==================== gfx_cmd_queue_flat
Figure 1. Metal 4 (gfx_cmd_queue_flat).
The bar under the picture is 50 um long. Supply wires on this layer in grey.
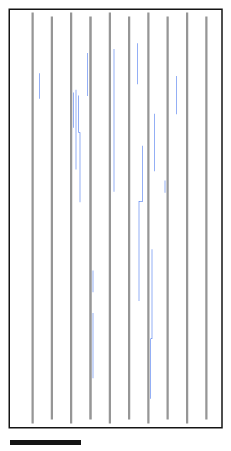

$ cat src/rtl/gfx_pkg.sv
// Shared types and constants for the G10k command queue.
//   GFX_CMD_W/GFX_OP_W/GFX_DATA_W : command field widths
//   gfx_cmd_t                     : {opcode, data} command payload
//   gfx_state_e                   : issue FSM encoding
package gfx_pkg;

  localparam int unsigned GFX_CMD_W  = 24;
  localparam int unsigned GFX_OP_W   = 8;
  localparam int unsigned GFX_DATA_W = 16;

  typedef struct packed {
    logic [GFX_OP_W-1:0]   opcode;
    logic [GFX_DATA_W-1:0] data;
  } gfx_cmd_t;

  typedef enum logic {
    GFX_ST_IDLE = 1'b0,
    GFX_ST_GAP  = 1'b1
  } gfx_state_e;

endpackage

$ cat src/rtl/gfx_cmd_queue_if.sv
// Connector/G10k side bundle of the command queue.
//   in_cmd, in_start      : command write from the bus connector
//   drain_en, ovf_clr     : drain window and sticky overflow clear
//   out_cmd, out_start    : command issue to G10k
//   level, full, empty,
//   overflow, irq_drained : queue status
// master drives commands/controls, slave is the queue.
interface gfx_cmd_queue_if #(
  parameter int unsigned AW = 4
);
  import gfx_pkg::*;

  gfx_cmd_t    in_cmd;
  logic        in_start;
  logic        drain_en;
  logic        ovf_clr;
  gfx_cmd_t    out_cmd;
  logic        out_start;
  logic [AW:0] level;
  logic        full;
  logic        empty;
  logic        overflow;
  logic        irq_drained;

  modport master (
    output in_cmd, in_start, drain_en, ovf_clr,
    input  out_cmd, out_start, level, full, empty, overflow, irq_drained
  );

  modport slave (
    input  in_cmd, in_start, drain_en, ovf_clr,
    output out_cmd, out_start, level, full, empty, overflow, irq_drained
  );

endinterface

$ cat src/rtl/gfx_cmd_fifo_mem.sv
// DEPTH x command register array, one write port, asynchronous read.
//   clk     : clock
//   we_i    : write enable
//   waddr_i : write address
//   wdata_i : write data
//   raddr_i : read address
//   rdata_o : read data (combinational)
module gfx_cmd_fifo_mem
  import gfx_pkg::*;
#(
  parameter int unsigned DEPTH = 16,
  parameter int unsigned AW    = 4
) (
  input  logic          clk,
  input  logic          we_i,
  input  logic [AW-1:0] waddr_i,
  input  gfx_cmd_t      wdata_i,
  input  logic [AW-1:0] raddr_i,
  output gfx_cmd_t      rdata_o
);

  gfx_cmd_t mem_q [DEPTH];

  always_ff @(posedge clk) begin
    if (we_i) begin
      mem_q[waddr_i] <= wdata_i;
    end
  end

  assign rdata_o = mem_q[raddr_i];

endmodule

$ cat src/rtl/gfx_cmd_queue.sv
// Command FIFO between the bus connector and G10k. Commands are stored as
// strobed and replayed one pulse at a time while drain_en is high, with
// ISSUE_GAP idle cycles after each issue.
//   clk, rst : clock, synchronous active-high reset
//   bus      : gfx_cmd_queue_if slave (write, issue and status signals)
module gfx_cmd_queue
  import gfx_pkg::*;
#(
  parameter int unsigned DEPTH     = 16,
  parameter int unsigned AW        = 4,
  parameter int unsigned ISSUE_GAP = 2
) (
  input logic             clk,
  input logic             rst,
  gfx_cmd_queue_if.slave  bus
);

  localparam int unsigned LW       = AW + 1;
  localparam int unsigned GW       = (ISSUE_GAP > 1) ? $clog2(ISSUE_GAP) : 1;
  localparam int unsigned GAP_INIT = (ISSUE_GAP > 0) ? ISSUE_GAP - 1 : 0;

  gfx_state_e    state_q, state_d;
  logic [GW-1:0] gap_q, gap_d;
  logic [AW-1:0] wptr_q, wptr_d;
  logic [AW-1:0] rptr_q, rptr_d;
  logic [LW-1:0] level_q, level_d;
  logic          overflow_q, overflow_d;
  logic          full_q, empty_q;
  gfx_cmd_t      out_cmd_q, out_cmd_d;
  logic          out_start_q, out_start_d;
  logic          irq_q, irq_d;

  gfx_cmd_t      rd_data;
  logic          is_full, is_empty;
  logic          issue, wr_acc, wr_drop;

  gfx_cmd_fifo_mem #(
    .DEPTH (DEPTH),
    .AW    (AW)
  ) u_mem (
    .clk     (clk),
    .we_i    (wr_acc),
    .waddr_i (wptr_q),
    .wdata_i (bus.in_cmd),
    .raddr_i (rptr_q),
    .rdata_o (rd_data)
  );

  // Write acceptance, occupancy and sticky overflow.
  // A write into a full queue is still taken when an issue frees a slot in the same cycle.
  always_comb begin
    is_full    = (level_q == LW'(DEPTH));
    is_empty   = (level_q == '0);
    issue      = (state_q == GFX_ST_IDLE) && !is_empty && bus.drain_en;
    wr_acc     = bus.in_start && (!is_full || issue);
    wr_drop    = bus.in_start && is_full && !issue;
    wptr_d     = wr_acc ? wptr_q + 1'b1 : wptr_q;
    level_d    = level_q + LW'(wr_acc) - LW'(issue);
    overflow_d = overflow_q;
    if (wr_drop) begin
      overflow_d = 1'b1;
    end else if (bus.ovf_clr) begin
      overflow_d = 1'b0;
    end
    irq_d      = issue && (level_q == LW'(1)) && !wr_acc;
  end

  // Issue FSM: next state and registered issue outputs.
  always_comb begin
    state_d     = state_q;
    gap_d       = gap_q;
    rptr_d      = rptr_q;
    out_start_d = 1'b0;
    out_cmd_d   = '0;
    case (state_q)
      GFX_ST_IDLE: begin
        if (issue) begin
          out_start_d = 1'b1;
          out_cmd_d   = rd_data;
          rptr_d      = rptr_q + 1'b1;
          if (ISSUE_GAP > 0) begin
            state_d = GFX_ST_GAP;
            gap_d   = GW'(GAP_INIT);
          end
        end
      end
      GFX_ST_GAP: begin
        // Gap runs to completion even if the drain window closes.
        if (gap_q == '0) begin
          state_d = GFX_ST_IDLE;
        end else begin
          gap_d = gap_q - 1'b1;
        end
      end
      default: state_d = GFX_ST_IDLE;
    endcase
  end

  // State and output registers.
  always_ff @(posedge clk) begin
    if (rst) begin
      state_q     <= GFX_ST_IDLE;
      gap_q       <= '0;
      wptr_q      <= '0;
      rptr_q      <= '0;
      level_q     <= '0;
      overflow_q  <= 1'b0;
      full_q      <= 1'b0;
      empty_q     <= 1'b1;
      out_cmd_q   <= '0;
      out_start_q <= 1'b0;
      irq_q       <= 1'b0;
    end else begin
      state_q     <= state_d;
      gap_q       <= gap_d;
      wptr_q      <= wptr_d;
      rptr_q      <= rptr_d;
      level_q     <= level_d;
      overflow_q  <= overflow_d;
      full_q      <= (level_d == LW'(DEPTH));
      empty_q     <= (level_d == '0);
      out_cmd_q   <= out_cmd_d;
      out_start_q <= out_start_d;
      irq_q       <= irq_d;
    end
  end

  assign bus.out_cmd     = out_cmd_q;
  assign bus.out_start   = out_start_q;
  assign bus.level       = level_q;
  assign bus.full        = full_q;
  assign bus.empty       = empty_q;
  assign bus.overflow    = overflow_q;
  assign bus.irq_drained = irq_q;

endmodule

$ cat src/flat_wrapper.sv
// flat-port wrapper written by rule: the top's interface ports become plain ports
module gfx_cmd_queue_flat import gfx_pkg::*;
#(
  parameter int unsigned DEPTH     = 16,
  parameter int unsigned AW        = 4,
  parameter int unsigned ISSUE_GAP = 2
)
  (clk, rst, bus_in_cmd, bus_in_start, bus_drain_en, bus_ovf_clr, bus_out_cmd, bus_out_start, bus_level, bus_full, bus_empty, bus_overflow, bus_irq_drained);
  gfx_cmd_queue_if #(.AW(AW)) bus_i ();
  input logic clk;
  input logic rst;
  input wire logic [$bits(bus_i.in_cmd)-1:0] bus_in_cmd;
  input wire logic [$bits(bus_i.in_start)-1:0] bus_in_start;
  input wire logic [$bits(bus_i.drain_en)-1:0] bus_drain_en;
  input wire logic [$bits(bus_i.ovf_clr)-1:0] bus_ovf_clr;
  output wire logic [$bits(bus_i.out_cmd)-1:0] bus_out_cmd;
  output wire logic [$bits(bus_i.out_start)-1:0] bus_out_start;
  output wire logic [$bits(bus_i.level)-1:0] bus_level;
  output wire logic [$bits(bus_i.full)-1:0] bus_full;
  output wire logic [$bits(bus_i.empty)-1:0] bus_empty;
  output wire logic [$bits(bus_i.overflow)-1:0] bus_overflow;
  output wire logic [$bits(bus_i.irq_drained)-1:0] bus_irq_drained;
  assign bus_i.in_cmd = bus_in_cmd;
  assign bus_i.in_start = bus_in_start;
  assign bus_i.drain_en = bus_drain_en;
  assign bus_i.ovf_clr = bus_ovf_clr;
  assign bus_out_cmd = bus_i.out_cmd;
  assign bus_out_start = bus_i.out_start;
  assign bus_level = bus_i.level;
  assign bus_full = bus_i.full;
  assign bus_empty = bus_i.empty;
  assign bus_overflow = bus_i.overflow;
  assign bus_irq_drained = bus_i.irq_drained;
  gfx_cmd_queue #(.DEPTH(DEPTH), .AW(AW), .ISSUE_GAP(ISSUE_GAP)) u_core (.clk(clk), .rst(rst), .bus(bus_i));
endmodule
$ cat config.mk
export PLATFORM = sky130hd
export DESIGN_NAME = gfx_cmd_queue_flat
export DESIGN_NICKNAME = d
export VERILOG_FILES = /design/src/rtl/gfx_pkg.sv /design/src/rtl/gfx_cmd_queue_if.sv /design/src/rtl/gfx_cmd_fifo_mem.sv /design/src/rtl/gfx_cmd_queue.sv /design/src/flat_wrapper.sv
export SDC_FILE = /design/constraint.sdc
export NUM_CORES = 1
export LEC_CHECK = 0
export CORE_ASPECT_RATIO = 2
export CORE_MARGIN = 2
export CORE_UTILIZATION = 39
export CTS_CLUSTER_DIAMETER = 150
export DETAILED_ROUTE_END_ITERATION = 6
export PLACE_DENSITY_LB_ADDON = 0.1
export SETUP_SLACK_MARGIN = 0.2
export SLEW_MARGIN = 20
export SYNTH_ARGS = -nofsm -noshare
export SYNTH_HDL_FRONTEND = slang
export SYNTH_SLANG_ARGS = --single-unit
$ cat constraint.sdc
create_clock -name clk -period 4.2 [get_ports clk]
set_input_delay 0.84 -clock clk [delete_from_list [all_inputs] [get_ports clk]]
set_output_delay 0.84 -clock clk [all_outputs]
set_load 0.1 [all_outputs]
==================== neopixel_strand_ctrl
## src/rtl/neopixel_strand_ctrl.sv

```systemverilog
// ============================================================================
// neopixel_strand_ctrl
// ----------------------------------------------------------------------------
// Drives a WS2812-class strand of NUM_NPX pixels from a write-side pixel
// buffer. Per-pixel loads and whole-buffer clears are accepted at any time;
// a transmission works from a frame snapshot taken in START, so writes made
// during a frame only show up in the next one. Each frame is sent pixel 0
// first, GRB order, MSB first, followed by a LATCH_CYC low gap.
//
// After reset the controller immediately sends an all-zero frame to blank
// the strand, then waits in IDLE for go.
//
// Optional feature (macro NPX_BRIGHTNESS_EN): adds an 8-bit brightness
// input sampled in START; every transmitted byte c becomes
// (c * (brightness + 1)) >> 8.
//
// Ports:
//   CLOCK_50      in   system clock, rising edge
//   reset         in   synchronous active-high reset
//   red/green/blue in  8-bit colour for a load
//   pixel         in   target pixel index for a load
//   load          in   write {green,red,blue} to buffer[pixel]
//   clear         in   zero the whole buffer (wins over load)
//   go            in   start a frame (accepted only while ready)
//   brightness    in   global scale (only with NPX_BRIGHTNESS_EN)
//   neopixel_data out  serial line to the strand
//   ready         out  idle, go will be accepted
//   frame_done    out  one-cycle pulse on the last latch-gap cycle
//   load_err      out  registered pulse for a load with pixel >= NUM_NPX
// ============================================================================
module neopixel_strand_ctrl #(
    parameter int NUM_NPX   = 17,
    parameter int T0H_CYC   = 18,
    parameter int T0L_CYC   = 40,
    parameter int T1H_CYC   = 35,
    parameter int T1L_CYC   = 30,
    parameter int LATCH_CYC = 2500,
    localparam int PIX_W    = (NUM_NPX > 1) ? $clog2(NUM_NPX) : 1
) (
    input  logic             CLOCK_50,
    input  logic             reset,
    input  logic [7:0]       red,
    input  logic [7:0]       green,
    input  logic [7:0]       blue,
    input  logic [PIX_W-1:0] pixel,
    input  logic             load,
    input  logic             clear,
    input  logic             go,
`ifdef NPX_BRIGHTNESS_EN
    input  logic [7:0]       brightness,
`endif
    output logic             neopixel_data,
    output logic             ready,
    output logic             frame_done,
    output logic             load_err
);

    localparam int NBITS  = NUM_NPX * 24;
    localparam int CNT_W  = $clog2(NBITS + 1);
    localparam int MAX_HI = (T0H_CYC > T1H_CYC) ? T0H_CYC : T1H_CYC;
    localparam int MAX_LO = (T0L_CYC > T1L_CYC) ? T0L_CYC : T1L_CYC;
    localparam int MAX_HL = (MAX_HI > MAX_LO) ? MAX_HI : MAX_LO;
    localparam int MAX_T  = (MAX_HL > LATCH_CYC) ? MAX_HL : LATCH_CYC;
    localparam int TIM_W  = $clog2(MAX_T + 1);

    // The timer counts down to zero, so each phase loads its length minus one.
    localparam logic [TIM_W-1:0] T0H_LD   = TIM_W'(T0H_CYC - 1);
    localparam logic [TIM_W-1:0] T0L_LD   = TIM_W'(T0L_CYC - 1);
    localparam logic [TIM_W-1:0] T1H_LD   = TIM_W'(T1H_CYC - 1);
    localparam logic [TIM_W-1:0] T1L_LD   = TIM_W'(T1L_CYC - 1);
    localparam logic [TIM_W-1:0] LATCH_LD = TIM_W'(LATCH_CYC - 1);
    localparam logic [PIX_W:0]   NPX_LIM  = (PIX_W + 1)'(NUM_NPX);

    typedef enum logic [2:0] {
        ST_START,
        ST_BIT_HI,
        ST_BIT_LO,
        ST_LATCH,
        ST_IDLE
    } state_t;

    state_t             state_q, state_d;
    logic [TIM_W-1:0]   timer_q, timer_d;
    logic [CNT_W-1:0]   bit_cnt_q, bit_cnt_d;
    logic [NBITS-1:0]   frame_q, frame_d;
    logic [NBITS-1:0]   snap;
    logic [23:0]        buf_q [NUM_NPX];
    logic [23:0]        buf_d [NUM_NPX];
    logic               load_err_q, load_err_d;

`ifdef NPX_BRIGHTNESS_EN
    // 16-bit product; brightness+1 reaches 256, so 255 is an exact pass-through.
    function automatic logic [7:0] scale_byte(input logic [7:0] c, input logic [7:0] b);
        logic [15:0] prod;
        prod = {8'd0, c} * ({8'd0, b} + 16'd1);
        return prod[15:8];
    endfunction
`endif

    // State register and all datapath flops.
    always_ff @(posedge CLOCK_50) begin
        if (reset) begin
            state_q    <= ST_START;
            timer_q    <= '0;
            bit_cnt_q  <= '0;
            frame_q    <= '0;
            buf_q      <= '{default: '0};
            load_err_q <= 1'b0;
        end else begin
            state_q    <= state_d;
            timer_q    <= timer_d;
            bit_cnt_q  <= bit_cnt_d;
            frame_q    <= frame_d;
            buf_q      <= buf_d;
            load_err_q <= load_err_d;
        end
    end

    // Buffer writes. Pixel 0 lands in the top 24 bits of the snapshot so a
    // left shift walks the strand in transmission order.
    always_comb begin
        buf_d      = buf_q;
        load_err_d = load && ({1'b0, pixel} >= NPX_LIM);
        if (clear) begin
            buf_d = '{default: '0};
        end else if (load) begin
            for (int i = 0; i < NUM_NPX; i++) begin
                if (pixel == PIX_W'(i)) begin
                    buf_d[i] = {green, red, blue};
                end
            end
        end
    end

    always_comb begin
        snap = '0;
        for (int i = 0; i < NUM_NPX; i++) begin
`ifdef NPX_BRIGHTNESS_EN
            snap[(NUM_NPX-1-i)*24 +: 24] = {scale_byte(buf_q[i][23:16], brightness),
                                            scale_byte(buf_q[i][15:8],  brightness),
                                            scale_byte(buf_q[i][7:0],   brightness)};
`else
            snap[(NUM_NPX-1-i)*24 +: 24] = buf_q[i];
`endif
        end
    end

    // Next-state logic. The timer is reloaded whenever the state changes,
    // using the bit that will be current in the new state (frame_d MSB).
    always_comb begin
        state_d   = state_q;
        timer_d   = timer_q;
        bit_cnt_d = bit_cnt_q;
        frame_d   = frame_q;
        case (state_q)
            ST_START: begin
                frame_d   = snap;
                bit_cnt_d = CNT_W'(NBITS);
                state_d   = ST_BIT_HI;
            end
            ST_BIT_HI: begin
                if (timer_q == '0) state_d = ST_BIT_LO;
                else               timer_d = timer_q - 1'b1;
            end
            ST_BIT_LO: begin
                if (timer_q == '0) begin
                    frame_d   = frame_q << 1;
                    bit_cnt_d = bit_cnt_q - 1'b1;
                    state_d   = (bit_cnt_q == CNT_W'(1)) ? ST_LATCH : ST_BIT_HI;
                end else begin
                    timer_d = timer_q - 1'b1;
                end
            end
            ST_LATCH: begin
                if (timer_q == '0) state_d = ST_IDLE;
                else               timer_d = timer_q - 1'b1;
            end
            ST_IDLE: begin
                if (go) state_d = ST_START;
            end
            default: state_d = ST_START;
        endcase

        if (state_d != state_q) begin
            case (state_d)
                ST_BIT_HI: timer_d = frame_d[NBITS-1] ? T1H_LD : T0H_LD;
                ST_BIT_LO: timer_d = frame_d[NBITS-1] ? T1L_LD : T0L_LD;
                ST_LATCH:  timer_d = LATCH_LD;
                default:   timer_d = '0;
            endcase
        end
    end

    // Outputs decoded from the registered state.
    always_comb begin
        neopixel_data = (state_q == ST_BIT_HI);
        ready         = (state_q == ST_IDLE);
        frame_done    = (state_q == ST_LATCH) && (timer_q == '0);
        load_err      = load_err_q;
    end

endmodule
```

## config.mk

```make
export PLATFORM = sky130hd
export DESIGN_NAME = neopixel_strand_ctrl
export DESIGN_NICKNAME = d
export VERILOG_FILES = /design/src/rtl/neopixel_strand_ctrl.sv
export SDC_FILE = /design/constraint.sdc
export NUM_CORES = 2
export LEC_CHECK = 0
export CAP_MARGIN = 20
export CORE_UTILIZATION = 50
export CTS_CLUSTER_SIZE = 30
export DETAILED_ROUTE_END_ITERATION = 8
export PLACE_DENSITY = 0.67
export SLEW_MARGIN = 40
export SYNTH_ARGS = -nofsm -noshare
export SYNTH_HDL_FRONTEND = slang
export SYNTH_SLANG_ARGS = --single-unit
```

## constraint.sdc

```tcl
create_clock -name CLOCK_50 -period 2.5 [get_ports CLOCK_50]
set_input_delay 0.375 -clock CLOCK_50 [delete_from_list [all_inputs] [get_ports CLOCK_50]]
set_output_delay 0.375 -clock CLOCK_50 [all_outputs]
set_load 0.01 [all_outputs]
```

==================== reg_file_mp
$ cat config.mk
export PLATFORM = sky130hd
export DESIGN_NAME = reg_file_mp
export DESIGN_NICKNAME = d
export VERILOG_FILES = /design/src/rtl/reg_file_mp.sv
export SDC_FILE = /design/constraint.sdc
export NUM_CORES = 1
export LEC_CHECK = 0
export CORE_ASPECT_RATIO = 1.4
export CORE_MARGIN = 1.5
export CORE_UTILIZATION = 58
export DETAILED_ROUTE_END_ITERATION = 12
export MAX_ROUTING_LAYER = met4
export PLACE_DENSITY = 0.84
export SLEW_MARGIN = 20
export SYNTH_ARGS = -nofsm -noshare
export SYNTH_HDL_FRONTEND = slang
export SYNTH_SLANG_ARGS = --single-unit
export TNS_END_PERCENT = 10
$ cat constraint.sdc
create_clock -name clock -period 4.2 [get_ports clock]
set_clock_uncertainty 0.2 [all_clocks]
set_input_delay 0.42 -clock clock [delete_from_list [all_inputs] [get_ports clock]]
set_output_delay 0.42 -clock clock [all_outputs]
set_load 0.01 [all_outputs]
$ cat src/rtl/reg_file_mp.sv
// Multi-port register file with a busy scoreboard and a power-up/clear sweep.
// Registers are zeroed one per cycle by the INIT sweep and have no reset, so the array can map to distributed RAM.

module reg_file_mp_rd #(
  parameter int DATA_W  = 16,
  parameter int ADDR_W  = 3,
  parameter int BYPASS  = 1,
  parameter int ZERO_EN = 1
) (
  input  logic              run,
  input  logic [ADDR_W-1:0] addr,
  input  logic [DATA_W-1:0] st_data,
  input  logic              st_busy,
  input  logic              wa_we,
  input  logic [ADDR_W-1:0] wa_addr,
  input  logic [DATA_W-1:0] wa_data,
  input  logic              wb_we,
  input  logic [ADDR_W-1:0] wb_addr,
  input  logic [DATA_W-1:0] wb_data,
  output logic [DATA_W-1:0] data,
  output logic              busy
);
  logic is_zero;
  assign is_zero = (ZERO_EN != 0) && (addr == '0);

  // wa_we/wb_we already exclude address 0, so the bypass cannot leak a write to r0
  always_comb begin
    data = st_data;
    busy = st_busy;
    if (BYPASS != 0) begin
      if (wa_we && wa_addr == addr) data = wa_data;
      if (wb_we && wb_addr == addr) data = wb_data;
    end
    if (!run || is_zero) begin
      data = '0;
      busy = 1'b0;
    end
  end
endmodule

module reg_file_mp #(
  parameter int DATA_W  = 16,
  parameter int ADDR_W  = 3,
  parameter int N_RD    = 2,
  parameter int BYPASS  = 1,
  parameter int ZERO_EN = 1
) (
  input  logic                     clock,
  input  logic                     n_rst,
  input  logic                     clr,
  input  logic [N_RD*ADDR_W-1:0]   r_addr,
  output logic [N_RD*DATA_W-1:0]   r_data,
  output logic [N_RD-1:0]          r_busy,
  input  logic                     wa_en,
  input  logic [ADDR_W-1:0]        wa_addr,
  input  logic [DATA_W-1:0]        wa_data,
  input  logic                     wb_en,
  input  logic [ADDR_W-1:0]        wb_addr,
  input  logic [DATA_W-1:0]        wb_data,
  input  logic                     rsv_en,
  input  logic [ADDR_W-1:0]        rsv_addr,
  output logic                     ready
);
  localparam int NREG = 2**ADDR_W;

  typedef enum logic {S_INIT, S_RUN} state_e;

  state_e            state_q, state_d;
  logic [ADDR_W-1:0] cnt_q, cnt_d;
  logic              run, sweep;
  logic              wa_we, wb_we, rsv_we;
  logic [NREG-1:0]   busy_q, busy_d;
  logic [DATA_W-1:0] regs [NREG];

  logic [N_RD-1:0][ADDR_W-1:0] ra;
  logic [N_RD-1:0][DATA_W-1:0] rd;

  assign ra     = r_addr;
  assign r_data = rd;

  always_ff @(posedge clock or negedge n_rst) begin
    if (!n_rst) begin
      state_q <= S_INIT;
      cnt_q   <= '0;
    end else begin
      state_q <= state_d;
      cnt_q   <= cnt_d;
    end
  end

  always_comb begin
    state_d = state_q;
    cnt_d   = cnt_q;
    case (state_q)
      S_INIT: begin
        cnt_d = cnt_q + ADDR_W'(1);
        if (&cnt_q) begin
          state_d = S_RUN;
          cnt_d   = '0;
        end
      end
      S_RUN: begin
        cnt_d = '0;
        if (clr) state_d = S_INIT;
      end
      default: begin
        state_d = S_INIT;
        cnt_d   = '0;
      end
    endcase
  end

  always_comb begin
    run   = (state_q == S_RUN);
    sweep = (state_q == S_INIT);
    ready = run;
  end

  // Effective enables: gated by RUN and, with ZERO_EN, blind to address 0
  assign wa_we  = run && wa_en  && !((ZERO_EN != 0) && (wa_addr  == '0));
  assign wb_we  = run && wb_en  && !((ZERO_EN != 0) && (wb_addr  == '0));
  assign rsv_we = run && rsv_en && !((ZERO_EN != 0) && (rsv_addr == '0));

  // Port B is written last so it wins a same-address collision
  always_ff @(posedge clock) begin
    if (sweep) begin
      regs[cnt_q] <= '0;
    end else begin
      if (wa_we) regs[wa_addr] <= wa_data;
      if (wb_we) regs[wb_addr] <= wb_data;
    end
  end

  // Reservation applied after write clears: set wins
  always_comb begin
    busy_d = busy_q;
    if (sweep) begin
      busy_d[cnt_q] = 1'b0;
    end else begin
      if (wa_we)  busy_d[wa_addr]  = 1'b0;
      if (wb_we)  busy_d[wb_addr]  = 1'b0;
      if (rsv_we) busy_d[rsv_addr] = 1'b1;
    end
  end

  always_ff @(posedge clock or negedge n_rst) begin
    if (!n_rst) busy_q <= '0;
    else        busy_q <= busy_d;
  end

  for (genvar k = 0; k < N_RD; k++) begin : g_rd
    reg_file_mp_rd #(
      .DATA_W (DATA_W),
      .ADDR_W (ADDR_W),
      .BYPASS (BYPASS),
      .ZERO_EN(ZERO_EN)
    ) u_rd (
      .run    (run),
      .addr   (ra[k]),
      .st_data(regs[ra[k]]),
      .st_busy(busy_q[ra[k]]),
      .wa_we  (wa_we),
      .wa_addr(wa_addr),
      .wa_data(wa_data),
      .wb_we  (wb_we),
      .wb_addr(wb_addr),
      .wb_data(wb_data),
      .data   (rd[k]),
      .busy   (r_busy[k])
    );
  end
endmodule

==================== cam_table
<file path="config.mk">
export PLATFORM = sky130hd
export DESIGN_NAME = cam_table
export DESIGN_NICKNAME = d
export VERILOG_FILES = /design/src/rtl/cam_table.sv
export SDC_FILE = /design/constraint.sdc
export NUM_CORES = 1
export LEC_CHECK = 0
export ABC_AREA = 1
export CAP_MARGIN = 10
export CORE_ASPECT_RATIO = 2
export CORE_MARGIN = 3
export CORE_UTILIZATION = 40
export DETAILED_ROUTE_END_ITERATION = 6
export GPL_ROUTABILITY_DRIVEN = 0
export SLEW_MARGIN = 20
export SYNTH_ARGS = -nofsm -noshare
export SYNTH_HDL_FRONTEND = slang
export SYNTH_SLANG_ARGS = --single-unit
</file>
<file path="constraint.sdc">
create_clock -name clk -period 4.6 [get_ports clk]
set_clock_uncertainty 0.1 [all_clocks]
set_input_delay 0.92 -clock clk [delete_from_list [all_inputs] [get_ports clk]]
set_output_delay 0.92 -clock clk [all_outputs]
set_load 0.1 [all_outputs]
</file>
<file path="src/rtl/cam_table.sv">
// Content-addressable match table: DEPTH keys with valid bits, write/invalidate/flush updates,
// and a two-stage search pipeline reporting lowest hit index, multi-hit and a free-slot pointer.
module cam_table #(
    parameter  int DATA_WIDTH = 16,
    parameter  int ADDR_WIDTH = 4,
    localparam int DEPTH      = 1 << ADDR_WIDTH
) (
    input  logic                  clk,
    input  logic                  rst_n,
    input  logic                  wr_en,
    input  logic [ADDR_WIDTH-1:0] wr_addr,
    input  logic [DATA_WIDTH-1:0] wr_data,
    input  logic                  inv_en,
    input  logic [ADDR_WIDTH-1:0] inv_addr,
    input  logic                  flush,
    input  logic                  srch_en,
    input  logic [DATA_WIDTH-1:0] srch_key,
    output logic                  srch_valid,
    output logic                  srch_hit,
    output logic [ADDR_WIDTH-1:0] srch_addr,
    output logic                  srch_multi,
    output logic [ADDR_WIDTH:0]   occupancy,
    output logic                  full,
    output logic [ADDR_WIDTH-1:0] free_addr
);

    // Handshake: every port is a one-cycle request with no back-pressure; srch_valid marks
    // the single cycle in which a search result is presented, two cycles after srch_en.

    logic [DEPTH-1:0]      valid_q;
    logic [DEPTH-1:0]      valid_nx;
    logic [DATA_WIDTH-1:0] keys_q [DEPTH];
    logic [ADDR_WIDTH:0]   occ_nx;
    logic [ADDR_WIDTH-1:0] free_nx;
    logic                  free_found;

    logic [DEPTH-1:0]      match_nx;
    logic [DEPTH-1:0]      match_q;
    logic                  s1_valid;
    logic [ADDR_WIDTH-1:0] enc_addr;
    logic                  enc_found;

    // Invalidate is applied after the write so it wins on a shared address.
    always_comb begin
        valid_nx = valid_q;
        if (flush) begin
            valid_nx = '0;
        end else begin
            if (wr_en)  valid_nx[wr_addr]  = 1'b1;
            if (inv_en) valid_nx[inv_addr] = 1'b0;
        end
    end

    always_comb begin
        occ_nx     = '0;
        free_nx    = '0;
        free_found = 1'b0;
        for (int i = 0; i < DEPTH; i++) begin
            occ_nx = occ_nx + {{ADDR_WIDTH{1'b0}}, valid_nx[i]};
            if (!valid_nx[i] && !free_found) begin
                free_nx    = ADDR_WIDTH'(i);
                free_found = 1'b1;
            end
        end
    end

    always_ff @(posedge clk or negedge rst_n) begin
        if (!rst_n) begin
            valid_q   <= '0;
            occupancy <= '0;
            full      <= 1'b0;
            free_addr <= '0;
        end else begin
            valid_q   <= valid_nx;
            occupancy <= occ_nx;
            full      <= &valid_nx;
            free_addr <= free_nx;
        end
    end

    // Key storage carries no reset; its contents only matter behind a set valid bit.
    always_ff @(posedge clk) begin
        if (wr_en && !flush) keys_q[wr_addr] <= wr_data;
    end

    always_comb begin
        for (int i = 0; i < DEPTH; i++) begin
            match_nx[i] = valid_q[i] && (keys_q[i] == srch_key);
        end
    end

    always_comb begin
        enc_addr  = '0;
        enc_found = 1'b0;
        for (int i = 0; i < DEPTH; i++) begin
            if (match_q[i] && !enc_found) begin
                enc_addr  = ADDR_WIDTH'(i);
                enc_found = 1'b1;
            end
        end
    end

    always_ff @(posedge clk or negedge rst_n) begin
        if (!rst_n) begin
            s1_valid   <= 1'b0;
            match_q    <= '0;
            srch_valid <= 1'b0;
            srch_hit   <= 1'b0;
            srch_addr  <= '0;
            srch_multi <= 1'b0;
        end else begin
            s1_valid   <= srch_en;
            match_q    <= srch_en ? match_nx : '0;
            srch_valid <= s1_valid;
            srch_hit   <= s1_valid && (|match_q);
            srch_addr  <= s1_valid ? enc_addr : '0;
            // Clearing the lowest set bit leaves something only when two or more bits were set.
            srch_multi <= s1_valid && ((match_q & (match_q - 1'b1)) != '0);
        end
    end

endmodule

</file>
Figure 2. Metal 4 (reg_file_mp).
The bar under the picture is 20 um long. Supply wires on this layer in grey.
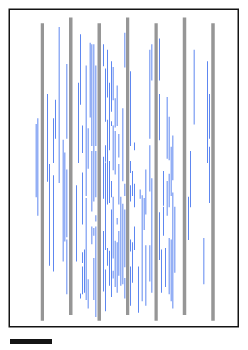
wire length on this layer = 2,960 um
main direction = vertical
longest straight run = 74.8 um
aggregate routed wire length: 30.2 mm
vias: 7,748

==> reports/qor.csv, reg_file_mp <==
stage,metric,value,unit
run_status,status,"complete, no violations",
yosys,postSynthAreaPerCell,11.3,um^2
critical_path,reg2reg_to,regs[3][14],
detailed_routing,route.detailed.drc,0,
critical_path,reg2reg_setup_slack,1.67,ns
layout,drive_gt1_frac,0.245,
yosys,logic_family,multiplexers,
timing,final-max-slew-violation-count,0,
layout,final-seq-area,4140,um^2
critical_path,cp-endpoint,r_data[25],
critical_path,path_class,primary input to primary output,
yosys,yosysTopAreaCellShare,0.425,
die,initCoreUtil,0.598,
yosys,top_cells_by_area,"edfxtp_1 (43%), mux4_2 (16%), o21ai_0 (6.9%)",
cts,cts_max_path_buffers,2,
die,core_region_area,15100,um^2
power_and_ir_drop,p_leak,3.66,nW
power_and_ir_drop,power.share.switching,0.333,
detailed_routing,via_per_inst,7.28,
detailed_routing,first_iter_violations,1099,
detailed_routing,top_layer_used,met4,
yosys,ys_sh_aoi,0.135,
cts,cts_tree,built,
layout,fin_nets,915,
detailed_routing,ant_nets,0,
global_route,grt_usage,0.407,
die,io_pins,88,
run,warning_count,26,
power_and_ir_drop,ir_drop,0.000400,V
layout,area_growth,17.8,%
timing,grt_setup_unrepaired,no,
layout,layoutNonFillerInstCount,1065,
power_and_ir_drop,internal_power,0.00367,W
cts,clkSinkCount,140,
power_and_ir_drop,pg_clk,0.00148,W
yosys,xor_share,0.0116,
yosys,synthTopCellsByCount,"nand2_1 (134), edfxtp_1 (128), o21ai_0 (124)",
critical_path,worstPathMaxFanout,18,
cts,cts_max_level,4,
yosys,postSynthCellCount,797,
timing,fmax,0.256,GHz
[reg_file_mp: sequential cells by signal, summed over array words and instances, names as in the netlist]
signal  cells
busy_q      8
cnt_q       3
ready       1
regs      128
[reg_file_mp: area by class of cell]
class	count	share of cell area
Clock buffer	19	0.0407
Clock inverter	13	0.0133
Inverter	19	0.00670
Multi-Input combinational cell	555	0.418
Sequential cell	140	0.389
Tap cell	192	0.0226
Timing Repair Buffer	127	0.109
[reg_file_mp: through the flow]
step           hold slack [ns]  instance area [um^2]  utilization
2_1_floorplan          -0.0756                  9040            -
3_3_place_gp             0.298                 10100        0.666
3_5_place_dp             0.380                 10100        0.666
4_1_cts                  0.200                 10600        0.704
5_1_grt                  0.216                 10600        0.704
6_report                 0.194                 10600        0.704
[reg_file_mp: cell usage in the layout (no fill, tap or decap), types with 12 or more instances in the layout]
master,Yosys,final
dfrtp_1,12,12
nor3_1,37,36
edfxtp_1,128,128
mux2_2,32,32
a221oi_1,12,12
clkbuf_16,0,17
nor2_1,49,43
nand2_1,134,134
clkdlybuf4s50_1,0,83
buf_4,3,39
o21ai_0,124,119
mux4_2,66,66
inv_1,19,19
a221oi_2,20,20
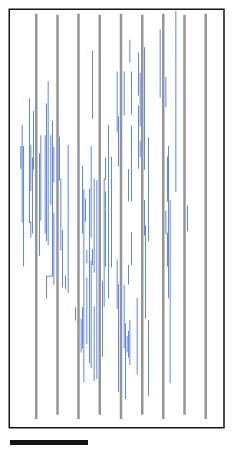
Figure 3: cam_table, metal 4.
The bar under the picture is 50 um long. Supply wires on this layer in grey.
main direction = vertical
nets with wire on the layer = 56
wire length on this layer = 3,750 um
aggregate routed wire length: 45.4 mm
vias: 10.2k

Figure 4. M1 wires (cam_table).
The bar under the picture is 50 um long. Supply wires on this layer in grey.
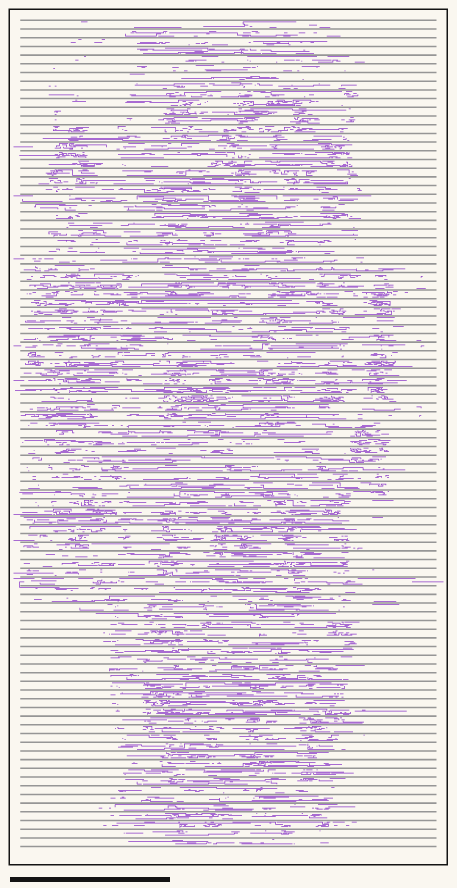
longest straight run = 50.6 um
wire length on this layer = 13,900 um
main direction = horizontal
met1 Usage GRT: 0.253

==> reports/qor.csv, cam_table <==
stage,metric,value,unit
power_and_ir_drop,p_switching,0.00137,W
die,io_pins,63,
timing,hold_violations,0,
cts,cts_root_buffer,clkbuf_16,
critical_path,worstPathMaxFanout,3,
detailed_routing,ant_nets,0,
critical_path,rr_startpoint,valid_q[7],
critical_path,slowest_stage,fa_2,
critical_path,crit_path_end_kind,flop,
yosys,synth_stat.cells,1132,
layout,fin_nets,1360,
run_status,status,"complete, no violations",
die,core_region_area,33600,um^2
cts,cts_tree,built,
yosys,synth-edff-count,256,
critical_path,worst-path-buf-inv,5,
detailed_routing,drt_first_pass_iters,5,
yosys,synth_top_cell_by_area,edfxtp_1,
timing,worst_pin_slew,1.23,ns
die,die_h,267,um
global_route,gr-total-overflow,0,
-- cam_table: metal layers --
metal	vias to the layer above	global-route usage	share of wire
met5	-	0	0
met4	0	0.173	0.083
met3	181	0.0318	0.068
met2	491	0.469	0.54
met1	5072	0.253	0.31
li1	4499	-	-
-- cam_table: area by class of cell --
cell class                 count  area [um^2]
clock buffer                  35          746
inverter                      95          357
tap                          436          546
clock inverter                13          140
fill                        2927        17100
timing repair buffer         179         1520
sequential                   306         8940
multi-input combinational    687         4300
-- cam_table: worst paths after layout --
path | endpoint | cells past startpoint | slack, ns
max reg2reg | occupancy[2] | 10 | 0.67
min in group clk | srch_valid | 0 | 0.36
max in group asynchronous | valid_q[14] | 2 | 3.31
min | match_q[13] | 1 | 0.24
min reg2reg | srch_valid | 0 | 0.36
max | occupancy[2] | 15 | 0.09
-- cam_table: kinds of logic after synthesis --
family / count (synthesis) / synth area share
and+or+nand+nor: 378 / 0.130
DFF: 306 / 0.656
AOI/OAI and AO/OA: 239 / 0.120
buffers and inverters: 139 / 0.0387
xor gates and xnor gates: 52 / 0.0334
adders and majority gates: 18 / 0.0220
Figure 5. Routing congestion map (gfx_cmd_queue_flat).
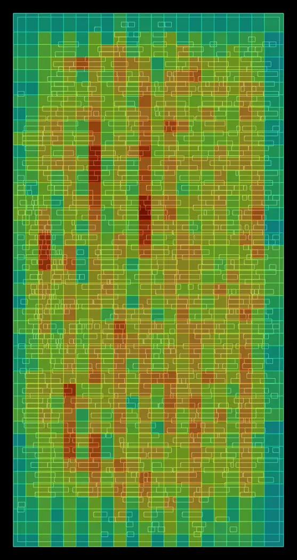
GR met2 Demand/Resource: 0.295
Final Util: 0.462
DR WL/cell: 25.3 um

Figure 6. M3 wires (gfx_cmd_queue_flat).
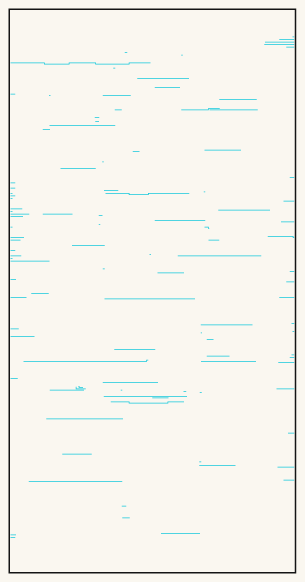
share of all routed wire = 3.4%
main direction = horizontal
wire length on this layer = 1,220 um
nets with wire on the layer = 71
aggregate routed wire length: 36.1 mm
vias: 7,488
GR Layer Usage met3: 0.0238

About Figure 1:
nets with wire on the layer = 8
share of all routed wire = 1.9%
main direction = vertical
longest straight run = 100 um

==> reports/qor.csv, gfx_cmd_queue_flat <==
stage,metric,value,unit
run_status,status,"complete, no violations",
cts,cts_max_path_buffers,3,
detailed_routing,routed-wl-met3,1.22,mm
cts,clkTransAtPathRegs,0.07,ns
global_route,gr-total-overflow,0,
yosys,postSynthAreaPerCell,21.4,um^2
yosys,simple_gate_share,0.0585,
power_and_ir_drop,top_power_group,registers,
detailed_routing,drt-met1-wl,15.6,mm
detailed_routing,route.detailed.drc,0,
yosys,adder_share,0.00890,
power_and_ir_drop,clkPwrFrac,0.343,
yosys,postSynthCellCount,762,
timing,finalSetupViolCount,0,
die,rows,106,
yosys,async_flop_share,0,
detailed_routing,ant_nets,0,
critical_path,worstPathMaxFanout,6,
critical_path,cp_top_family,buffers and inverters,
detailed_routing,via_per_inst,5.24,
cts,cts.repair.resized,0,
detailed_routing,drt_first_pass_iters,5,
detailed_routing,top_layer_used,met4,
timing,hold_violations,0,
power_and_ir_drop,pg_comb,0.00208,W
layout,lay_top_count,edfxtp_1,
cts,cts_root_buffer,clkbuf_16,
timing,fmax,0.321,GHz
global_route,grt_max_degree,49,
==> gfx_cmd_queue_flat: worst paths after layout <==
kind,slack (ns),to,from,cells past startpoint
setup / recovery,1.08,bus_level[4],u_core.bus.level[4],1
hold / removal,0.46,u_core.state_q,u_core.gap_q,2
setup reg to reg,1.43,u_core.bus.full,u_core.bus.level[2],11
hold reg to reg,0.46,u_core.state_q,u_core.gap_q,2
==> gfx_cmd_queue_flat: layout make-up <==
| type | count | area share |
|---|---|---|
| clock inverters | 11 | 0.00985 |
| inverters | 5 | 0.000979 |
| clock buffers | 59 | 0.0602 |
| repair buffers | 92 | 0.0474 |
| well taps | 540 | 0.0352 |
| diodes | 1 | 0.000131 |
| multi-input cells | 293 | 0.199 |
| flip-flops and latches | 428 | 0.648 |
==> gfx_cmd_queue_flat: per-stage QoR <==
stage               hold WS, ns  cells  total power, W
detailed placement        0.463   1358         0.00722
global route              0.500   1428          0.0112
finish                    0.465   1429          0.0108
floorplan                 0.437    762         0.00665
CTS                       0.467   1428          0.0109
global placement          0.443   1358         0.00722
==> gfx_cmd_queue_flat: routing by layer <==
layer,vias to the layer above,track usage
met1,4024,0.230
met3,43,0.0238
met4,0,0.0409
met2,137,0.295
met5,-,0
li1,3284,-
Figure 7. M1 wires (neopixel_strand_ctrl).
The bar under the picture is 100 um long. Supply wires on this layer in grey.
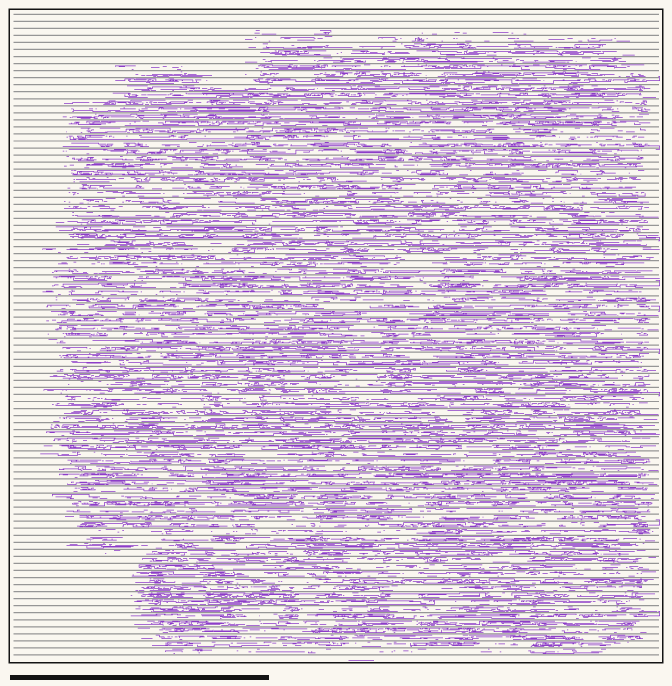
longest straight run = 51.5 um
nets with wire on the layer = 3,615
main direction = horizontal
aggregate routed wire length: 86.7 mm
vias: 26.6k
met1 Usage GRT: 0.353

Figure 8. Metal 4 (neopixel_strand_ctrl).
The bar under the picture is 100 um long. Supply wires on this layer in grey.
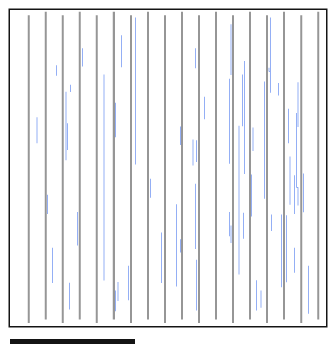
nets with wire on the layer = 31
wire length on this layer = 2,000 um
main direction = vertical

==> reports/qor.csv, neopixel_strand_ctrl <==
stage,metric,value,unit
power_and_ir_drop,ir_drop,0.000782,V
layout,nNonClkInverters,4,
cts,clkSinkCount,841,
global_route,antenna_found_initial,3,
yosys,postSynthCellCount,3859,
cts,numCtsBuffers,85,
run,drv_cap,0,
place,place.gp.congestion,0.826,
layout,seq_share,0.470,
yosys,top_cells_by_area,"dfxtp_1 (54%), nand2_1 (15%), a21oi_1 (13%)",
layout,fin_area,35800,um^2
detailed_routing,first_iter_violations,2301,
power_and_ir_drop,sequentialPower,0.0137,W
place,hpwl,44.9,mm
yosys,ys_ff,841,
critical_path,cpPeakStageDelay,0.54,ns
power_and_ir_drop,p_per_area,935,nW/um^2
yosys,synth_seq_share,0.539,
layout,final-seq-area,16800,um^2
run_status,status,"complete, no violations",
die,rows,91,
hold_path,min_path_cells,2,
yosys,synth_stat.cells,3859,
place,portBuffers,37,
yosys,ys_sh_aoi,0.238,
timing,slew-limit-headroom,0.498,
critical_path,crit_path_end_kind,primary output,
layout,clk_share,0.0796,
yosys,postSynthAreaPerCell,8.09,um^2
critical_path,slowest_stage,clkdlybuf4s50_1,
layout,layoutNonFillerInstCount,4666,
cts,clkTransAtPathRegs,0.06,ns
cts,clock_latency,0.64,ns
detailed_routing,ant_nets,0,
cts,cts_max_path_buffers,3,
critical_path,worstPathMaxFanout,12,
yosys,yosysUniqueCellTypes,49,
power_and_ir_drop,power.share.switching,0.310,
yosys,logic_family,AND-OR/OR-AND gates,
hold_path,min_path_type,primary input to flop,
global_route,grt_pass1_vias,25500,
power_and_ir_drop,seqPwrFrac,0.410,
timing,finalSetupViolCount,0,
global_route,grt_pass1_wl,138,mm
timing,worst_pin_slew,0.753,ns
power_and_ir_drop,p_leak,10.9,nW
-- neopixel_strand_ctrl: critical path: cells and delay by family (launching register included) --
kind          cells  cell delay, ns
simple gates      2            0.36
buf+inv           2            0.72
flops             1            0.33
-- neopixel_strand_ctrl: synth_stat cells (all sizes together), types with 6 or more instances --
| master | number |
|---|---|
| a22oi | 407 |
| nand2b | 7 |
| o21ai | 7 |
| dfxtp | 841 |
| buf | 63 |
| nand3 | 12 |
| nor2 | 35 |
| nor3 | 23 |
| nand2 | 1251 |
| clkbuf | 295 |
| nor4 | 6 |
| a21oi | 832 |
-- neopixel_strand_ctrl: worst paths after layout --
path	start	end	slack, ns
max	state_q[0]	ready	0.09
min	reset	state_q[0]	0.08
max reg2reg	timer_q[1]	timer_q[1]	0.19
min reg2reg	frame_q[74]	frame_q[74]	0.45
-- neopixel_strand_ctrl: timing repair --
item | CTS | global route
setup endpoints to repair | 3 | 1
setup buffers | 1 | 2
pin swaps | 1 | 0
hold buffers | 0 | 0
resized | 7 | 0
-- neopixel_strand_ctrl: registers in the layout, summed over array words and instances, names as in the netlist --
signal,count
state_q,3
load_err,1
timer_q,12
buf_q,408
frame_q,408
bit_cnt_q,9

==> layout pictures side by side <==
The metal 2 layer.
(a)
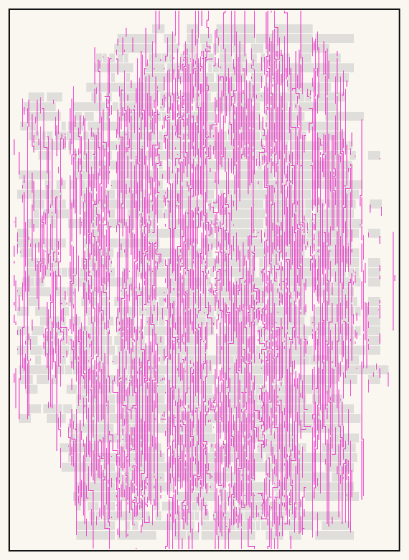
(b)
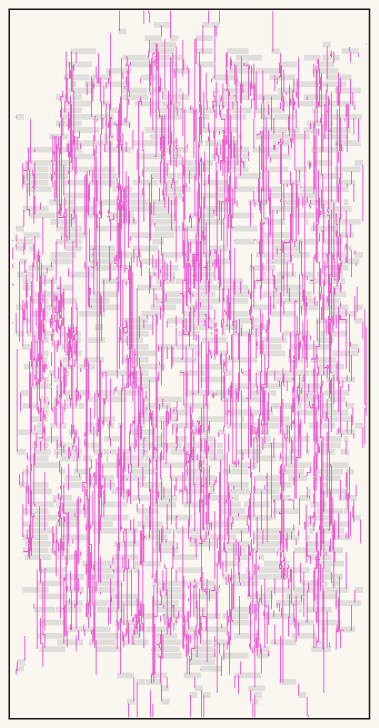
(c)
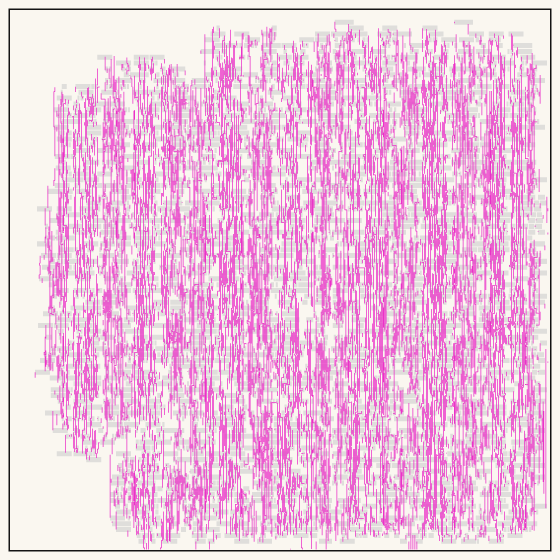
(d)
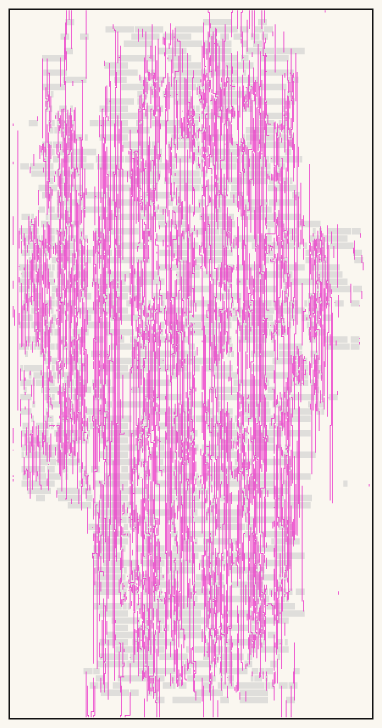
(c) comes from neopixel_strand_ctrl.
(b) comes from gfx_cmd_queue_flat.
(a) comes from reg_file_mp.
(d) comes from cam_table.


==================== model_vector_integration_feeder_flat
Figure 9. The metal 2 layer (model_vector_integration_feeder_flat).
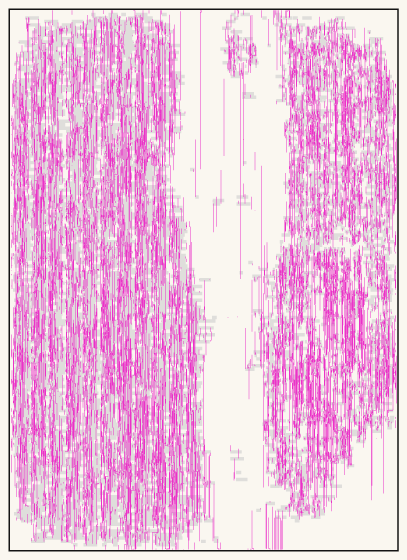

<file path="config.mk">
export PLATFORM = sky130hd
export DESIGN_NAME = model_vector_integration_feeder_flat
export DESIGN_NICKNAME = d
export VERILOG_FILES = /design/src/rtl/model_vector_integration_feeder_if.sv /design/src/rtl/model_vector_integration_feeder.sv /design/src/flat_wrapper.sv
export SDC_FILE = /design/constraint.sdc
export NUM_CORES = 2
export LEC_CHECK = 0
export CORE_ASPECT_RATIO = 1.4
export CORE_MARGIN = 2
export CORE_UTILIZATION = 45
export DETAILED_ROUTE_END_ITERATION = 8
export MAX_ROUTING_LAYER = met4
export PLACE_DENSITY = 0.73
export SLEW_MARGIN = 30
export SYNTH_ARGS = -nofsm -noshare
export SYNTH_HDL_FRONTEND = slang
export SYNTH_SLANG_ARGS = --single-unit
</file>
<file path="constraint.sdc">
create_clock -name CLK -period 15 [get_ports CLK]
set_input_delay 2.25 -clock CLK [delete_from_list [all_inputs] [get_ports CLK]]
set_output_delay 2.25 -clock CLK [all_outputs]
set_load 0.005 [all_outputs]
</file>
<file path="src/rtl/model_vector_integration_feeder_if.sv">
// Handshake/data bundle between a sample producer/consumer and the vector integration feeder.
// PERIOD_IN is present only when MODEL_VECTOR_INTEGRATION_FEEDER_PERIOD_EN is defined.
interface model_vector_integration_feeder_if #(
    parameter int DATA_SIZE = 64
);
    logic                 START;
    logic                 READY;
    logic                 DATA_IN_ENABLE;
    logic                 FIFO_FULL;
    logic                 FIFO_EMPTY;
    logic                 OVERFLOW;
    logic                 DATA_OUT_READY;
    logic                 DATA_OUT_VECTOR_ENABLE;
    logic                 DATA_OUT_SCALAR_ENABLE;
    logic [DATA_SIZE-1:0] SIZE_IN;
    logic [DATA_SIZE-1:0] LENGTH_IN;
`ifdef MODEL_VECTOR_INTEGRATION_FEEDER_PERIOD_EN
    logic [DATA_SIZE-1:0] PERIOD_IN;
`endif
    logic [DATA_SIZE-1:0] DATA_IN;
    logic [DATA_SIZE-1:0] DATA_OUT;

    modport master (
        output START, DATA_IN_ENABLE, DATA_OUT_READY, SIZE_IN, LENGTH_IN, DATA_IN,
`ifdef MODEL_VECTOR_INTEGRATION_FEEDER_PERIOD_EN
        output PERIOD_IN,
`endif
        input  READY, FIFO_FULL, FIFO_EMPTY, OVERFLOW,
        input  DATA_OUT_VECTOR_ENABLE, DATA_OUT_SCALAR_ENABLE, DATA_OUT
    );

    modport slave (
        input  START, DATA_IN_ENABLE, DATA_OUT_READY, SIZE_IN, LENGTH_IN, DATA_IN,
`ifdef MODEL_VECTOR_INTEGRATION_FEEDER_PERIOD_EN
        input  PERIOD_IN,
`endif
        output READY, FIFO_FULL, FIFO_EMPTY, OVERFLOW,
        output DATA_OUT_VECTOR_ENABLE, DATA_OUT_SCALAR_ENABLE, DATA_OUT
    );
endinterface

</file>
<file path="src/rtl/model_vector_integration_feeder.sv">
// Sample FIFO replayed as a SIZE x LENGTH stream for the vector integrator.
// Optional minimum sample spacing: define MODEL_VECTOR_INTEGRATION_FEEDER_PERIOD_EN.
module model_vector_integration_feeder #(
    parameter int DATA_SIZE    = 64,
    parameter int CONTROL_SIZE = 64,
    parameter int FIFO_DEPTH   = 16,
    parameter int ADDR_SIZE    = 4
) (
    input  logic                         CLK,
    input  logic                         RST,
    model_vector_integration_feeder_if.slave bus
);
    typedef enum logic [1:0] {IDLE = 2'd0, FEED = 2'd1, DONE = 2'd2} state_t;

    localparam logic [CONTROL_SIZE-1:0] ONE_C   = CONTROL_SIZE'(1);
    localparam logic [CONTROL_SIZE-1:0] ZERO_C  = {CONTROL_SIZE{1'b0}};
    localparam logic [ADDR_SIZE:0]      DEPTH_C = (ADDR_SIZE + 1)'(FIFO_DEPTH);

    state_t                  state_q, state_d;
    logic [DATA_SIZE-1:0]    mem_q [FIFO_DEPTH];
    logic [ADDR_SIZE-1:0]    wr_ptr_q, rd_ptr_q;
    logic [ADDR_SIZE:0]      count_q, count_d;
    logic [CONTROL_SIZE-1:0] size_q, size_d, length_q, length_d;
    logic [CONTROL_SIZE-1:0] i_q, i_d, j_q, j_d;
    logic                    zero_xfer_q, zero_xfer_d;
    logic                    ready_d;
    logic [DATA_SIZE-1:0]    data_out_q;
    logic                    scalar_q, vector_q, ready_q, full_q, empty_q, overflow_q;
    logic                    push_s, pop_s, pace_ok_s, zero_s;

    assign zero_s = (CONTROL_SIZE'(bus.SIZE_IN) == ZERO_C) || (CONTROL_SIZE'(bus.LENGTH_IN) == ZERO_C);
    assign pop_s  = (state_q == FEED) && (count_q != '0) && bus.DATA_OUT_READY && pace_ok_s;
    // A full FIFO still takes a push when the same edge frees a slot.
    assign push_s = bus.DATA_IN_ENABLE && ((count_q != DEPTH_C) || pop_s);

`ifdef MODEL_VECTOR_INTEGRATION_FEEDER_PERIOD_EN
    logic [CONTROL_SIZE-1:0] period_q, period_d, pace_q, pace_d;

    assign pace_ok_s = (pace_q == ZERO_C);

    // Pacing down-counter: reloads PERIOD-1 on each pop, cleared outside FEED.
    always_comb begin
        period_d = period_q;
        pace_d   = pace_q;
        if ((state_q == IDLE) && bus.START) begin
            period_d = CONTROL_SIZE'(bus.PERIOD_IN);
        end else begin
            period_d = period_q;
        end
        if (state_d != FEED) begin
            pace_d = ZERO_C;
        end else if (pop_s) begin
            pace_d = (period_q > ONE_C) ? (period_q - ONE_C) : ZERO_C;
        end else if (pace_q != ZERO_C) begin
            pace_d = pace_q - ONE_C;
        end else begin
            pace_d = pace_q;
        end
    end

    // Pacing registers.
    always_ff @(posedge CLK) begin
        if (RST) begin
            period_q <= ZERO_C;
            pace_q   <= ZERO_C;
        end else begin
            period_q <= period_d;
            pace_q   <= pace_d;
        end
    end
`else
    assign pace_ok_s = 1'b1;
`endif

    // FIFO occupancy next state.
    always_comb begin
        count_d = count_q;
        case ({push_s, pop_s})
            2'b10:   count_d = count_q + (ADDR_SIZE + 1)'(1);
            2'b01:   count_d = count_q - (ADDR_SIZE + 1)'(1);
            default: count_d = count_q;
        endcase
    end

    // FSM next state and element/sample counters.
    always_comb begin
        state_d     = state_q;
        size_d      = size_q;
        length_d    = length_q;
        i_d         = i_q;
        j_d         = j_q;
        zero_xfer_d = zero_xfer_q;
        ready_d     = 1'b0;
        case (state_q)
            IDLE: begin
                if (bus.START) begin
                    size_d      = CONTROL_SIZE'(bus.SIZE_IN);
                    length_d    = CONTROL_SIZE'(bus.LENGTH_IN);
                    i_d         = ZERO_C;
                    j_d         = ZERO_C;
                    zero_xfer_d = zero_s;
                    ready_d     = zero_s;
                    state_d     = zero_s ? DONE : FEED;
                end else begin
                    state_d = IDLE;
                end
            end
            FEED: begin
                if (pop_s && (j_q == length_q - ONE_C)) begin
                    j_d = ZERO_C;
                    i_d = i_q + ONE_C;
                    state_d = (i_q == size_q - ONE_C) ? DONE : FEED;
                end else if (pop_s) begin
                    j_d = j_q + ONE_C;
                end else begin
                    j_d = j_q;
                end
            end
            DONE: begin
                // Zero-size transfers already pulsed READY on entry.
                ready_d = !zero_xfer_q;
                state_d = IDLE;
            end
            default: state_d = IDLE;
        endcase
    end

    // Sample storage; contents are don't-care until written.
    always_ff @(posedge CLK) begin
        if (push_s) begin
            mem_q[wr_ptr_q] <= bus.DATA_IN;
        end
    end

    // Control state, FIFO pointers and registered outputs.
    always_ff @(posedge CLK) begin
        if (RST) begin
            state_q     <= IDLE;
            wr_ptr_q    <= '0;
            rd_ptr_q    <= '0;
            count_q     <= '0;
            size_q      <= ZERO_C;
            length_q    <= ZERO_C;
            i_q         <= ZERO_C;
            j_q         <= ZERO_C;
            zero_xfer_q <= 1'b0;
            data_out_q  <= '0;
            scalar_q    <= 1'b0;
            vector_q    <= 1'b0;
            ready_q     <= 1'b0;
            full_q      <= 1'b0;
            empty_q     <= 1'b1;
            overflow_q  <= 1'b0;
        end else begin
            state_q     <= state_d;
            wr_ptr_q    <= push_s ? wr_ptr_q + ADDR_SIZE'(1) : wr_ptr_q;
            rd_ptr_q    <= pop_s ? rd_ptr_q + ADDR_SIZE'(1) : rd_ptr_q;
            count_q     <= count_d;
            size_q      <= size_d;
            length_q    <= length_d;
            i_q         <= i_d;
            j_q         <= j_d;
            zero_xfer_q <= zero_xfer_d;
            data_out_q  <= pop_s ? mem_q[rd_ptr_q] : data_out_q;
            scalar_q    <= pop_s;
            vector_q    <= pop_s && (j_q == ZERO_C);
            ready_q     <= ready_d;
            full_q      <= (count_d == DEPTH_C);
            empty_q     <= (count_d == '0);
            overflow_q  <= overflow_q || (bus.DATA_IN_ENABLE && !push_s);
        end
    end

    assign bus.DATA_OUT               = data_out_q;
    assign bus.DATA_OUT_SCALAR_ENABLE = scalar_q;
    assign bus.DATA_OUT_VECTOR_ENABLE = vector_q;
    assign bus.READY                  = ready_q;
    assign bus.FIFO_FULL              = full_q;
    assign bus.FIFO_EMPTY             = empty_q;
    assign bus.OVERFLOW               = overflow_q;
endmodule

</file>
<file path="src/flat_wrapper.sv">
// flat-port wrapper written by rule: the top's interface ports become plain ports
module model_vector_integration_feeder_flat 
#(
    parameter int DATA_SIZE    = 64,
    parameter int CONTROL_SIZE = 64,
    parameter int FIFO_DEPTH   = 16,
    parameter int ADDR_SIZE    = 4
)
  (CLK, RST, bus_START, bus_DATA_IN_ENABLE, bus_DATA_OUT_READY, bus_SIZE_IN, bus_LENGTH_IN, bus_DATA_IN, bus_READY, bus_FIFO_FULL, bus_FIFO_EMPTY, bus_OVERFLOW, bus_DATA_OUT_VECTOR_ENABLE, bus_DATA_OUT_SCALAR_ENABLE, bus_DATA_OUT);
  model_vector_integration_feeder_if #(.DATA_SIZE(DATA_SIZE)) bus_i ();
  input  logic CLK;
  input  logic RST;
  input wire logic [$bits(bus_i.START)-1:0] bus_START;
  input wire logic [$bits(bus_i.DATA_IN_ENABLE)-1:0] bus_DATA_IN_ENABLE;
  input wire logic [$bits(bus_i.DATA_OUT_READY)-1:0] bus_DATA_OUT_READY;
  input wire logic [$bits(bus_i.SIZE_IN)-1:0] bus_SIZE_IN;
  input wire logic [$bits(bus_i.LENGTH_IN)-1:0] bus_LENGTH_IN;
  input wire logic [$bits(bus_i.DATA_IN)-1:0] bus_DATA_IN;
  output wire logic [$bits(bus_i.READY)-1:0] bus_READY;
  output wire logic [$bits(bus_i.FIFO_FULL)-1:0] bus_FIFO_FULL;
  output wire logic [$bits(bus_i.FIFO_EMPTY)-1:0] bus_FIFO_EMPTY;
  output wire logic [$bits(bus_i.OVERFLOW)-1:0] bus_OVERFLOW;
  output wire logic [$bits(bus_i.DATA_OUT_VECTOR_ENABLE)-1:0] bus_DATA_OUT_VECTOR_ENABLE;
  output wire logic [$bits(bus_i.DATA_OUT_SCALAR_ENABLE)-1:0] bus_DATA_OUT_SCALAR_ENABLE;
  output wire logic [$bits(bus_i.DATA_OUT)-1:0] bus_DATA_OUT;
  assign bus_i.START = bus_START;
  assign bus_i.DATA_IN_ENABLE = bus_DATA_IN_ENABLE;
  assign bus_i.DATA_OUT_READY = bus_DATA_OUT_READY;
  assign bus_i.SIZE_IN = bus_SIZE_IN;
  assign bus_i.LENGTH_IN = bus_LENGTH_IN;
  assign bus_i.DATA_IN = bus_DATA_IN;
  assign bus_READY = bus_i.READY;
  assign bus_FIFO_FULL = bus_i.FIFO_FULL;
  assign bus_FIFO_EMPTY = bus_i.FIFO_EMPTY;
  assign bus_OVERFLOW = bus_i.OVERFLOW;
  assign bus_DATA_OUT_VECTOR_ENABLE = bus_i.DATA_OUT_VECTOR_ENABLE;
  assign bus_DATA_OUT_SCALAR_ENABLE = bus_i.DATA_OUT_SCALAR_ENABLE;
  assign bus_DATA_OUT = bus_i.DATA_OUT;
  model_vector_integration_feeder #(.DATA_SIZE(DATA_SIZE), .CONTROL_SIZE(CONTROL_SIZE), .FIFO_DEPTH(FIFO_DEPTH), .ADDR_SIZE(ADDR_SIZE)) u_core (.CLK(CLK), .RST(RST), .bus(bus_i));
endmodule
</file>
==================== us_arp_tx_flat
<file path="src/rtl/us_arp_tx_if.sv">
// Transmit beat stream carrying ARP frames from us_arp_tx to the MAC sink.
// master drives the beat; slave returns tx_ready.
interface us_arp_tx_if;
  logic [63:0] tx_data;
  logic [7:0]  tx_keep;
  logic        tx_valid;
  logic        tx_last;
  logic        tx_ready;

  modport master (
    output tx_data, tx_keep, tx_valid, tx_last,
    input  tx_ready
  );

  modport slave (
    input  tx_data, tx_keep, tx_valid, tx_last,
    output tx_ready
  );
endinterface

</file>
<file path="src/rtl/us_arp_tx.sv">
// ARP who-has / is-at frame generator on a 64-bit beat stream.
// Define ARP_TX_PAD_EN to zero-pad frames to the 60-byte Ethernet minimum.
module us_arp_tx #(
  parameter logic [47:0] LOCAL_MAC = 48'h00_0A_35_01_02_03,
  parameter logic [31:0] LOCAL_IP  = 32'hC0A8_0101
) (
  input  logic        clk,
  input  logic        rstn,
  input  logic        arp_request_req,
  output logic        arp_request_ack,
  input  logic [31:0] dst_ip_addr,
  input  logic        arp_reply_req,
  output logic        arp_reply_ack,
  input  logic [47:0] recv_src_mac_addr,
  input  logic [31:0] recv_src_ip_addr,
  us_arp_tx_if.master tx
);

`ifdef ARP_TX_PAD_EN
  localparam logic [2:0] LAST_BEAT = 3'd7;
  localparam logic [7:0] LAST_KEEP = 8'hF0;
`else
  localparam logic [2:0] LAST_BEAT = 3'd5;
  localparam logic [7:0] LAST_KEEP = 8'hC0;
`endif

  typedef enum logic [1:0] {IDLE, REQ_TX, REP_TX, GAP} state_t;

  state_t      state_q;
  logic [2:0]  beat_cnt_q;
  logic        is_reply_q;
  logic [47:0] snap_mac_q;
  logic [31:0] snap_ip_q;
  logic [63:0] tx_data_q;
  logic [7:0]  tx_keep_q;
  logic        tx_valid_q;
  logic        tx_last_q;
  logic        req_ack_q;
  logic        rep_ack_q;
  logic [2:0]  beat_cnt_d;

  // Whole frame laid out MSB-first in 64 bytes; trailing bytes are the zero pad.
  function automatic logic [63:0] beat_data(input logic [2:0]  idx,
                                            input logic        rep,
                                            input logic [47:0] mac,
                                            input logic [31:0] ip);
    logic [511:0] frm;
    frm = {rep ? mac : 48'hFFFF_FFFF_FFFF, LOCAL_MAC,
           16'h0806, 16'h0001, 16'h0800, 8'h06, 8'h04,
           rep ? 16'h0002 : 16'h0001, LOCAL_MAC, LOCAL_IP,
           rep ? mac : 48'h0, ip, 176'h0};
    return frm[{~idx, 6'b000} +: 64];
  endfunction

  function automatic logic [7:0] beat_keep(input logic [2:0] idx);
    return (idx == LAST_BEAT) ? LAST_KEEP : 8'hFF;
  endfunction

  assign beat_cnt_d = beat_cnt_q + 3'd1;

  always_ff @(posedge clk or negedge rstn) begin
    if (!rstn) begin
      state_q    <= IDLE;
      beat_cnt_q <= 3'd0;
      is_reply_q <= 1'b0;
      snap_mac_q <= 48'h0;
      snap_ip_q  <= 32'h0;
      tx_data_q  <= 64'h0;
      tx_keep_q  <= 8'h00;
      tx_valid_q <= 1'b0;
      tx_last_q  <= 1'b0;
      req_ack_q  <= 1'b0;
      rep_ack_q  <= 1'b0;
    end else begin
      req_ack_q <= 1'b0;
      rep_ack_q <= 1'b0;
      case (state_q)
        IDLE: begin
          // Reply has priority so a peer waiting on us is answered first.
          if (arp_reply_req) begin
            state_q    <= REP_TX;
            is_reply_q <= 1'b1;
            snap_mac_q <= recv_src_mac_addr;
            snap_ip_q  <= recv_src_ip_addr;
            beat_cnt_q <= 3'd0;
            tx_data_q  <= beat_data(3'd0, 1'b1, recv_src_mac_addr, recv_src_ip_addr);
            tx_keep_q  <= beat_keep(3'd0);
            tx_last_q  <= 1'b0;
            tx_valid_q <= 1'b1;
          end else if (arp_request_req) begin
            state_q    <= REQ_TX;
            is_reply_q <= 1'b0;
            snap_mac_q <= 48'h0;
            snap_ip_q  <= dst_ip_addr;
            beat_cnt_q <= 3'd0;
            tx_data_q  <= beat_data(3'd0, 1'b0, 48'h0, dst_ip_addr);
            tx_keep_q  <= beat_keep(3'd0);
            tx_last_q  <= 1'b0;
            tx_valid_q <= 1'b1;
          end
        end
        REQ_TX, REP_TX: begin
          if (tx.tx_ready) begin
            if (tx_last_q) begin
              state_q    <= GAP;
              beat_cnt_q <= 3'd0;
              tx_valid_q <= 1'b0;
              tx_last_q  <= 1'b0;
              tx_keep_q  <= 8'h00;
              tx_data_q  <= 64'h0;
              req_ack_q  <= (state_q == REQ_TX);
              rep_ack_q  <= (state_q == REP_TX);
            end else begin
              beat_cnt_q <= beat_cnt_d;
              tx_data_q  <= beat_data(beat_cnt_d, is_reply_q, snap_mac_q, snap_ip_q);
              tx_keep_q  <= beat_keep(beat_cnt_d);
              tx_last_q  <= (beat_cnt_d == LAST_BEAT);
            end
          end
        end
        GAP:     state_q <= IDLE;
        default: state_q <= IDLE;
      endcase
    end
  end

  assign tx.tx_data      = tx_data_q;
  assign tx.tx_keep      = tx_keep_q;
  assign tx.tx_valid     = tx_valid_q;
  assign tx.tx_last      = tx_last_q;
  assign arp_request_ack = req_ack_q;
  assign arp_reply_ack   = rep_ack_q;

endmodule

</file>
<file path="src/flat_wrapper.sv">
// flat-port wrapper written by rule: the top's interface ports become plain ports
module us_arp_tx_flat 
#(
  parameter logic [47:0] LOCAL_MAC = 48'h00_0A_35_01_02_03,
  parameter logic [31:0] LOCAL_IP  = 32'hC0A8_0101
)
  (clk, rstn, arp_request_req, arp_request_ack, dst_ip_addr, arp_reply_req, arp_reply_ack, recv_src_mac_addr, recv_src_ip_addr, tx_tx_data, tx_tx_keep, tx_tx_valid, tx_tx_last, tx_tx_ready);
  us_arp_tx_if tx_i ();
  input  logic clk;
  input  logic rstn;
  input  logic arp_request_req;
  output logic arp_request_ack;
  input  logic [31:0] dst_ip_addr;
  input  logic arp_reply_req;
  output logic arp_reply_ack;
  input  logic [47:0] recv_src_mac_addr;
  input  logic [31:0] recv_src_ip_addr;
  output wire logic [$bits(tx_i.tx_data)-1:0] tx_tx_data;
  output wire logic [$bits(tx_i.tx_keep)-1:0] tx_tx_keep;
  output wire logic [$bits(tx_i.tx_valid)-1:0] tx_tx_valid;
  output wire logic [$bits(tx_i.tx_last)-1:0] tx_tx_last;
  input wire logic [$bits(tx_i.tx_ready)-1:0] tx_tx_ready;
  assign tx_tx_data = tx_i.tx_data;
  assign tx_tx_keep = tx_i.tx_keep;
  assign tx_tx_valid = tx_i.tx_valid;
  assign tx_tx_last = tx_i.tx_last;
  assign tx_i.tx_ready = tx_tx_ready;
  us_arp_tx #(.LOCAL_MAC(LOCAL_MAC), .LOCAL_IP(LOCAL_IP)) u_core (.clk(clk), .rstn(rstn), .arp_request_req(arp_request_req), .arp_request_ack(arp_request_ack), .dst_ip_addr(dst_ip_addr), .arp_reply_req(arp_reply_req), .arp_reply_ack(arp_reply_ack), .recv_src_mac_addr(recv_src_mac_addr), .recv_src_ip_addr(recv_src_ip_addr), .tx(tx_i));
endmodule
</file>
<file path="config.mk">
export PLATFORM = sky130hd
export DESIGN_NAME = us_arp_tx_flat
export DESIGN_NICKNAME = d
export VERILOG_FILES = /design/src/rtl/us_arp_tx_if.sv /design/src/rtl/us_arp_tx.sv /design/src/flat_wrapper.sv
export SDC_FILE = /design/constraint.sdc
export NUM_CORES = 1
export LEC_CHECK = 0
export ABC_CLOCK_PERIOD_IN_PS = 2240
export CORE_ASPECT_RATIO = 1.2
export CORE_UTILIZATION = 50
export DETAILED_ROUTE_END_ITERATION = 10
export PLACE_DENSITY_LB_ADDON = 0.15
export SYNTH_ARGS = -nofsm -noshare
export SYNTH_HDL_FRONTEND = slang
export SYNTH_SLANG_ARGS = --single-unit
export TNS_END_PERCENT = 10
</file>
<file path="constraint.sdc">
create_clock -name clk -period 2.24 [get_ports clk]
set_input_delay 0.224 -clock clk [delete_from_list [all_inputs] [get_ports clk]]
set_output_delay 0.224 -clock clk [all_outputs]
set_load 0.02 [all_outputs]
</file>
==================== apb_cfg_master
<file path="src/rtl/apb_cfg_master.sv">
`default_nettype none
// ============================================================================
// Module      : apb_cfg_master
// Description : APB requester for the configuration-memory slave port.
//               Turns a valid/ready command stream into single APB transfers
//               and returns read data and status on a valid/ready response
//               channel. Out-of-range addresses are rejected without touching
//               the bus; transfers stalled by pready are aborted on timeout.
// Ports       : pclk/prstn            clock, async active-low reset
//               cmd_*                 command channel (valid/ready)
//               rsp_*                 response channel (valid/ready)
//               busy                  high whenever a command is in flight
//               psel..pwdata, prdata,
//               pready, pslverr       APB requester interface
// Revision    : 1.0 - initial release
// ============================================================================
module apb_cfg_master #(
  parameter int ADDR_W     = 16,
  parameter int DATA_W     = 32,
  parameter int ADDR_LIMIT = 64,
  parameter int TIMEOUT    = 255
) (
  input  logic              pclk,
  input  logic              prstn,
  input  logic              cmd_valid,
  output logic              cmd_ready,
  input  logic              cmd_write,
  input  logic [ADDR_W-1:0] cmd_addr,
  input  logic [DATA_W-1:0] cmd_wdata,
  output logic              rsp_valid,
  input  logic              rsp_ready,
  output logic [DATA_W-1:0] rsp_rdata,
  output logic              rsp_err,
  output logic              rsp_timeout,
  output logic              busy,
  output logic              psel,
  output logic              penable,
  output logic              pwrite,
  output logic [ADDR_W-1:0] paddr,
  output logic [DATA_W-1:0] pwdata,
  input  logic [DATA_W-1:0] prdata,
  input  logic              pready,
  input  logic              pslverr
);

  localparam int CNT_W = $clog2(TIMEOUT + 1);

  // One extra bit so a limit equal to 2**ADDR_W still compares correctly.
  localparam logic [ADDR_W:0]  c_addr_limit = (ADDR_W + 1)'(ADDR_LIMIT);
  localparam logic [CNT_W-1:0] c_cnt_last   = CNT_W'(TIMEOUT - 1);
  localparam logic [CNT_W-1:0] c_cnt_max    = CNT_W'(TIMEOUT);

  typedef enum logic [1:0] {
    S_IDLE   = 2'd0,
    S_SETUP  = 2'd1,
    S_ACCESS = 2'd2,
    S_RESP   = 2'd3
  } state_t;

  state_t              state_q, state_d;
  logic                psel_q, psel_d;
  logic                penable_q, penable_d;
  logic                pwrite_q, pwrite_d;
  logic [ADDR_W-1:0]   paddr_q, paddr_d;
  logic [DATA_W-1:0]   pwdata_q, pwdata_d;
  logic                rsp_valid_q, rsp_valid_d;
  logic [DATA_W-1:0]   rsp_rdata_q, rsp_rdata_d;
  logic                rsp_err_q, rsp_err_d;
  logic                rsp_timeout_q, rsp_timeout_d;
  logic                busy_q, busy_d;
  logic [CNT_W-1:0]    wait_cnt_q, wait_cnt_d;

  logic                w_in_range;
  logic [CNT_W-1:0]    w_cnt_inc;

  assign w_in_range = ({1'b0, cmd_addr} < c_addr_limit);
  // Saturating increment: the counter never wraps back to zero.
  assign w_cnt_inc  = (wait_cnt_q == c_cnt_max) ? wait_cnt_q : wait_cnt_q + CNT_W'(1);

  always_comb begin
    state_d       = state_q;
    psel_d        = psel_q;
    penable_d     = penable_q;
    pwrite_d      = pwrite_q;
    paddr_d       = paddr_q;
    pwdata_d      = pwdata_q;
    rsp_valid_d   = rsp_valid_q;
    rsp_rdata_d   = rsp_rdata_q;
    rsp_err_d     = rsp_err_q;
    rsp_timeout_d = rsp_timeout_q;
    wait_cnt_d    = wait_cnt_q;

    case (state_q)
      S_IDLE: begin
        if (cmd_valid) begin
          if (w_in_range) begin
            // Bus fields are loaded here so they appear together with psel
            // in SETUP and otherwise keep their previous values.
            state_d  = S_SETUP;
            psel_d   = 1'b1;
            pwrite_d = cmd_write;
            paddr_d  = cmd_addr;
            pwdata_d = cmd_write ? cmd_wdata : '0;
          end else begin
            state_d       = S_RESP;
            rsp_valid_d   = 1'b1;
            rsp_err_d     = 1'b1;
            rsp_timeout_d = 1'b0;
            rsp_rdata_d   = '0;
          end
        end
      end

      S_SETUP: begin
        state_d    = S_ACCESS;
        penable_d  = 1'b1;
        wait_cnt_d = '0;
      end

      S_ACCESS: begin
        if (pready) begin
          state_d       = S_RESP;
          psel_d        = 1'b0;
          penable_d     = 1'b0;
          rsp_valid_d   = 1'b1;
          rsp_err_d     = pslverr;
          rsp_timeout_d = 1'b0;
          rsp_rdata_d   = (!pwrite_q && !pslverr) ? prdata : '0;
        end else begin
          wait_cnt_d = w_cnt_inc;
          // This low-pready cycle is the TIMEOUT-th one: abort the transfer.
          if (wait_cnt_q == c_cnt_last) begin
            state_d       = S_RESP;
            psel_d        = 1'b0;
            penable_d     = 1'b0;
            rsp_valid_d   = 1'b1;
            rsp_err_d     = 1'b1;
            rsp_timeout_d = 1'b1;
            rsp_rdata_d   = '0;
          end
        end
      end

      S_RESP: begin
        if (rsp_ready) begin
          state_d     = S_IDLE;
          rsp_valid_d = 1'b0;
        end
      end

      default: state_d = S_IDLE;
    endcase

    busy_d = (state_d != S_IDLE);
  end

  always_ff @(posedge pclk or negedge prstn) begin
    if (!prstn) begin
      state_q       <= S_IDLE;
      psel_q        <= 1'b0;
      penable_q     <= 1'b0;
      pwrite_q      <= 1'b0;
      paddr_q       <= '0;
      pwdata_q      <= '0;
      rsp_valid_q   <= 1'b0;
      rsp_rdata_q   <= '0;
      rsp_err_q     <= 1'b0;
      rsp_timeout_q <= 1'b0;
      busy_q        <= 1'b0;
      wait_cnt_q    <= '0;
    end else begin
      state_q       <= state_d;
      psel_q        <= psel_d;
      penable_q     <= penable_d;
      pwrite_q      <= pwrite_d;
      paddr_q       <= paddr_d;
      pwdata_q      <= pwdata_d;
      rsp_valid_q   <= rsp_valid_d;
      rsp_rdata_q   <= rsp_rdata_d;
      rsp_err_q     <= rsp_err_d;
      rsp_timeout_q <= rsp_timeout_d;
      busy_q        <= busy_d;
      wait_cnt_q    <= wait_cnt_d;
    end
  end

  // Only combinational output; gated by reset so nothing is accepted in reset.
  assign cmd_ready   = (state_q == S_IDLE) & prstn;

  assign psel        = psel_q;
  assign penable     = penable_q;
  assign pwrite      = pwrite_q;
  assign paddr       = paddr_q;
  assign pwdata      = pwdata_q;
  assign rsp_valid   = rsp_valid_q;
  assign rsp_rdata   = rsp_rdata_q;
  assign rsp_err     = rsp_err_q;
  assign rsp_timeout = rsp_timeout_q;
  assign busy        = busy_q;

endmodule
`default_nettype wire

</file>
<file path="config.mk">
export PLATFORM = sky130hd
export DESIGN_NAME = apb_cfg_master
export DESIGN_NICKNAME = d
export VERILOG_FILES = /design/src/rtl/apb_cfg_master.sv
export SDC_FILE = /design/constraint.sdc
export NUM_CORES = 1
export LEC_CHECK = 0
export CORE_MARGIN = 8
export CORE_UTILIZATION = 44
export DETAILED_ROUTE_END_ITERATION = 10
export GPL_TIMING_DRIVEN = 0
export PLACE_DENSITY = 0.81
export SYNTH_ARGS = -nofsm -noshare
export SYNTH_HDL_FRONTEND = slang
export SYNTH_SLANG_ARGS = --single-unit
</file>
<file path="constraint.sdc">
create_clock -name pclk -period 2.41 [get_ports pclk]
set_input_delay 0.482 -clock pclk [delete_from_list [all_inputs] [get_ports pclk]]
set_output_delay 0.482 -clock pclk [all_outputs]
set_load 0.1 [all_outputs]
</file>
==================== lbist_misr
File: config.mk
export PLATFORM = sky130hd
export DESIGN_NAME = lbist_misr
export DESIGN_NICKNAME = d
export VERILOG_FILES = /design/src/rtl/lbist_misr.sv
export SDC_FILE = /design/constraint.sdc
export NUM_CORES = 1
export LEC_CHECK = 0
export CORE_ASPECT_RATIO = 0.9
export CORE_MARGIN = 4
export CORE_UTILIZATION = 29
export CTS_BUF_LIST = sky130_fd_sc_hd__clkbuf_4 sky130_fd_sc_hd__clkbuf_8
export CTS_CLUSTER_SIZE = 8
export DETAILED_ROUTE_END_ITERATION = 8
export HOLD_SLACK_MARGIN = 0.03
export MAX_ROUTING_LAYER = met4
export PLACE_DENSITY = 0.58
export SLEW_MARGIN = 40
export SYNTH_ARGS = -nofsm -noshare
export SYNTH_HDL_FRONTEND = slang
export SYNTH_SLANG_ARGS = --single-unit
File: constraint.sdc
create_clock -name clk -period 2.3 [get_ports clk]
set_input_delay 0.46 -clock clk [delete_from_list [all_inputs] [get_ports clk]]
set_output_delay 0.46 -clock clk [all_outputs]
set_load 0.02 [all_outputs]
File: src/rtl/lbist_misr.sv
// LBIST multiple-input signature register with pattern-count/check FSM.
// Compacts NUM_PATTERNS response words into a signature, then compares it with GOLDEN.
module lbist_misr #(
    parameter int unsigned  W            = 21,
    parameter int unsigned  NUM_PATTERNS = 1024,
    parameter logic [W-1:0] POLY         = 21'h5,
    parameter logic [W-1:0] SEED         = 21'h0,
    parameter logic [W-1:0] GOLDEN       = 21'h0
) (
    input  logic                                  clk,
    input  logic                                  rst_n,
    input  logic                                  start,
    input  logic                                  abort,
    input  logic                                  resp_valid,
    input  logic [W-1:0]                          resp_data,
    output logic                                  busy,
    output logic                                  done,
    output logic                                  pass,
    output logic [W-1:0]                          signature,
    output logic [$clog2(NUM_PATTERNS+1)-1:0]     pattern_cnt
);

    localparam int unsigned     CW       = $clog2(NUM_PATTERNS + 1);
    localparam logic [CW-1:0]   CNT_MAX  = CW'(NUM_PATTERNS);
    localparam logic [CW-1:0]   CNT_LAST = CW'(NUM_PATTERNS - 1);
    localparam logic [CW-1:0]   CNT_ONE  = CW'(1);

    typedef enum logic [1:0] {
        ST_IDLE  = 2'd0,
        ST_RUN   = 2'd1,
        ST_CHECK = 2'd2,
        ST_DONE  = 2'd3
    } state_e;

    state_e          state_q, state_d;
    logic [W-1:0]    sig_q, sig_d;
    logic [CW-1:0]   cnt_q, cnt_d;
    logic            busy_q, busy_d;
    logic            done_q, done_d;
    logic            pass_q, pass_d;

    // One MISR step: shift toward bit 0, feedback from bit 0 into the MSB and the POLY taps.
    function automatic logic [W-1:0] misr_next(input logic [W-1:0] sig,
                                               input logic [W-1:0] resp);
        logic [W-1:0] nxt;
        logic         fb;
        fb        = sig[0];
        nxt[W-1]  = fb ^ resp[W-1];
        for (int i = 0; i < int'(W) - 1; i++) begin
            nxt[i] = sig[i+1] ^ resp[i] ^ (POLY[i] & fb);
        end
        return nxt;
    endfunction

    // Next-state, signature, counter and result computation.
    always_comb begin
        state_d = state_q;
        sig_d   = sig_q;
        cnt_d   = cnt_q;
        pass_d  = pass_q;
        if (abort) begin
            state_d = ST_IDLE;
            cnt_d   = {CW{1'b0}};
            pass_d  = 1'b0;
        end else begin
            case (state_q)
                ST_IDLE, ST_DONE: begin
                    if (start) begin
                        state_d = ST_RUN;
                        sig_d   = SEED;
                        cnt_d   = {CW{1'b0}};
                        pass_d  = 1'b0;
                    end else begin
                        state_d = state_q;
                    end
                end
                ST_RUN: begin
                    if (resp_valid) begin
                        sig_d = misr_next(sig_q, resp_data);
                        if (cnt_q != CNT_MAX) begin
                            cnt_d = cnt_q + CNT_ONE;
                        end else begin
                            cnt_d = cnt_q;
                        end
                        if (cnt_q == CNT_LAST) begin
                            state_d = ST_CHECK;
                        end else begin
                            state_d = ST_RUN;
                        end
                    end else begin
                        state_d = ST_RUN;
                    end
                end
                ST_CHECK: begin
                    pass_d  = (sig_q == GOLDEN);
                    state_d = ST_DONE;
                end
                default: begin
                    state_d = ST_IDLE;
                end
            endcase
        end
        // Status flags follow the state being entered so they are valid straight off the flops.
        busy_d = (state_d == ST_RUN) || (state_d == ST_CHECK);
        done_d = (state_d == ST_DONE);
    end

    // State and output registers.
    always_ff @(posedge clk or negedge rst_n) begin
        if (!rst_n) begin
            state_q <= ST_IDLE;
            sig_q   <= SEED;
            cnt_q   <= {CW{1'b0}};
            busy_q  <= 1'b0;
            done_q  <= 1'b0;
            pass_q  <= 1'b0;
        end else begin
            state_q <= state_d;
            sig_q   <= sig_d;
            cnt_q   <= cnt_d;
            busy_q  <= busy_d;
            done_q  <= done_d;
            pass_q  <= pass_d;
        end
    end

    assign busy        = busy_q;
    assign done        = done_q;
    assign pass        = pass_q;
    assign signature   = sig_q;
    assign pattern_cnt = cnt_q;

endmodule


==> notes/layouts.md <==
Pictures saved along the way, in no particular order.

The metal 2 layer.
picture 1
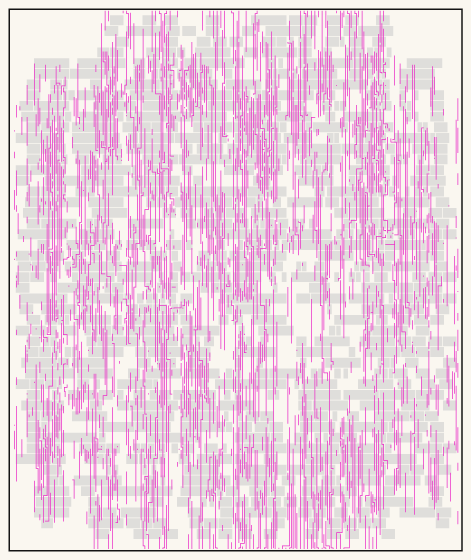
picture 2
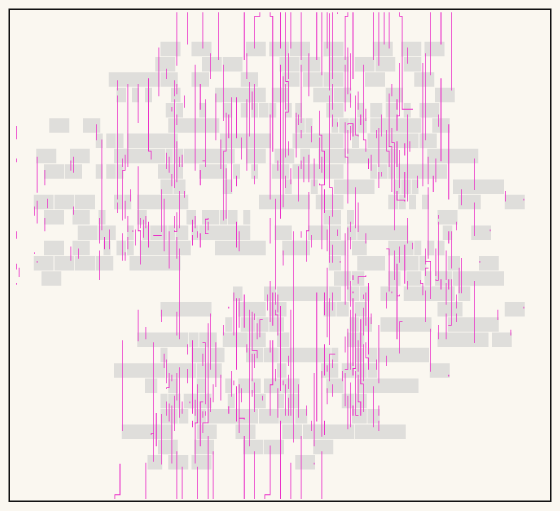
picture 3
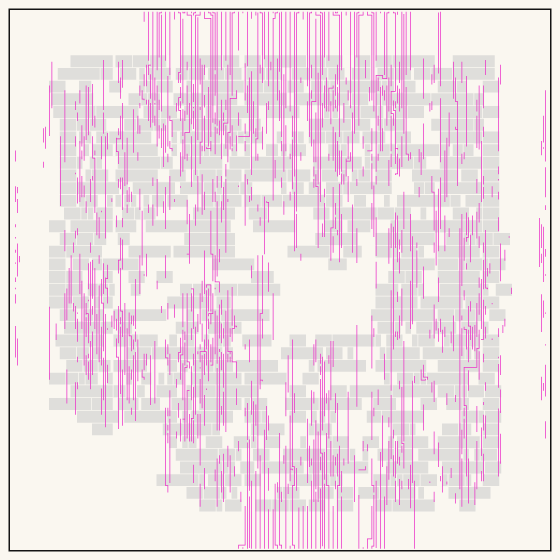
- picture 1 = us_arp_tx_flat
- picture 2 = lbist_misr
- picture 3 = apb_cfg_master

Key to picture 2:
nets with wire on the layer = 251
main direction = vertical
longest straight run = 37.4 um
share of all routed wire = 46%

Figure 10. M1 wires (lbist_misr).
The bar under the picture is 20 um long. Supply wires on this layer in grey.
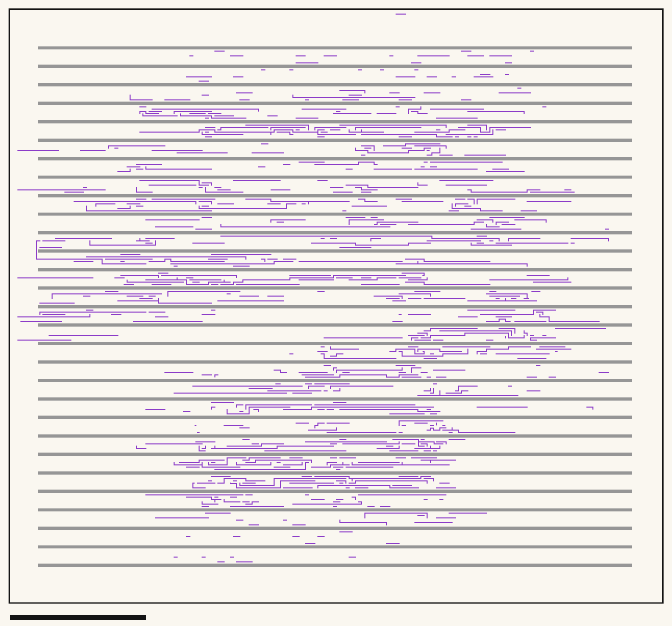
main direction = horizontal
share of all routed wire = 49%
wire length on this layer = 2,550 um
met1 Usage GRT: 0.198
aggregate routed wire length: 5.25 mm
vias: 1,822

Figure 11. Placement by cell class (lbist_misr).
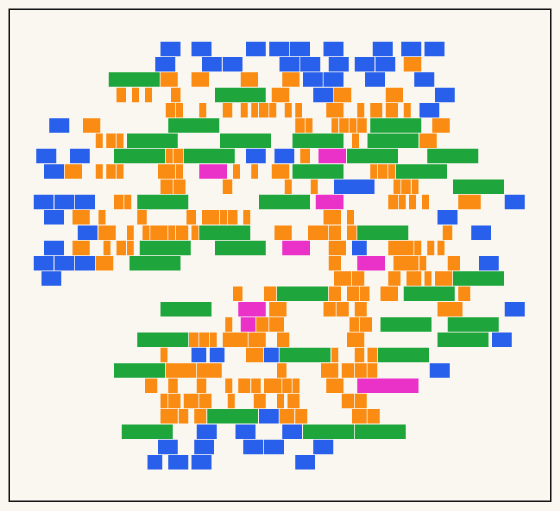
orange -> all other logic  # cells 175
magenta -> clock drivers and dummy loads  # cells 8
blue -> other buffers and delay cells  # cells 65
green -> flip-flops  # cells 37
Final Util: 0.429
CORE AREA: 6660 um^2
final instance area: 2860 um^2
Seq/total area: 0.324
# rows: 28

==> reports/qor.csv, lbist_misr <==
stage,metric,value,unit
cts,post_cts_buffers,0,
cts,clkSinkCount,37,
cts,cts_root_buffer,clkbuf_8,
global_route,grt_usage,0.136,
detailed_routing,first_iter_violations,127,
critical_path,worst-path-buf-inv,1,
timing,grt_setup_unrepaired,no,
detailed_routing,top_layer_used,met4,
yosys,yosys_warnings,0,
critical_path,worst-r2r-cell-count,6,
run_status,status,"complete, no violations",
critical_path,path_class,flop to flop,
layout,largest_reg_flops,21,
place,place.gp.congestion,0.775,
yosys,synth_area,2020,um^2
yosys,async_flop_share,1.00,
yosys,yosys_most_used_dff,dfrtp_1,
==> lbist_misr: how the worst max path moves through the flow <==
stage | start | cells after the start | to | slack (ns)
after global routing | state_q[0] | 6 | pattern_cnt[9] | 0.21
after global placement | abort | 5 | pattern_cnt[7] | 0.09
final | state_q[0] | 6 | pattern_cnt[7] | 0.35
after floorplan | pattern_cnt[1] | 6 | busy | 0.35
after detailed placement | abort | 5 | pattern_cnt[7] | 0.12
after CTS | pattern_cnt[0] | 6 | busy | 0.35
==> lbist_misr: area by class of cell <==
type | instances | area, um^2
Clock inverter | 2 | 37.5
Multi-Input combinational cell | 168 | 1020
Sequential cell | 37 | 926
Tap cell | 90 | 113
Inverter | 7 | 26.3
Fill cell | 677 | 3800
Clock buffer | 6 | 82.6
Timing Repair Buffer | 65 | 648
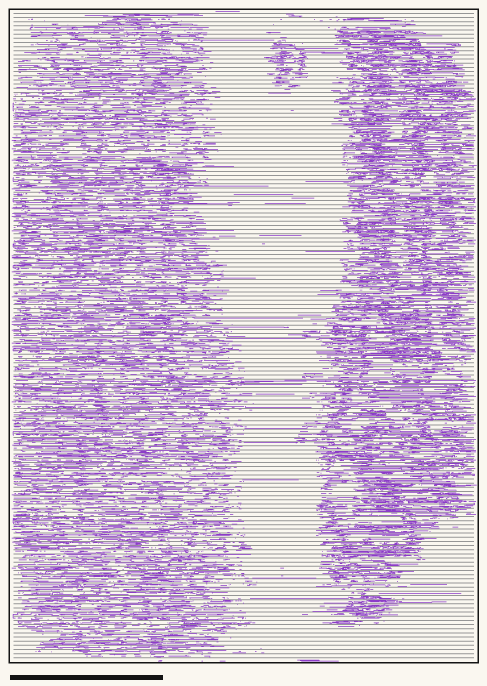
Figure 12: model_vector_integration_feeder_flat, M1 wires.
The bar under the picture is 100 um long. Supply wires on this layer in grey.
share of all routed wire = 38%
wire length on this layer = 58.2 mm
met1 Usage GRT: 0.283
vias: 35.7k

About Figure 9:
nets with wire on the layer = 3,874
main direction = vertical
aggregate routed wire length: 155 mm
GR met2 Demand/Resource: 0.411

==> reports/qor.csv, model_vector_integration_feeder_flat <==
stage,metric,value,unit
detailed_routing,drt_first_pass_iters,5,
critical_path,worstPathMaxFanout,27,
yosys,synth_top_cell_by_area,edfxtp_1,
timing,slew-limit-headroom,0.355,
yosys,synth_seq_share,0.655,
power_and_ir_drop,power.share.switching,0.232,
hold_path,min_from,u_core.bus.DATA_OUT[53],
power_and_ir_drop,top_power_group,registers,
die,die_x,306,um
timing,min_period,5.74,ns
critical_path,worst-path-buf-inv,2,
critical_path,crit_path_cell_trace,inv_1 > ha_1 > or3b_2 > or4_4 > or4_4 > or4_4 > a22oi_1 > nand4b_1 > nor4_1 > nand2_1 > buf_4 > nor4b_1 > mux2i_1,
yosys,xor_share,0.0385,
yosys,logic_family,multiplexers,
power_and_ir_drop,seqPwrFrac,0.504,
detailed_routing,route.detailed.drc,0,
power_and_ir_drop,pg_clk,0.00348,W
cts,cts_tree,built,
yosys,synth.most_common_cell,edfxtp_1,
power_and_ir_drop,p_leak,20.7,nW
yosys,simple_gate_share,0.112,
run_status,status,"complete, no violations",
yosys,async_flop_share,0,
cts,cts_max_level,4,
yosys,yosysTopAreaCellShare,0.536,
place,place_area,62100,um^2
critical_path,worst_ep_arrival_time,6.43,ns
cts,clock_latency,0.78,ns
critical_path,cp_top_family,simple AND/OR/NAND/NOR gates,
yosys,synth_area,57400,um^2
run,drv_cap,0,
hold_path,whs_endpoint,u_core.bus.DATA_OUT[53],
power_and_ir_drop,ir_drop,0.000122,V
layout,lay_top_count,edfxtp_1,
critical_path,worst-r2r-cell-count,13,
layout,area_growth,16.3,%
[model_vector_integration_feeder_flat: final cells by class]
class / instances / area [um^2]
Antenna cell: 20 / 50.0
Timing Repair Buffer: 328 / 3330
Inverter: 46 / 173
Sequential cell: 1366 / 37600
Fill cell: 10200 / 60300
Tap cell: 1648 / 2060
Clock inverter: 71 / 915
Multi-Input combinational cell: 2318 / 19000
Clock buffer: 173 / 3650
[model_vector_integration_feeder_flat: how the worst max path moves through the flow]
| stage | to | cells after the start | startpoint |
|---|---|---|---|
| 5_1_grt | u_core.i_q[58] | 14 | u_core.length_q[0] |
| 2_1_floorplan | u_core.mem_q[3][0] | 4 | bus_DATA_OUT_READY |
| 4_1_cts | u_core.i_q[55] | 12 | bus_DATA_OUT_READY |
| 3_3_place_gp | u_core.i_q[55] | 12 | bus_DATA_OUT_READY |
| 6_report | u_core.i_q[55] | 13 | u_core.length_q[0] |
| 3_5_place_dp | u_core.i_q[55] | 12 | bus_DATA_OUT_READY |
[model_vector_integration_feeder_flat: layer usage]
metal | global-route usage | share of wire
met1 | 0.283 | 0.38
met2 | 0.411 | 0.51
met3 | 0.0443 | 0.072
met4 | 0.113 | 0.042
met5 | - | 0
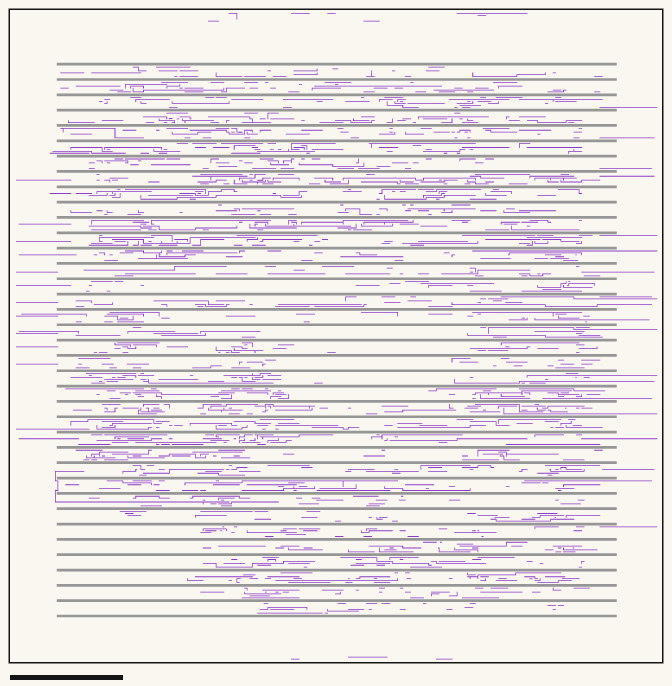
Figure 13: apb_cfg_master, M1 wires.
The bar under the picture is 20 um long. Supply wires on this layer in grey.
wire length on this layer = 4,740 um
longest straight run = 32.7 um
nets with wire on the layer = 621
main direction = horizontal
vias: 3,588
aggregate routed wire length: 11.8 mm
met1 Usage GRT: 0.200

==> reports/qor.csv, apb_cfg_master <==
stage,metric,value,unit
timing,post-route-period-util,0.985,
cts,clkSinkCount,97,
layout,clk_share,0.0364,
detailed_routing,ant_nets,0,
power_and_ir_drop,p_leak,3.46,nW
critical_path,crit_path_start_kind,flop,
detailed_routing,wl_per_cell,16.1,um
global_route,use_met2,0.313,
die,rows,36,
critical_path,cp.required,1.93,ns
layout,fin_area,6570,um^2
layout,seq_cell_count,97,
global_route,grt_pass1_wl,18.9,mm
yosys,postSynthAreaPerCell,10.6,um^2
timing,worst_pin_slew,1.03,ns
critical_path,cp-endpoint,pwdata[8],
detailed_routing,drt_first_pass_iters,4,
cts,clkTransAtPathRegs,0.10,ns
die,die_area,13400,um^2
place,hpwl,9.26,mm
yosys,top_cells_by_area,"dfrtp_1 (56%), mux2i_1 (7.6%), nand2_1 (6.2%)",
yosys,postSynthCellCount,412,
cts,cts_max_path_buffers,2,
timing,setup_slack,0.0372,ns
layout,fin_nets,690,
run_status,status,"complete, no violations",
layout,signal_buffer_area_fraction,0.294,
critical_path,worstPathMaxFanout,2,
layout,buffers,195,
critical_path,crit_path_end_kind,primary output,
timing,hold_violations,0,
detailed_routing,via_per_inst,4.89,
detailed_routing,dr_wl_met2,5.96,mm
yosys,ys_ff,97,
power_and_ir_drop,power.share.switching,0.439,
cts,cts.repair.resized,8,
power_and_ir_drop,clkPwrFrac,0.202,
power_and_ir_drop,p_comb_frac,0.484,
die,die_x,116,um
cts,cts_root_buffer,clkbuf_8,
global_route,grt_busiest_layer,met2,
timing,fmax,0.421,GHz
power_and_ir_drop,pg_clk,0.00126,W
cts,clock_latency,0.36,ns
==> apb_cfg_master: worst register-to-register path, stage by stage (launching register included) <==
cell	delay (ns)
dfrtp_1	0.44
inv_1	0.10
ha_1	0.14
clkbuf_1	0.29
and2_1	0.23
nand4_4	0.22
buf_6	0.24
mux2_1	0.31
==> apb_cfg_master: cell usage in the layout, fill, tap and decap left out, types with 9 or more instances in the layout <==
master	count
clkdlybuf4s50_1	156
dfrtp_1	97
nand2_1	72
nor2_1	38
inv_1	37
mux2i_1	33
a21o_1	32
clkbuf_1	15
dlymetal6s2s_1	14
and2_1	13
clkbuf_8	9
==> apb_cfg_master: logic make-up (layout without fill, tap and decap cells) <==
| family | after synthesis | after routing | share of synthesized area |
|---|---|---|---|
| AND/OR/NAND/NOR | 151 | 151 | 0.167 |
| flip-flops | 97 | 97 | 0.555 |
| AND-OR/OR-AND | 58 | 58 | 0.0990 |
| buffers and inverters | 58 | 247 | 0.0635 |
| multiplexers | 41 | 41 | 0.0961 |
| adder cells (fa/ha/maj) | 6 | 6 | 0.0172 |
| XOR/XNOR | 1 | 1 | 0.00200 |
Figure 14. M1 wires (us_arp_tx_flat).
The bar under the picture is 20 um long. Supply wires on this layer in grey.
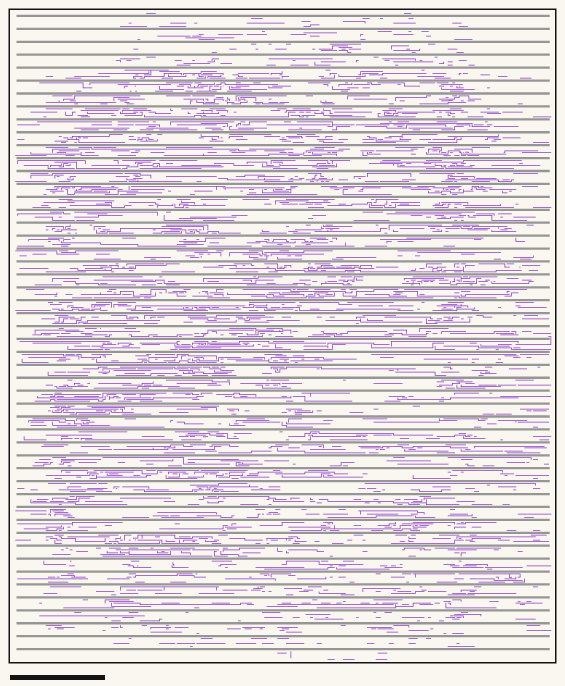
share of all routed wire = 41%
longest straight run = 35.9 um
nets with wire on the layer = 955
aggregate routed wire length: 21.6 mm
met1 Usage GRT: 0.353
vias: 6,676

==> reports/qor.csv, us_arp_tx_flat <==
stage,metric,value,unit
run_status,status,"complete, no violations",
timing,finalClockSkew,0.00853,ns
hold_path,min_path_cells,3,
power_and_ir_drop,ir_drop,0.000925,V
global_route,grt_usage,0.283,
layout,nNonClkInverters,37,
critical_path,path_depth,7,
layout,drive_gt1_frac,0.0848,
cts,clkSinkCount,156,
layout,dominant_cells,registers,
yosys,synth_stat.cells,770,
timing,post-route-period-util,0.960,
yosys,yosys_area,7620,um^2
layout,nClkBuffers,21,
cts,cts_max_path_buffers,2,
power_and_ir_drop,finalPower,0.0158,W
power_and_ir_drop,p_per_area,1520,nW/um^2
cts,cts.repair.resized,0,
layout,comb_area,3250,um^2
critical_path,reg2reg_to,u_core.tx.tx_valid,
global_route,antenna_found_initial,0,
cts,clkTransAtPathRegs,0.06,ns
us_arp_tx_flat: cell usage in the layout (no fill, tap or decap), drive strengths merged, types with 3 or more instances in the layout:
cell type      instances
a2bb2oi                5
buf                   34
inv                   36
nand2b                16
clkinvlp               4
a221o                  5
nand2                 89
o22a                  27
a22o                  49
dfrtp                156
clkdlybuf4s50        190
mux2i                 33
o211ai                10
clkinv                 6
ha                     6
and2                   3
nor2b                  4
o31ai                  3
a31oi                 13
o32ai                  4
o2bb2ai                5
nor2                  12
a21boi                 3
a21o                  12
clkbuf                21
a21oi                 81
o21ai                 94
nand3                 11
us_arp_tx_flat: sequential cells by signal, indices dropped and copies added (netlist names), 2 cells and up:
name               flops
u_core.beat_cnt_q      3
u_core.tx.tx_keep      2
u_core.tx.tx_data     64
u_core.snap_ip_q      32
u_core.state_q         2
u_core.snap_mac_q     48
us_arp_tx_flat: where the power goes:
group | switching, W | internal (W)
sequential | 0.000843 | 0.00406
combinational | 0.00453 | 0.00352
clock | 0.00113 | 0.00169

==================== pps_trig_gen
**config.mk**
```make
export PLATFORM = sky130hd
export DESIGN_NAME = pps_trig_gen
export DESIGN_NICKNAME = d
export VERILOG_FILES = /design/src/rtl/pps_trig_gen.sv
export SDC_FILE = /design/constraint.sdc
export NUM_CORES = 1
export LEC_CHECK = 0
export ABC_CLOCK_PERIOD_IN_PS = 5050
export CAP_MARGIN = 5
export CORE_ASPECT_RATIO = 0.8
export CORE_MARGIN = 2
export CORE_UTILIZATION = 52
export CTS_CLUSTER_DIAMETER = 80
export DETAILED_ROUTE_END_ITERATION = 8
export GPL_TIMING_DRIVEN = 1
export PLACE_DENSITY = 0.81
export SLEW_MARGIN = 15
export SYNTH_ARGS = -nofsm -noshare
export SYNTH_HDL_FRONTEND = slang
export SYNTH_SLANG_ARGS = --single-unit
```
**constraint.sdc**
```tcl
create_clock -name clk -period 5.05 [get_ports clk]
set_clock_uncertainty 0.2 [all_clocks]
set_input_delay 1.2625 -clock clk [delete_from_list [all_inputs] [get_ports clk]]
set_output_delay 1.2625 -clock clk [all_outputs]
set_load 0.02 [all_outputs]
```
**src/rtl/pps_trig_gen.sv**
```systemverilog
`timescale 1ns/1ps
`default_nettype none
// +----------------------------------------------------------------------------+
// | Module   : pps_trig_gen                                                    |
// | Purpose  : Pulse-per-second generator and one-shot time trigger driven by  |
// |            a PTP real-time clock (seconds + nanoseconds).                  |
// | Revision : 1.0 - initial release                                           |
// +----------------------------------------------------------------------------+
module pps_trig_gen #(
    parameter logic [31:0] PW_RST_NS = 32'd100_000_000
) (
    input  logic        clk,
    input  logic        rst,
    input  logic [31:0] time_ptp_ns,
    input  logic [47:0] time_ptp_sec,
    input  logic        pps_en,
    input  logic        pw_ld,
    input  logic [31:0] pw_ns_in,
    input  logic        trig_arm,
    input  logic        trig_cancel,
    input  logic [47:0] trig_sec_in,
    input  logic [31:0] trig_ns_in,
    output logic        pps_out,
    output logic [47:0] pps_sec_out,
    output logic        trig_out,
    output logic        trig_armed,
    output logic        trig_done,
    output logic        trig_late,
    output logic        time_jump
);

    localparam logic [31:0] NS_PER_SEC = 32'd1_000_000_000;

    localparam logic [1:0] ST_IDLE  = 2'd0;
    localparam logic [1:0] ST_ARMED = 2'd1;
    localparam logic [1:0] ST_FIRE  = 2'd2;

    // ------------------------------------------------------------------
    // Second-boundary classification
    // ------------------------------------------------------------------
    logic [47:0] sec_prev;
    logic        sec_valid;     // sec_prev holds a real sample (not the reset value)
    logic        sec_roll;
    logic        sec_jump;

    logic [31:0] pw_reg;
    logic        pw_end;        // programmed width has elapsed in this second
    logic        pps_restart;   // pulse was still high at rollover: re-assert next cycle

    assign sec_roll = sec_valid && (time_ptp_sec == sec_prev + 48'd1);
    assign sec_jump = sec_valid && (time_ptp_sec != sec_prev) && !sec_roll;

    // A width of a full second or more never ends inside the second; the
    // pulse is only broken for one cycle at the following rollover.
    assign pw_end = (pw_reg < NS_PER_SEC) && (time_ptp_ns >= pw_reg);

    // Second tracking, width register and PPS pulse shaping
    always_ff @(posedge clk or negedge rst) begin
        if (!rst) begin
            sec_prev    <= '0;
            sec_valid   <= 1'b0;
            pw_reg      <= PW_RST_NS;
            pps_restart <= 1'b0;
            pps_out     <= 1'b0;
            pps_sec_out <= '0;
            time_jump   <= 1'b0;
        end else begin
            sec_prev  <= time_ptp_sec;
            sec_valid <= 1'b1;
            time_jump <= sec_jump;

            if (pw_ld) begin
                pw_reg <= pw_ns_in;
            end

            if (sec_jump || !pps_en) begin
                pps_out     <= 1'b0;
                pps_restart <= 1'b0;
            end else if (sec_roll && pps_out) begin
                pps_out     <= 1'b0;
                pps_restart <= 1'b1;
            end else if (sec_roll || pps_restart) begin
                pps_out     <= 1'b1;
                pps_restart <= 1'b0;
                pps_sec_out <= time_ptp_sec;
            end else if (pps_out && pw_end) begin
                pps_out <= 1'b0;
            end
        end
    end

    // ------------------------------------------------------------------
    // Trigger FSM
    // ------------------------------------------------------------------
    logic [1:0]  state;
    logic [1:0]  state_nxt;
    logic [47:0] trig_sec;
    logic [31:0] trig_ns;
    logic        arm_first;     // first ARMED cycle after a capture

    logic [47:0] trig_sec_nxt;
    logic [31:0] trig_ns_nxt;
    logic        arm_first_nxt;
    logic        trig_out_nxt;
    logic        trig_armed_nxt;
    logic        trig_done_nxt;
    logic        trig_late_nxt;
    logic        capture;
    logic        time_ge_tgt;

    assign time_ge_tgt = {time_ptp_sec, time_ptp_ns} >= {trig_sec, trig_ns};

    // State register together with the registered trigger outputs
    always_ff @(posedge clk or negedge rst) begin
        if (!rst) begin
            state      <= ST_IDLE;
            trig_sec   <= '0;
            trig_ns    <= '0;
            arm_first  <= 1'b0;
            trig_out   <= 1'b0;
            trig_armed <= 1'b0;
            trig_done  <= 1'b0;
            trig_late  <= 1'b0;
        end else begin
            state      <= state_nxt;
            trig_sec   <= trig_sec_nxt;
            trig_ns    <= trig_ns_nxt;
            arm_first  <= arm_first_nxt;
            trig_out   <= trig_out_nxt;
            trig_armed <= trig_armed_nxt;
            trig_done  <= trig_done_nxt;
            trig_late  <= trig_late_nxt;
        end
    end

    // Next-state decision; cancel always wins over arm and over a due fire
    always_comb begin
        state_nxt = state;
        case (state)
            ST_IDLE: begin
                if (!trig_cancel && trig_arm) begin
                    state_nxt = ST_ARMED;
                end
            end
            ST_ARMED: begin
                if (trig_cancel) begin
                    state_nxt = ST_IDLE;
                end else if (trig_arm) begin
                    state_nxt = ST_ARMED;
                end else if (time_ge_tgt) begin
                    state_nxt = ST_FIRE;
                end
            end
            ST_FIRE: begin
                state_nxt = ST_IDLE;
            end
            default: begin
                state_nxt = ST_IDLE;
            end
        endcase
    end

    // Next values of the target register and of the registered outputs
    always_comb begin
        trig_sec_nxt  = trig_sec;
        trig_ns_nxt   = trig_ns;
        arm_first_nxt = 1'b0;
        trig_done_nxt = trig_done;
        trig_late_nxt = trig_late;
        capture       = !trig_cancel && trig_arm &&
                        ((state == ST_IDLE) || (state == ST_ARMED));

        if (capture) begin
            trig_sec_nxt  = trig_sec_in;
            trig_ns_nxt   = trig_ns_in;
            arm_first_nxt = 1'b1;
            trig_done_nxt = 1'b0;
            trig_late_nxt = 1'b0;
        end

        if ((state == ST_ARMED) && (state_nxt == ST_FIRE)) begin
            trig_done_nxt = 1'b1;
            if (arm_first) begin
                trig_late_nxt = 1'b1;
            end
        end

        trig_out_nxt   = (state_nxt == ST_FIRE);
        trig_armed_nxt = (state_nxt != ST_IDLE);
    end

endmodule
`default_nettype wire

```
==================== rx_link_arbiter
==> src/rtl/rx_link_arbiter.sv <==
// Round-robin arbiter merging N toggle-handshake RX links onto one AXI-Stream master, one burst per grant.
// Define RX_ARB_HEADER_EN to prefix every burst with a {8'hA5, link} header beat.
module rx_link_arbiter #(
    parameter int unsigned N_LINKS      = 4,
    parameter int unsigned DATA_W       = 16,
    parameter int unsigned IDLE_TIMEOUT = 100,
    parameter int unsigned MAX_BURST    = 256
) (
    input  logic                       clk,
    input  logic                       rst_n,
    input  logic [N_LINKS-1:0]         RX_REQ,
    input  logic [N_LINKS*DATA_W-1:0]  RX_DATA,
    output logic [N_LINKS-1:0]         RX_ACK,
    output logic [DATA_W-1:0]          M_AXIS_TDATA,
    output logic                       M_AXIS_TVALID,
    input  logic                       M_AXIS_TREADY,
    output logic [1:0]                 M_AXIS_TKEEP,
    output logic                       M_AXIS_TLAST,
    output logic                       BURST_DONE,
    output logic [$clog2(N_LINKS)-1:0] BURST_CH,
    output logic [31:0]                BURST_COUNT,
    output logic                       BUSY
);
    localparam int unsigned CH_W = $clog2(N_LINKS);
    localparam int unsigned IC_W = $clog2(IDLE_TIMEOUT);

    typedef enum logic [1:0] {
        S_IDLE   = 2'd0,
`ifdef RX_ARB_HEADER_EN
        S_HEADER = 2'd1,
`endif
        S_RECV   = 2'd2,
        S_FLUSH  = 2'd3
    } state_t;

    state_t              state_q;
    logic [N_LINKS-1:0]  req_meta_q;
    logic [N_LINKS-1:0]  req_s_q;
    logic [N_LINKS-1:0]  ack_q;
    logic [CH_W-1:0]     grant_q;
    logic [CH_W-1:0]     last_grant_q;
    logic [DATA_W-1:0]   hold_q;
    logic                hold_valid_q;
    logic [IC_W-1:0]     idle_cnt_q;
    logic [DATA_W-1:0]   tdata_q;
    logic                tvalid_q;
    logic                tlast_q;
    logic                done_q;
    logic [CH_W-1:0]     ch_q;
    logic [31:0]         count_q;

    logic [N_LINKS-1:0]  pending;
    logic                out_free;
    logic [DATA_W-1:0]   rx_word;
    logic [CH_W-1:0]     arb_idx;
    logic [CH_W-1:0]     arb_grant_d;
    logic                flush_due;
    logic                capture;

    assign pending   = req_s_q ^ ack_q;
    assign out_free  = !tvalid_q || M_AXIS_TREADY;
    assign rx_word   = RX_DATA[32'(grant_q) * DATA_W +: DATA_W];
    assign flush_due = hold_valid_q &&
                       (idle_cnt_q == IC_W'(IDLE_TIMEOUT - 1) || count_q == MAX_BURST);
    assign capture   = pending[grant_q] && (!hold_valid_q || out_free) && (count_q < MAX_BURST);

    // Scan from the farthest link back to the nearest so the closest pending link after last_grant wins.
    always_comb begin
        arb_idx     = '0;
        arb_grant_d = last_grant_q;
        for (int unsigned k = N_LINKS; k >= 1; k--) begin
            arb_idx = CH_W'((32'(last_grant_q) + k) % N_LINKS);
            if (pending[arb_idx]) begin
                arb_grant_d = arb_idx;
            end
        end
    end

    always_ff @(posedge clk or negedge rst_n) begin
        if (!rst_n) begin
            req_meta_q   <= '0;
            req_s_q      <= '0;
            ack_q        <= '0;
            state_q      <= S_IDLE;
            grant_q      <= '0;
            last_grant_q <= CH_W'(N_LINKS - 1);
            hold_q       <= '0;
            hold_valid_q <= 1'b0;
            idle_cnt_q   <= '0;
            tdata_q      <= '0;
            tvalid_q     <= 1'b0;
            tlast_q      <= 1'b0;
            done_q       <= 1'b0;
            ch_q         <= '0;
            count_q      <= '0;
        end else begin
            req_meta_q <= RX_REQ;
            req_s_q    <= req_meta_q;
            done_q     <= 1'b0;
            if (tvalid_q && M_AXIS_TREADY) begin
                tvalid_q <= 1'b0;
            end
            case (state_q)
                S_IDLE: begin
                    if (|pending) begin
                        grant_q    <= arb_grant_d;
                        ch_q       <= arb_grant_d;
                        count_q    <= '0;
                        idle_cnt_q <= '0;
`ifdef RX_ARB_HEADER_EN
                        state_q    <= S_HEADER;
`else
                        state_q    <= S_RECV;
`endif
                    end
                end
`ifdef RX_ARB_HEADER_EN
                S_HEADER: begin
                    if (out_free) begin
                        tdata_q  <= DATA_W'({8'hA5, 8'(grant_q)});
                        tvalid_q <= 1'b1;
                        tlast_q  <= 1'b0;
                        state_q  <= S_RECV;
                    end
                end
`endif
                S_RECV: begin
                    // The hold register lags by one word so the burst's final word can still get TLAST.
                    if (flush_due) begin
                        state_q <= S_FLUSH;
                    end else if (capture) begin
                        if (hold_valid_q) begin
                            tdata_q  <= hold_q;
                            tvalid_q <= 1'b1;
                            tlast_q  <= 1'b0;
                        end
                        hold_q         <= rx_word;
                        hold_valid_q   <= 1'b1;
                        ack_q[grant_q] <= ~ack_q[grant_q];
                        count_q        <= count_q + 32'd1;
                        idle_cnt_q     <= '0;
                    end else if (hold_valid_q && !pending[grant_q] &&
                                 idle_cnt_q != IC_W'(IDLE_TIMEOUT - 1)) begin
                        idle_cnt_q <= idle_cnt_q + IC_W'(1);
                    end
                end
                S_FLUSH: begin
                    if (out_free) begin
                        tdata_q      <= hold_q;
                        tvalid_q     <= 1'b1;
                        tlast_q      <= 1'b1;
                        hold_valid_q <= 1'b0;
                        done_q       <= 1'b1;
                        last_grant_q <= grant_q;
                        state_q      <= S_IDLE;
                    end
                end
                default: state_q <= S_IDLE;
            endcase
        end
    end

    assign RX_ACK        = ack_q;
    assign M_AXIS_TDATA  = tdata_q;
    assign M_AXIS_TVALID = tvalid_q;
    assign M_AXIS_TKEEP  = 2'b11;
    assign M_AXIS_TLAST  = tlast_q;
    assign BURST_DONE    = done_q;
    assign BURST_CH      = ch_q;
    assign BURST_COUNT   = count_q;
    assign BUSY          = (state_q != S_IDLE);

endmodule

==> config.mk <==
export PLATFORM = sky130hd
export DESIGN_NAME = rx_link_arbiter
export DESIGN_NICKNAME = d
export VERILOG_FILES = /design/src/rtl/rx_link_arbiter.sv
export SDC_FILE = /design/constraint.sdc
export NUM_CORES = 1
export LEC_CHECK = 0
export CORE_MARGIN = 2
export CORE_UTILIZATION = 53
export CTS_BUF_LIST = sky130_fd_sc_hd__clkbuf_8
export DETAILED_ROUTE_END_ITERATION = 8
export GPL_TIMING_DRIVEN = 0
export PLACE_DENSITY = 0.95
export SYNTH_ARGS = -nofsm -noshare
export SYNTH_HDL_FRONTEND = slang
export SYNTH_SLANG_ARGS = --single-unit
==> constraint.sdc <==
create_clock -name clk -period 5.1 [get_ports clk]
set_input_delay 0.765 -clock clk [delete_from_list [all_inputs] [get_ports clk]]
set_output_delay 0.765 -clock clk [all_outputs]
set_load 0.02 [all_outputs]
==================== note_uart_tx_flat
`src/rtl/note_pkg.sv`:
```
// Shared types and constants for the note UART transmitter.
// NOTE_TX_PARITY_EN adds the PARITY state to the frame encoding.
package note_pkg;

    localparam int NOTE_W   = 8;
    localparam int TONE_MSB = 7;
    localparam int TONE_LSB = 3;
    localparam int DUR_MSB  = 2;
    localparam int DUR_LSB  = 0;

    typedef logic [DUR_MSB-DUR_LSB:0] dur_t;

    localparam dur_t DUR_QUARTER = 3'd1;
    localparam dur_t DUR_HALF    = 3'd2;
    localparam dur_t DUR_ONE     = 3'd3;
    localparam dur_t DUR_TWO     = 3'd4;
    localparam dur_t DUR_FOUR    = 3'd5;

    typedef enum logic [2:0] {
        ST_IDLE   = 3'd0,
        ST_START  = 3'd1,
        ST_DATA   = 3'd2,
`ifdef NOTE_TX_PARITY_EN
        ST_PARITY = 3'd3,
`endif
        ST_STOP   = 3'd4
    } tx_state_e;

    function automatic logic dur_is_valid(input logic [NOTE_W-1:0] code);
        return (code[DUR_MSB:DUR_LSB] >= DUR_QUARTER) && (code[DUR_MSB:DUR_LSB] <= DUR_FOUR);
    endfunction

endpackage

```
`src/rtl/note_uart_tx_if.sv`:
```
// Note write channel between a producer and the transmitter.
// Unaffected by NOTE_TX_PARITY_EN.
interface note_uart_tx_if;
    logic       note_valid;
    logic [7:0] note_data;
    logic       note_ready;
    logic       note_err;

    modport master (
        output note_valid,
        output note_data,
        input  note_ready,
        input  note_err
    );

    modport slave (
        input  note_valid,
        input  note_data,
        output note_ready,
        output note_err
    );
endinterface

```
`src/rtl/note_fifo.sv`:
```
// Count-based synchronous note queue with registered full/empty flags.
// Unaffected by NOTE_TX_PARITY_EN.
module note_fifo #(
    parameter int DEPTH = 4,
    parameter int WIDTH = 8
) (
    input  logic             clk,
    input  logic             rst,
    input  logic             push_i,
    input  logic [WIDTH-1:0] data_i,
    input  logic             pop_i,
    output logic [WIDTH-1:0] data_o,
    output logic             full_o,
    output logic             empty_o
);
    localparam int AW = $clog2(DEPTH);
    localparam int CW = AW + 1;
    localparam logic [CW-1:0] DEPTH_C = CW'(DEPTH);

    logic [WIDTH-1:0] mem_q [DEPTH];
    logic [AW-1:0]    wr_ptr_q, wr_ptr_d;
    logic [AW-1:0]    rd_ptr_q, rd_ptr_d;
    logic [CW-1:0]    count_q, count_d;
    logic             full_q, full_d;
    logic             empty_q, empty_d;
    logic             push_ok, pop_ok;

    // A push while full is dropped even if a pop happens in the same cycle.
    always_comb begin
        push_ok  = push_i && !full_q;
        pop_ok   = pop_i && !empty_q;
        wr_ptr_d = wr_ptr_q + AW'(push_ok);
        rd_ptr_d = rd_ptr_q + AW'(pop_ok);
        count_d  = count_q + CW'(push_ok) - CW'(pop_ok);
        full_d   = (count_d == DEPTH_C);
        empty_d  = (count_d == '0);
    end

    always_ff @(posedge clk) begin
        if (rst) begin
            wr_ptr_q <= '0;
            rd_ptr_q <= '0;
            count_q  <= '0;
            full_q   <= 1'b0;
            empty_q  <= 1'b1;
        end else begin
            wr_ptr_q <= wr_ptr_d;
            rd_ptr_q <= rd_ptr_d;
            count_q  <= count_d;
            full_q   <= full_d;
            empty_q  <= empty_d;
        end
    end

    // NOTE: storage is not reset; validity is tracked by count and pointers alone.
    always_ff @(posedge clk) begin
        if (push_ok) begin
            mem_q[wr_ptr_q] <= data_i;
        end
    end

    assign data_o  = mem_q[rd_ptr_q];
    assign full_o  = full_q;
    assign empty_o = empty_q;
endmodule

```
`src/rtl/note_uart_tx.sv`:
```
// Note queue feeding an 8N1 UART transmitter; frames run back-to-back while notes wait.
// NOTE_TX_PARITY_EN inserts an even-parity bit between the data bits and the stop bit.
module note_uart_tx
    import note_pkg::*;
#(
    parameter int CLK_FREQ   = 50_000_000,
    parameter int BAUD       = 115_200,
    parameter int FIFO_DEPTH = 4
) (
    input  logic          sys_clk,
    input  logic          sys_rst,
    note_uart_tx_if.slave note,
    output logic          uart_txd,
    output logic          tx_done_flag,
    output logic          tx_busy
);
    localparam int DIV = CLK_FREQ / BAUD;
    localparam int CW  = (DIV > 1) ? $clog2(DIV) : 1;
    localparam logic [CW-1:0] BAUD_LAST = CW'(DIV - 1);

    tx_state_e        state_q, state_d;
    logic [CW-1:0]    baud_q, baud_d;
    logic [2:0]       bit_q, bit_d;
    logic [NOTE_W-1:0] shift_q, shift_d;
    logic             err_q, err_d;
`ifdef NOTE_TX_PARITY_EN
    logic             parity_q, parity_d;
`endif

    logic              push, pop, full, empty, bit_end;
    logic [NOTE_W-1:0] head;

    assign push  = note.note_valid && dur_is_valid(note.note_data) && !full;
    assign err_d = note.note_valid && (!dur_is_valid(note.note_data) || full);

    note_fifo #(
        .DEPTH (FIFO_DEPTH),
        .WIDTH (NOTE_W)
    ) u_fifo (
        .clk     (sys_clk),
        .rst     (sys_rst),
        .push_i  (push),
        .data_i  (note.note_data),
        .pop_i   (pop),
        .data_o  (head),
        .full_o  (full),
        .empty_o (empty)
    );

    assign bit_end = (baud_q == BAUD_LAST);

    // NOTE: every output of this block gets a default first so no latch is inferred.
    always_comb begin
        state_d      = state_q;
        baud_d       = baud_q + CW'(1);
        bit_d        = bit_q;
        shift_d      = shift_q;
        pop          = 1'b0;
        uart_txd     = 1'b1;
        tx_done_flag = 1'b0;
`ifdef NOTE_TX_PARITY_EN
        parity_d     = parity_q;
`endif
        case (state_q)
            ST_IDLE: begin
                baud_d = '0;
                if (!empty) begin
                    pop     = 1'b1;
                    state_d = ST_START;
                end
            end
            ST_START: begin
                uart_txd = 1'b0;
                if (bit_end) begin
                    baud_d  = '0;
                    state_d = ST_DATA;
                end
            end
            ST_DATA: begin
                uart_txd = shift_q[0];
                if (bit_end) begin
                    baud_d  = '0;
                    shift_d = shift_q >> 1;
                    bit_d   = bit_q + 3'd1;
                    if (bit_q == 3'd7) begin
`ifdef NOTE_TX_PARITY_EN
                        state_d = ST_PARITY;
`else
                        state_d = ST_STOP;
`endif
                    end
                end
            end
`ifdef NOTE_TX_PARITY_EN
            ST_PARITY: begin
                uart_txd = parity_q;
                if (bit_end) begin
                    baud_d  = '0;
                    state_d = ST_STOP;
                end
            end
`endif
            ST_STOP: begin
                if (bit_end) begin
                    baud_d       = '0;
                    tx_done_flag = 1'b1;
                    // Chain straight into the next frame when a note is waiting.
                    if (!empty) begin
                        pop     = 1'b1;
                        state_d = ST_START;
                    end else begin
                        state_d = ST_IDLE;
                    end
                end
            end
            default: begin
                baud_d  = '0;
                state_d = ST_IDLE;
            end
        endcase

        if (pop) begin
            shift_d = head;
            bit_d   = 3'd0;
`ifdef NOTE_TX_PARITY_EN
            parity_d = ^head;
`endif
        end
    end

    always_ff @(posedge sys_clk) begin
        if (sys_rst) begin
            state_q  <= ST_IDLE;
            baud_q   <= '0;
            bit_q    <= '0;
            shift_q  <= '0;
            err_q    <= 1'b0;
`ifdef NOTE_TX_PARITY_EN
            parity_q <= 1'b0;
`endif
        end else begin
            state_q  <= state_d;
            baud_q   <= baud_d;
            bit_q    <= bit_d;
            shift_q  <= shift_d;
            err_q    <= err_d;
`ifdef NOTE_TX_PARITY_EN
            parity_q <= parity_d;
`endif
        end
    end

    assign note.note_ready = !full;
    assign note.note_err   = err_q;
    assign tx_busy         = (state_q != ST_IDLE) || !empty;
endmodule

```
`src/flat_wrapper.sv`:
```
// flat-port wrapper written by rule: the top's interface ports become plain ports
module note_uart_tx_flat import note_pkg::*;
#(
    parameter int CLK_FREQ   = 50_000_000,
    parameter int BAUD       = 115_200,
    parameter int FIFO_DEPTH = 4
)
  (sys_clk, sys_rst, uart_txd, tx_done_flag, tx_busy, note_note_valid, note_note_data, note_note_ready, note_note_err);
  note_uart_tx_if note_i ();
  input  logic sys_clk;
  input  logic sys_rst;
  output logic uart_txd;
  output logic tx_done_flag;
  output logic tx_busy;
  input wire logic [$bits(note_i.note_valid)-1:0] note_note_valid;
  input wire logic [$bits(note_i.note_data)-1:0] note_note_data;
  output wire logic [$bits(note_i.note_ready)-1:0] note_note_ready;
  output wire logic [$bits(note_i.note_err)-1:0] note_note_err;
  assign note_i.note_valid = note_note_valid;
  assign note_i.note_data = note_note_data;
  assign note_note_ready = note_i.note_ready;
  assign note_note_err = note_i.note_err;
  note_uart_tx #(.CLK_FREQ(CLK_FREQ), .BAUD(BAUD), .FIFO_DEPTH(FIFO_DEPTH)) u_core (.sys_clk(sys_clk), .sys_rst(sys_rst), .note(note_i), .uart_txd(uart_txd), .tx_done_flag(tx_done_flag), .tx_busy(tx_busy));
endmodule
```
`config.mk`:
```
export PLATFORM = sky130hd
export DESIGN_NAME = note_uart_tx_flat
export DESIGN_NICKNAME = d
export VERILOG_FILES = /design/src/rtl/note_pkg.sv /design/src/rtl/note_uart_tx_if.sv /design/src/rtl/note_fifo.sv /design/src/rtl/note_uart_tx.sv /design/src/flat_wrapper.sv
export SDC_FILE = /design/constraint.sdc
export NUM_CORES = 1
export LEC_CHECK = 0
export CAP_MARGIN = 10
export CORE_UTILIZATION = 60
export DETAILED_ROUTE_END_ITERATION = 7
export GPL_TIMING_DRIVEN = 0
export PLACE_DENSITY = 0.85
export SLEW_MARGIN = 20
export SYNTH_ARGS = -nofsm -noshare
export SYNTH_HDL_FRONTEND = slang
export SYNTH_SLANG_ARGS = --single-unit
```
`constraint.sdc`:
```
create_clock -name sys_clk -period 6.48 [get_ports sys_clk]
set_clock_uncertainty 0.2 [all_clocks]
set_input_delay 0.972 -clock sys_clk [delete_from_list [all_inputs] [get_ports sys_clk]]
set_output_delay 0.972 -clock sys_clk [all_outputs]
set_load 0.01 [all_outputs]
```
Figure 15. M1 wires (pps_trig_gen).
The bar under the picture is 50 um long. Supply wires on this layer in grey.
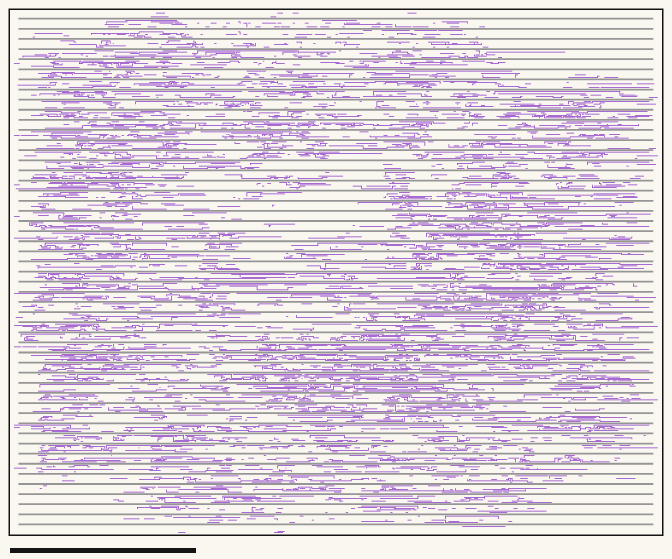
main direction = horizontal
nets with wire on the layer = 1,621
vias: 10.1k
met1 Usage GRT: 0.354
aggregate routed wire length: 32.6 mm

==> reports/qor.csv, pps_trig_gen <==
stage,metric,value,unit
global_route,antenna_found_initial,2,
layout,layout_top_cells,"clkdlybuf4s50_1 (249), dfrtp_1 (207), nand2_1 (137)",
run,warning_count,28,
timing,slew-limit-headroom,0.317,
yosys,synthTopCellsByCount,"dfrtp_1 (207), nand2_1 (137), o21ai_0 (130)",
hold_path,whs_endpoint,trig_late,
cts,clock_latency,0.52,ns
yosys,synth-edff-count,0,
cts,cts_tree,built,
run_status,status,"complete, no violations",
yosys,synth.most_common_cell,dfrtp_1,
global_route,grt_use_met3,0.0583,
detailed_routing,route.detailed.drc,0,
timing,hold_violations,0,
yosys,xor_share,0.0459,
hold_path,min_path_type,flop to flop,
cts,post_cts_buffers,0,
-- pps_trig_gen: power by group through the flow --
stage          Combinational (W)  Sequential, W  Clock [W]
6_report                0.000906        0.00197    0.00182
5_1_grt                  0.00102        0.00198    0.00193
4_1_cts                 0.000907        0.00196    0.00186
3_5_place_dp            0.000892        0.00199          0
3_3_place_gp            0.000856        0.00199          0
2_1_floorplan           0.000504        0.00198          0
-- pps_trig_gen: final cells by class --
cell class / count / area [um^2] / area share
Antenna cell: 1 / 2.50 / 0.000158
Clock buffer: 34 / 679 / 0.0428
Clock inverter: 10 / 135 / 0.00851
Inverter: 128 / 483 / 0.0304
Multi-Input combinational cell: 836 / 6060 / 0.381
Sequential cell: 219 / 5500 / 0.346
Tap cell: 312 / 390 / 0.0246
Timing Repair Buffer: 264 / 2640 / 0.166
-- pps_trig_gen: critical path: stages, from the launching register on --
cell and delay, ns:
dfrtp_1 0.42, ha_1 0.27, and4_1 0.28, nand4_1 0.15, or4_1 0.71, o31a_1 0.34
a2111oi_0 0.74, nand4b_1 0.25, nor4_4 0.28, o21ai_4 0.07, buf_4 0.30, mux2_1 0.38
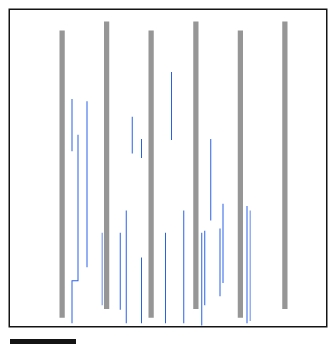
Figure 16: rx_link_arbiter, metal 4.
The bar under the picture is 20 um long. Supply wires on this layer in grey.
main direction = vertical
share of all routed wire = 4.3%
longest straight run = 50.3 um
aggregate routed wire length: 12.0 mm
vias: 3,698

Figure 17. M1 wires (rx_link_arbiter).
The bar under the picture is 20 um long. Supply wires on this layer in grey.
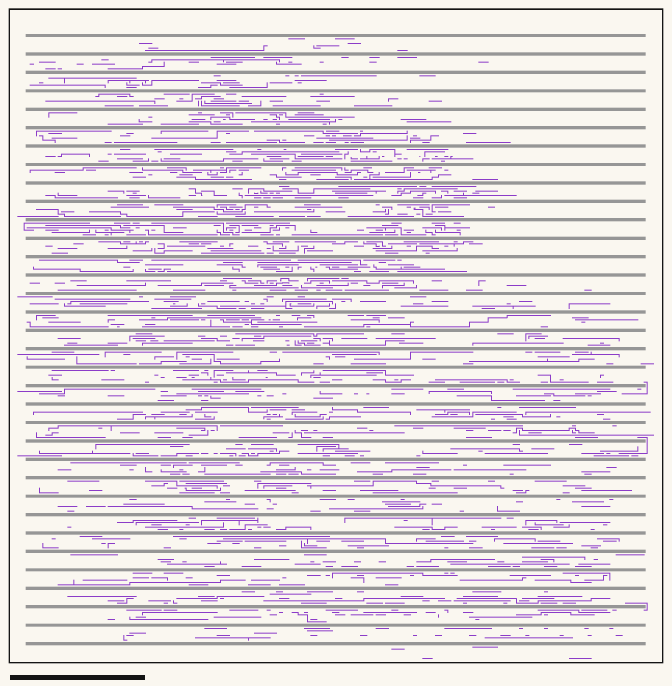
main direction = horizontal
longest straight run = 23.9 um
wire length on this layer = 4,650 um
share of all routed wire = 39%
met1 Usage GRT: 0.340

==> reports/qor.csv, rx_link_arbiter <==
stage,metric,value,unit
yosys,yosysTopAreaCellShare,0.505,
yosys,synth-edff-count,0,
cts,cts_root_buffer,clkbuf_8,
yosys,top_cells_by_area,"dfrtp_1 (50%), mux4_2 (8.5%), mux2_1 (8.0%)",
die,n_tap_cell,105,
die,core_region_area,8220,um^2
layout,nClkBuffers,9,
die,initCoreUtil,0.549,
cts,cts_hold_buf,0,
critical_path,slowest_stage,nor3_4,
yosys,yosys_warnings,0,
layout,area_growth,36.1,%
die,io_pins,131,
critical_path,cpPeakStageDelay,0.57,ns
layout,final-seq-area,2330,um^2
layout,comb_cells,246,
place,place.gp.congestion,0.903,
layout,diodes,0,
critical_path,worst_ep_arrival_time,3.16,ns
yosys,synth.most_common_cell,dfrtp_1,
detailed_routing,route.detailed.drc,0,
power_and_ir_drop,p_per_area,450,nW/um^2
layout,buffers,149,
yosys,yosysUniqueCellTypes,61,
power_and_ir_drop,ir_drop,0.000357,V
power_and_ir_drop,p_leak,2.57,nW
hold_path,min_path_type,flop to flop,
yosys,ys_ff,93,
layout,seq_cell_count,93,
run_status,status,"complete, no violations",
die,die_h,96.3,um
layout,comb_share,0.338,
layout,dominant_cells,registers,
global_route,antenna_found_initial,0,
layout,final.fill_count,497,
yosys,mux_share,0.181,
global_route,grt_pass1_wl,19.3,mm
timing,hold_violations,0,
timing,whs,0.356,ns
layout,nNonClkInverters,6,
yosys,synthTopCellsByCount,"dfrtp_1 (91), mux2_1 (32), nand2_1 (21)",
critical_path,crit_path_end_kind,flop,
timing,slew-limit-headroom,0.434,
timing,post-route-period-util,0.569,
yosys,async_flop_share,1.00,
layout,fin_nets,579,
==> rx_link_arbiter: path summary, 6_finish.rpt <==
kind | slack [ns] | endpoint | cells past startpoint
setup / recovery | 2.20 | hold_q[1] | 7
hold / removal | 0.36 | req_s_q[2] | 0
setup reg to reg | 2.20 | hold_q[1] | 7
hold reg to reg | 0.36 | req_s_q[2] | 0
max in group asynchronous | 4.00 | last_grant_q[1] | 2
min in group asynchronous | 0.39 | M_AXIS_TDATA[4] | 1
==> rx_link_arbiter: metrics by stage <==
step	worst slack [ns]	util	cells	cell area, um^2	power (W)
3_5_place_dp	2.08	0.723	599	5940	0.00227
4_1_cts	2.20	0.747	615	6140	0.00277
3_3_place_gp	0.152	0.721	598	5930	0.00219
2_1_floorplan	2.58	-	365	4510	0.00178
6_report	2.20	0.747	615	6140	0.00276
5_1_grt	1.97	0.747	615	6140	0.00292
==> rx_link_arbiter: report_power, final <==
group          switching (W)  internal [W]  total, W
clock network       0.000269      0.000228  0.000497
registers           0.000140      0.000933   0.00107
logic               0.000617      0.000577   0.00119
total                0.00103       0.00174   0.00276
Figure 18. Routing congestion map (note_uart_tx_flat).
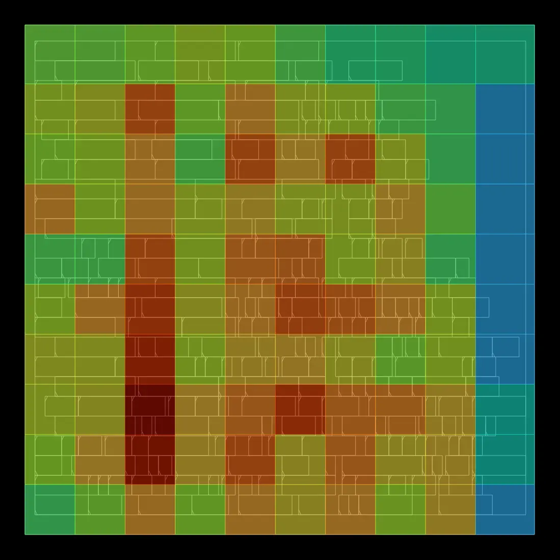
GR met2 Demand/Resource: 0.408
busiest grt layer: met2
GR Layer Usage met3: 0.0577
Total GRT Usage: 0.245

Figure 19. The metal 2 layer (note_uart_tx_flat).
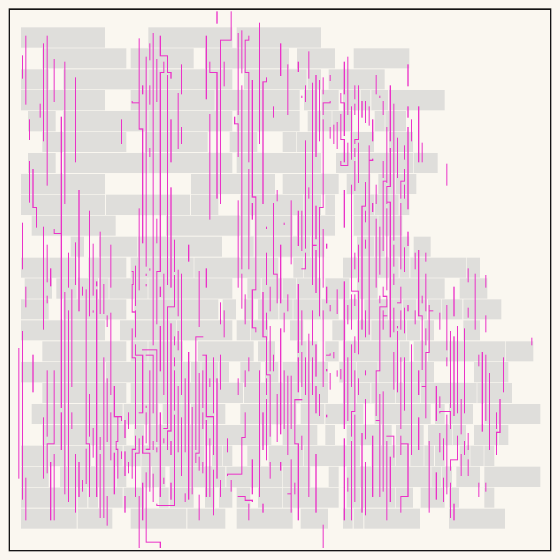
main direction = vertical
nets with wire on the layer = 242
aggregate routed wire length: 5.46 mm
vias: 1,894

==> reports/qor.csv, note_uart_tx_flat <==
stage,metric,value,unit
timing,hold_violations,0,
timing,final-max-slew-violation-count,0,
yosys,yosysTopAreaCellShare,0.344,
cts,cts_max_path_buffers,2,
yosys,yosys_most_used_dff,dfxtp_1,
critical_path,cp-endpoint,u_core.u_fifo.full_o,
die,die_h,70.2,um
critical_path,reg2reg_to,u_core.u_fifo.full_o,
timing,grt_setup_unrepaired,no,
yosys,xor_share,0.0408,
detailed_routing,route.detailed.drc,0,
yosys,ys_sh_aoi,0.0538,
cts,clkSinkCount,65,
power_and_ir_drop,p_comb_frac,0.266,
yosys,synth_stat.cells,228,
die,io_pins,16,
yosys,fp_nets,246,
layout,layout_top_cells,"dfxtp_1 (33), edfxtp_1 (32), nor2_1 (27)",
run_status,status,"complete, no violations",
hold_path,min_path_cells,1,
power_and_ir_drop,p_per_area,375,nW/um^2
layout,clk_share,0.0676,
yosys,postSynthAreaPerCell,12.2,um^2
layout,area_growth,16.1,%
layout,dominant_cells,registers,
yosys,yosys_warnings,0,
timing,whs,0.301,ns
die,core_region_area,4410,um^2
note_uart_tx_flat: stage by stage:
stage	setup WS [ns]	instance area, um^2	utilization	power (W)
2_1_floorplan	3.47	2790	-	0.000744
3_3_place_gp	2.72	3010	0.681	0.000817
3_5_place_dp	2.47	3020	0.685	0.000831
4_1_cts	2.64	3240	0.734	0.00122
5_1_grt	2.51	3240	0.734	0.00126
6_report	2.65	3240	0.734	0.00121
note_uart_tx_flat: power by group through the flow:
stage	registers [W]	logic (W)	clock network, W
6_report	0.000512	0.000323	0.000378
2_1_floorplan	0.000511	0.000233	0
5_1_grt	0.000517	0.000353	0.000395
4_1_cts	0.000512	0.000323	0.000382
3_3_place_gp	0.000517	0.000300	0
3_5_place_dp	0.000520	0.000311	0
note_uart_tx_flat: cell usage after synthesis (all sizes together), types with 2 or more instances:
master   n
or3      3
mux2i    3
inv      9
ha       6
a21oi    5
nor4     7
nand3b   2
and3     2
dfxtp   33
mux4     8
buf      9
nand2    3
nor3    16
clkbuf   4
nor2    28
o31ai    8
edfxtp  32
xnor2    9
nor3b    4
nand4b   7
nand3    4
nor2b    3
xor2     4
o21ai    3

==> layout pictures side by side <==
M3 wires.
image #1
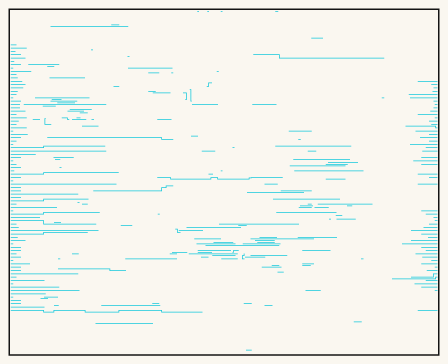
image #2
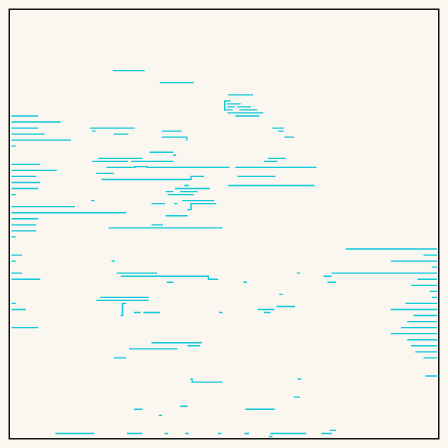
image #3
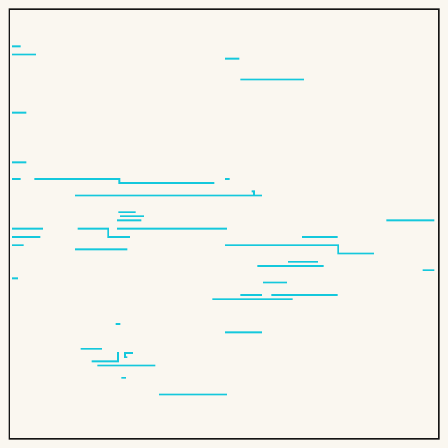
For pps_trig_gen, see image #1.
For rx_link_arbiter, see image #2.
For note_uart_tx_flat, see image #3.

Key to image #3:
main direction = horizontal
wire length on this layer = 264 um
longest straight run = 30.4 um
share of all routed wire = 4.8%


==================== commit_mem_read_linefillbuffer
Figure 20. The metal 2 layer (commit_mem_read_linefillbuffer).
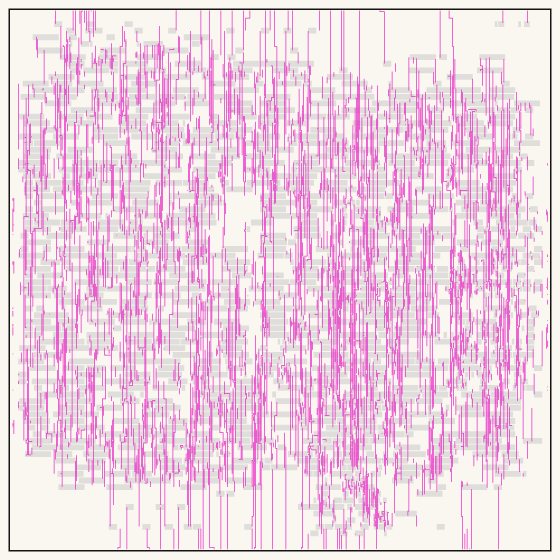

## src/rtl/commit_mem_read_linefillbuffer.sv

```systemverilog
// Purpose: circular line-fill buffer of returned read words (per-entry line tag, word offset, data) feeding commit-stage data update.
// Latency: push visible on doutb one cycle later (no fall-through); pop advances head at the sampling edge.
// Backpressure: push dropped when full without a same-cycle pop (sticky s_overflow); pop on empty ignored; flush wins over both.
//
// Ports:
//   clk, resetn            clock, asynchronous active-low reset
//   flush                  synchronous clear of entries, pointers, overflow and last-popped tag
//   wea, dina_addr/data    push request with byte address and data word
//   web                    pop request
//   doutb_addr/data        head entry {tag, offset, 2'b0} and data; zero when empty
//   doutb_newline          head tag differs from the last popped tag (or nothing popped yet)
//   s_full/s_empty/s_almost_full/s_count/s_overflow   registered status
module commit_mem_read_linefillbuffer #(
  parameter int DEPTH        = 8,
  parameter int DATA_WIDTH   = 32,
  parameter int ADDR_WIDTH   = 32,
  parameter int OFFSET_BITS  = 3,
  parameter int AFULL_THRESH = DEPTH - 2
) (
  input  logic                         clk,
  input  logic                         resetn,
  input  logic                         flush,
  input  logic                         wea,
  input  logic [ADDR_WIDTH-1:0]        dina_addr,
  input  logic [DATA_WIDTH-1:0]        dina_data,
  input  logic                         web,
  output logic [ADDR_WIDTH-1:0]        doutb_addr,
  output logic [DATA_WIDTH-1:0]        doutb_data,
  output logic                         doutb_newline,
  output logic                         s_full,
  output logic                         s_empty,
  output logic                         s_almost_full,
  output logic [$clog2(DEPTH+1)-1:0]   s_count,
  output logic                         s_overflow
);

  localparam int TAG_W = ADDR_WIDTH - OFFSET_BITS - 2;
  localparam int PTR_W = (DEPTH > 1) ? $clog2(DEPTH) : 1;
  localparam int CNT_W = $clog2(DEPTH + 1);

  localparam logic [PTR_W-1:0] PTR_LAST  = PTR_W'(DEPTH - 1);
  localparam logic [CNT_W-1:0] CNT_FULL  = CNT_W'(DEPTH);
  localparam logic [CNT_W-1:0] CNT_AFULL = CNT_W'(AFULL_THRESH);

  // Storage is intentionally not reset; validity is tracked by count_q alone.
  logic [TAG_W-1:0]       tag_mem_q  [DEPTH];
  logic [OFFSET_BITS-1:0] off_mem_q  [DEPTH];
  logic [DATA_WIDTH-1:0]  data_mem_q [DEPTH];

  logic [PTR_W-1:0] rd_ptr_q, rd_ptr_d;
  logic [PTR_W-1:0] wr_ptr_q, wr_ptr_d;
  logic [CNT_W-1:0] count_q, count_d;
  logic             overflow_q, overflow_d;
  logic             last_valid_q, last_valid_d;
  logic [TAG_W-1:0] last_tag_q, last_tag_d;

  logic             pop_ok;
  logic             push_ok;
  logic [TAG_W-1:0] wr_tag;
  logic [OFFSET_BITS-1:0] wr_off;
  logic [TAG_W-1:0] head_tag;
  logic [OFFSET_BITS-1:0] head_off;
  logic [DATA_WIDTH-1:0]  head_data;

  // Byte-lane bits of the address carry no information for word returns.
  logic addr_lsb_unused;
  assign addr_lsb_unused = ^dina_addr[1:0];

  // Pointers wrap explicitly so DEPTH need not be a power of two.
  function automatic logic [PTR_W-1:0] ptr_inc(input logic [PTR_W-1:0] p);
    return (p == PTR_LAST) ? '0 : p + PTR_W'(1);
  endfunction

  assign wr_tag = dina_addr[ADDR_WIDTH-1:OFFSET_BITS+2];
  assign wr_off = dina_addr[OFFSET_BITS+1:2];

  // Status decoded purely from registers.
  assign s_empty       = (count_q == '0);
  assign s_full        = (count_q == CNT_FULL);
  assign s_almost_full = (count_q >= CNT_AFULL);
  assign s_count       = count_q;
  assign s_overflow    = overflow_q;

  // Pop is qualified by flush so a flush cycle never disturbs last-tag state.
  assign pop_ok  = web & ~s_empty & ~flush;
  // A full buffer still accepts a push when the head leaves in the same cycle.
  assign push_ok = wea & (~s_full | (web & ~s_empty)) & ~flush;

  assign head_tag  = tag_mem_q[rd_ptr_q];
  assign head_off  = off_mem_q[rd_ptr_q];
  assign head_data = data_mem_q[rd_ptr_q];

  always_comb begin
    doutb_addr    = '0;
    doutb_data    = '0;
    doutb_newline = 1'b0;
    if (!s_empty) begin
      doutb_addr    = {head_tag, head_off, 2'b00};
      doutb_data    = head_data;
      doutb_newline = ~last_valid_q | (head_tag != last_tag_q);
    end
  end

  always_comb begin
    rd_ptr_d     = rd_ptr_q;
    wr_ptr_d     = wr_ptr_q;
    count_d      = count_q;
    overflow_d   = overflow_q;
    last_valid_d = last_valid_q;
    last_tag_d   = last_tag_q;

    if (flush) begin
      rd_ptr_d     = '0;
      wr_ptr_d     = '0;
      count_d      = '0;
      overflow_d   = 1'b0;
      last_valid_d = 1'b0;
    end else begin
      if (pop_ok) begin
        rd_ptr_d     = ptr_inc(rd_ptr_q);
        last_tag_d   = head_tag;
        last_valid_d = 1'b1;
      end
      if (push_ok) begin
        wr_ptr_d = ptr_inc(wr_ptr_q);
      end
      case ({push_ok, pop_ok})
        2'b10:   count_d = count_q + CNT_W'(1);
        2'b01:   count_d = count_q - CNT_W'(1);
        default: count_d = count_q;
      endcase
      if (wea & s_full & ~web) begin
        overflow_d = 1'b1;
      end
    end
  end

  always_ff @(posedge clk or negedge resetn) begin
    if (!resetn) begin
      rd_ptr_q     <= '0;
      wr_ptr_q     <= '0;
      count_q      <= '0;
      overflow_q   <= 1'b0;
      last_valid_q <= 1'b0;
      last_tag_q   <= '0;
    end else begin
      rd_ptr_q     <= rd_ptr_d;
      wr_ptr_q     <= wr_ptr_d;
      count_q      <= count_d;
      overflow_q   <= overflow_d;
      last_valid_q <= last_valid_d;
      last_tag_q   <= last_tag_d;
    end
  end

  always_ff @(posedge clk) begin
    if (push_ok) begin
      tag_mem_q[wr_ptr_q]  <= wr_tag;
      off_mem_q[wr_ptr_q]  <= wr_off;
      data_mem_q[wr_ptr_q] <= dina_data;
    end
  end

endmodule

```

## config.mk

```make
export PLATFORM = sky130hd
export DESIGN_NAME = commit_mem_read_linefillbuffer
export DESIGN_NICKNAME = d
export VERILOG_FILES = /design/src/rtl/commit_mem_read_linefillbuffer.sv
export SDC_FILE = /design/constraint.sdc
export NUM_CORES = 1
export LEC_CHECK = 0
export ABC_CLOCK_PERIOD_IN_PS = 14500
export CORE_MARGIN = 3
export CORE_UTILIZATION = 45
export CTS_CLUSTER_DIAMETER = 100
export CTS_CLUSTER_SIZE = 24
export DETAILED_ROUTE_END_ITERATION = 10
export GPL_ROUTABILITY_DRIVEN = 0
export GPL_TIMING_DRIVEN = 0
export PLACE_DENSITY = 0.63
export SETUP_SLACK_MARGIN = 0.1
export SLEW_MARGIN = 10
export SYNTH_ARGS = -nofsm -noshare
export SYNTH_HDL_FRONTEND = slang
export SYNTH_SLANG_ARGS = --single-unit
```

## constraint.sdc

```tcl
create_clock -name clk -period 14.5 [get_ports clk]
set_clock_uncertainty 0.1 [all_clocks]
set_input_delay 2.175 -clock clk [delete_from_list [all_inputs] [get_ports clk]]
set_output_delay 2.175 -clock clk [all_outputs]
set_load 0.02 [all_outputs]
```

==================== seg_scan_driver
==> src/rtl/seg_scan_driver.sv <==
// Time-multiplexed 8-digit seven-segment scan driver with frame-aligned value commit.
// Optional leading-zero blanking is enabled by defining SEG_LZ_BLANK_EN.
module seg_scan_driver #(
    parameter int NUM_DIGITS  = 4,
    parameter int REFRESH_DIV = 100000
) (
    input  logic                    clk,
    input  logic                    reset,
    input  logic                    load,
    input  logic [4*NUM_DIGITS-1:0] value,
    input  logic [NUM_DIGITS-1:0]   dp_in,
    output logic                    ready,
    output logic [2:0]              digit_idx,
    output logic [7:0]              AN,
    output logic [7:0]              CATHODES,
    output logic                    dbg_state_o
);

    localparam int          CW       = $clog2(REFRESH_DIV);
    localparam logic [CW-1:0] LAST_CNT = CW'(REFRESH_DIV - 1);
    localparam logic [2:0]  LAST_IDX = 3'(NUM_DIGITS - 1);

    typedef enum logic {
        BLANK = 1'b0,
        SCAN  = 1'b1
    } state_t;

    state_t                  state_q, state_d;
    logic [CW-1:0]           cnt_q, cnt_d;
    logic [2:0]              idx_q, idx_d;
    logic [4*NUM_DIGITS-1:0] act_val_q, act_val_d;
    logic [NUM_DIGITS-1:0]   act_dp_q, act_dp_d;
    logic [4*NUM_DIGITS-1:0] sh_val_q, sh_val_d;
    logic [NUM_DIGITS-1:0]   sh_dp_q, sh_dp_d;
    logic                    pend_q, pend_d;
    logic [7:0]              an_q, an_d;
    logic [7:0]              cath_q, cath_d;

    logic       tick;
    logic       frame_end;
    logic [3:0] cur_nib;
    logic       cur_dp;
    logic       cur_blank;

    function automatic logic [6:0] seg7(input logic [3:0] n);
        case (n)
            4'h0:    seg7 = 7'b1000000;
            4'h1:    seg7 = 7'b1111001;
            4'h2:    seg7 = 7'b0100100;
            4'h3:    seg7 = 7'b0110000;
            4'h4:    seg7 = 7'b0011001;
            4'h5:    seg7 = 7'b0010010;
            4'h6:    seg7 = 7'b0000010;
            4'h7:    seg7 = 7'b1111000;
            4'h8:    seg7 = 7'b0000000;
            4'h9:    seg7 = 7'b0010000;
            4'hA:    seg7 = 7'b0001000;
            4'hB:    seg7 = 7'b0000011;
            4'hC:    seg7 = 7'b1000110;
            4'hD:    seg7 = 7'b0100001;
            4'hE:    seg7 = 7'b0000110;
            default: seg7 = 7'b0001110;
        endcase
    endfunction

    // Handshake: a load is accepted on any rising edge where load=1 and ready=1;
    // ready drops while a value waits in the shadow for the next frame boundary.
    assign ready       = ~pend_q;
    assign digit_idx   = idx_q;
    assign AN          = an_q;
    assign CATHODES    = cath_q;
    assign dbg_state_o = state_q;

    assign tick      = (state_q == SCAN) && (cnt_q == LAST_CNT);
    assign frame_end = tick && (idx_q == LAST_IDX);

    // Active-register view of the digit currently being scanned.
    always_comb begin
        logic upper_zero;
        cur_nib    = 4'h0;
        cur_dp     = 1'b0;
        cur_blank  = 1'b0;
        upper_zero = 1'b1;
        for (int k = NUM_DIGITS - 1; k >= 0; k--) begin
            upper_zero = upper_zero && (act_val_q[4*k +: 4] == 4'h0);
            if (idx_q == 3'(k)) begin
                cur_nib = act_val_q[4*k +: 4];
                cur_dp  = act_dp_q[k];
`ifdef SEG_LZ_BLANK_EN
                cur_blank = upper_zero && (k != 0);
`else
                cur_blank = 1'b0;
`endif
            end
        end
    end

    always_comb begin
        state_d   = state_q;
        cnt_d     = cnt_q;
        idx_d     = idx_q;
        act_val_d = act_val_q;
        act_dp_d  = act_dp_q;
        sh_val_d  = sh_val_q;
        sh_dp_d   = sh_dp_q;
        pend_d    = pend_q;
        an_d      = 8'hFF;
        cath_d    = 8'hFF;

        case (state_q)
            BLANK: begin
                cnt_d = '0;
                if (load) begin
                    act_val_d = value;
                    act_dp_d  = dp_in;
                    idx_d     = 3'd0;
                    state_d   = SCAN;
                end
            end
            default: begin
                cnt_d = tick ? '0 : cnt_q + CW'(1);
                if (tick) begin
                    idx_d = (idx_q == LAST_IDX) ? 3'd0 : idx_q + 3'd1;
                end
                // pend_q is sampled, so a load on the boundary edge waits a full frame.
                if (frame_end && pend_q) begin
                    act_val_d = sh_val_q;
                    act_dp_d  = sh_dp_q;
                    pend_d    = 1'b0;
                end else if (load && !pend_q) begin
                    sh_val_d = value;
                    sh_dp_d  = dp_in;
                    pend_d   = 1'b1;
                end
                an_d[idx_q] = 1'b0;
                cath_d      = {~cur_dp, cur_blank ? 7'h7F : seg7(cur_nib)};
            end
        endcase
    end

    always_ff @(posedge clk or posedge reset) begin
        if (reset) begin
            state_q   <= BLANK;
            cnt_q     <= '0;
            idx_q     <= 3'd0;
            act_val_q <= '0;
            act_dp_q  <= '0;
            sh_val_q  <= '0;
            sh_dp_q   <= '0;
            pend_q    <= 1'b0;
            an_q      <= 8'hFF;
            cath_q    <= 8'hFF;
        end else begin
            state_q   <= state_d;
            cnt_q     <= cnt_d;
            idx_q     <= idx_d;
            act_val_q <= act_val_d;
            act_dp_q  <= act_dp_d;
            sh_val_q  <= sh_val_d;
            sh_dp_q   <= sh_dp_d;
            pend_q    <= pend_d;
            an_q      <= an_d;
            cath_q    <= cath_d;
        end
    end

endmodule

==> config.mk <==
export PLATFORM = sky130hd
export DESIGN_NAME = seg_scan_driver
export DESIGN_NICKNAME = d
export VERILOG_FILES = /design/src/rtl/seg_scan_driver.sv
export SDC_FILE = /design/constraint.sdc
export NUM_CORES = 1
export LEC_CHECK = 0
export ABC_AREA = 1
export ABC_CLOCK_PERIOD_IN_PS = 5100
export CAP_MARGIN = 15
export CORE_UTILIZATION = 40
export DETAILED_ROUTE_END_ITERATION = 16
export GPL_ROUTABILITY_DRIVEN = 1
export SLEW_MARGIN = 10
export SYNTH_ARGS = -nofsm -noshare
export SYNTH_HDL_FRONTEND = slang
export SYNTH_SLANG_ARGS = --single-unit
==> constraint.sdc <==
create_clock -name clk -period 5.1 [get_ports clk]
set_clock_uncertainty 0.05 [all_clocks]
set_input_delay 1.02 -clock clk [delete_from_list [all_inputs] [get_ports clk]]
set_output_delay 1.02 -clock clk [all_outputs]
set_load 0.005 [all_outputs]
==================== imem_loader
--- src/rtl/imem_loader_pkg.sv ---
// imem_loader_pkg: shared states and constants for the loader; IMEM_LOADER_CHECKSUM_EN adds S_CSUM
package imem_loader_pkg;
    localparam int BYTES_PER_WORD = 4;
    localparam int LEN_W_DEFAULT  = 16;
    typedef enum logic [2:0] {
        S_LEN0 = 3'd0,
        S_LEN1 = 3'd1,
        S_DATA = 3'd2,
`ifdef IMEM_LOADER_CHECKSUM_EN
        S_CSUM = 3'd3,
`endif
        S_DONE = 3'd4,
        S_ERR  = 3'd5
    } state_t;
endpackage

--- src/rtl/imem_loader_byte_packer.sv ---
// byte_packer: little-endian 8->32 assembly register with a wrapping byte counter
module byte_packer
    import imem_loader_pkg::*;
(
    input  logic        clk,
    input  logic        rst_n,
    input  logic        clr,
    input  logic        in_valid,
    input  logic [7:0]  in_byte,
    output logic [31:0] word,
    output logic        word_valid
);
    logic [23:0] asm_q, asm_d;
    logic [1:0]  cnt_q, cnt_d;
    // new bytes enter at the top so byte 0 ends up in bits [7:0] when the word completes
    always_comb begin
        asm_d = asm_q;
        cnt_d = cnt_q;
        if (clr) begin
            asm_d = '0;
            cnt_d = '0;
        end else if (in_valid) begin
            asm_d = {in_byte, asm_q[23:8]};
            cnt_d = cnt_q + 2'd1;
        end
    end
    assign word_valid = in_valid && !clr && cnt_q == 2'(BYTES_PER_WORD - 1);
    assign word       = {in_byte, asm_q};
    // assembly state registers
    always_ff @(posedge clk) begin
        if (!rst_n) begin
            asm_q <= '0;
            cnt_q <= '0;
        end else begin
            asm_q <= asm_d;
            cnt_q <= cnt_d;
        end
    end
endmodule

--- src/rtl/imem_loader.sv ---
// imem_loader: byte-stream writer for the instruction SRAM; IMEM_LOADER_CHECKSUM_EN enables a trailing XOR checksum byte
module imem_loader
    import imem_loader_pkg::*;
#(
    parameter int DEPTH  = 32,
    parameter int ADDR_W = 32,
    parameter int LEN_W  = LEN_W_DEFAULT
) (
    input  logic              clk,
    input  logic              rst_n,
    input  logic              in_valid,
    input  logic [7:0]        in_data,
    output logic              in_ready,
    input  logic              start,
    output logic              wr_en,
    output logic [ADDR_W-1:0] wr_addr,
    output logic [31:0]       din,
    output logic              core_rst_n,
    output logic              done,
    output logic              err
);
    localparam int IDX_W = $clog2(DEPTH + 1);
    state_t            state_q, state_d;
    logic [7:0]        len_lo_q, len_lo_d;
    logic [LEN_W-1:0]  len_q, len_d, len_in;
    logic [IDX_W-1:0]  idx_q, idx_d;
    logic              wr_en_q, wr_en_d;
    logic [ADDR_W-1:0] wr_addr_q, wr_addr_d;
    logic [31:0]       din_q, din_d;
    logic              done_q, done_d, err_q, err_d, core_rst_n_q, core_rst_n_d;
    logic              accept, pk_valid, last_word;
    logic [31:0]       pk_word;
`ifdef IMEM_LOADER_CHECKSUM_EN
    logic [7:0]        csum_q, csum_d;
`endif
    assign in_ready  = rst_n && state_q != S_DONE && state_q != S_ERR;
    assign accept    = in_valid && in_ready;
    assign len_in    = LEN_W'({in_data, len_lo_q});
    assign last_word = (LEN_W'(idx_q) + LEN_W'(1)) == len_q;
    byte_packer u_packer (
        .clk        (clk),
        .rst_n      (rst_n),
        .clr        (state_q != S_DATA),
        .in_valid   (accept),
        .in_byte    (in_data),
        .word       (pk_word),
        .word_valid (pk_valid)
    );
    // header parsing, word sequencing and re-arm
    always_comb begin
        state_d  = state_q;
        len_lo_d = len_lo_q;
        len_d    = len_q;
        idx_d    = idx_q;
        case (state_q)
            S_LEN0: if (accept) begin
                len_lo_d = in_data;
                state_d  = S_LEN1;
            end
            S_LEN1: if (accept) begin
                len_d   = len_in;
                idx_d   = '0;
                state_d = (len_in == '0 || int'(len_in) > DEPTH) ? S_ERR : S_DATA;
            end
            S_DATA: if (pk_valid) begin
                idx_d = idx_q + IDX_W'(1);
`ifdef IMEM_LOADER_CHECKSUM_EN
                if (last_word) state_d = S_CSUM;
`else
                if (last_word) state_d = S_DONE;
`endif
            end
`ifdef IMEM_LOADER_CHECKSUM_EN
            S_CSUM: if (accept) state_d = (in_data == csum_q) ? S_DONE : S_ERR;
`endif
            S_DONE, S_ERR: if (start) begin
                state_d = S_LEN0;
                idx_d   = '0;
            end
            default: state_d = S_LEN0;
        endcase
    end
`ifdef IMEM_LOADER_CHECKSUM_EN
    // running XOR of payload bytes, held for the checksum compare and zero otherwise
    always_comb begin
        csum_d = (state_q == S_DATA) ? (accept ? csum_q ^ in_data : csum_q) : (state_q == S_CSUM ? csum_q : 8'h00);
    end
`endif
    // write port and status flags; done/err trail the state by one cycle so the last write lands first
    always_comb begin
        wr_en_d      = pk_valid;
        wr_addr_d    = pk_valid ? ADDR_W'(idx_q) : wr_addr_q;
        din_d        = pk_valid ? pk_word : din_q;
        done_d       = state_q == S_DONE && !start;
        err_d        = state_q == S_ERR && !start;
        core_rst_n_d = done_d;
    end
    // state and output registers
    always_ff @(posedge clk) begin
        if (!rst_n) begin
            state_q      <= S_LEN0;
            len_lo_q     <= '0;
            len_q        <= '0;
            idx_q        <= '0;
            wr_en_q      <= 1'b0;
            wr_addr_q    <= '0;
            din_q        <= '0;
            done_q       <= 1'b0;
            err_q        <= 1'b0;
            core_rst_n_q <= 1'b0;
`ifdef IMEM_LOADER_CHECKSUM_EN
            csum_q       <= '0;
`endif
        end else begin
            state_q      <= state_d;
            len_lo_q     <= len_lo_d;
            len_q        <= len_d;
            idx_q        <= idx_d;
            wr_en_q      <= wr_en_d;
            wr_addr_q    <= wr_addr_d;
            din_q        <= din_d;
            done_q       <= done_d;
            err_q        <= err_d;
            core_rst_n_q <= core_rst_n_d;
`ifdef IMEM_LOADER_CHECKSUM_EN
            csum_q       <= csum_d;
`endif
        end
    end
    assign wr_en      = wr_en_q;
    assign wr_addr    = wr_addr_q;
    assign din        = din_q;
    assign done       = done_q;
    assign err        = err_q;
    assign core_rst_n = core_rst_n_q;
endmodule

--- config.mk ---
export PLATFORM = sky130hd
export DESIGN_NAME = imem_loader
export DESIGN_NICKNAME = d
export VERILOG_FILES = /design/src/rtl/imem_loader_pkg.sv /design/src/rtl/imem_loader_byte_packer.sv /design/src/rtl/imem_loader.sv
export SDC_FILE = /design/constraint.sdc
export NUM_CORES = 1
export LEC_CHECK = 0
export CAP_MARGIN = 20
export CORE_ASPECT_RATIO = 0.5
export CORE_UTILIZATION = 35
export CTS_CLUSTER_SIZE = 40
export DETAILED_ROUTE_END_ITERATION = 6
export MAX_ROUTING_LAYER = met4
export PLACE_DENSITY_LB_ADDON = 0.1
export SLEW_MARGIN = 15
export SYNTH_ARGS = -nofsm -noshare
export SYNTH_HDL_FRONTEND = slang
export SYNTH_SLANG_ARGS = --single-unit
--- constraint.sdc ---
create_clock -name clk -period 5 [get_ports clk]
set_input_delay 1.25 -clock clk [delete_from_list [all_inputs] [get_ports clk]]
set_output_delay 1.25 -clock clk [all_outputs]
set_load 0.01 [all_outputs]
==================== keypad_scanner
--- src/rtl/keypad_pkg.sv ---
// Shared types and helpers for the 4x4 matrix keypad scanner.
package keypad_pkg;

  typedef enum logic [1:0] {
    SCAN,
    PRESS_DB,
    HELD,
    RELEASE_DB
  } scan_state_t;

  localparam logic [3:0] COL_INIT = 4'b1110;

  // Physical layout: r0: 1 2 3 A | r1: 4 5 6 B | r2: 7 8 9 C | r3: E 0 F D
  function automatic logic [3:0] key_lut(input logic [1:0] row, input logic [1:0] col);
    logic [3:0] code;
    code = '0;
    case ({row, col})
      4'h0: code = 4'h1;
      4'h1: code = 4'h2;
      4'h2: code = 4'h3;
      4'h3: code = 4'hA;
      4'h4: code = 4'h4;
      4'h5: code = 4'h5;
      4'h6: code = 4'h6;
      4'h7: code = 4'hB;
      4'h8: code = 4'h7;
      4'h9: code = 4'h8;
      4'hA: code = 4'h9;
      4'hB: code = 4'hC;
      4'hC: code = 4'hE;
      4'hD: code = 4'h0;
      4'hE: code = 4'hF;
      4'hF: code = 4'hD;
    endcase
    return code;
  endfunction

endpackage

--- src/rtl/keypad_sync.sv ---
// Two-flop synchronizer for asynchronous active-low inputs; resets to all-ones (idle).
module keypad_sync #(
  parameter int unsigned WIDTH = 4
) (
  input  logic             clk_i,
  input  logic             rst_ni,
  input  logic [WIDTH-1:0] d_i,
  output logic [WIDTH-1:0] q_o
);

  logic [WIDTH-1:0] meta_q;
  logic [WIDTH-1:0] sync_q;

  always_ff @(posedge clk_i) begin
    if (!rst_ni) begin
      meta_q <= '1;
      sync_q <= '1;
    end else begin
      meta_q <= d_i;
      sync_q <= meta_q;
    end
  end

  assign q_o = sync_q;

endmodule

--- src/rtl/keypad_scanner.sv ---
// 4x4 active-low keypad scanner with press/release debounce and no-rollover key hold.
// Define KEYPAD_RELEASE_EN to add the one-cycle key_released strobe port.
module keypad_scanner
  import keypad_pkg::*;
#(
  parameter int unsigned SCAN_TICKS     = 24000,
  parameter int unsigned DEBOUNCE_TICKS = 20
) (
  input  logic       internal_oscillator,
  input  logic       reset,
  input  logic [3:0] rows,
  output logic [3:0] columns,
  output logic [3:0] key_code,
  output logic       key_valid,
  output logic       key_held
`ifdef KEYPAD_RELEASE_EN
  ,
  output logic       key_released
`endif
);

  localparam int unsigned TW = (SCAN_TICKS > 1) ? $clog2(SCAN_TICKS) : 1;
  localparam int unsigned DW = $clog2(DEBOUNCE_TICKS + 1);

  logic [3:0]    rs;
  scan_state_t   state_q;
  logic [TW-1:0] tick_cnt_q, tick_cnt_d;
  logic [DW-1:0] db_cnt_q;
  logic [DW-1:0] db_inc;
  logic          db_done;
  logic          tick;
  logic [3:0]    columns_q;
  logic [1:0]    col_q;
  logic [1:0]    row_q;
  logic [1:0]    first_row;
  logic          first_found;
  logic [3:0]    key_code_q;
  logic          key_valid_q;
  logic          key_held_q;
`ifdef KEYPAD_RELEASE_EN
  logic          key_released_q;
`endif

  keypad_sync #(.WIDTH(4)) u_sync (
    .clk_i  (internal_oscillator),
    .rst_ni (reset),
    .d_i    (rows),
    .q_o    (rs)
  );

  assign tick       = (tick_cnt_q == TW'(SCAN_TICKS - 1));
  assign tick_cnt_d = tick ? '0 : tick_cnt_q + 1'b1;

  // Debounce count saturates rather than wrapping.
  assign db_inc  = (db_cnt_q >= DW'(DEBOUNCE_TICKS)) ? DW'(DEBOUNCE_TICKS) : db_cnt_q + 1'b1;
  assign db_done = (db_inc == DW'(DEBOUNCE_TICKS));

  always_comb begin
    first_row   = '0;
    first_found = 1'b0;
    for (int unsigned i = 0; i < 4; i++) begin
      if (!rs[i] && !first_found) begin
        first_row   = 2'(i);
        first_found = 1'b1;
      end
    end
  end

  always_ff @(posedge internal_oscillator) begin
    if (!reset) begin
      state_q     <= SCAN;
      tick_cnt_q  <= '0;
      db_cnt_q    <= '0;
      columns_q   <= COL_INIT;
      col_q       <= '0;
      row_q       <= '0;
      key_code_q  <= '0;
      key_valid_q <= 1'b0;
      key_held_q  <= 1'b0;
`ifdef KEYPAD_RELEASE_EN
      key_released_q <= 1'b0;
`endif
    end else begin
      tick_cnt_q  <= tick_cnt_d;
      key_valid_q <= 1'b0;
`ifdef KEYPAD_RELEASE_EN
      key_released_q <= 1'b0;
`endif
      if (tick) begin
        case (state_q)
          SCAN: begin
            if (rs != 4'hF) begin
              row_q    <= first_row;
              db_cnt_q <= '0;
              state_q  <= PRESS_DB;
            end else begin
              columns_q <= {columns_q[2:0], columns_q[3]};
              col_q     <= col_q + 2'd1;
            end
          end
          PRESS_DB: begin
            if (!rs[row_q]) begin
              db_cnt_q <= db_inc;
              if (db_done) begin
                state_q     <= HELD;
                key_code_q  <= key_lut(row_q, col_q);
                key_valid_q <= 1'b1;
                key_held_q  <= 1'b1;
              end
            end else begin
              state_q   <= SCAN;
              columns_q <= {columns_q[2:0], columns_q[3]};
              col_q     <= col_q + 2'd1;
            end
          end
          HELD: begin
            // A single-tick debounce completes on the first high sample.
            if (rs[row_q]) begin
              if (DEBOUNCE_TICKS <= 1) begin
                state_q    <= SCAN;
                key_held_q <= 1'b0;
                columns_q  <= {columns_q[2:0], columns_q[3]};
                col_q      <= col_q + 2'd1;
`ifdef KEYPAD_RELEASE_EN
                key_released_q <= 1'b1;
`endif
              end else begin
                state_q  <= RELEASE_DB;
                db_cnt_q <= DW'(1);
              end
            end
          end
          RELEASE_DB: begin
            if (rs[row_q]) begin
              db_cnt_q <= db_inc;
              if (db_done) begin
                state_q    <= SCAN;
                key_held_q <= 1'b0;
                columns_q  <= {columns_q[2:0], columns_q[3]};
                col_q      <= col_q + 2'd1;
`ifdef KEYPAD_RELEASE_EN
                key_released_q <= 1'b1;
`endif
              end
            end else begin
              state_q <= HELD;
            end
          end
          default: state_q <= SCAN;
        endcase
      end
    end
  end

  assign columns   = columns_q;
  assign key_code  = key_code_q;
  assign key_valid = key_valid_q;
  assign key_held  = key_held_q;
`ifdef KEYPAD_RELEASE_EN
  assign key_released = key_released_q;
`endif

endmodule
--- config.mk ---
export PLATFORM = sky130hd
export DESIGN_NAME = keypad_scanner
export DESIGN_NICKNAME = d
export VERILOG_FILES = /design/src/rtl/keypad_pkg.sv /design/src/rtl/keypad_sync.sv /design/src/rtl/keypad_scanner.sv
export SDC_FILE = /design/constraint.sdc
export NUM_CORES = 1
export LEC_CHECK = 0
export CAP_MARGIN = 0
export CORE_ASPECT_RATIO = 1.5
export CORE_MARGIN = 5
export CORE_UTILIZATION = 35
export CTS_CLUSTER_SIZE = 28
export DETAILED_ROUTE_END_ITERATION = 10
export MAX_ROUTING_LAYER = met4
export PLACE_DENSITY = 0.62
export SLEW_MARGIN = 5
export SYNTH_ARGS = -nofsm -noshare
export SYNTH_HDL_FRONTEND = slang
export SYNTH_HIERARCHICAL = 1
export SYNTH_SLANG_ARGS = --single-unit
--- constraint.sdc ---
create_clock -name internal_oscillator -period 2.6 [get_ports internal_oscillator]
set_clock_uncertainty 0.1 [all_clocks]
set_input_delay 0.52 -clock internal_oscillator [delete_from_list [all_inputs] [get_ports internal_oscillator]]
set_output_delay 0.52 -clock internal_oscillator [all_outputs]
set_load 0.005 [all_outputs]

==> layout pictures side by side <==
The metal 2 layer.
panel A
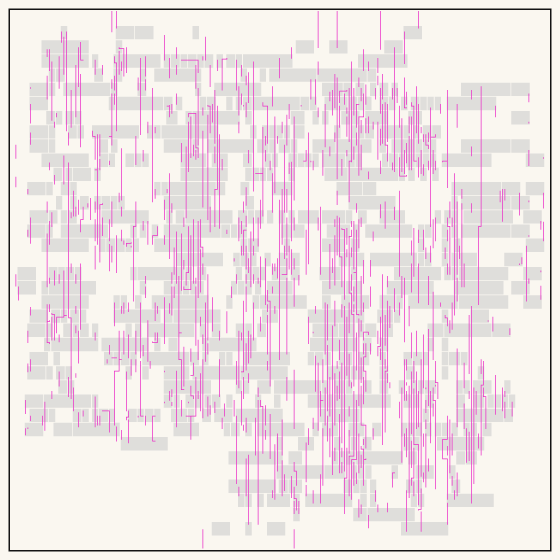
panel B
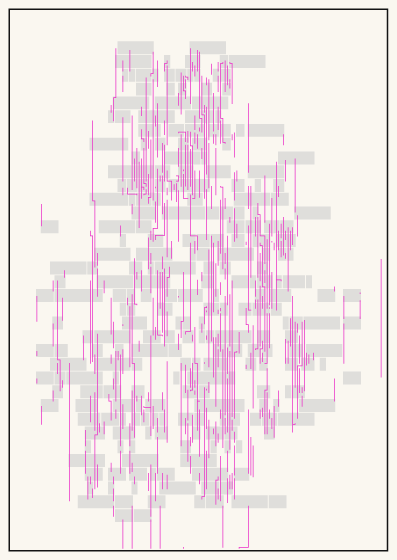
panel C
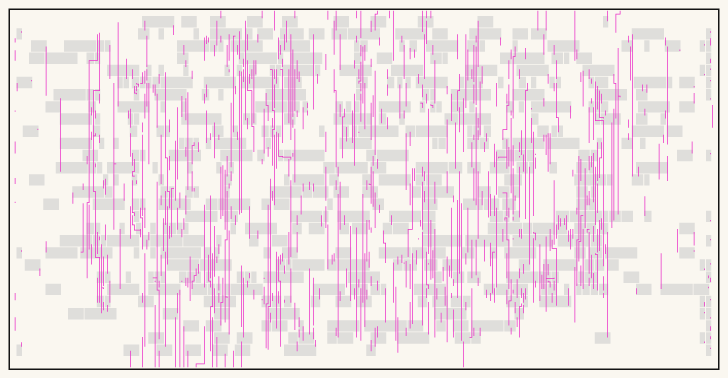
For imem_loader, see panel C.
For seg_scan_driver, see panel A.
For keypad_scanner, see panel B.

Figure 21. M1 wires (keypad_scanner).
The bar under the picture is 20 um long. Supply wires on this layer in grey.
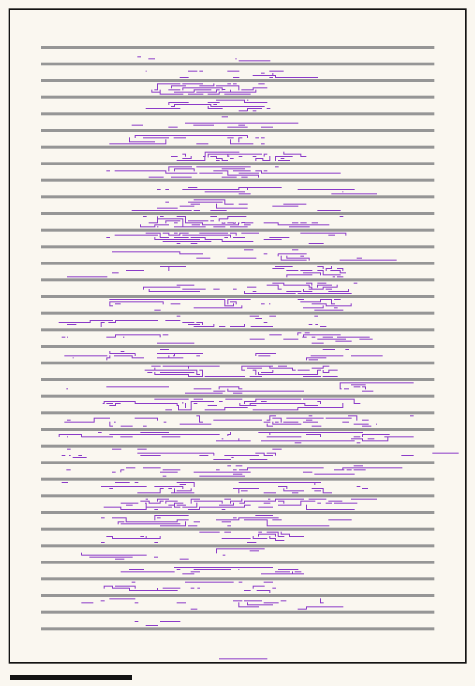
wire length on this layer = 1,960 um
longest straight run = 18.9 um
main direction = horizontal
share of all routed wire = 43%
aggregate routed wire length: 4.54 mm
met1 Usage GRT: 0.140
vias: 1,841

==> reports/qor.csv, keypad_scanner <==
stage,metric,value,unit
power_and_ir_drop,pg_clk,0.000383,W
yosys,simple_gate_share,0.258,
layout,largest_register,tick_cnt_q,
power_and_ir_drop,pg_comb,0.0000550,W
yosys,synth_top_cell_by_area,dfxtp_1,
layout,nNonClkInverters,11,
critical_path,worst_ep_arrival_time,2.58,ns
timing,grt_setup_unrepaired,no,
detailed_routing,drt_first_pass_iters,5,
cts,cts.repair.resized,0,
layout,comb_cells,182,
yosys,postSynthCellCount,248,
yosys,xor_share,0.0481,
timing,slew-limit-headroom,0.537,
yosys,mux_share,0.0521,
critical_path,crit_path_start_kind,flop,
cts,clkTransAtPathRegs,0.07,ns
global_route,grt_busiest_layer,met2,
cts,cts_max_level,2,
timing,hold_violations,0,
cts,cts_hold_buf,0,
cts,numCtsBuffers,5,
critical_path,reg2reg_setup_slack,0.14,ns
global_route,gr-total-overflow,0,
yosys,top_cells_by_area,"dfxtp_1 (40%), nand2_1 (5.0%), ha_1 (4.6%)",
timing,worst_pin_slew,0.693,ns
layout,fin_nets,284,
global_route,grt_pass1_vias,1797,
critical_path,cp_top_family,simple AND/OR/NAND/NOR gates,
power_and_ir_drop,internal_power,0.000883,W
die,initCoreUtil,0.356,
run_status,status,"complete, no violations",
run,drv_cap,0,
layout,comb_area,1230,um^2
timing,finalSetupViolCount,0,
critical_path,worst-path-buf-inv,0,
[keypad_scanner: cell usage after synthesis (6+ instances only)]
library cell / count
dfxtp_1: 44
nand2_1: 29
nor2_1: 15
inv_1: 11
nand2b_1: 11
xor2_1: 10
and3_1: 9
o211ai_1: 9
clkbuf_1: 8
ha_1: 8
mux2i_1: 8
nand3_1: 7
nand4_1: 7
o21ai_0: 7
a21oi_1: 6
[keypad_scanner: per-layer routing]
layer  wire [um]  up-vias  part of all wire
met1        1960      868              0.43
met3         169        8             0.037
met4          82        0             0.018
met2        2330       36              0.51
met5           0        -                 0
li1            -      929                 -
[keypad_scanner: per-stage QoR]
stage | power [W] | std cells | hold WS, ns | setup WS [ns] | instance area, um^2
global route | 0.00118 | 342 | 0.324 | 0.0383 | 2550
detailed placement | 0.000764 | 337 | 0.293 | 0.156 | 2480
CTS | 0.00115 | 342 | 0.311 | 0.140 | 2550
floorplan | 0.000738 | 248 | 0.286 | 0.0270 | 2210
global placement | 0.000763 | 337 | 0.291 | 0.207 | 2480
finish | 0.00113 | 342 | 0.309 | 0.140 | 2550
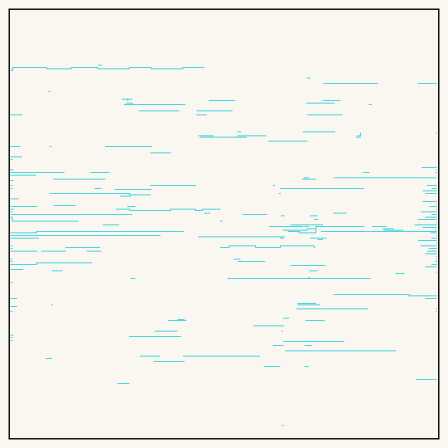
Figure 22: commit_mem_read_linefillbuffer, M3 wires.
wire length on this layer = 2,190 um
nets with wire on the layer = 134
longest straight run = 77.5 um
vias: 10.4k
GR Layer Usage met3: 0.0347
aggregate routed wire length: 46.3 mm

Figure 23. M1 wires (commit_mem_read_linefillbuffer).
The bar under the picture is 50 um long. Supply wires on this layer in grey.
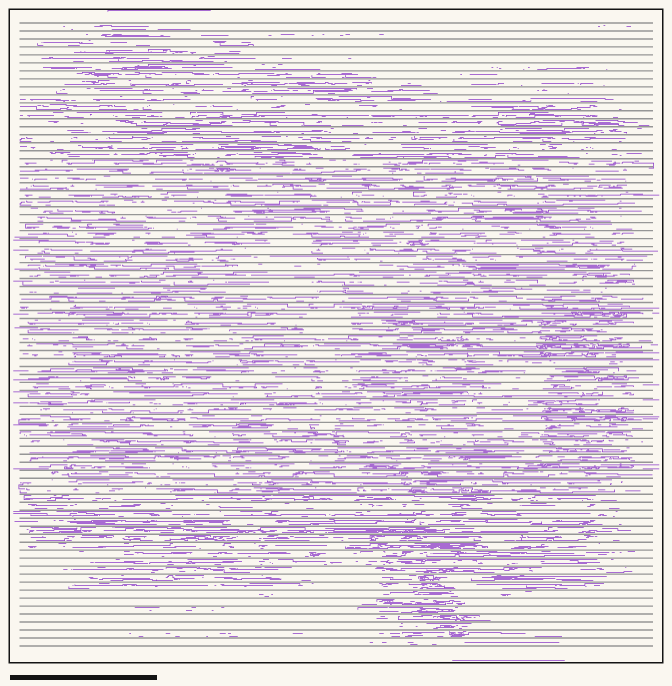
nets with wire on the layer = 1,251
main direction = horizontal
share of all routed wire = 44%
met1 Usage GRT: 0.265

About Figure 20:
nets with wire on the layer = 1,148
main direction = vertical
GR met2 Demand/Resource: 0.311

==> reports/qor.csv, commit_mem_read_linefillbuffer <==
stage,metric,value,unit
run_status,status,"complete, no violations",
yosys,top_cells_by_area,"edfxtp_1 (71%), mux4_2 (11%), dfrtp_1 (4.6%)",
timing,slew-limit-headroom,0.343,
die,die_h,222,um
yosys,simple_gate_share,0.0313,
global_route,grt_usage,0.187,
critical_path,reg2reg_setup_slack,11.23,ns
critical_path,worst-r2r-cell-count,8,
detailed_routing,route.detailed.drc,0,
layout,comb_area,4860,um^2
hold_path,min_path_cells,2,
critical_path,rr_startpoint,s_count[3],
power_and_ir_drop,power.share.switching,0.313,
detailed_routing,drt_first_pass_iters,5,
place,hpwl,30.7,mm
layout,lay_top_count,edfxtp_1,
layout,drive_gt1_frac,0.176,
cts,cts.repair.resized,0,
die,initCoreUtil,0.459,
layout,fin_nets,1331,
critical_path,crit_path_start_kind,flop,
timing,hold_violations,0,
place,placed_cells,1828,
power_and_ir_drop,clkPwrFrac,0.207,
yosys,logic_family,multiplexers,
timing,finalSetupViolCount,0,
run,drv_cap,0,
power_and_ir_drop,p_comb_frac,0.327,
cts,clock_latency,0.59,ns
layout,fin_util,0.535,
cts,cts_max_path_buffers,3,
layout,dominant_cells,registers,
detailed_routing,routed-wl-met3,2.19,mm
power_and_ir_drop,p_switching,0.00120,W
global_route,grt_busiest_layer,met2,
critical_path,worstPathMaxFanout,10,
run,warning_count,28,
layout,seq_cell_count,535,
layout,buffers,228,
layout,seq_share,0.648,
power_and_ir_drop,internal_power,0.00264,W
layout,layoutNonFillerInstCount,1867,
timing,min_period,6.24,ns
power_and_ir_drop,sequentialPower,0.00179,W
power_and_ir_drop,seqPwrFrac,0.465,
==> commit_mem_read_linefillbuffer: stage by stage <==
stage | hold WS (ns) | setup slack (ns)
after floorplan | 0.369 | 6.46
after global placement | 0.385 | 1.36
after detailed placement | 0.395 | 8.77
after CTS | 0.417 | 8.13
after global routing | 0.439 | 8.07
final | 0.412 | 8.26
==> commit_mem_read_linefillbuffer: cells by family after synthesis <==
logic type,count (synthesis)
adders and majority gates,6
buffers and inverters,62
and+or+nand+nor,145
AOI/OAI and AO/OA,79
muxes,197
DFF,535
xor gates and xnor gates,30
other,1
==> commit_mem_read_linefillbuffer: flip-flops by register name, indices dropped and copies added (netlist names) <==
signal / count
last_tag_q: 27
wr_ptr_q: 3
rd_ptr_q: 3
tag_mem_q: 216
data_mem_q: 256
s_overflow: 1
last_valid_q: 1
s_count: 4
off_mem_q: 24
==> commit_mem_read_linefillbuffer: worst max-delay path, stage by stage, from the launching register on <==
cell and delay (ns):
dfrtp_1 0.39, buf_2 0.19, nor4_4 0.42, clkbuf_1 0.78
buf_1 0.74, nor2_1 0.24, clkdlybuf4s50_1 0.60
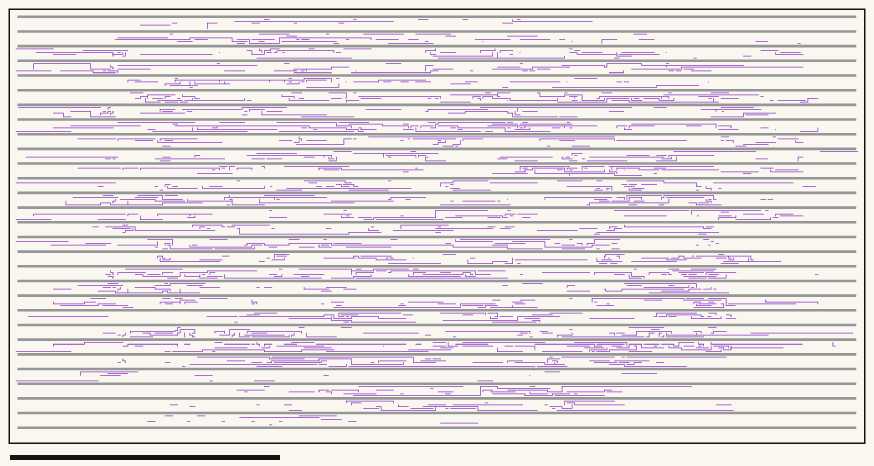
Figure 24: imem_loader, M1 wires.
The bar under the picture is 50 um long. Supply wires on this layer in grey.
main direction = horizontal
nets with wire on the layer = 495
share of all routed wire = 54%
met1 Usage GRT: 0.245
vias: 3,276
aggregate routed wire length: 9.98 mm

==> reports/qor.csv, imem_loader <==
stage,metric,value,unit
run_status,status,"complete, no violations",
cts,clkTransAtPathRegs,0.07,ns
run,drv_cap,0,
yosys,synth_stat.cells,500,
detailed_routing,wl_per_cell,14.1,um
die,die_area,12700,um^2
hold_path,min_path_type,flop to flop,
timing,final-max-slew-violation-count,0,
global_route,grt_max_degree,78,
cts,cts_root_buffer,clkbuf_16,
yosys,synthTopCellsByCount,"nand2_1 (136), dfxtp_1 (100), nand3_1 (30)",
layout,signal_buffer_area_fraction,0.115,
critical_path,worstPathMaxFanout,2,
global_route,grt_pass1_wl,16.3,mm
timing,grt_setup_unrepaired,no,
layout,layout_top_cells,"nand2_1 (136), dfxtp_1 (100), clkdlybuf4s50_1 (53)",
imem_loader: path summary, 6_finish.rpt:
kind	startpoint	to	slack, ns	cells past startpoint
min reg2reg	din[8]	din[8]	0.45	2
max reg2reg	u_packer.cnt_q[0]	state_q[1]	2.72	6
max	rst_n	in_ready	1.72	3
min	din[8]	din[8]	0.45	2
imem_loader: sequential cells by signal (all words and copies together) (netlist names):
signal and flops:
idx_q 6, wr_en 1, wr_addr 6, u_packer.cnt_q 2, err 1, len_q 16
core_rst_n 1, len_lo_q 8, din 32, state_q 3, u_packer.asm_q 24
imem_loader: kinds of logic after synthesis:
group           after synthesis  synth area share
simple gates                233             0.261
flops                       100             0.468
compound gates               67             0.105
buf+inv                      62            0.0805
mux                          25            0.0585
xor+xnor                     10            0.0205
fa+ha+maj                     2           0.00585
other cells                   1          0.000877
imem_loader: layer usage:
metal,up-vias,wire [um],global-route usage
met5,-,0,-
met4,0,53,0.0279
met3,5,420,0.0513
met2,79,4120,0.243
met1,1502,5390,0.245
li1,1690,-,-
imem_loader: worst max-delay path: stages:
cell and delay (ns):
buf_2 0.09, and2_1 0.13, clkdlybuf4s50_1 0.57
Figure 25. Routing congestion map (seg_scan_driver).
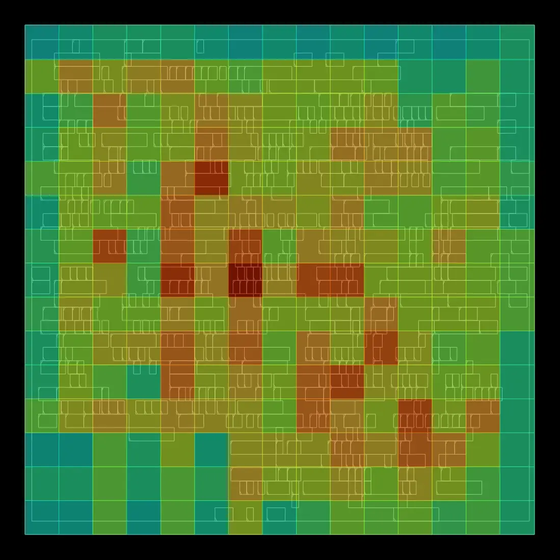
DR WL/cell: 12.0 um
Final Util: 0.495
GR met2 Demand/Resource: 0.272
busiest grt layer: met2

==> reports/qor.csv, seg_scan_driver <==
stage,metric,value,unit
global_route,grt_pass1_vias,3264,
cts,clkSinkCount,78,
cts,cts_tree,built,
run,drv_cap,0,
timing,post-route-period-util,0.555,
place,placed_cells,700,
layout,largest_reg_flops,17,
timing,finalSetupViolCount,0,
critical_path,rr_startpoint,dbg_state_o,
layout,reg_top3,"cnt_q x17, act_val_q x16, sh_val_q x16",
layout,buffers,46,
detailed_routing,drt-met1-wl,4.27,mm
cts,post_cts_buffers,0,
run_status,status,"complete, no violations",
layout,seq_cell_count,78,
cts,cts_root_buffer,clkbuf_8,
die,die_h,104,um
global_route,use_met1,0.238,
timing,hold_violations,0,
die,die_x,104,um
layout,final-seq-area,1970,um^2
global_route,grt_pass1_wl,15.2,mm
place,portBuffers,43,
critical_path,reg2reg_to,act_val_q[7],
detailed_routing,top_layer_used,met4,
die,initCoreUtil,0.417,
layout,fin_nets,613,
critical_path,path_class,flop to primary output,
layout,area_growth,18.7,%
global_route,grt_usage,0.173,
yosys,fp_nets,574,
die,rows,36,
layout,clk_share,0.0498,
detailed_routing,drt_first_pass_iters,4,
critical_path,worst-r2r-cell-count,7,
yosys,synth_area,4130,um^2
timing,min_period,2.83,ns
critical_path,crit_path_start_kind,flop,
yosys,async_flop_share,1.00,
seg_scan_driver: layout by cell type (no fill, tap or decap), types with 5 or more instances in the layout:
cell,netlist,layout
inv_2,5,6
o21ai_0,45,45
nand3_1,54,53
clkbuf_8,0,9
inv_1,68,67
ha_1,12,12
xor2_1,6,6
nand2_1,160,160
dfrtp_1,62,62
a21oi_1,6,6
nor2_1,40,40
nand4_1,6,6
clkdlybuf4s50_1,0,43
dfstp_2,16,16
nand2_2,5,5
nor3_1,15,15
seg_scan_driver: stage by stage:
stage                     cell area [um^2]  setup WS [ns]   util
after detailed placement              4650           1.97  0.470
after floorplan                       4130           2.06      -
after CTS                             4900           2.25  0.494
after global routing                  4900           2.17  0.495
after global placement                4650           2.08  0.470
final                                 4900           2.27  0.495
seg_scan_driver: power by group:
group	total (W)	switching, W	internal, W	leakage, nW
registers	0.000647	0.0000101	0.000637	0.866
logic	0.0000646	0.0000339	0.0000307	1.42
clock network	0.000571	0.000243	0.000328	0.120


==> notes/layouts.md <==
Pictures saved along the way, in no particular order.

Placement by cell class.
Plate I
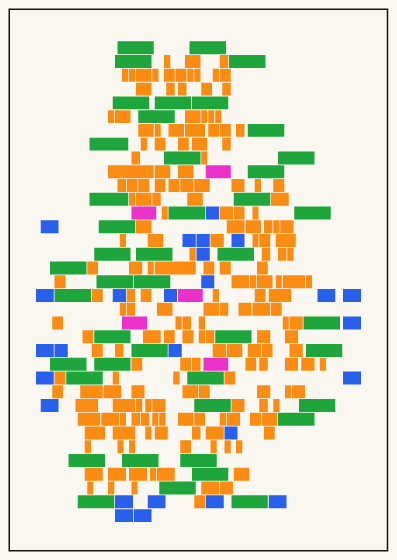
Plate II
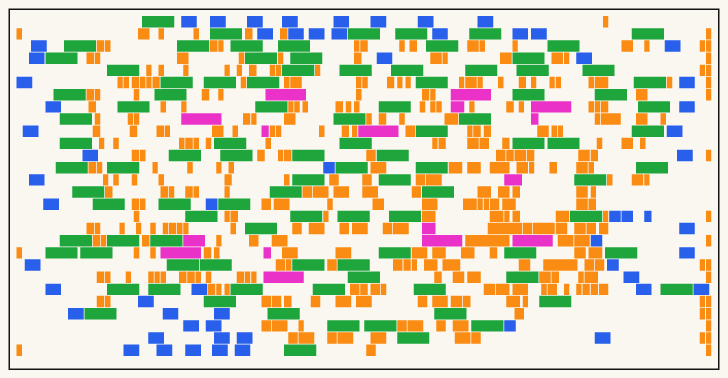
Plate III
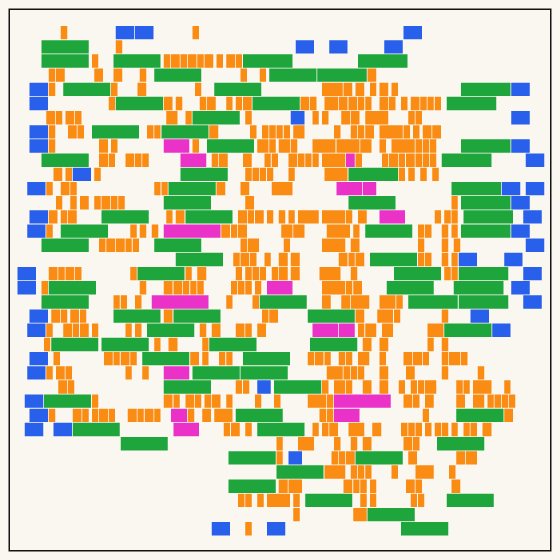
Plate II: imem_loader
Plate III: seg_scan_driver
Plate I: keypad_scanner
Of these, fewest cells: Plate I
Of these, fewest sequential cells: Plate I

Key to Plate II:
magenta -> clock drivers and dummy loads  # cells 16
orange -> all other logic  # cells 366
blue -> other buffers and delay cells  # cells 61
green -> flip-flops  # cells 100


==> notes/layouts.md <==
Pictures saved along the way, in no particular order.

M1 wires.
shot_01.png
The bar under the picture is 50 um long. Supply wires on this layer in grey.
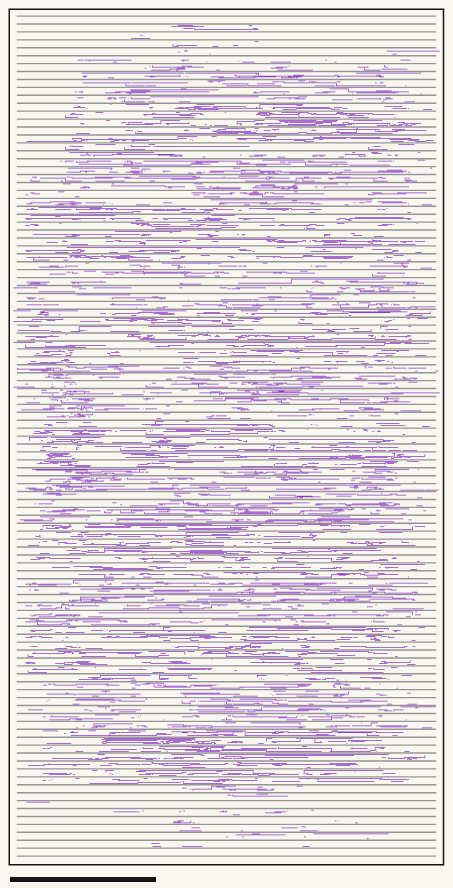
shot_02.png
The bar under the picture is 20 um long. Supply wires on this layer in grey.
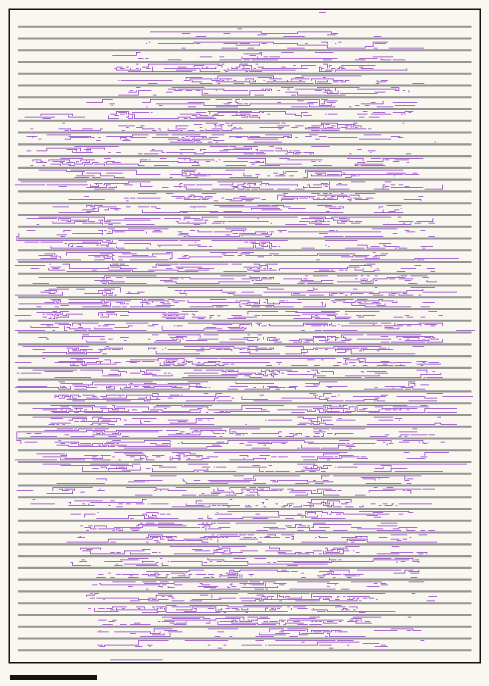
shot_03.png
The bar under the picture is 20 um long. Supply wires on this layer in grey.
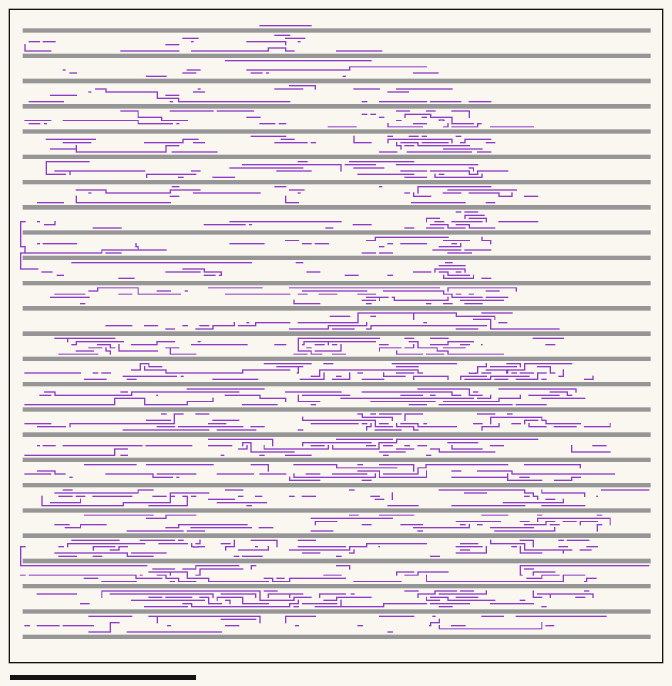
shot_04.png
The bar under the picture is 20 um long. Supply wires on this layer in grey.
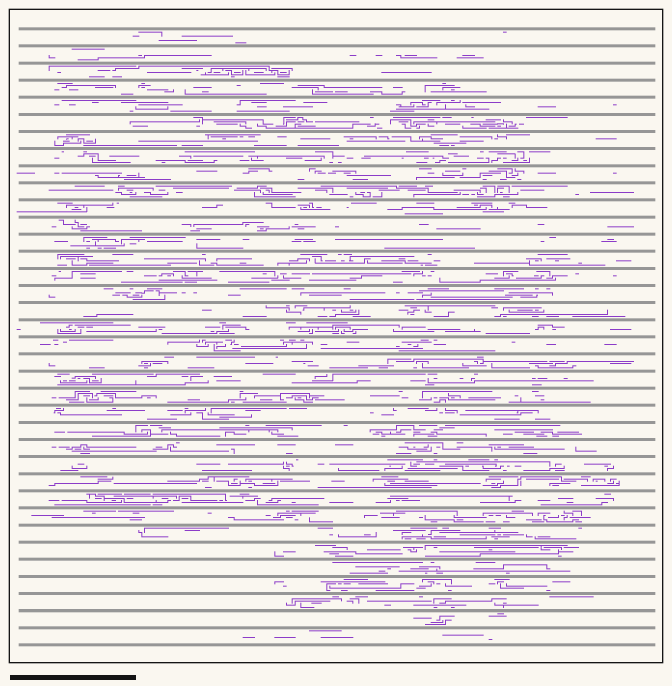
note_uart_tx_flat: shot_03.png
gfx_cmd_queue_flat: shot_01.png
reg_file_mp: shot_02.png
seg_scan_driver: shot_04.png

Key to shot_04.png:
nets with wire on the layer = 546
longest straight run = 27.1 um
wire length on this layer = 4,270 um

Power is estimated from default activity; no workload was simulated.
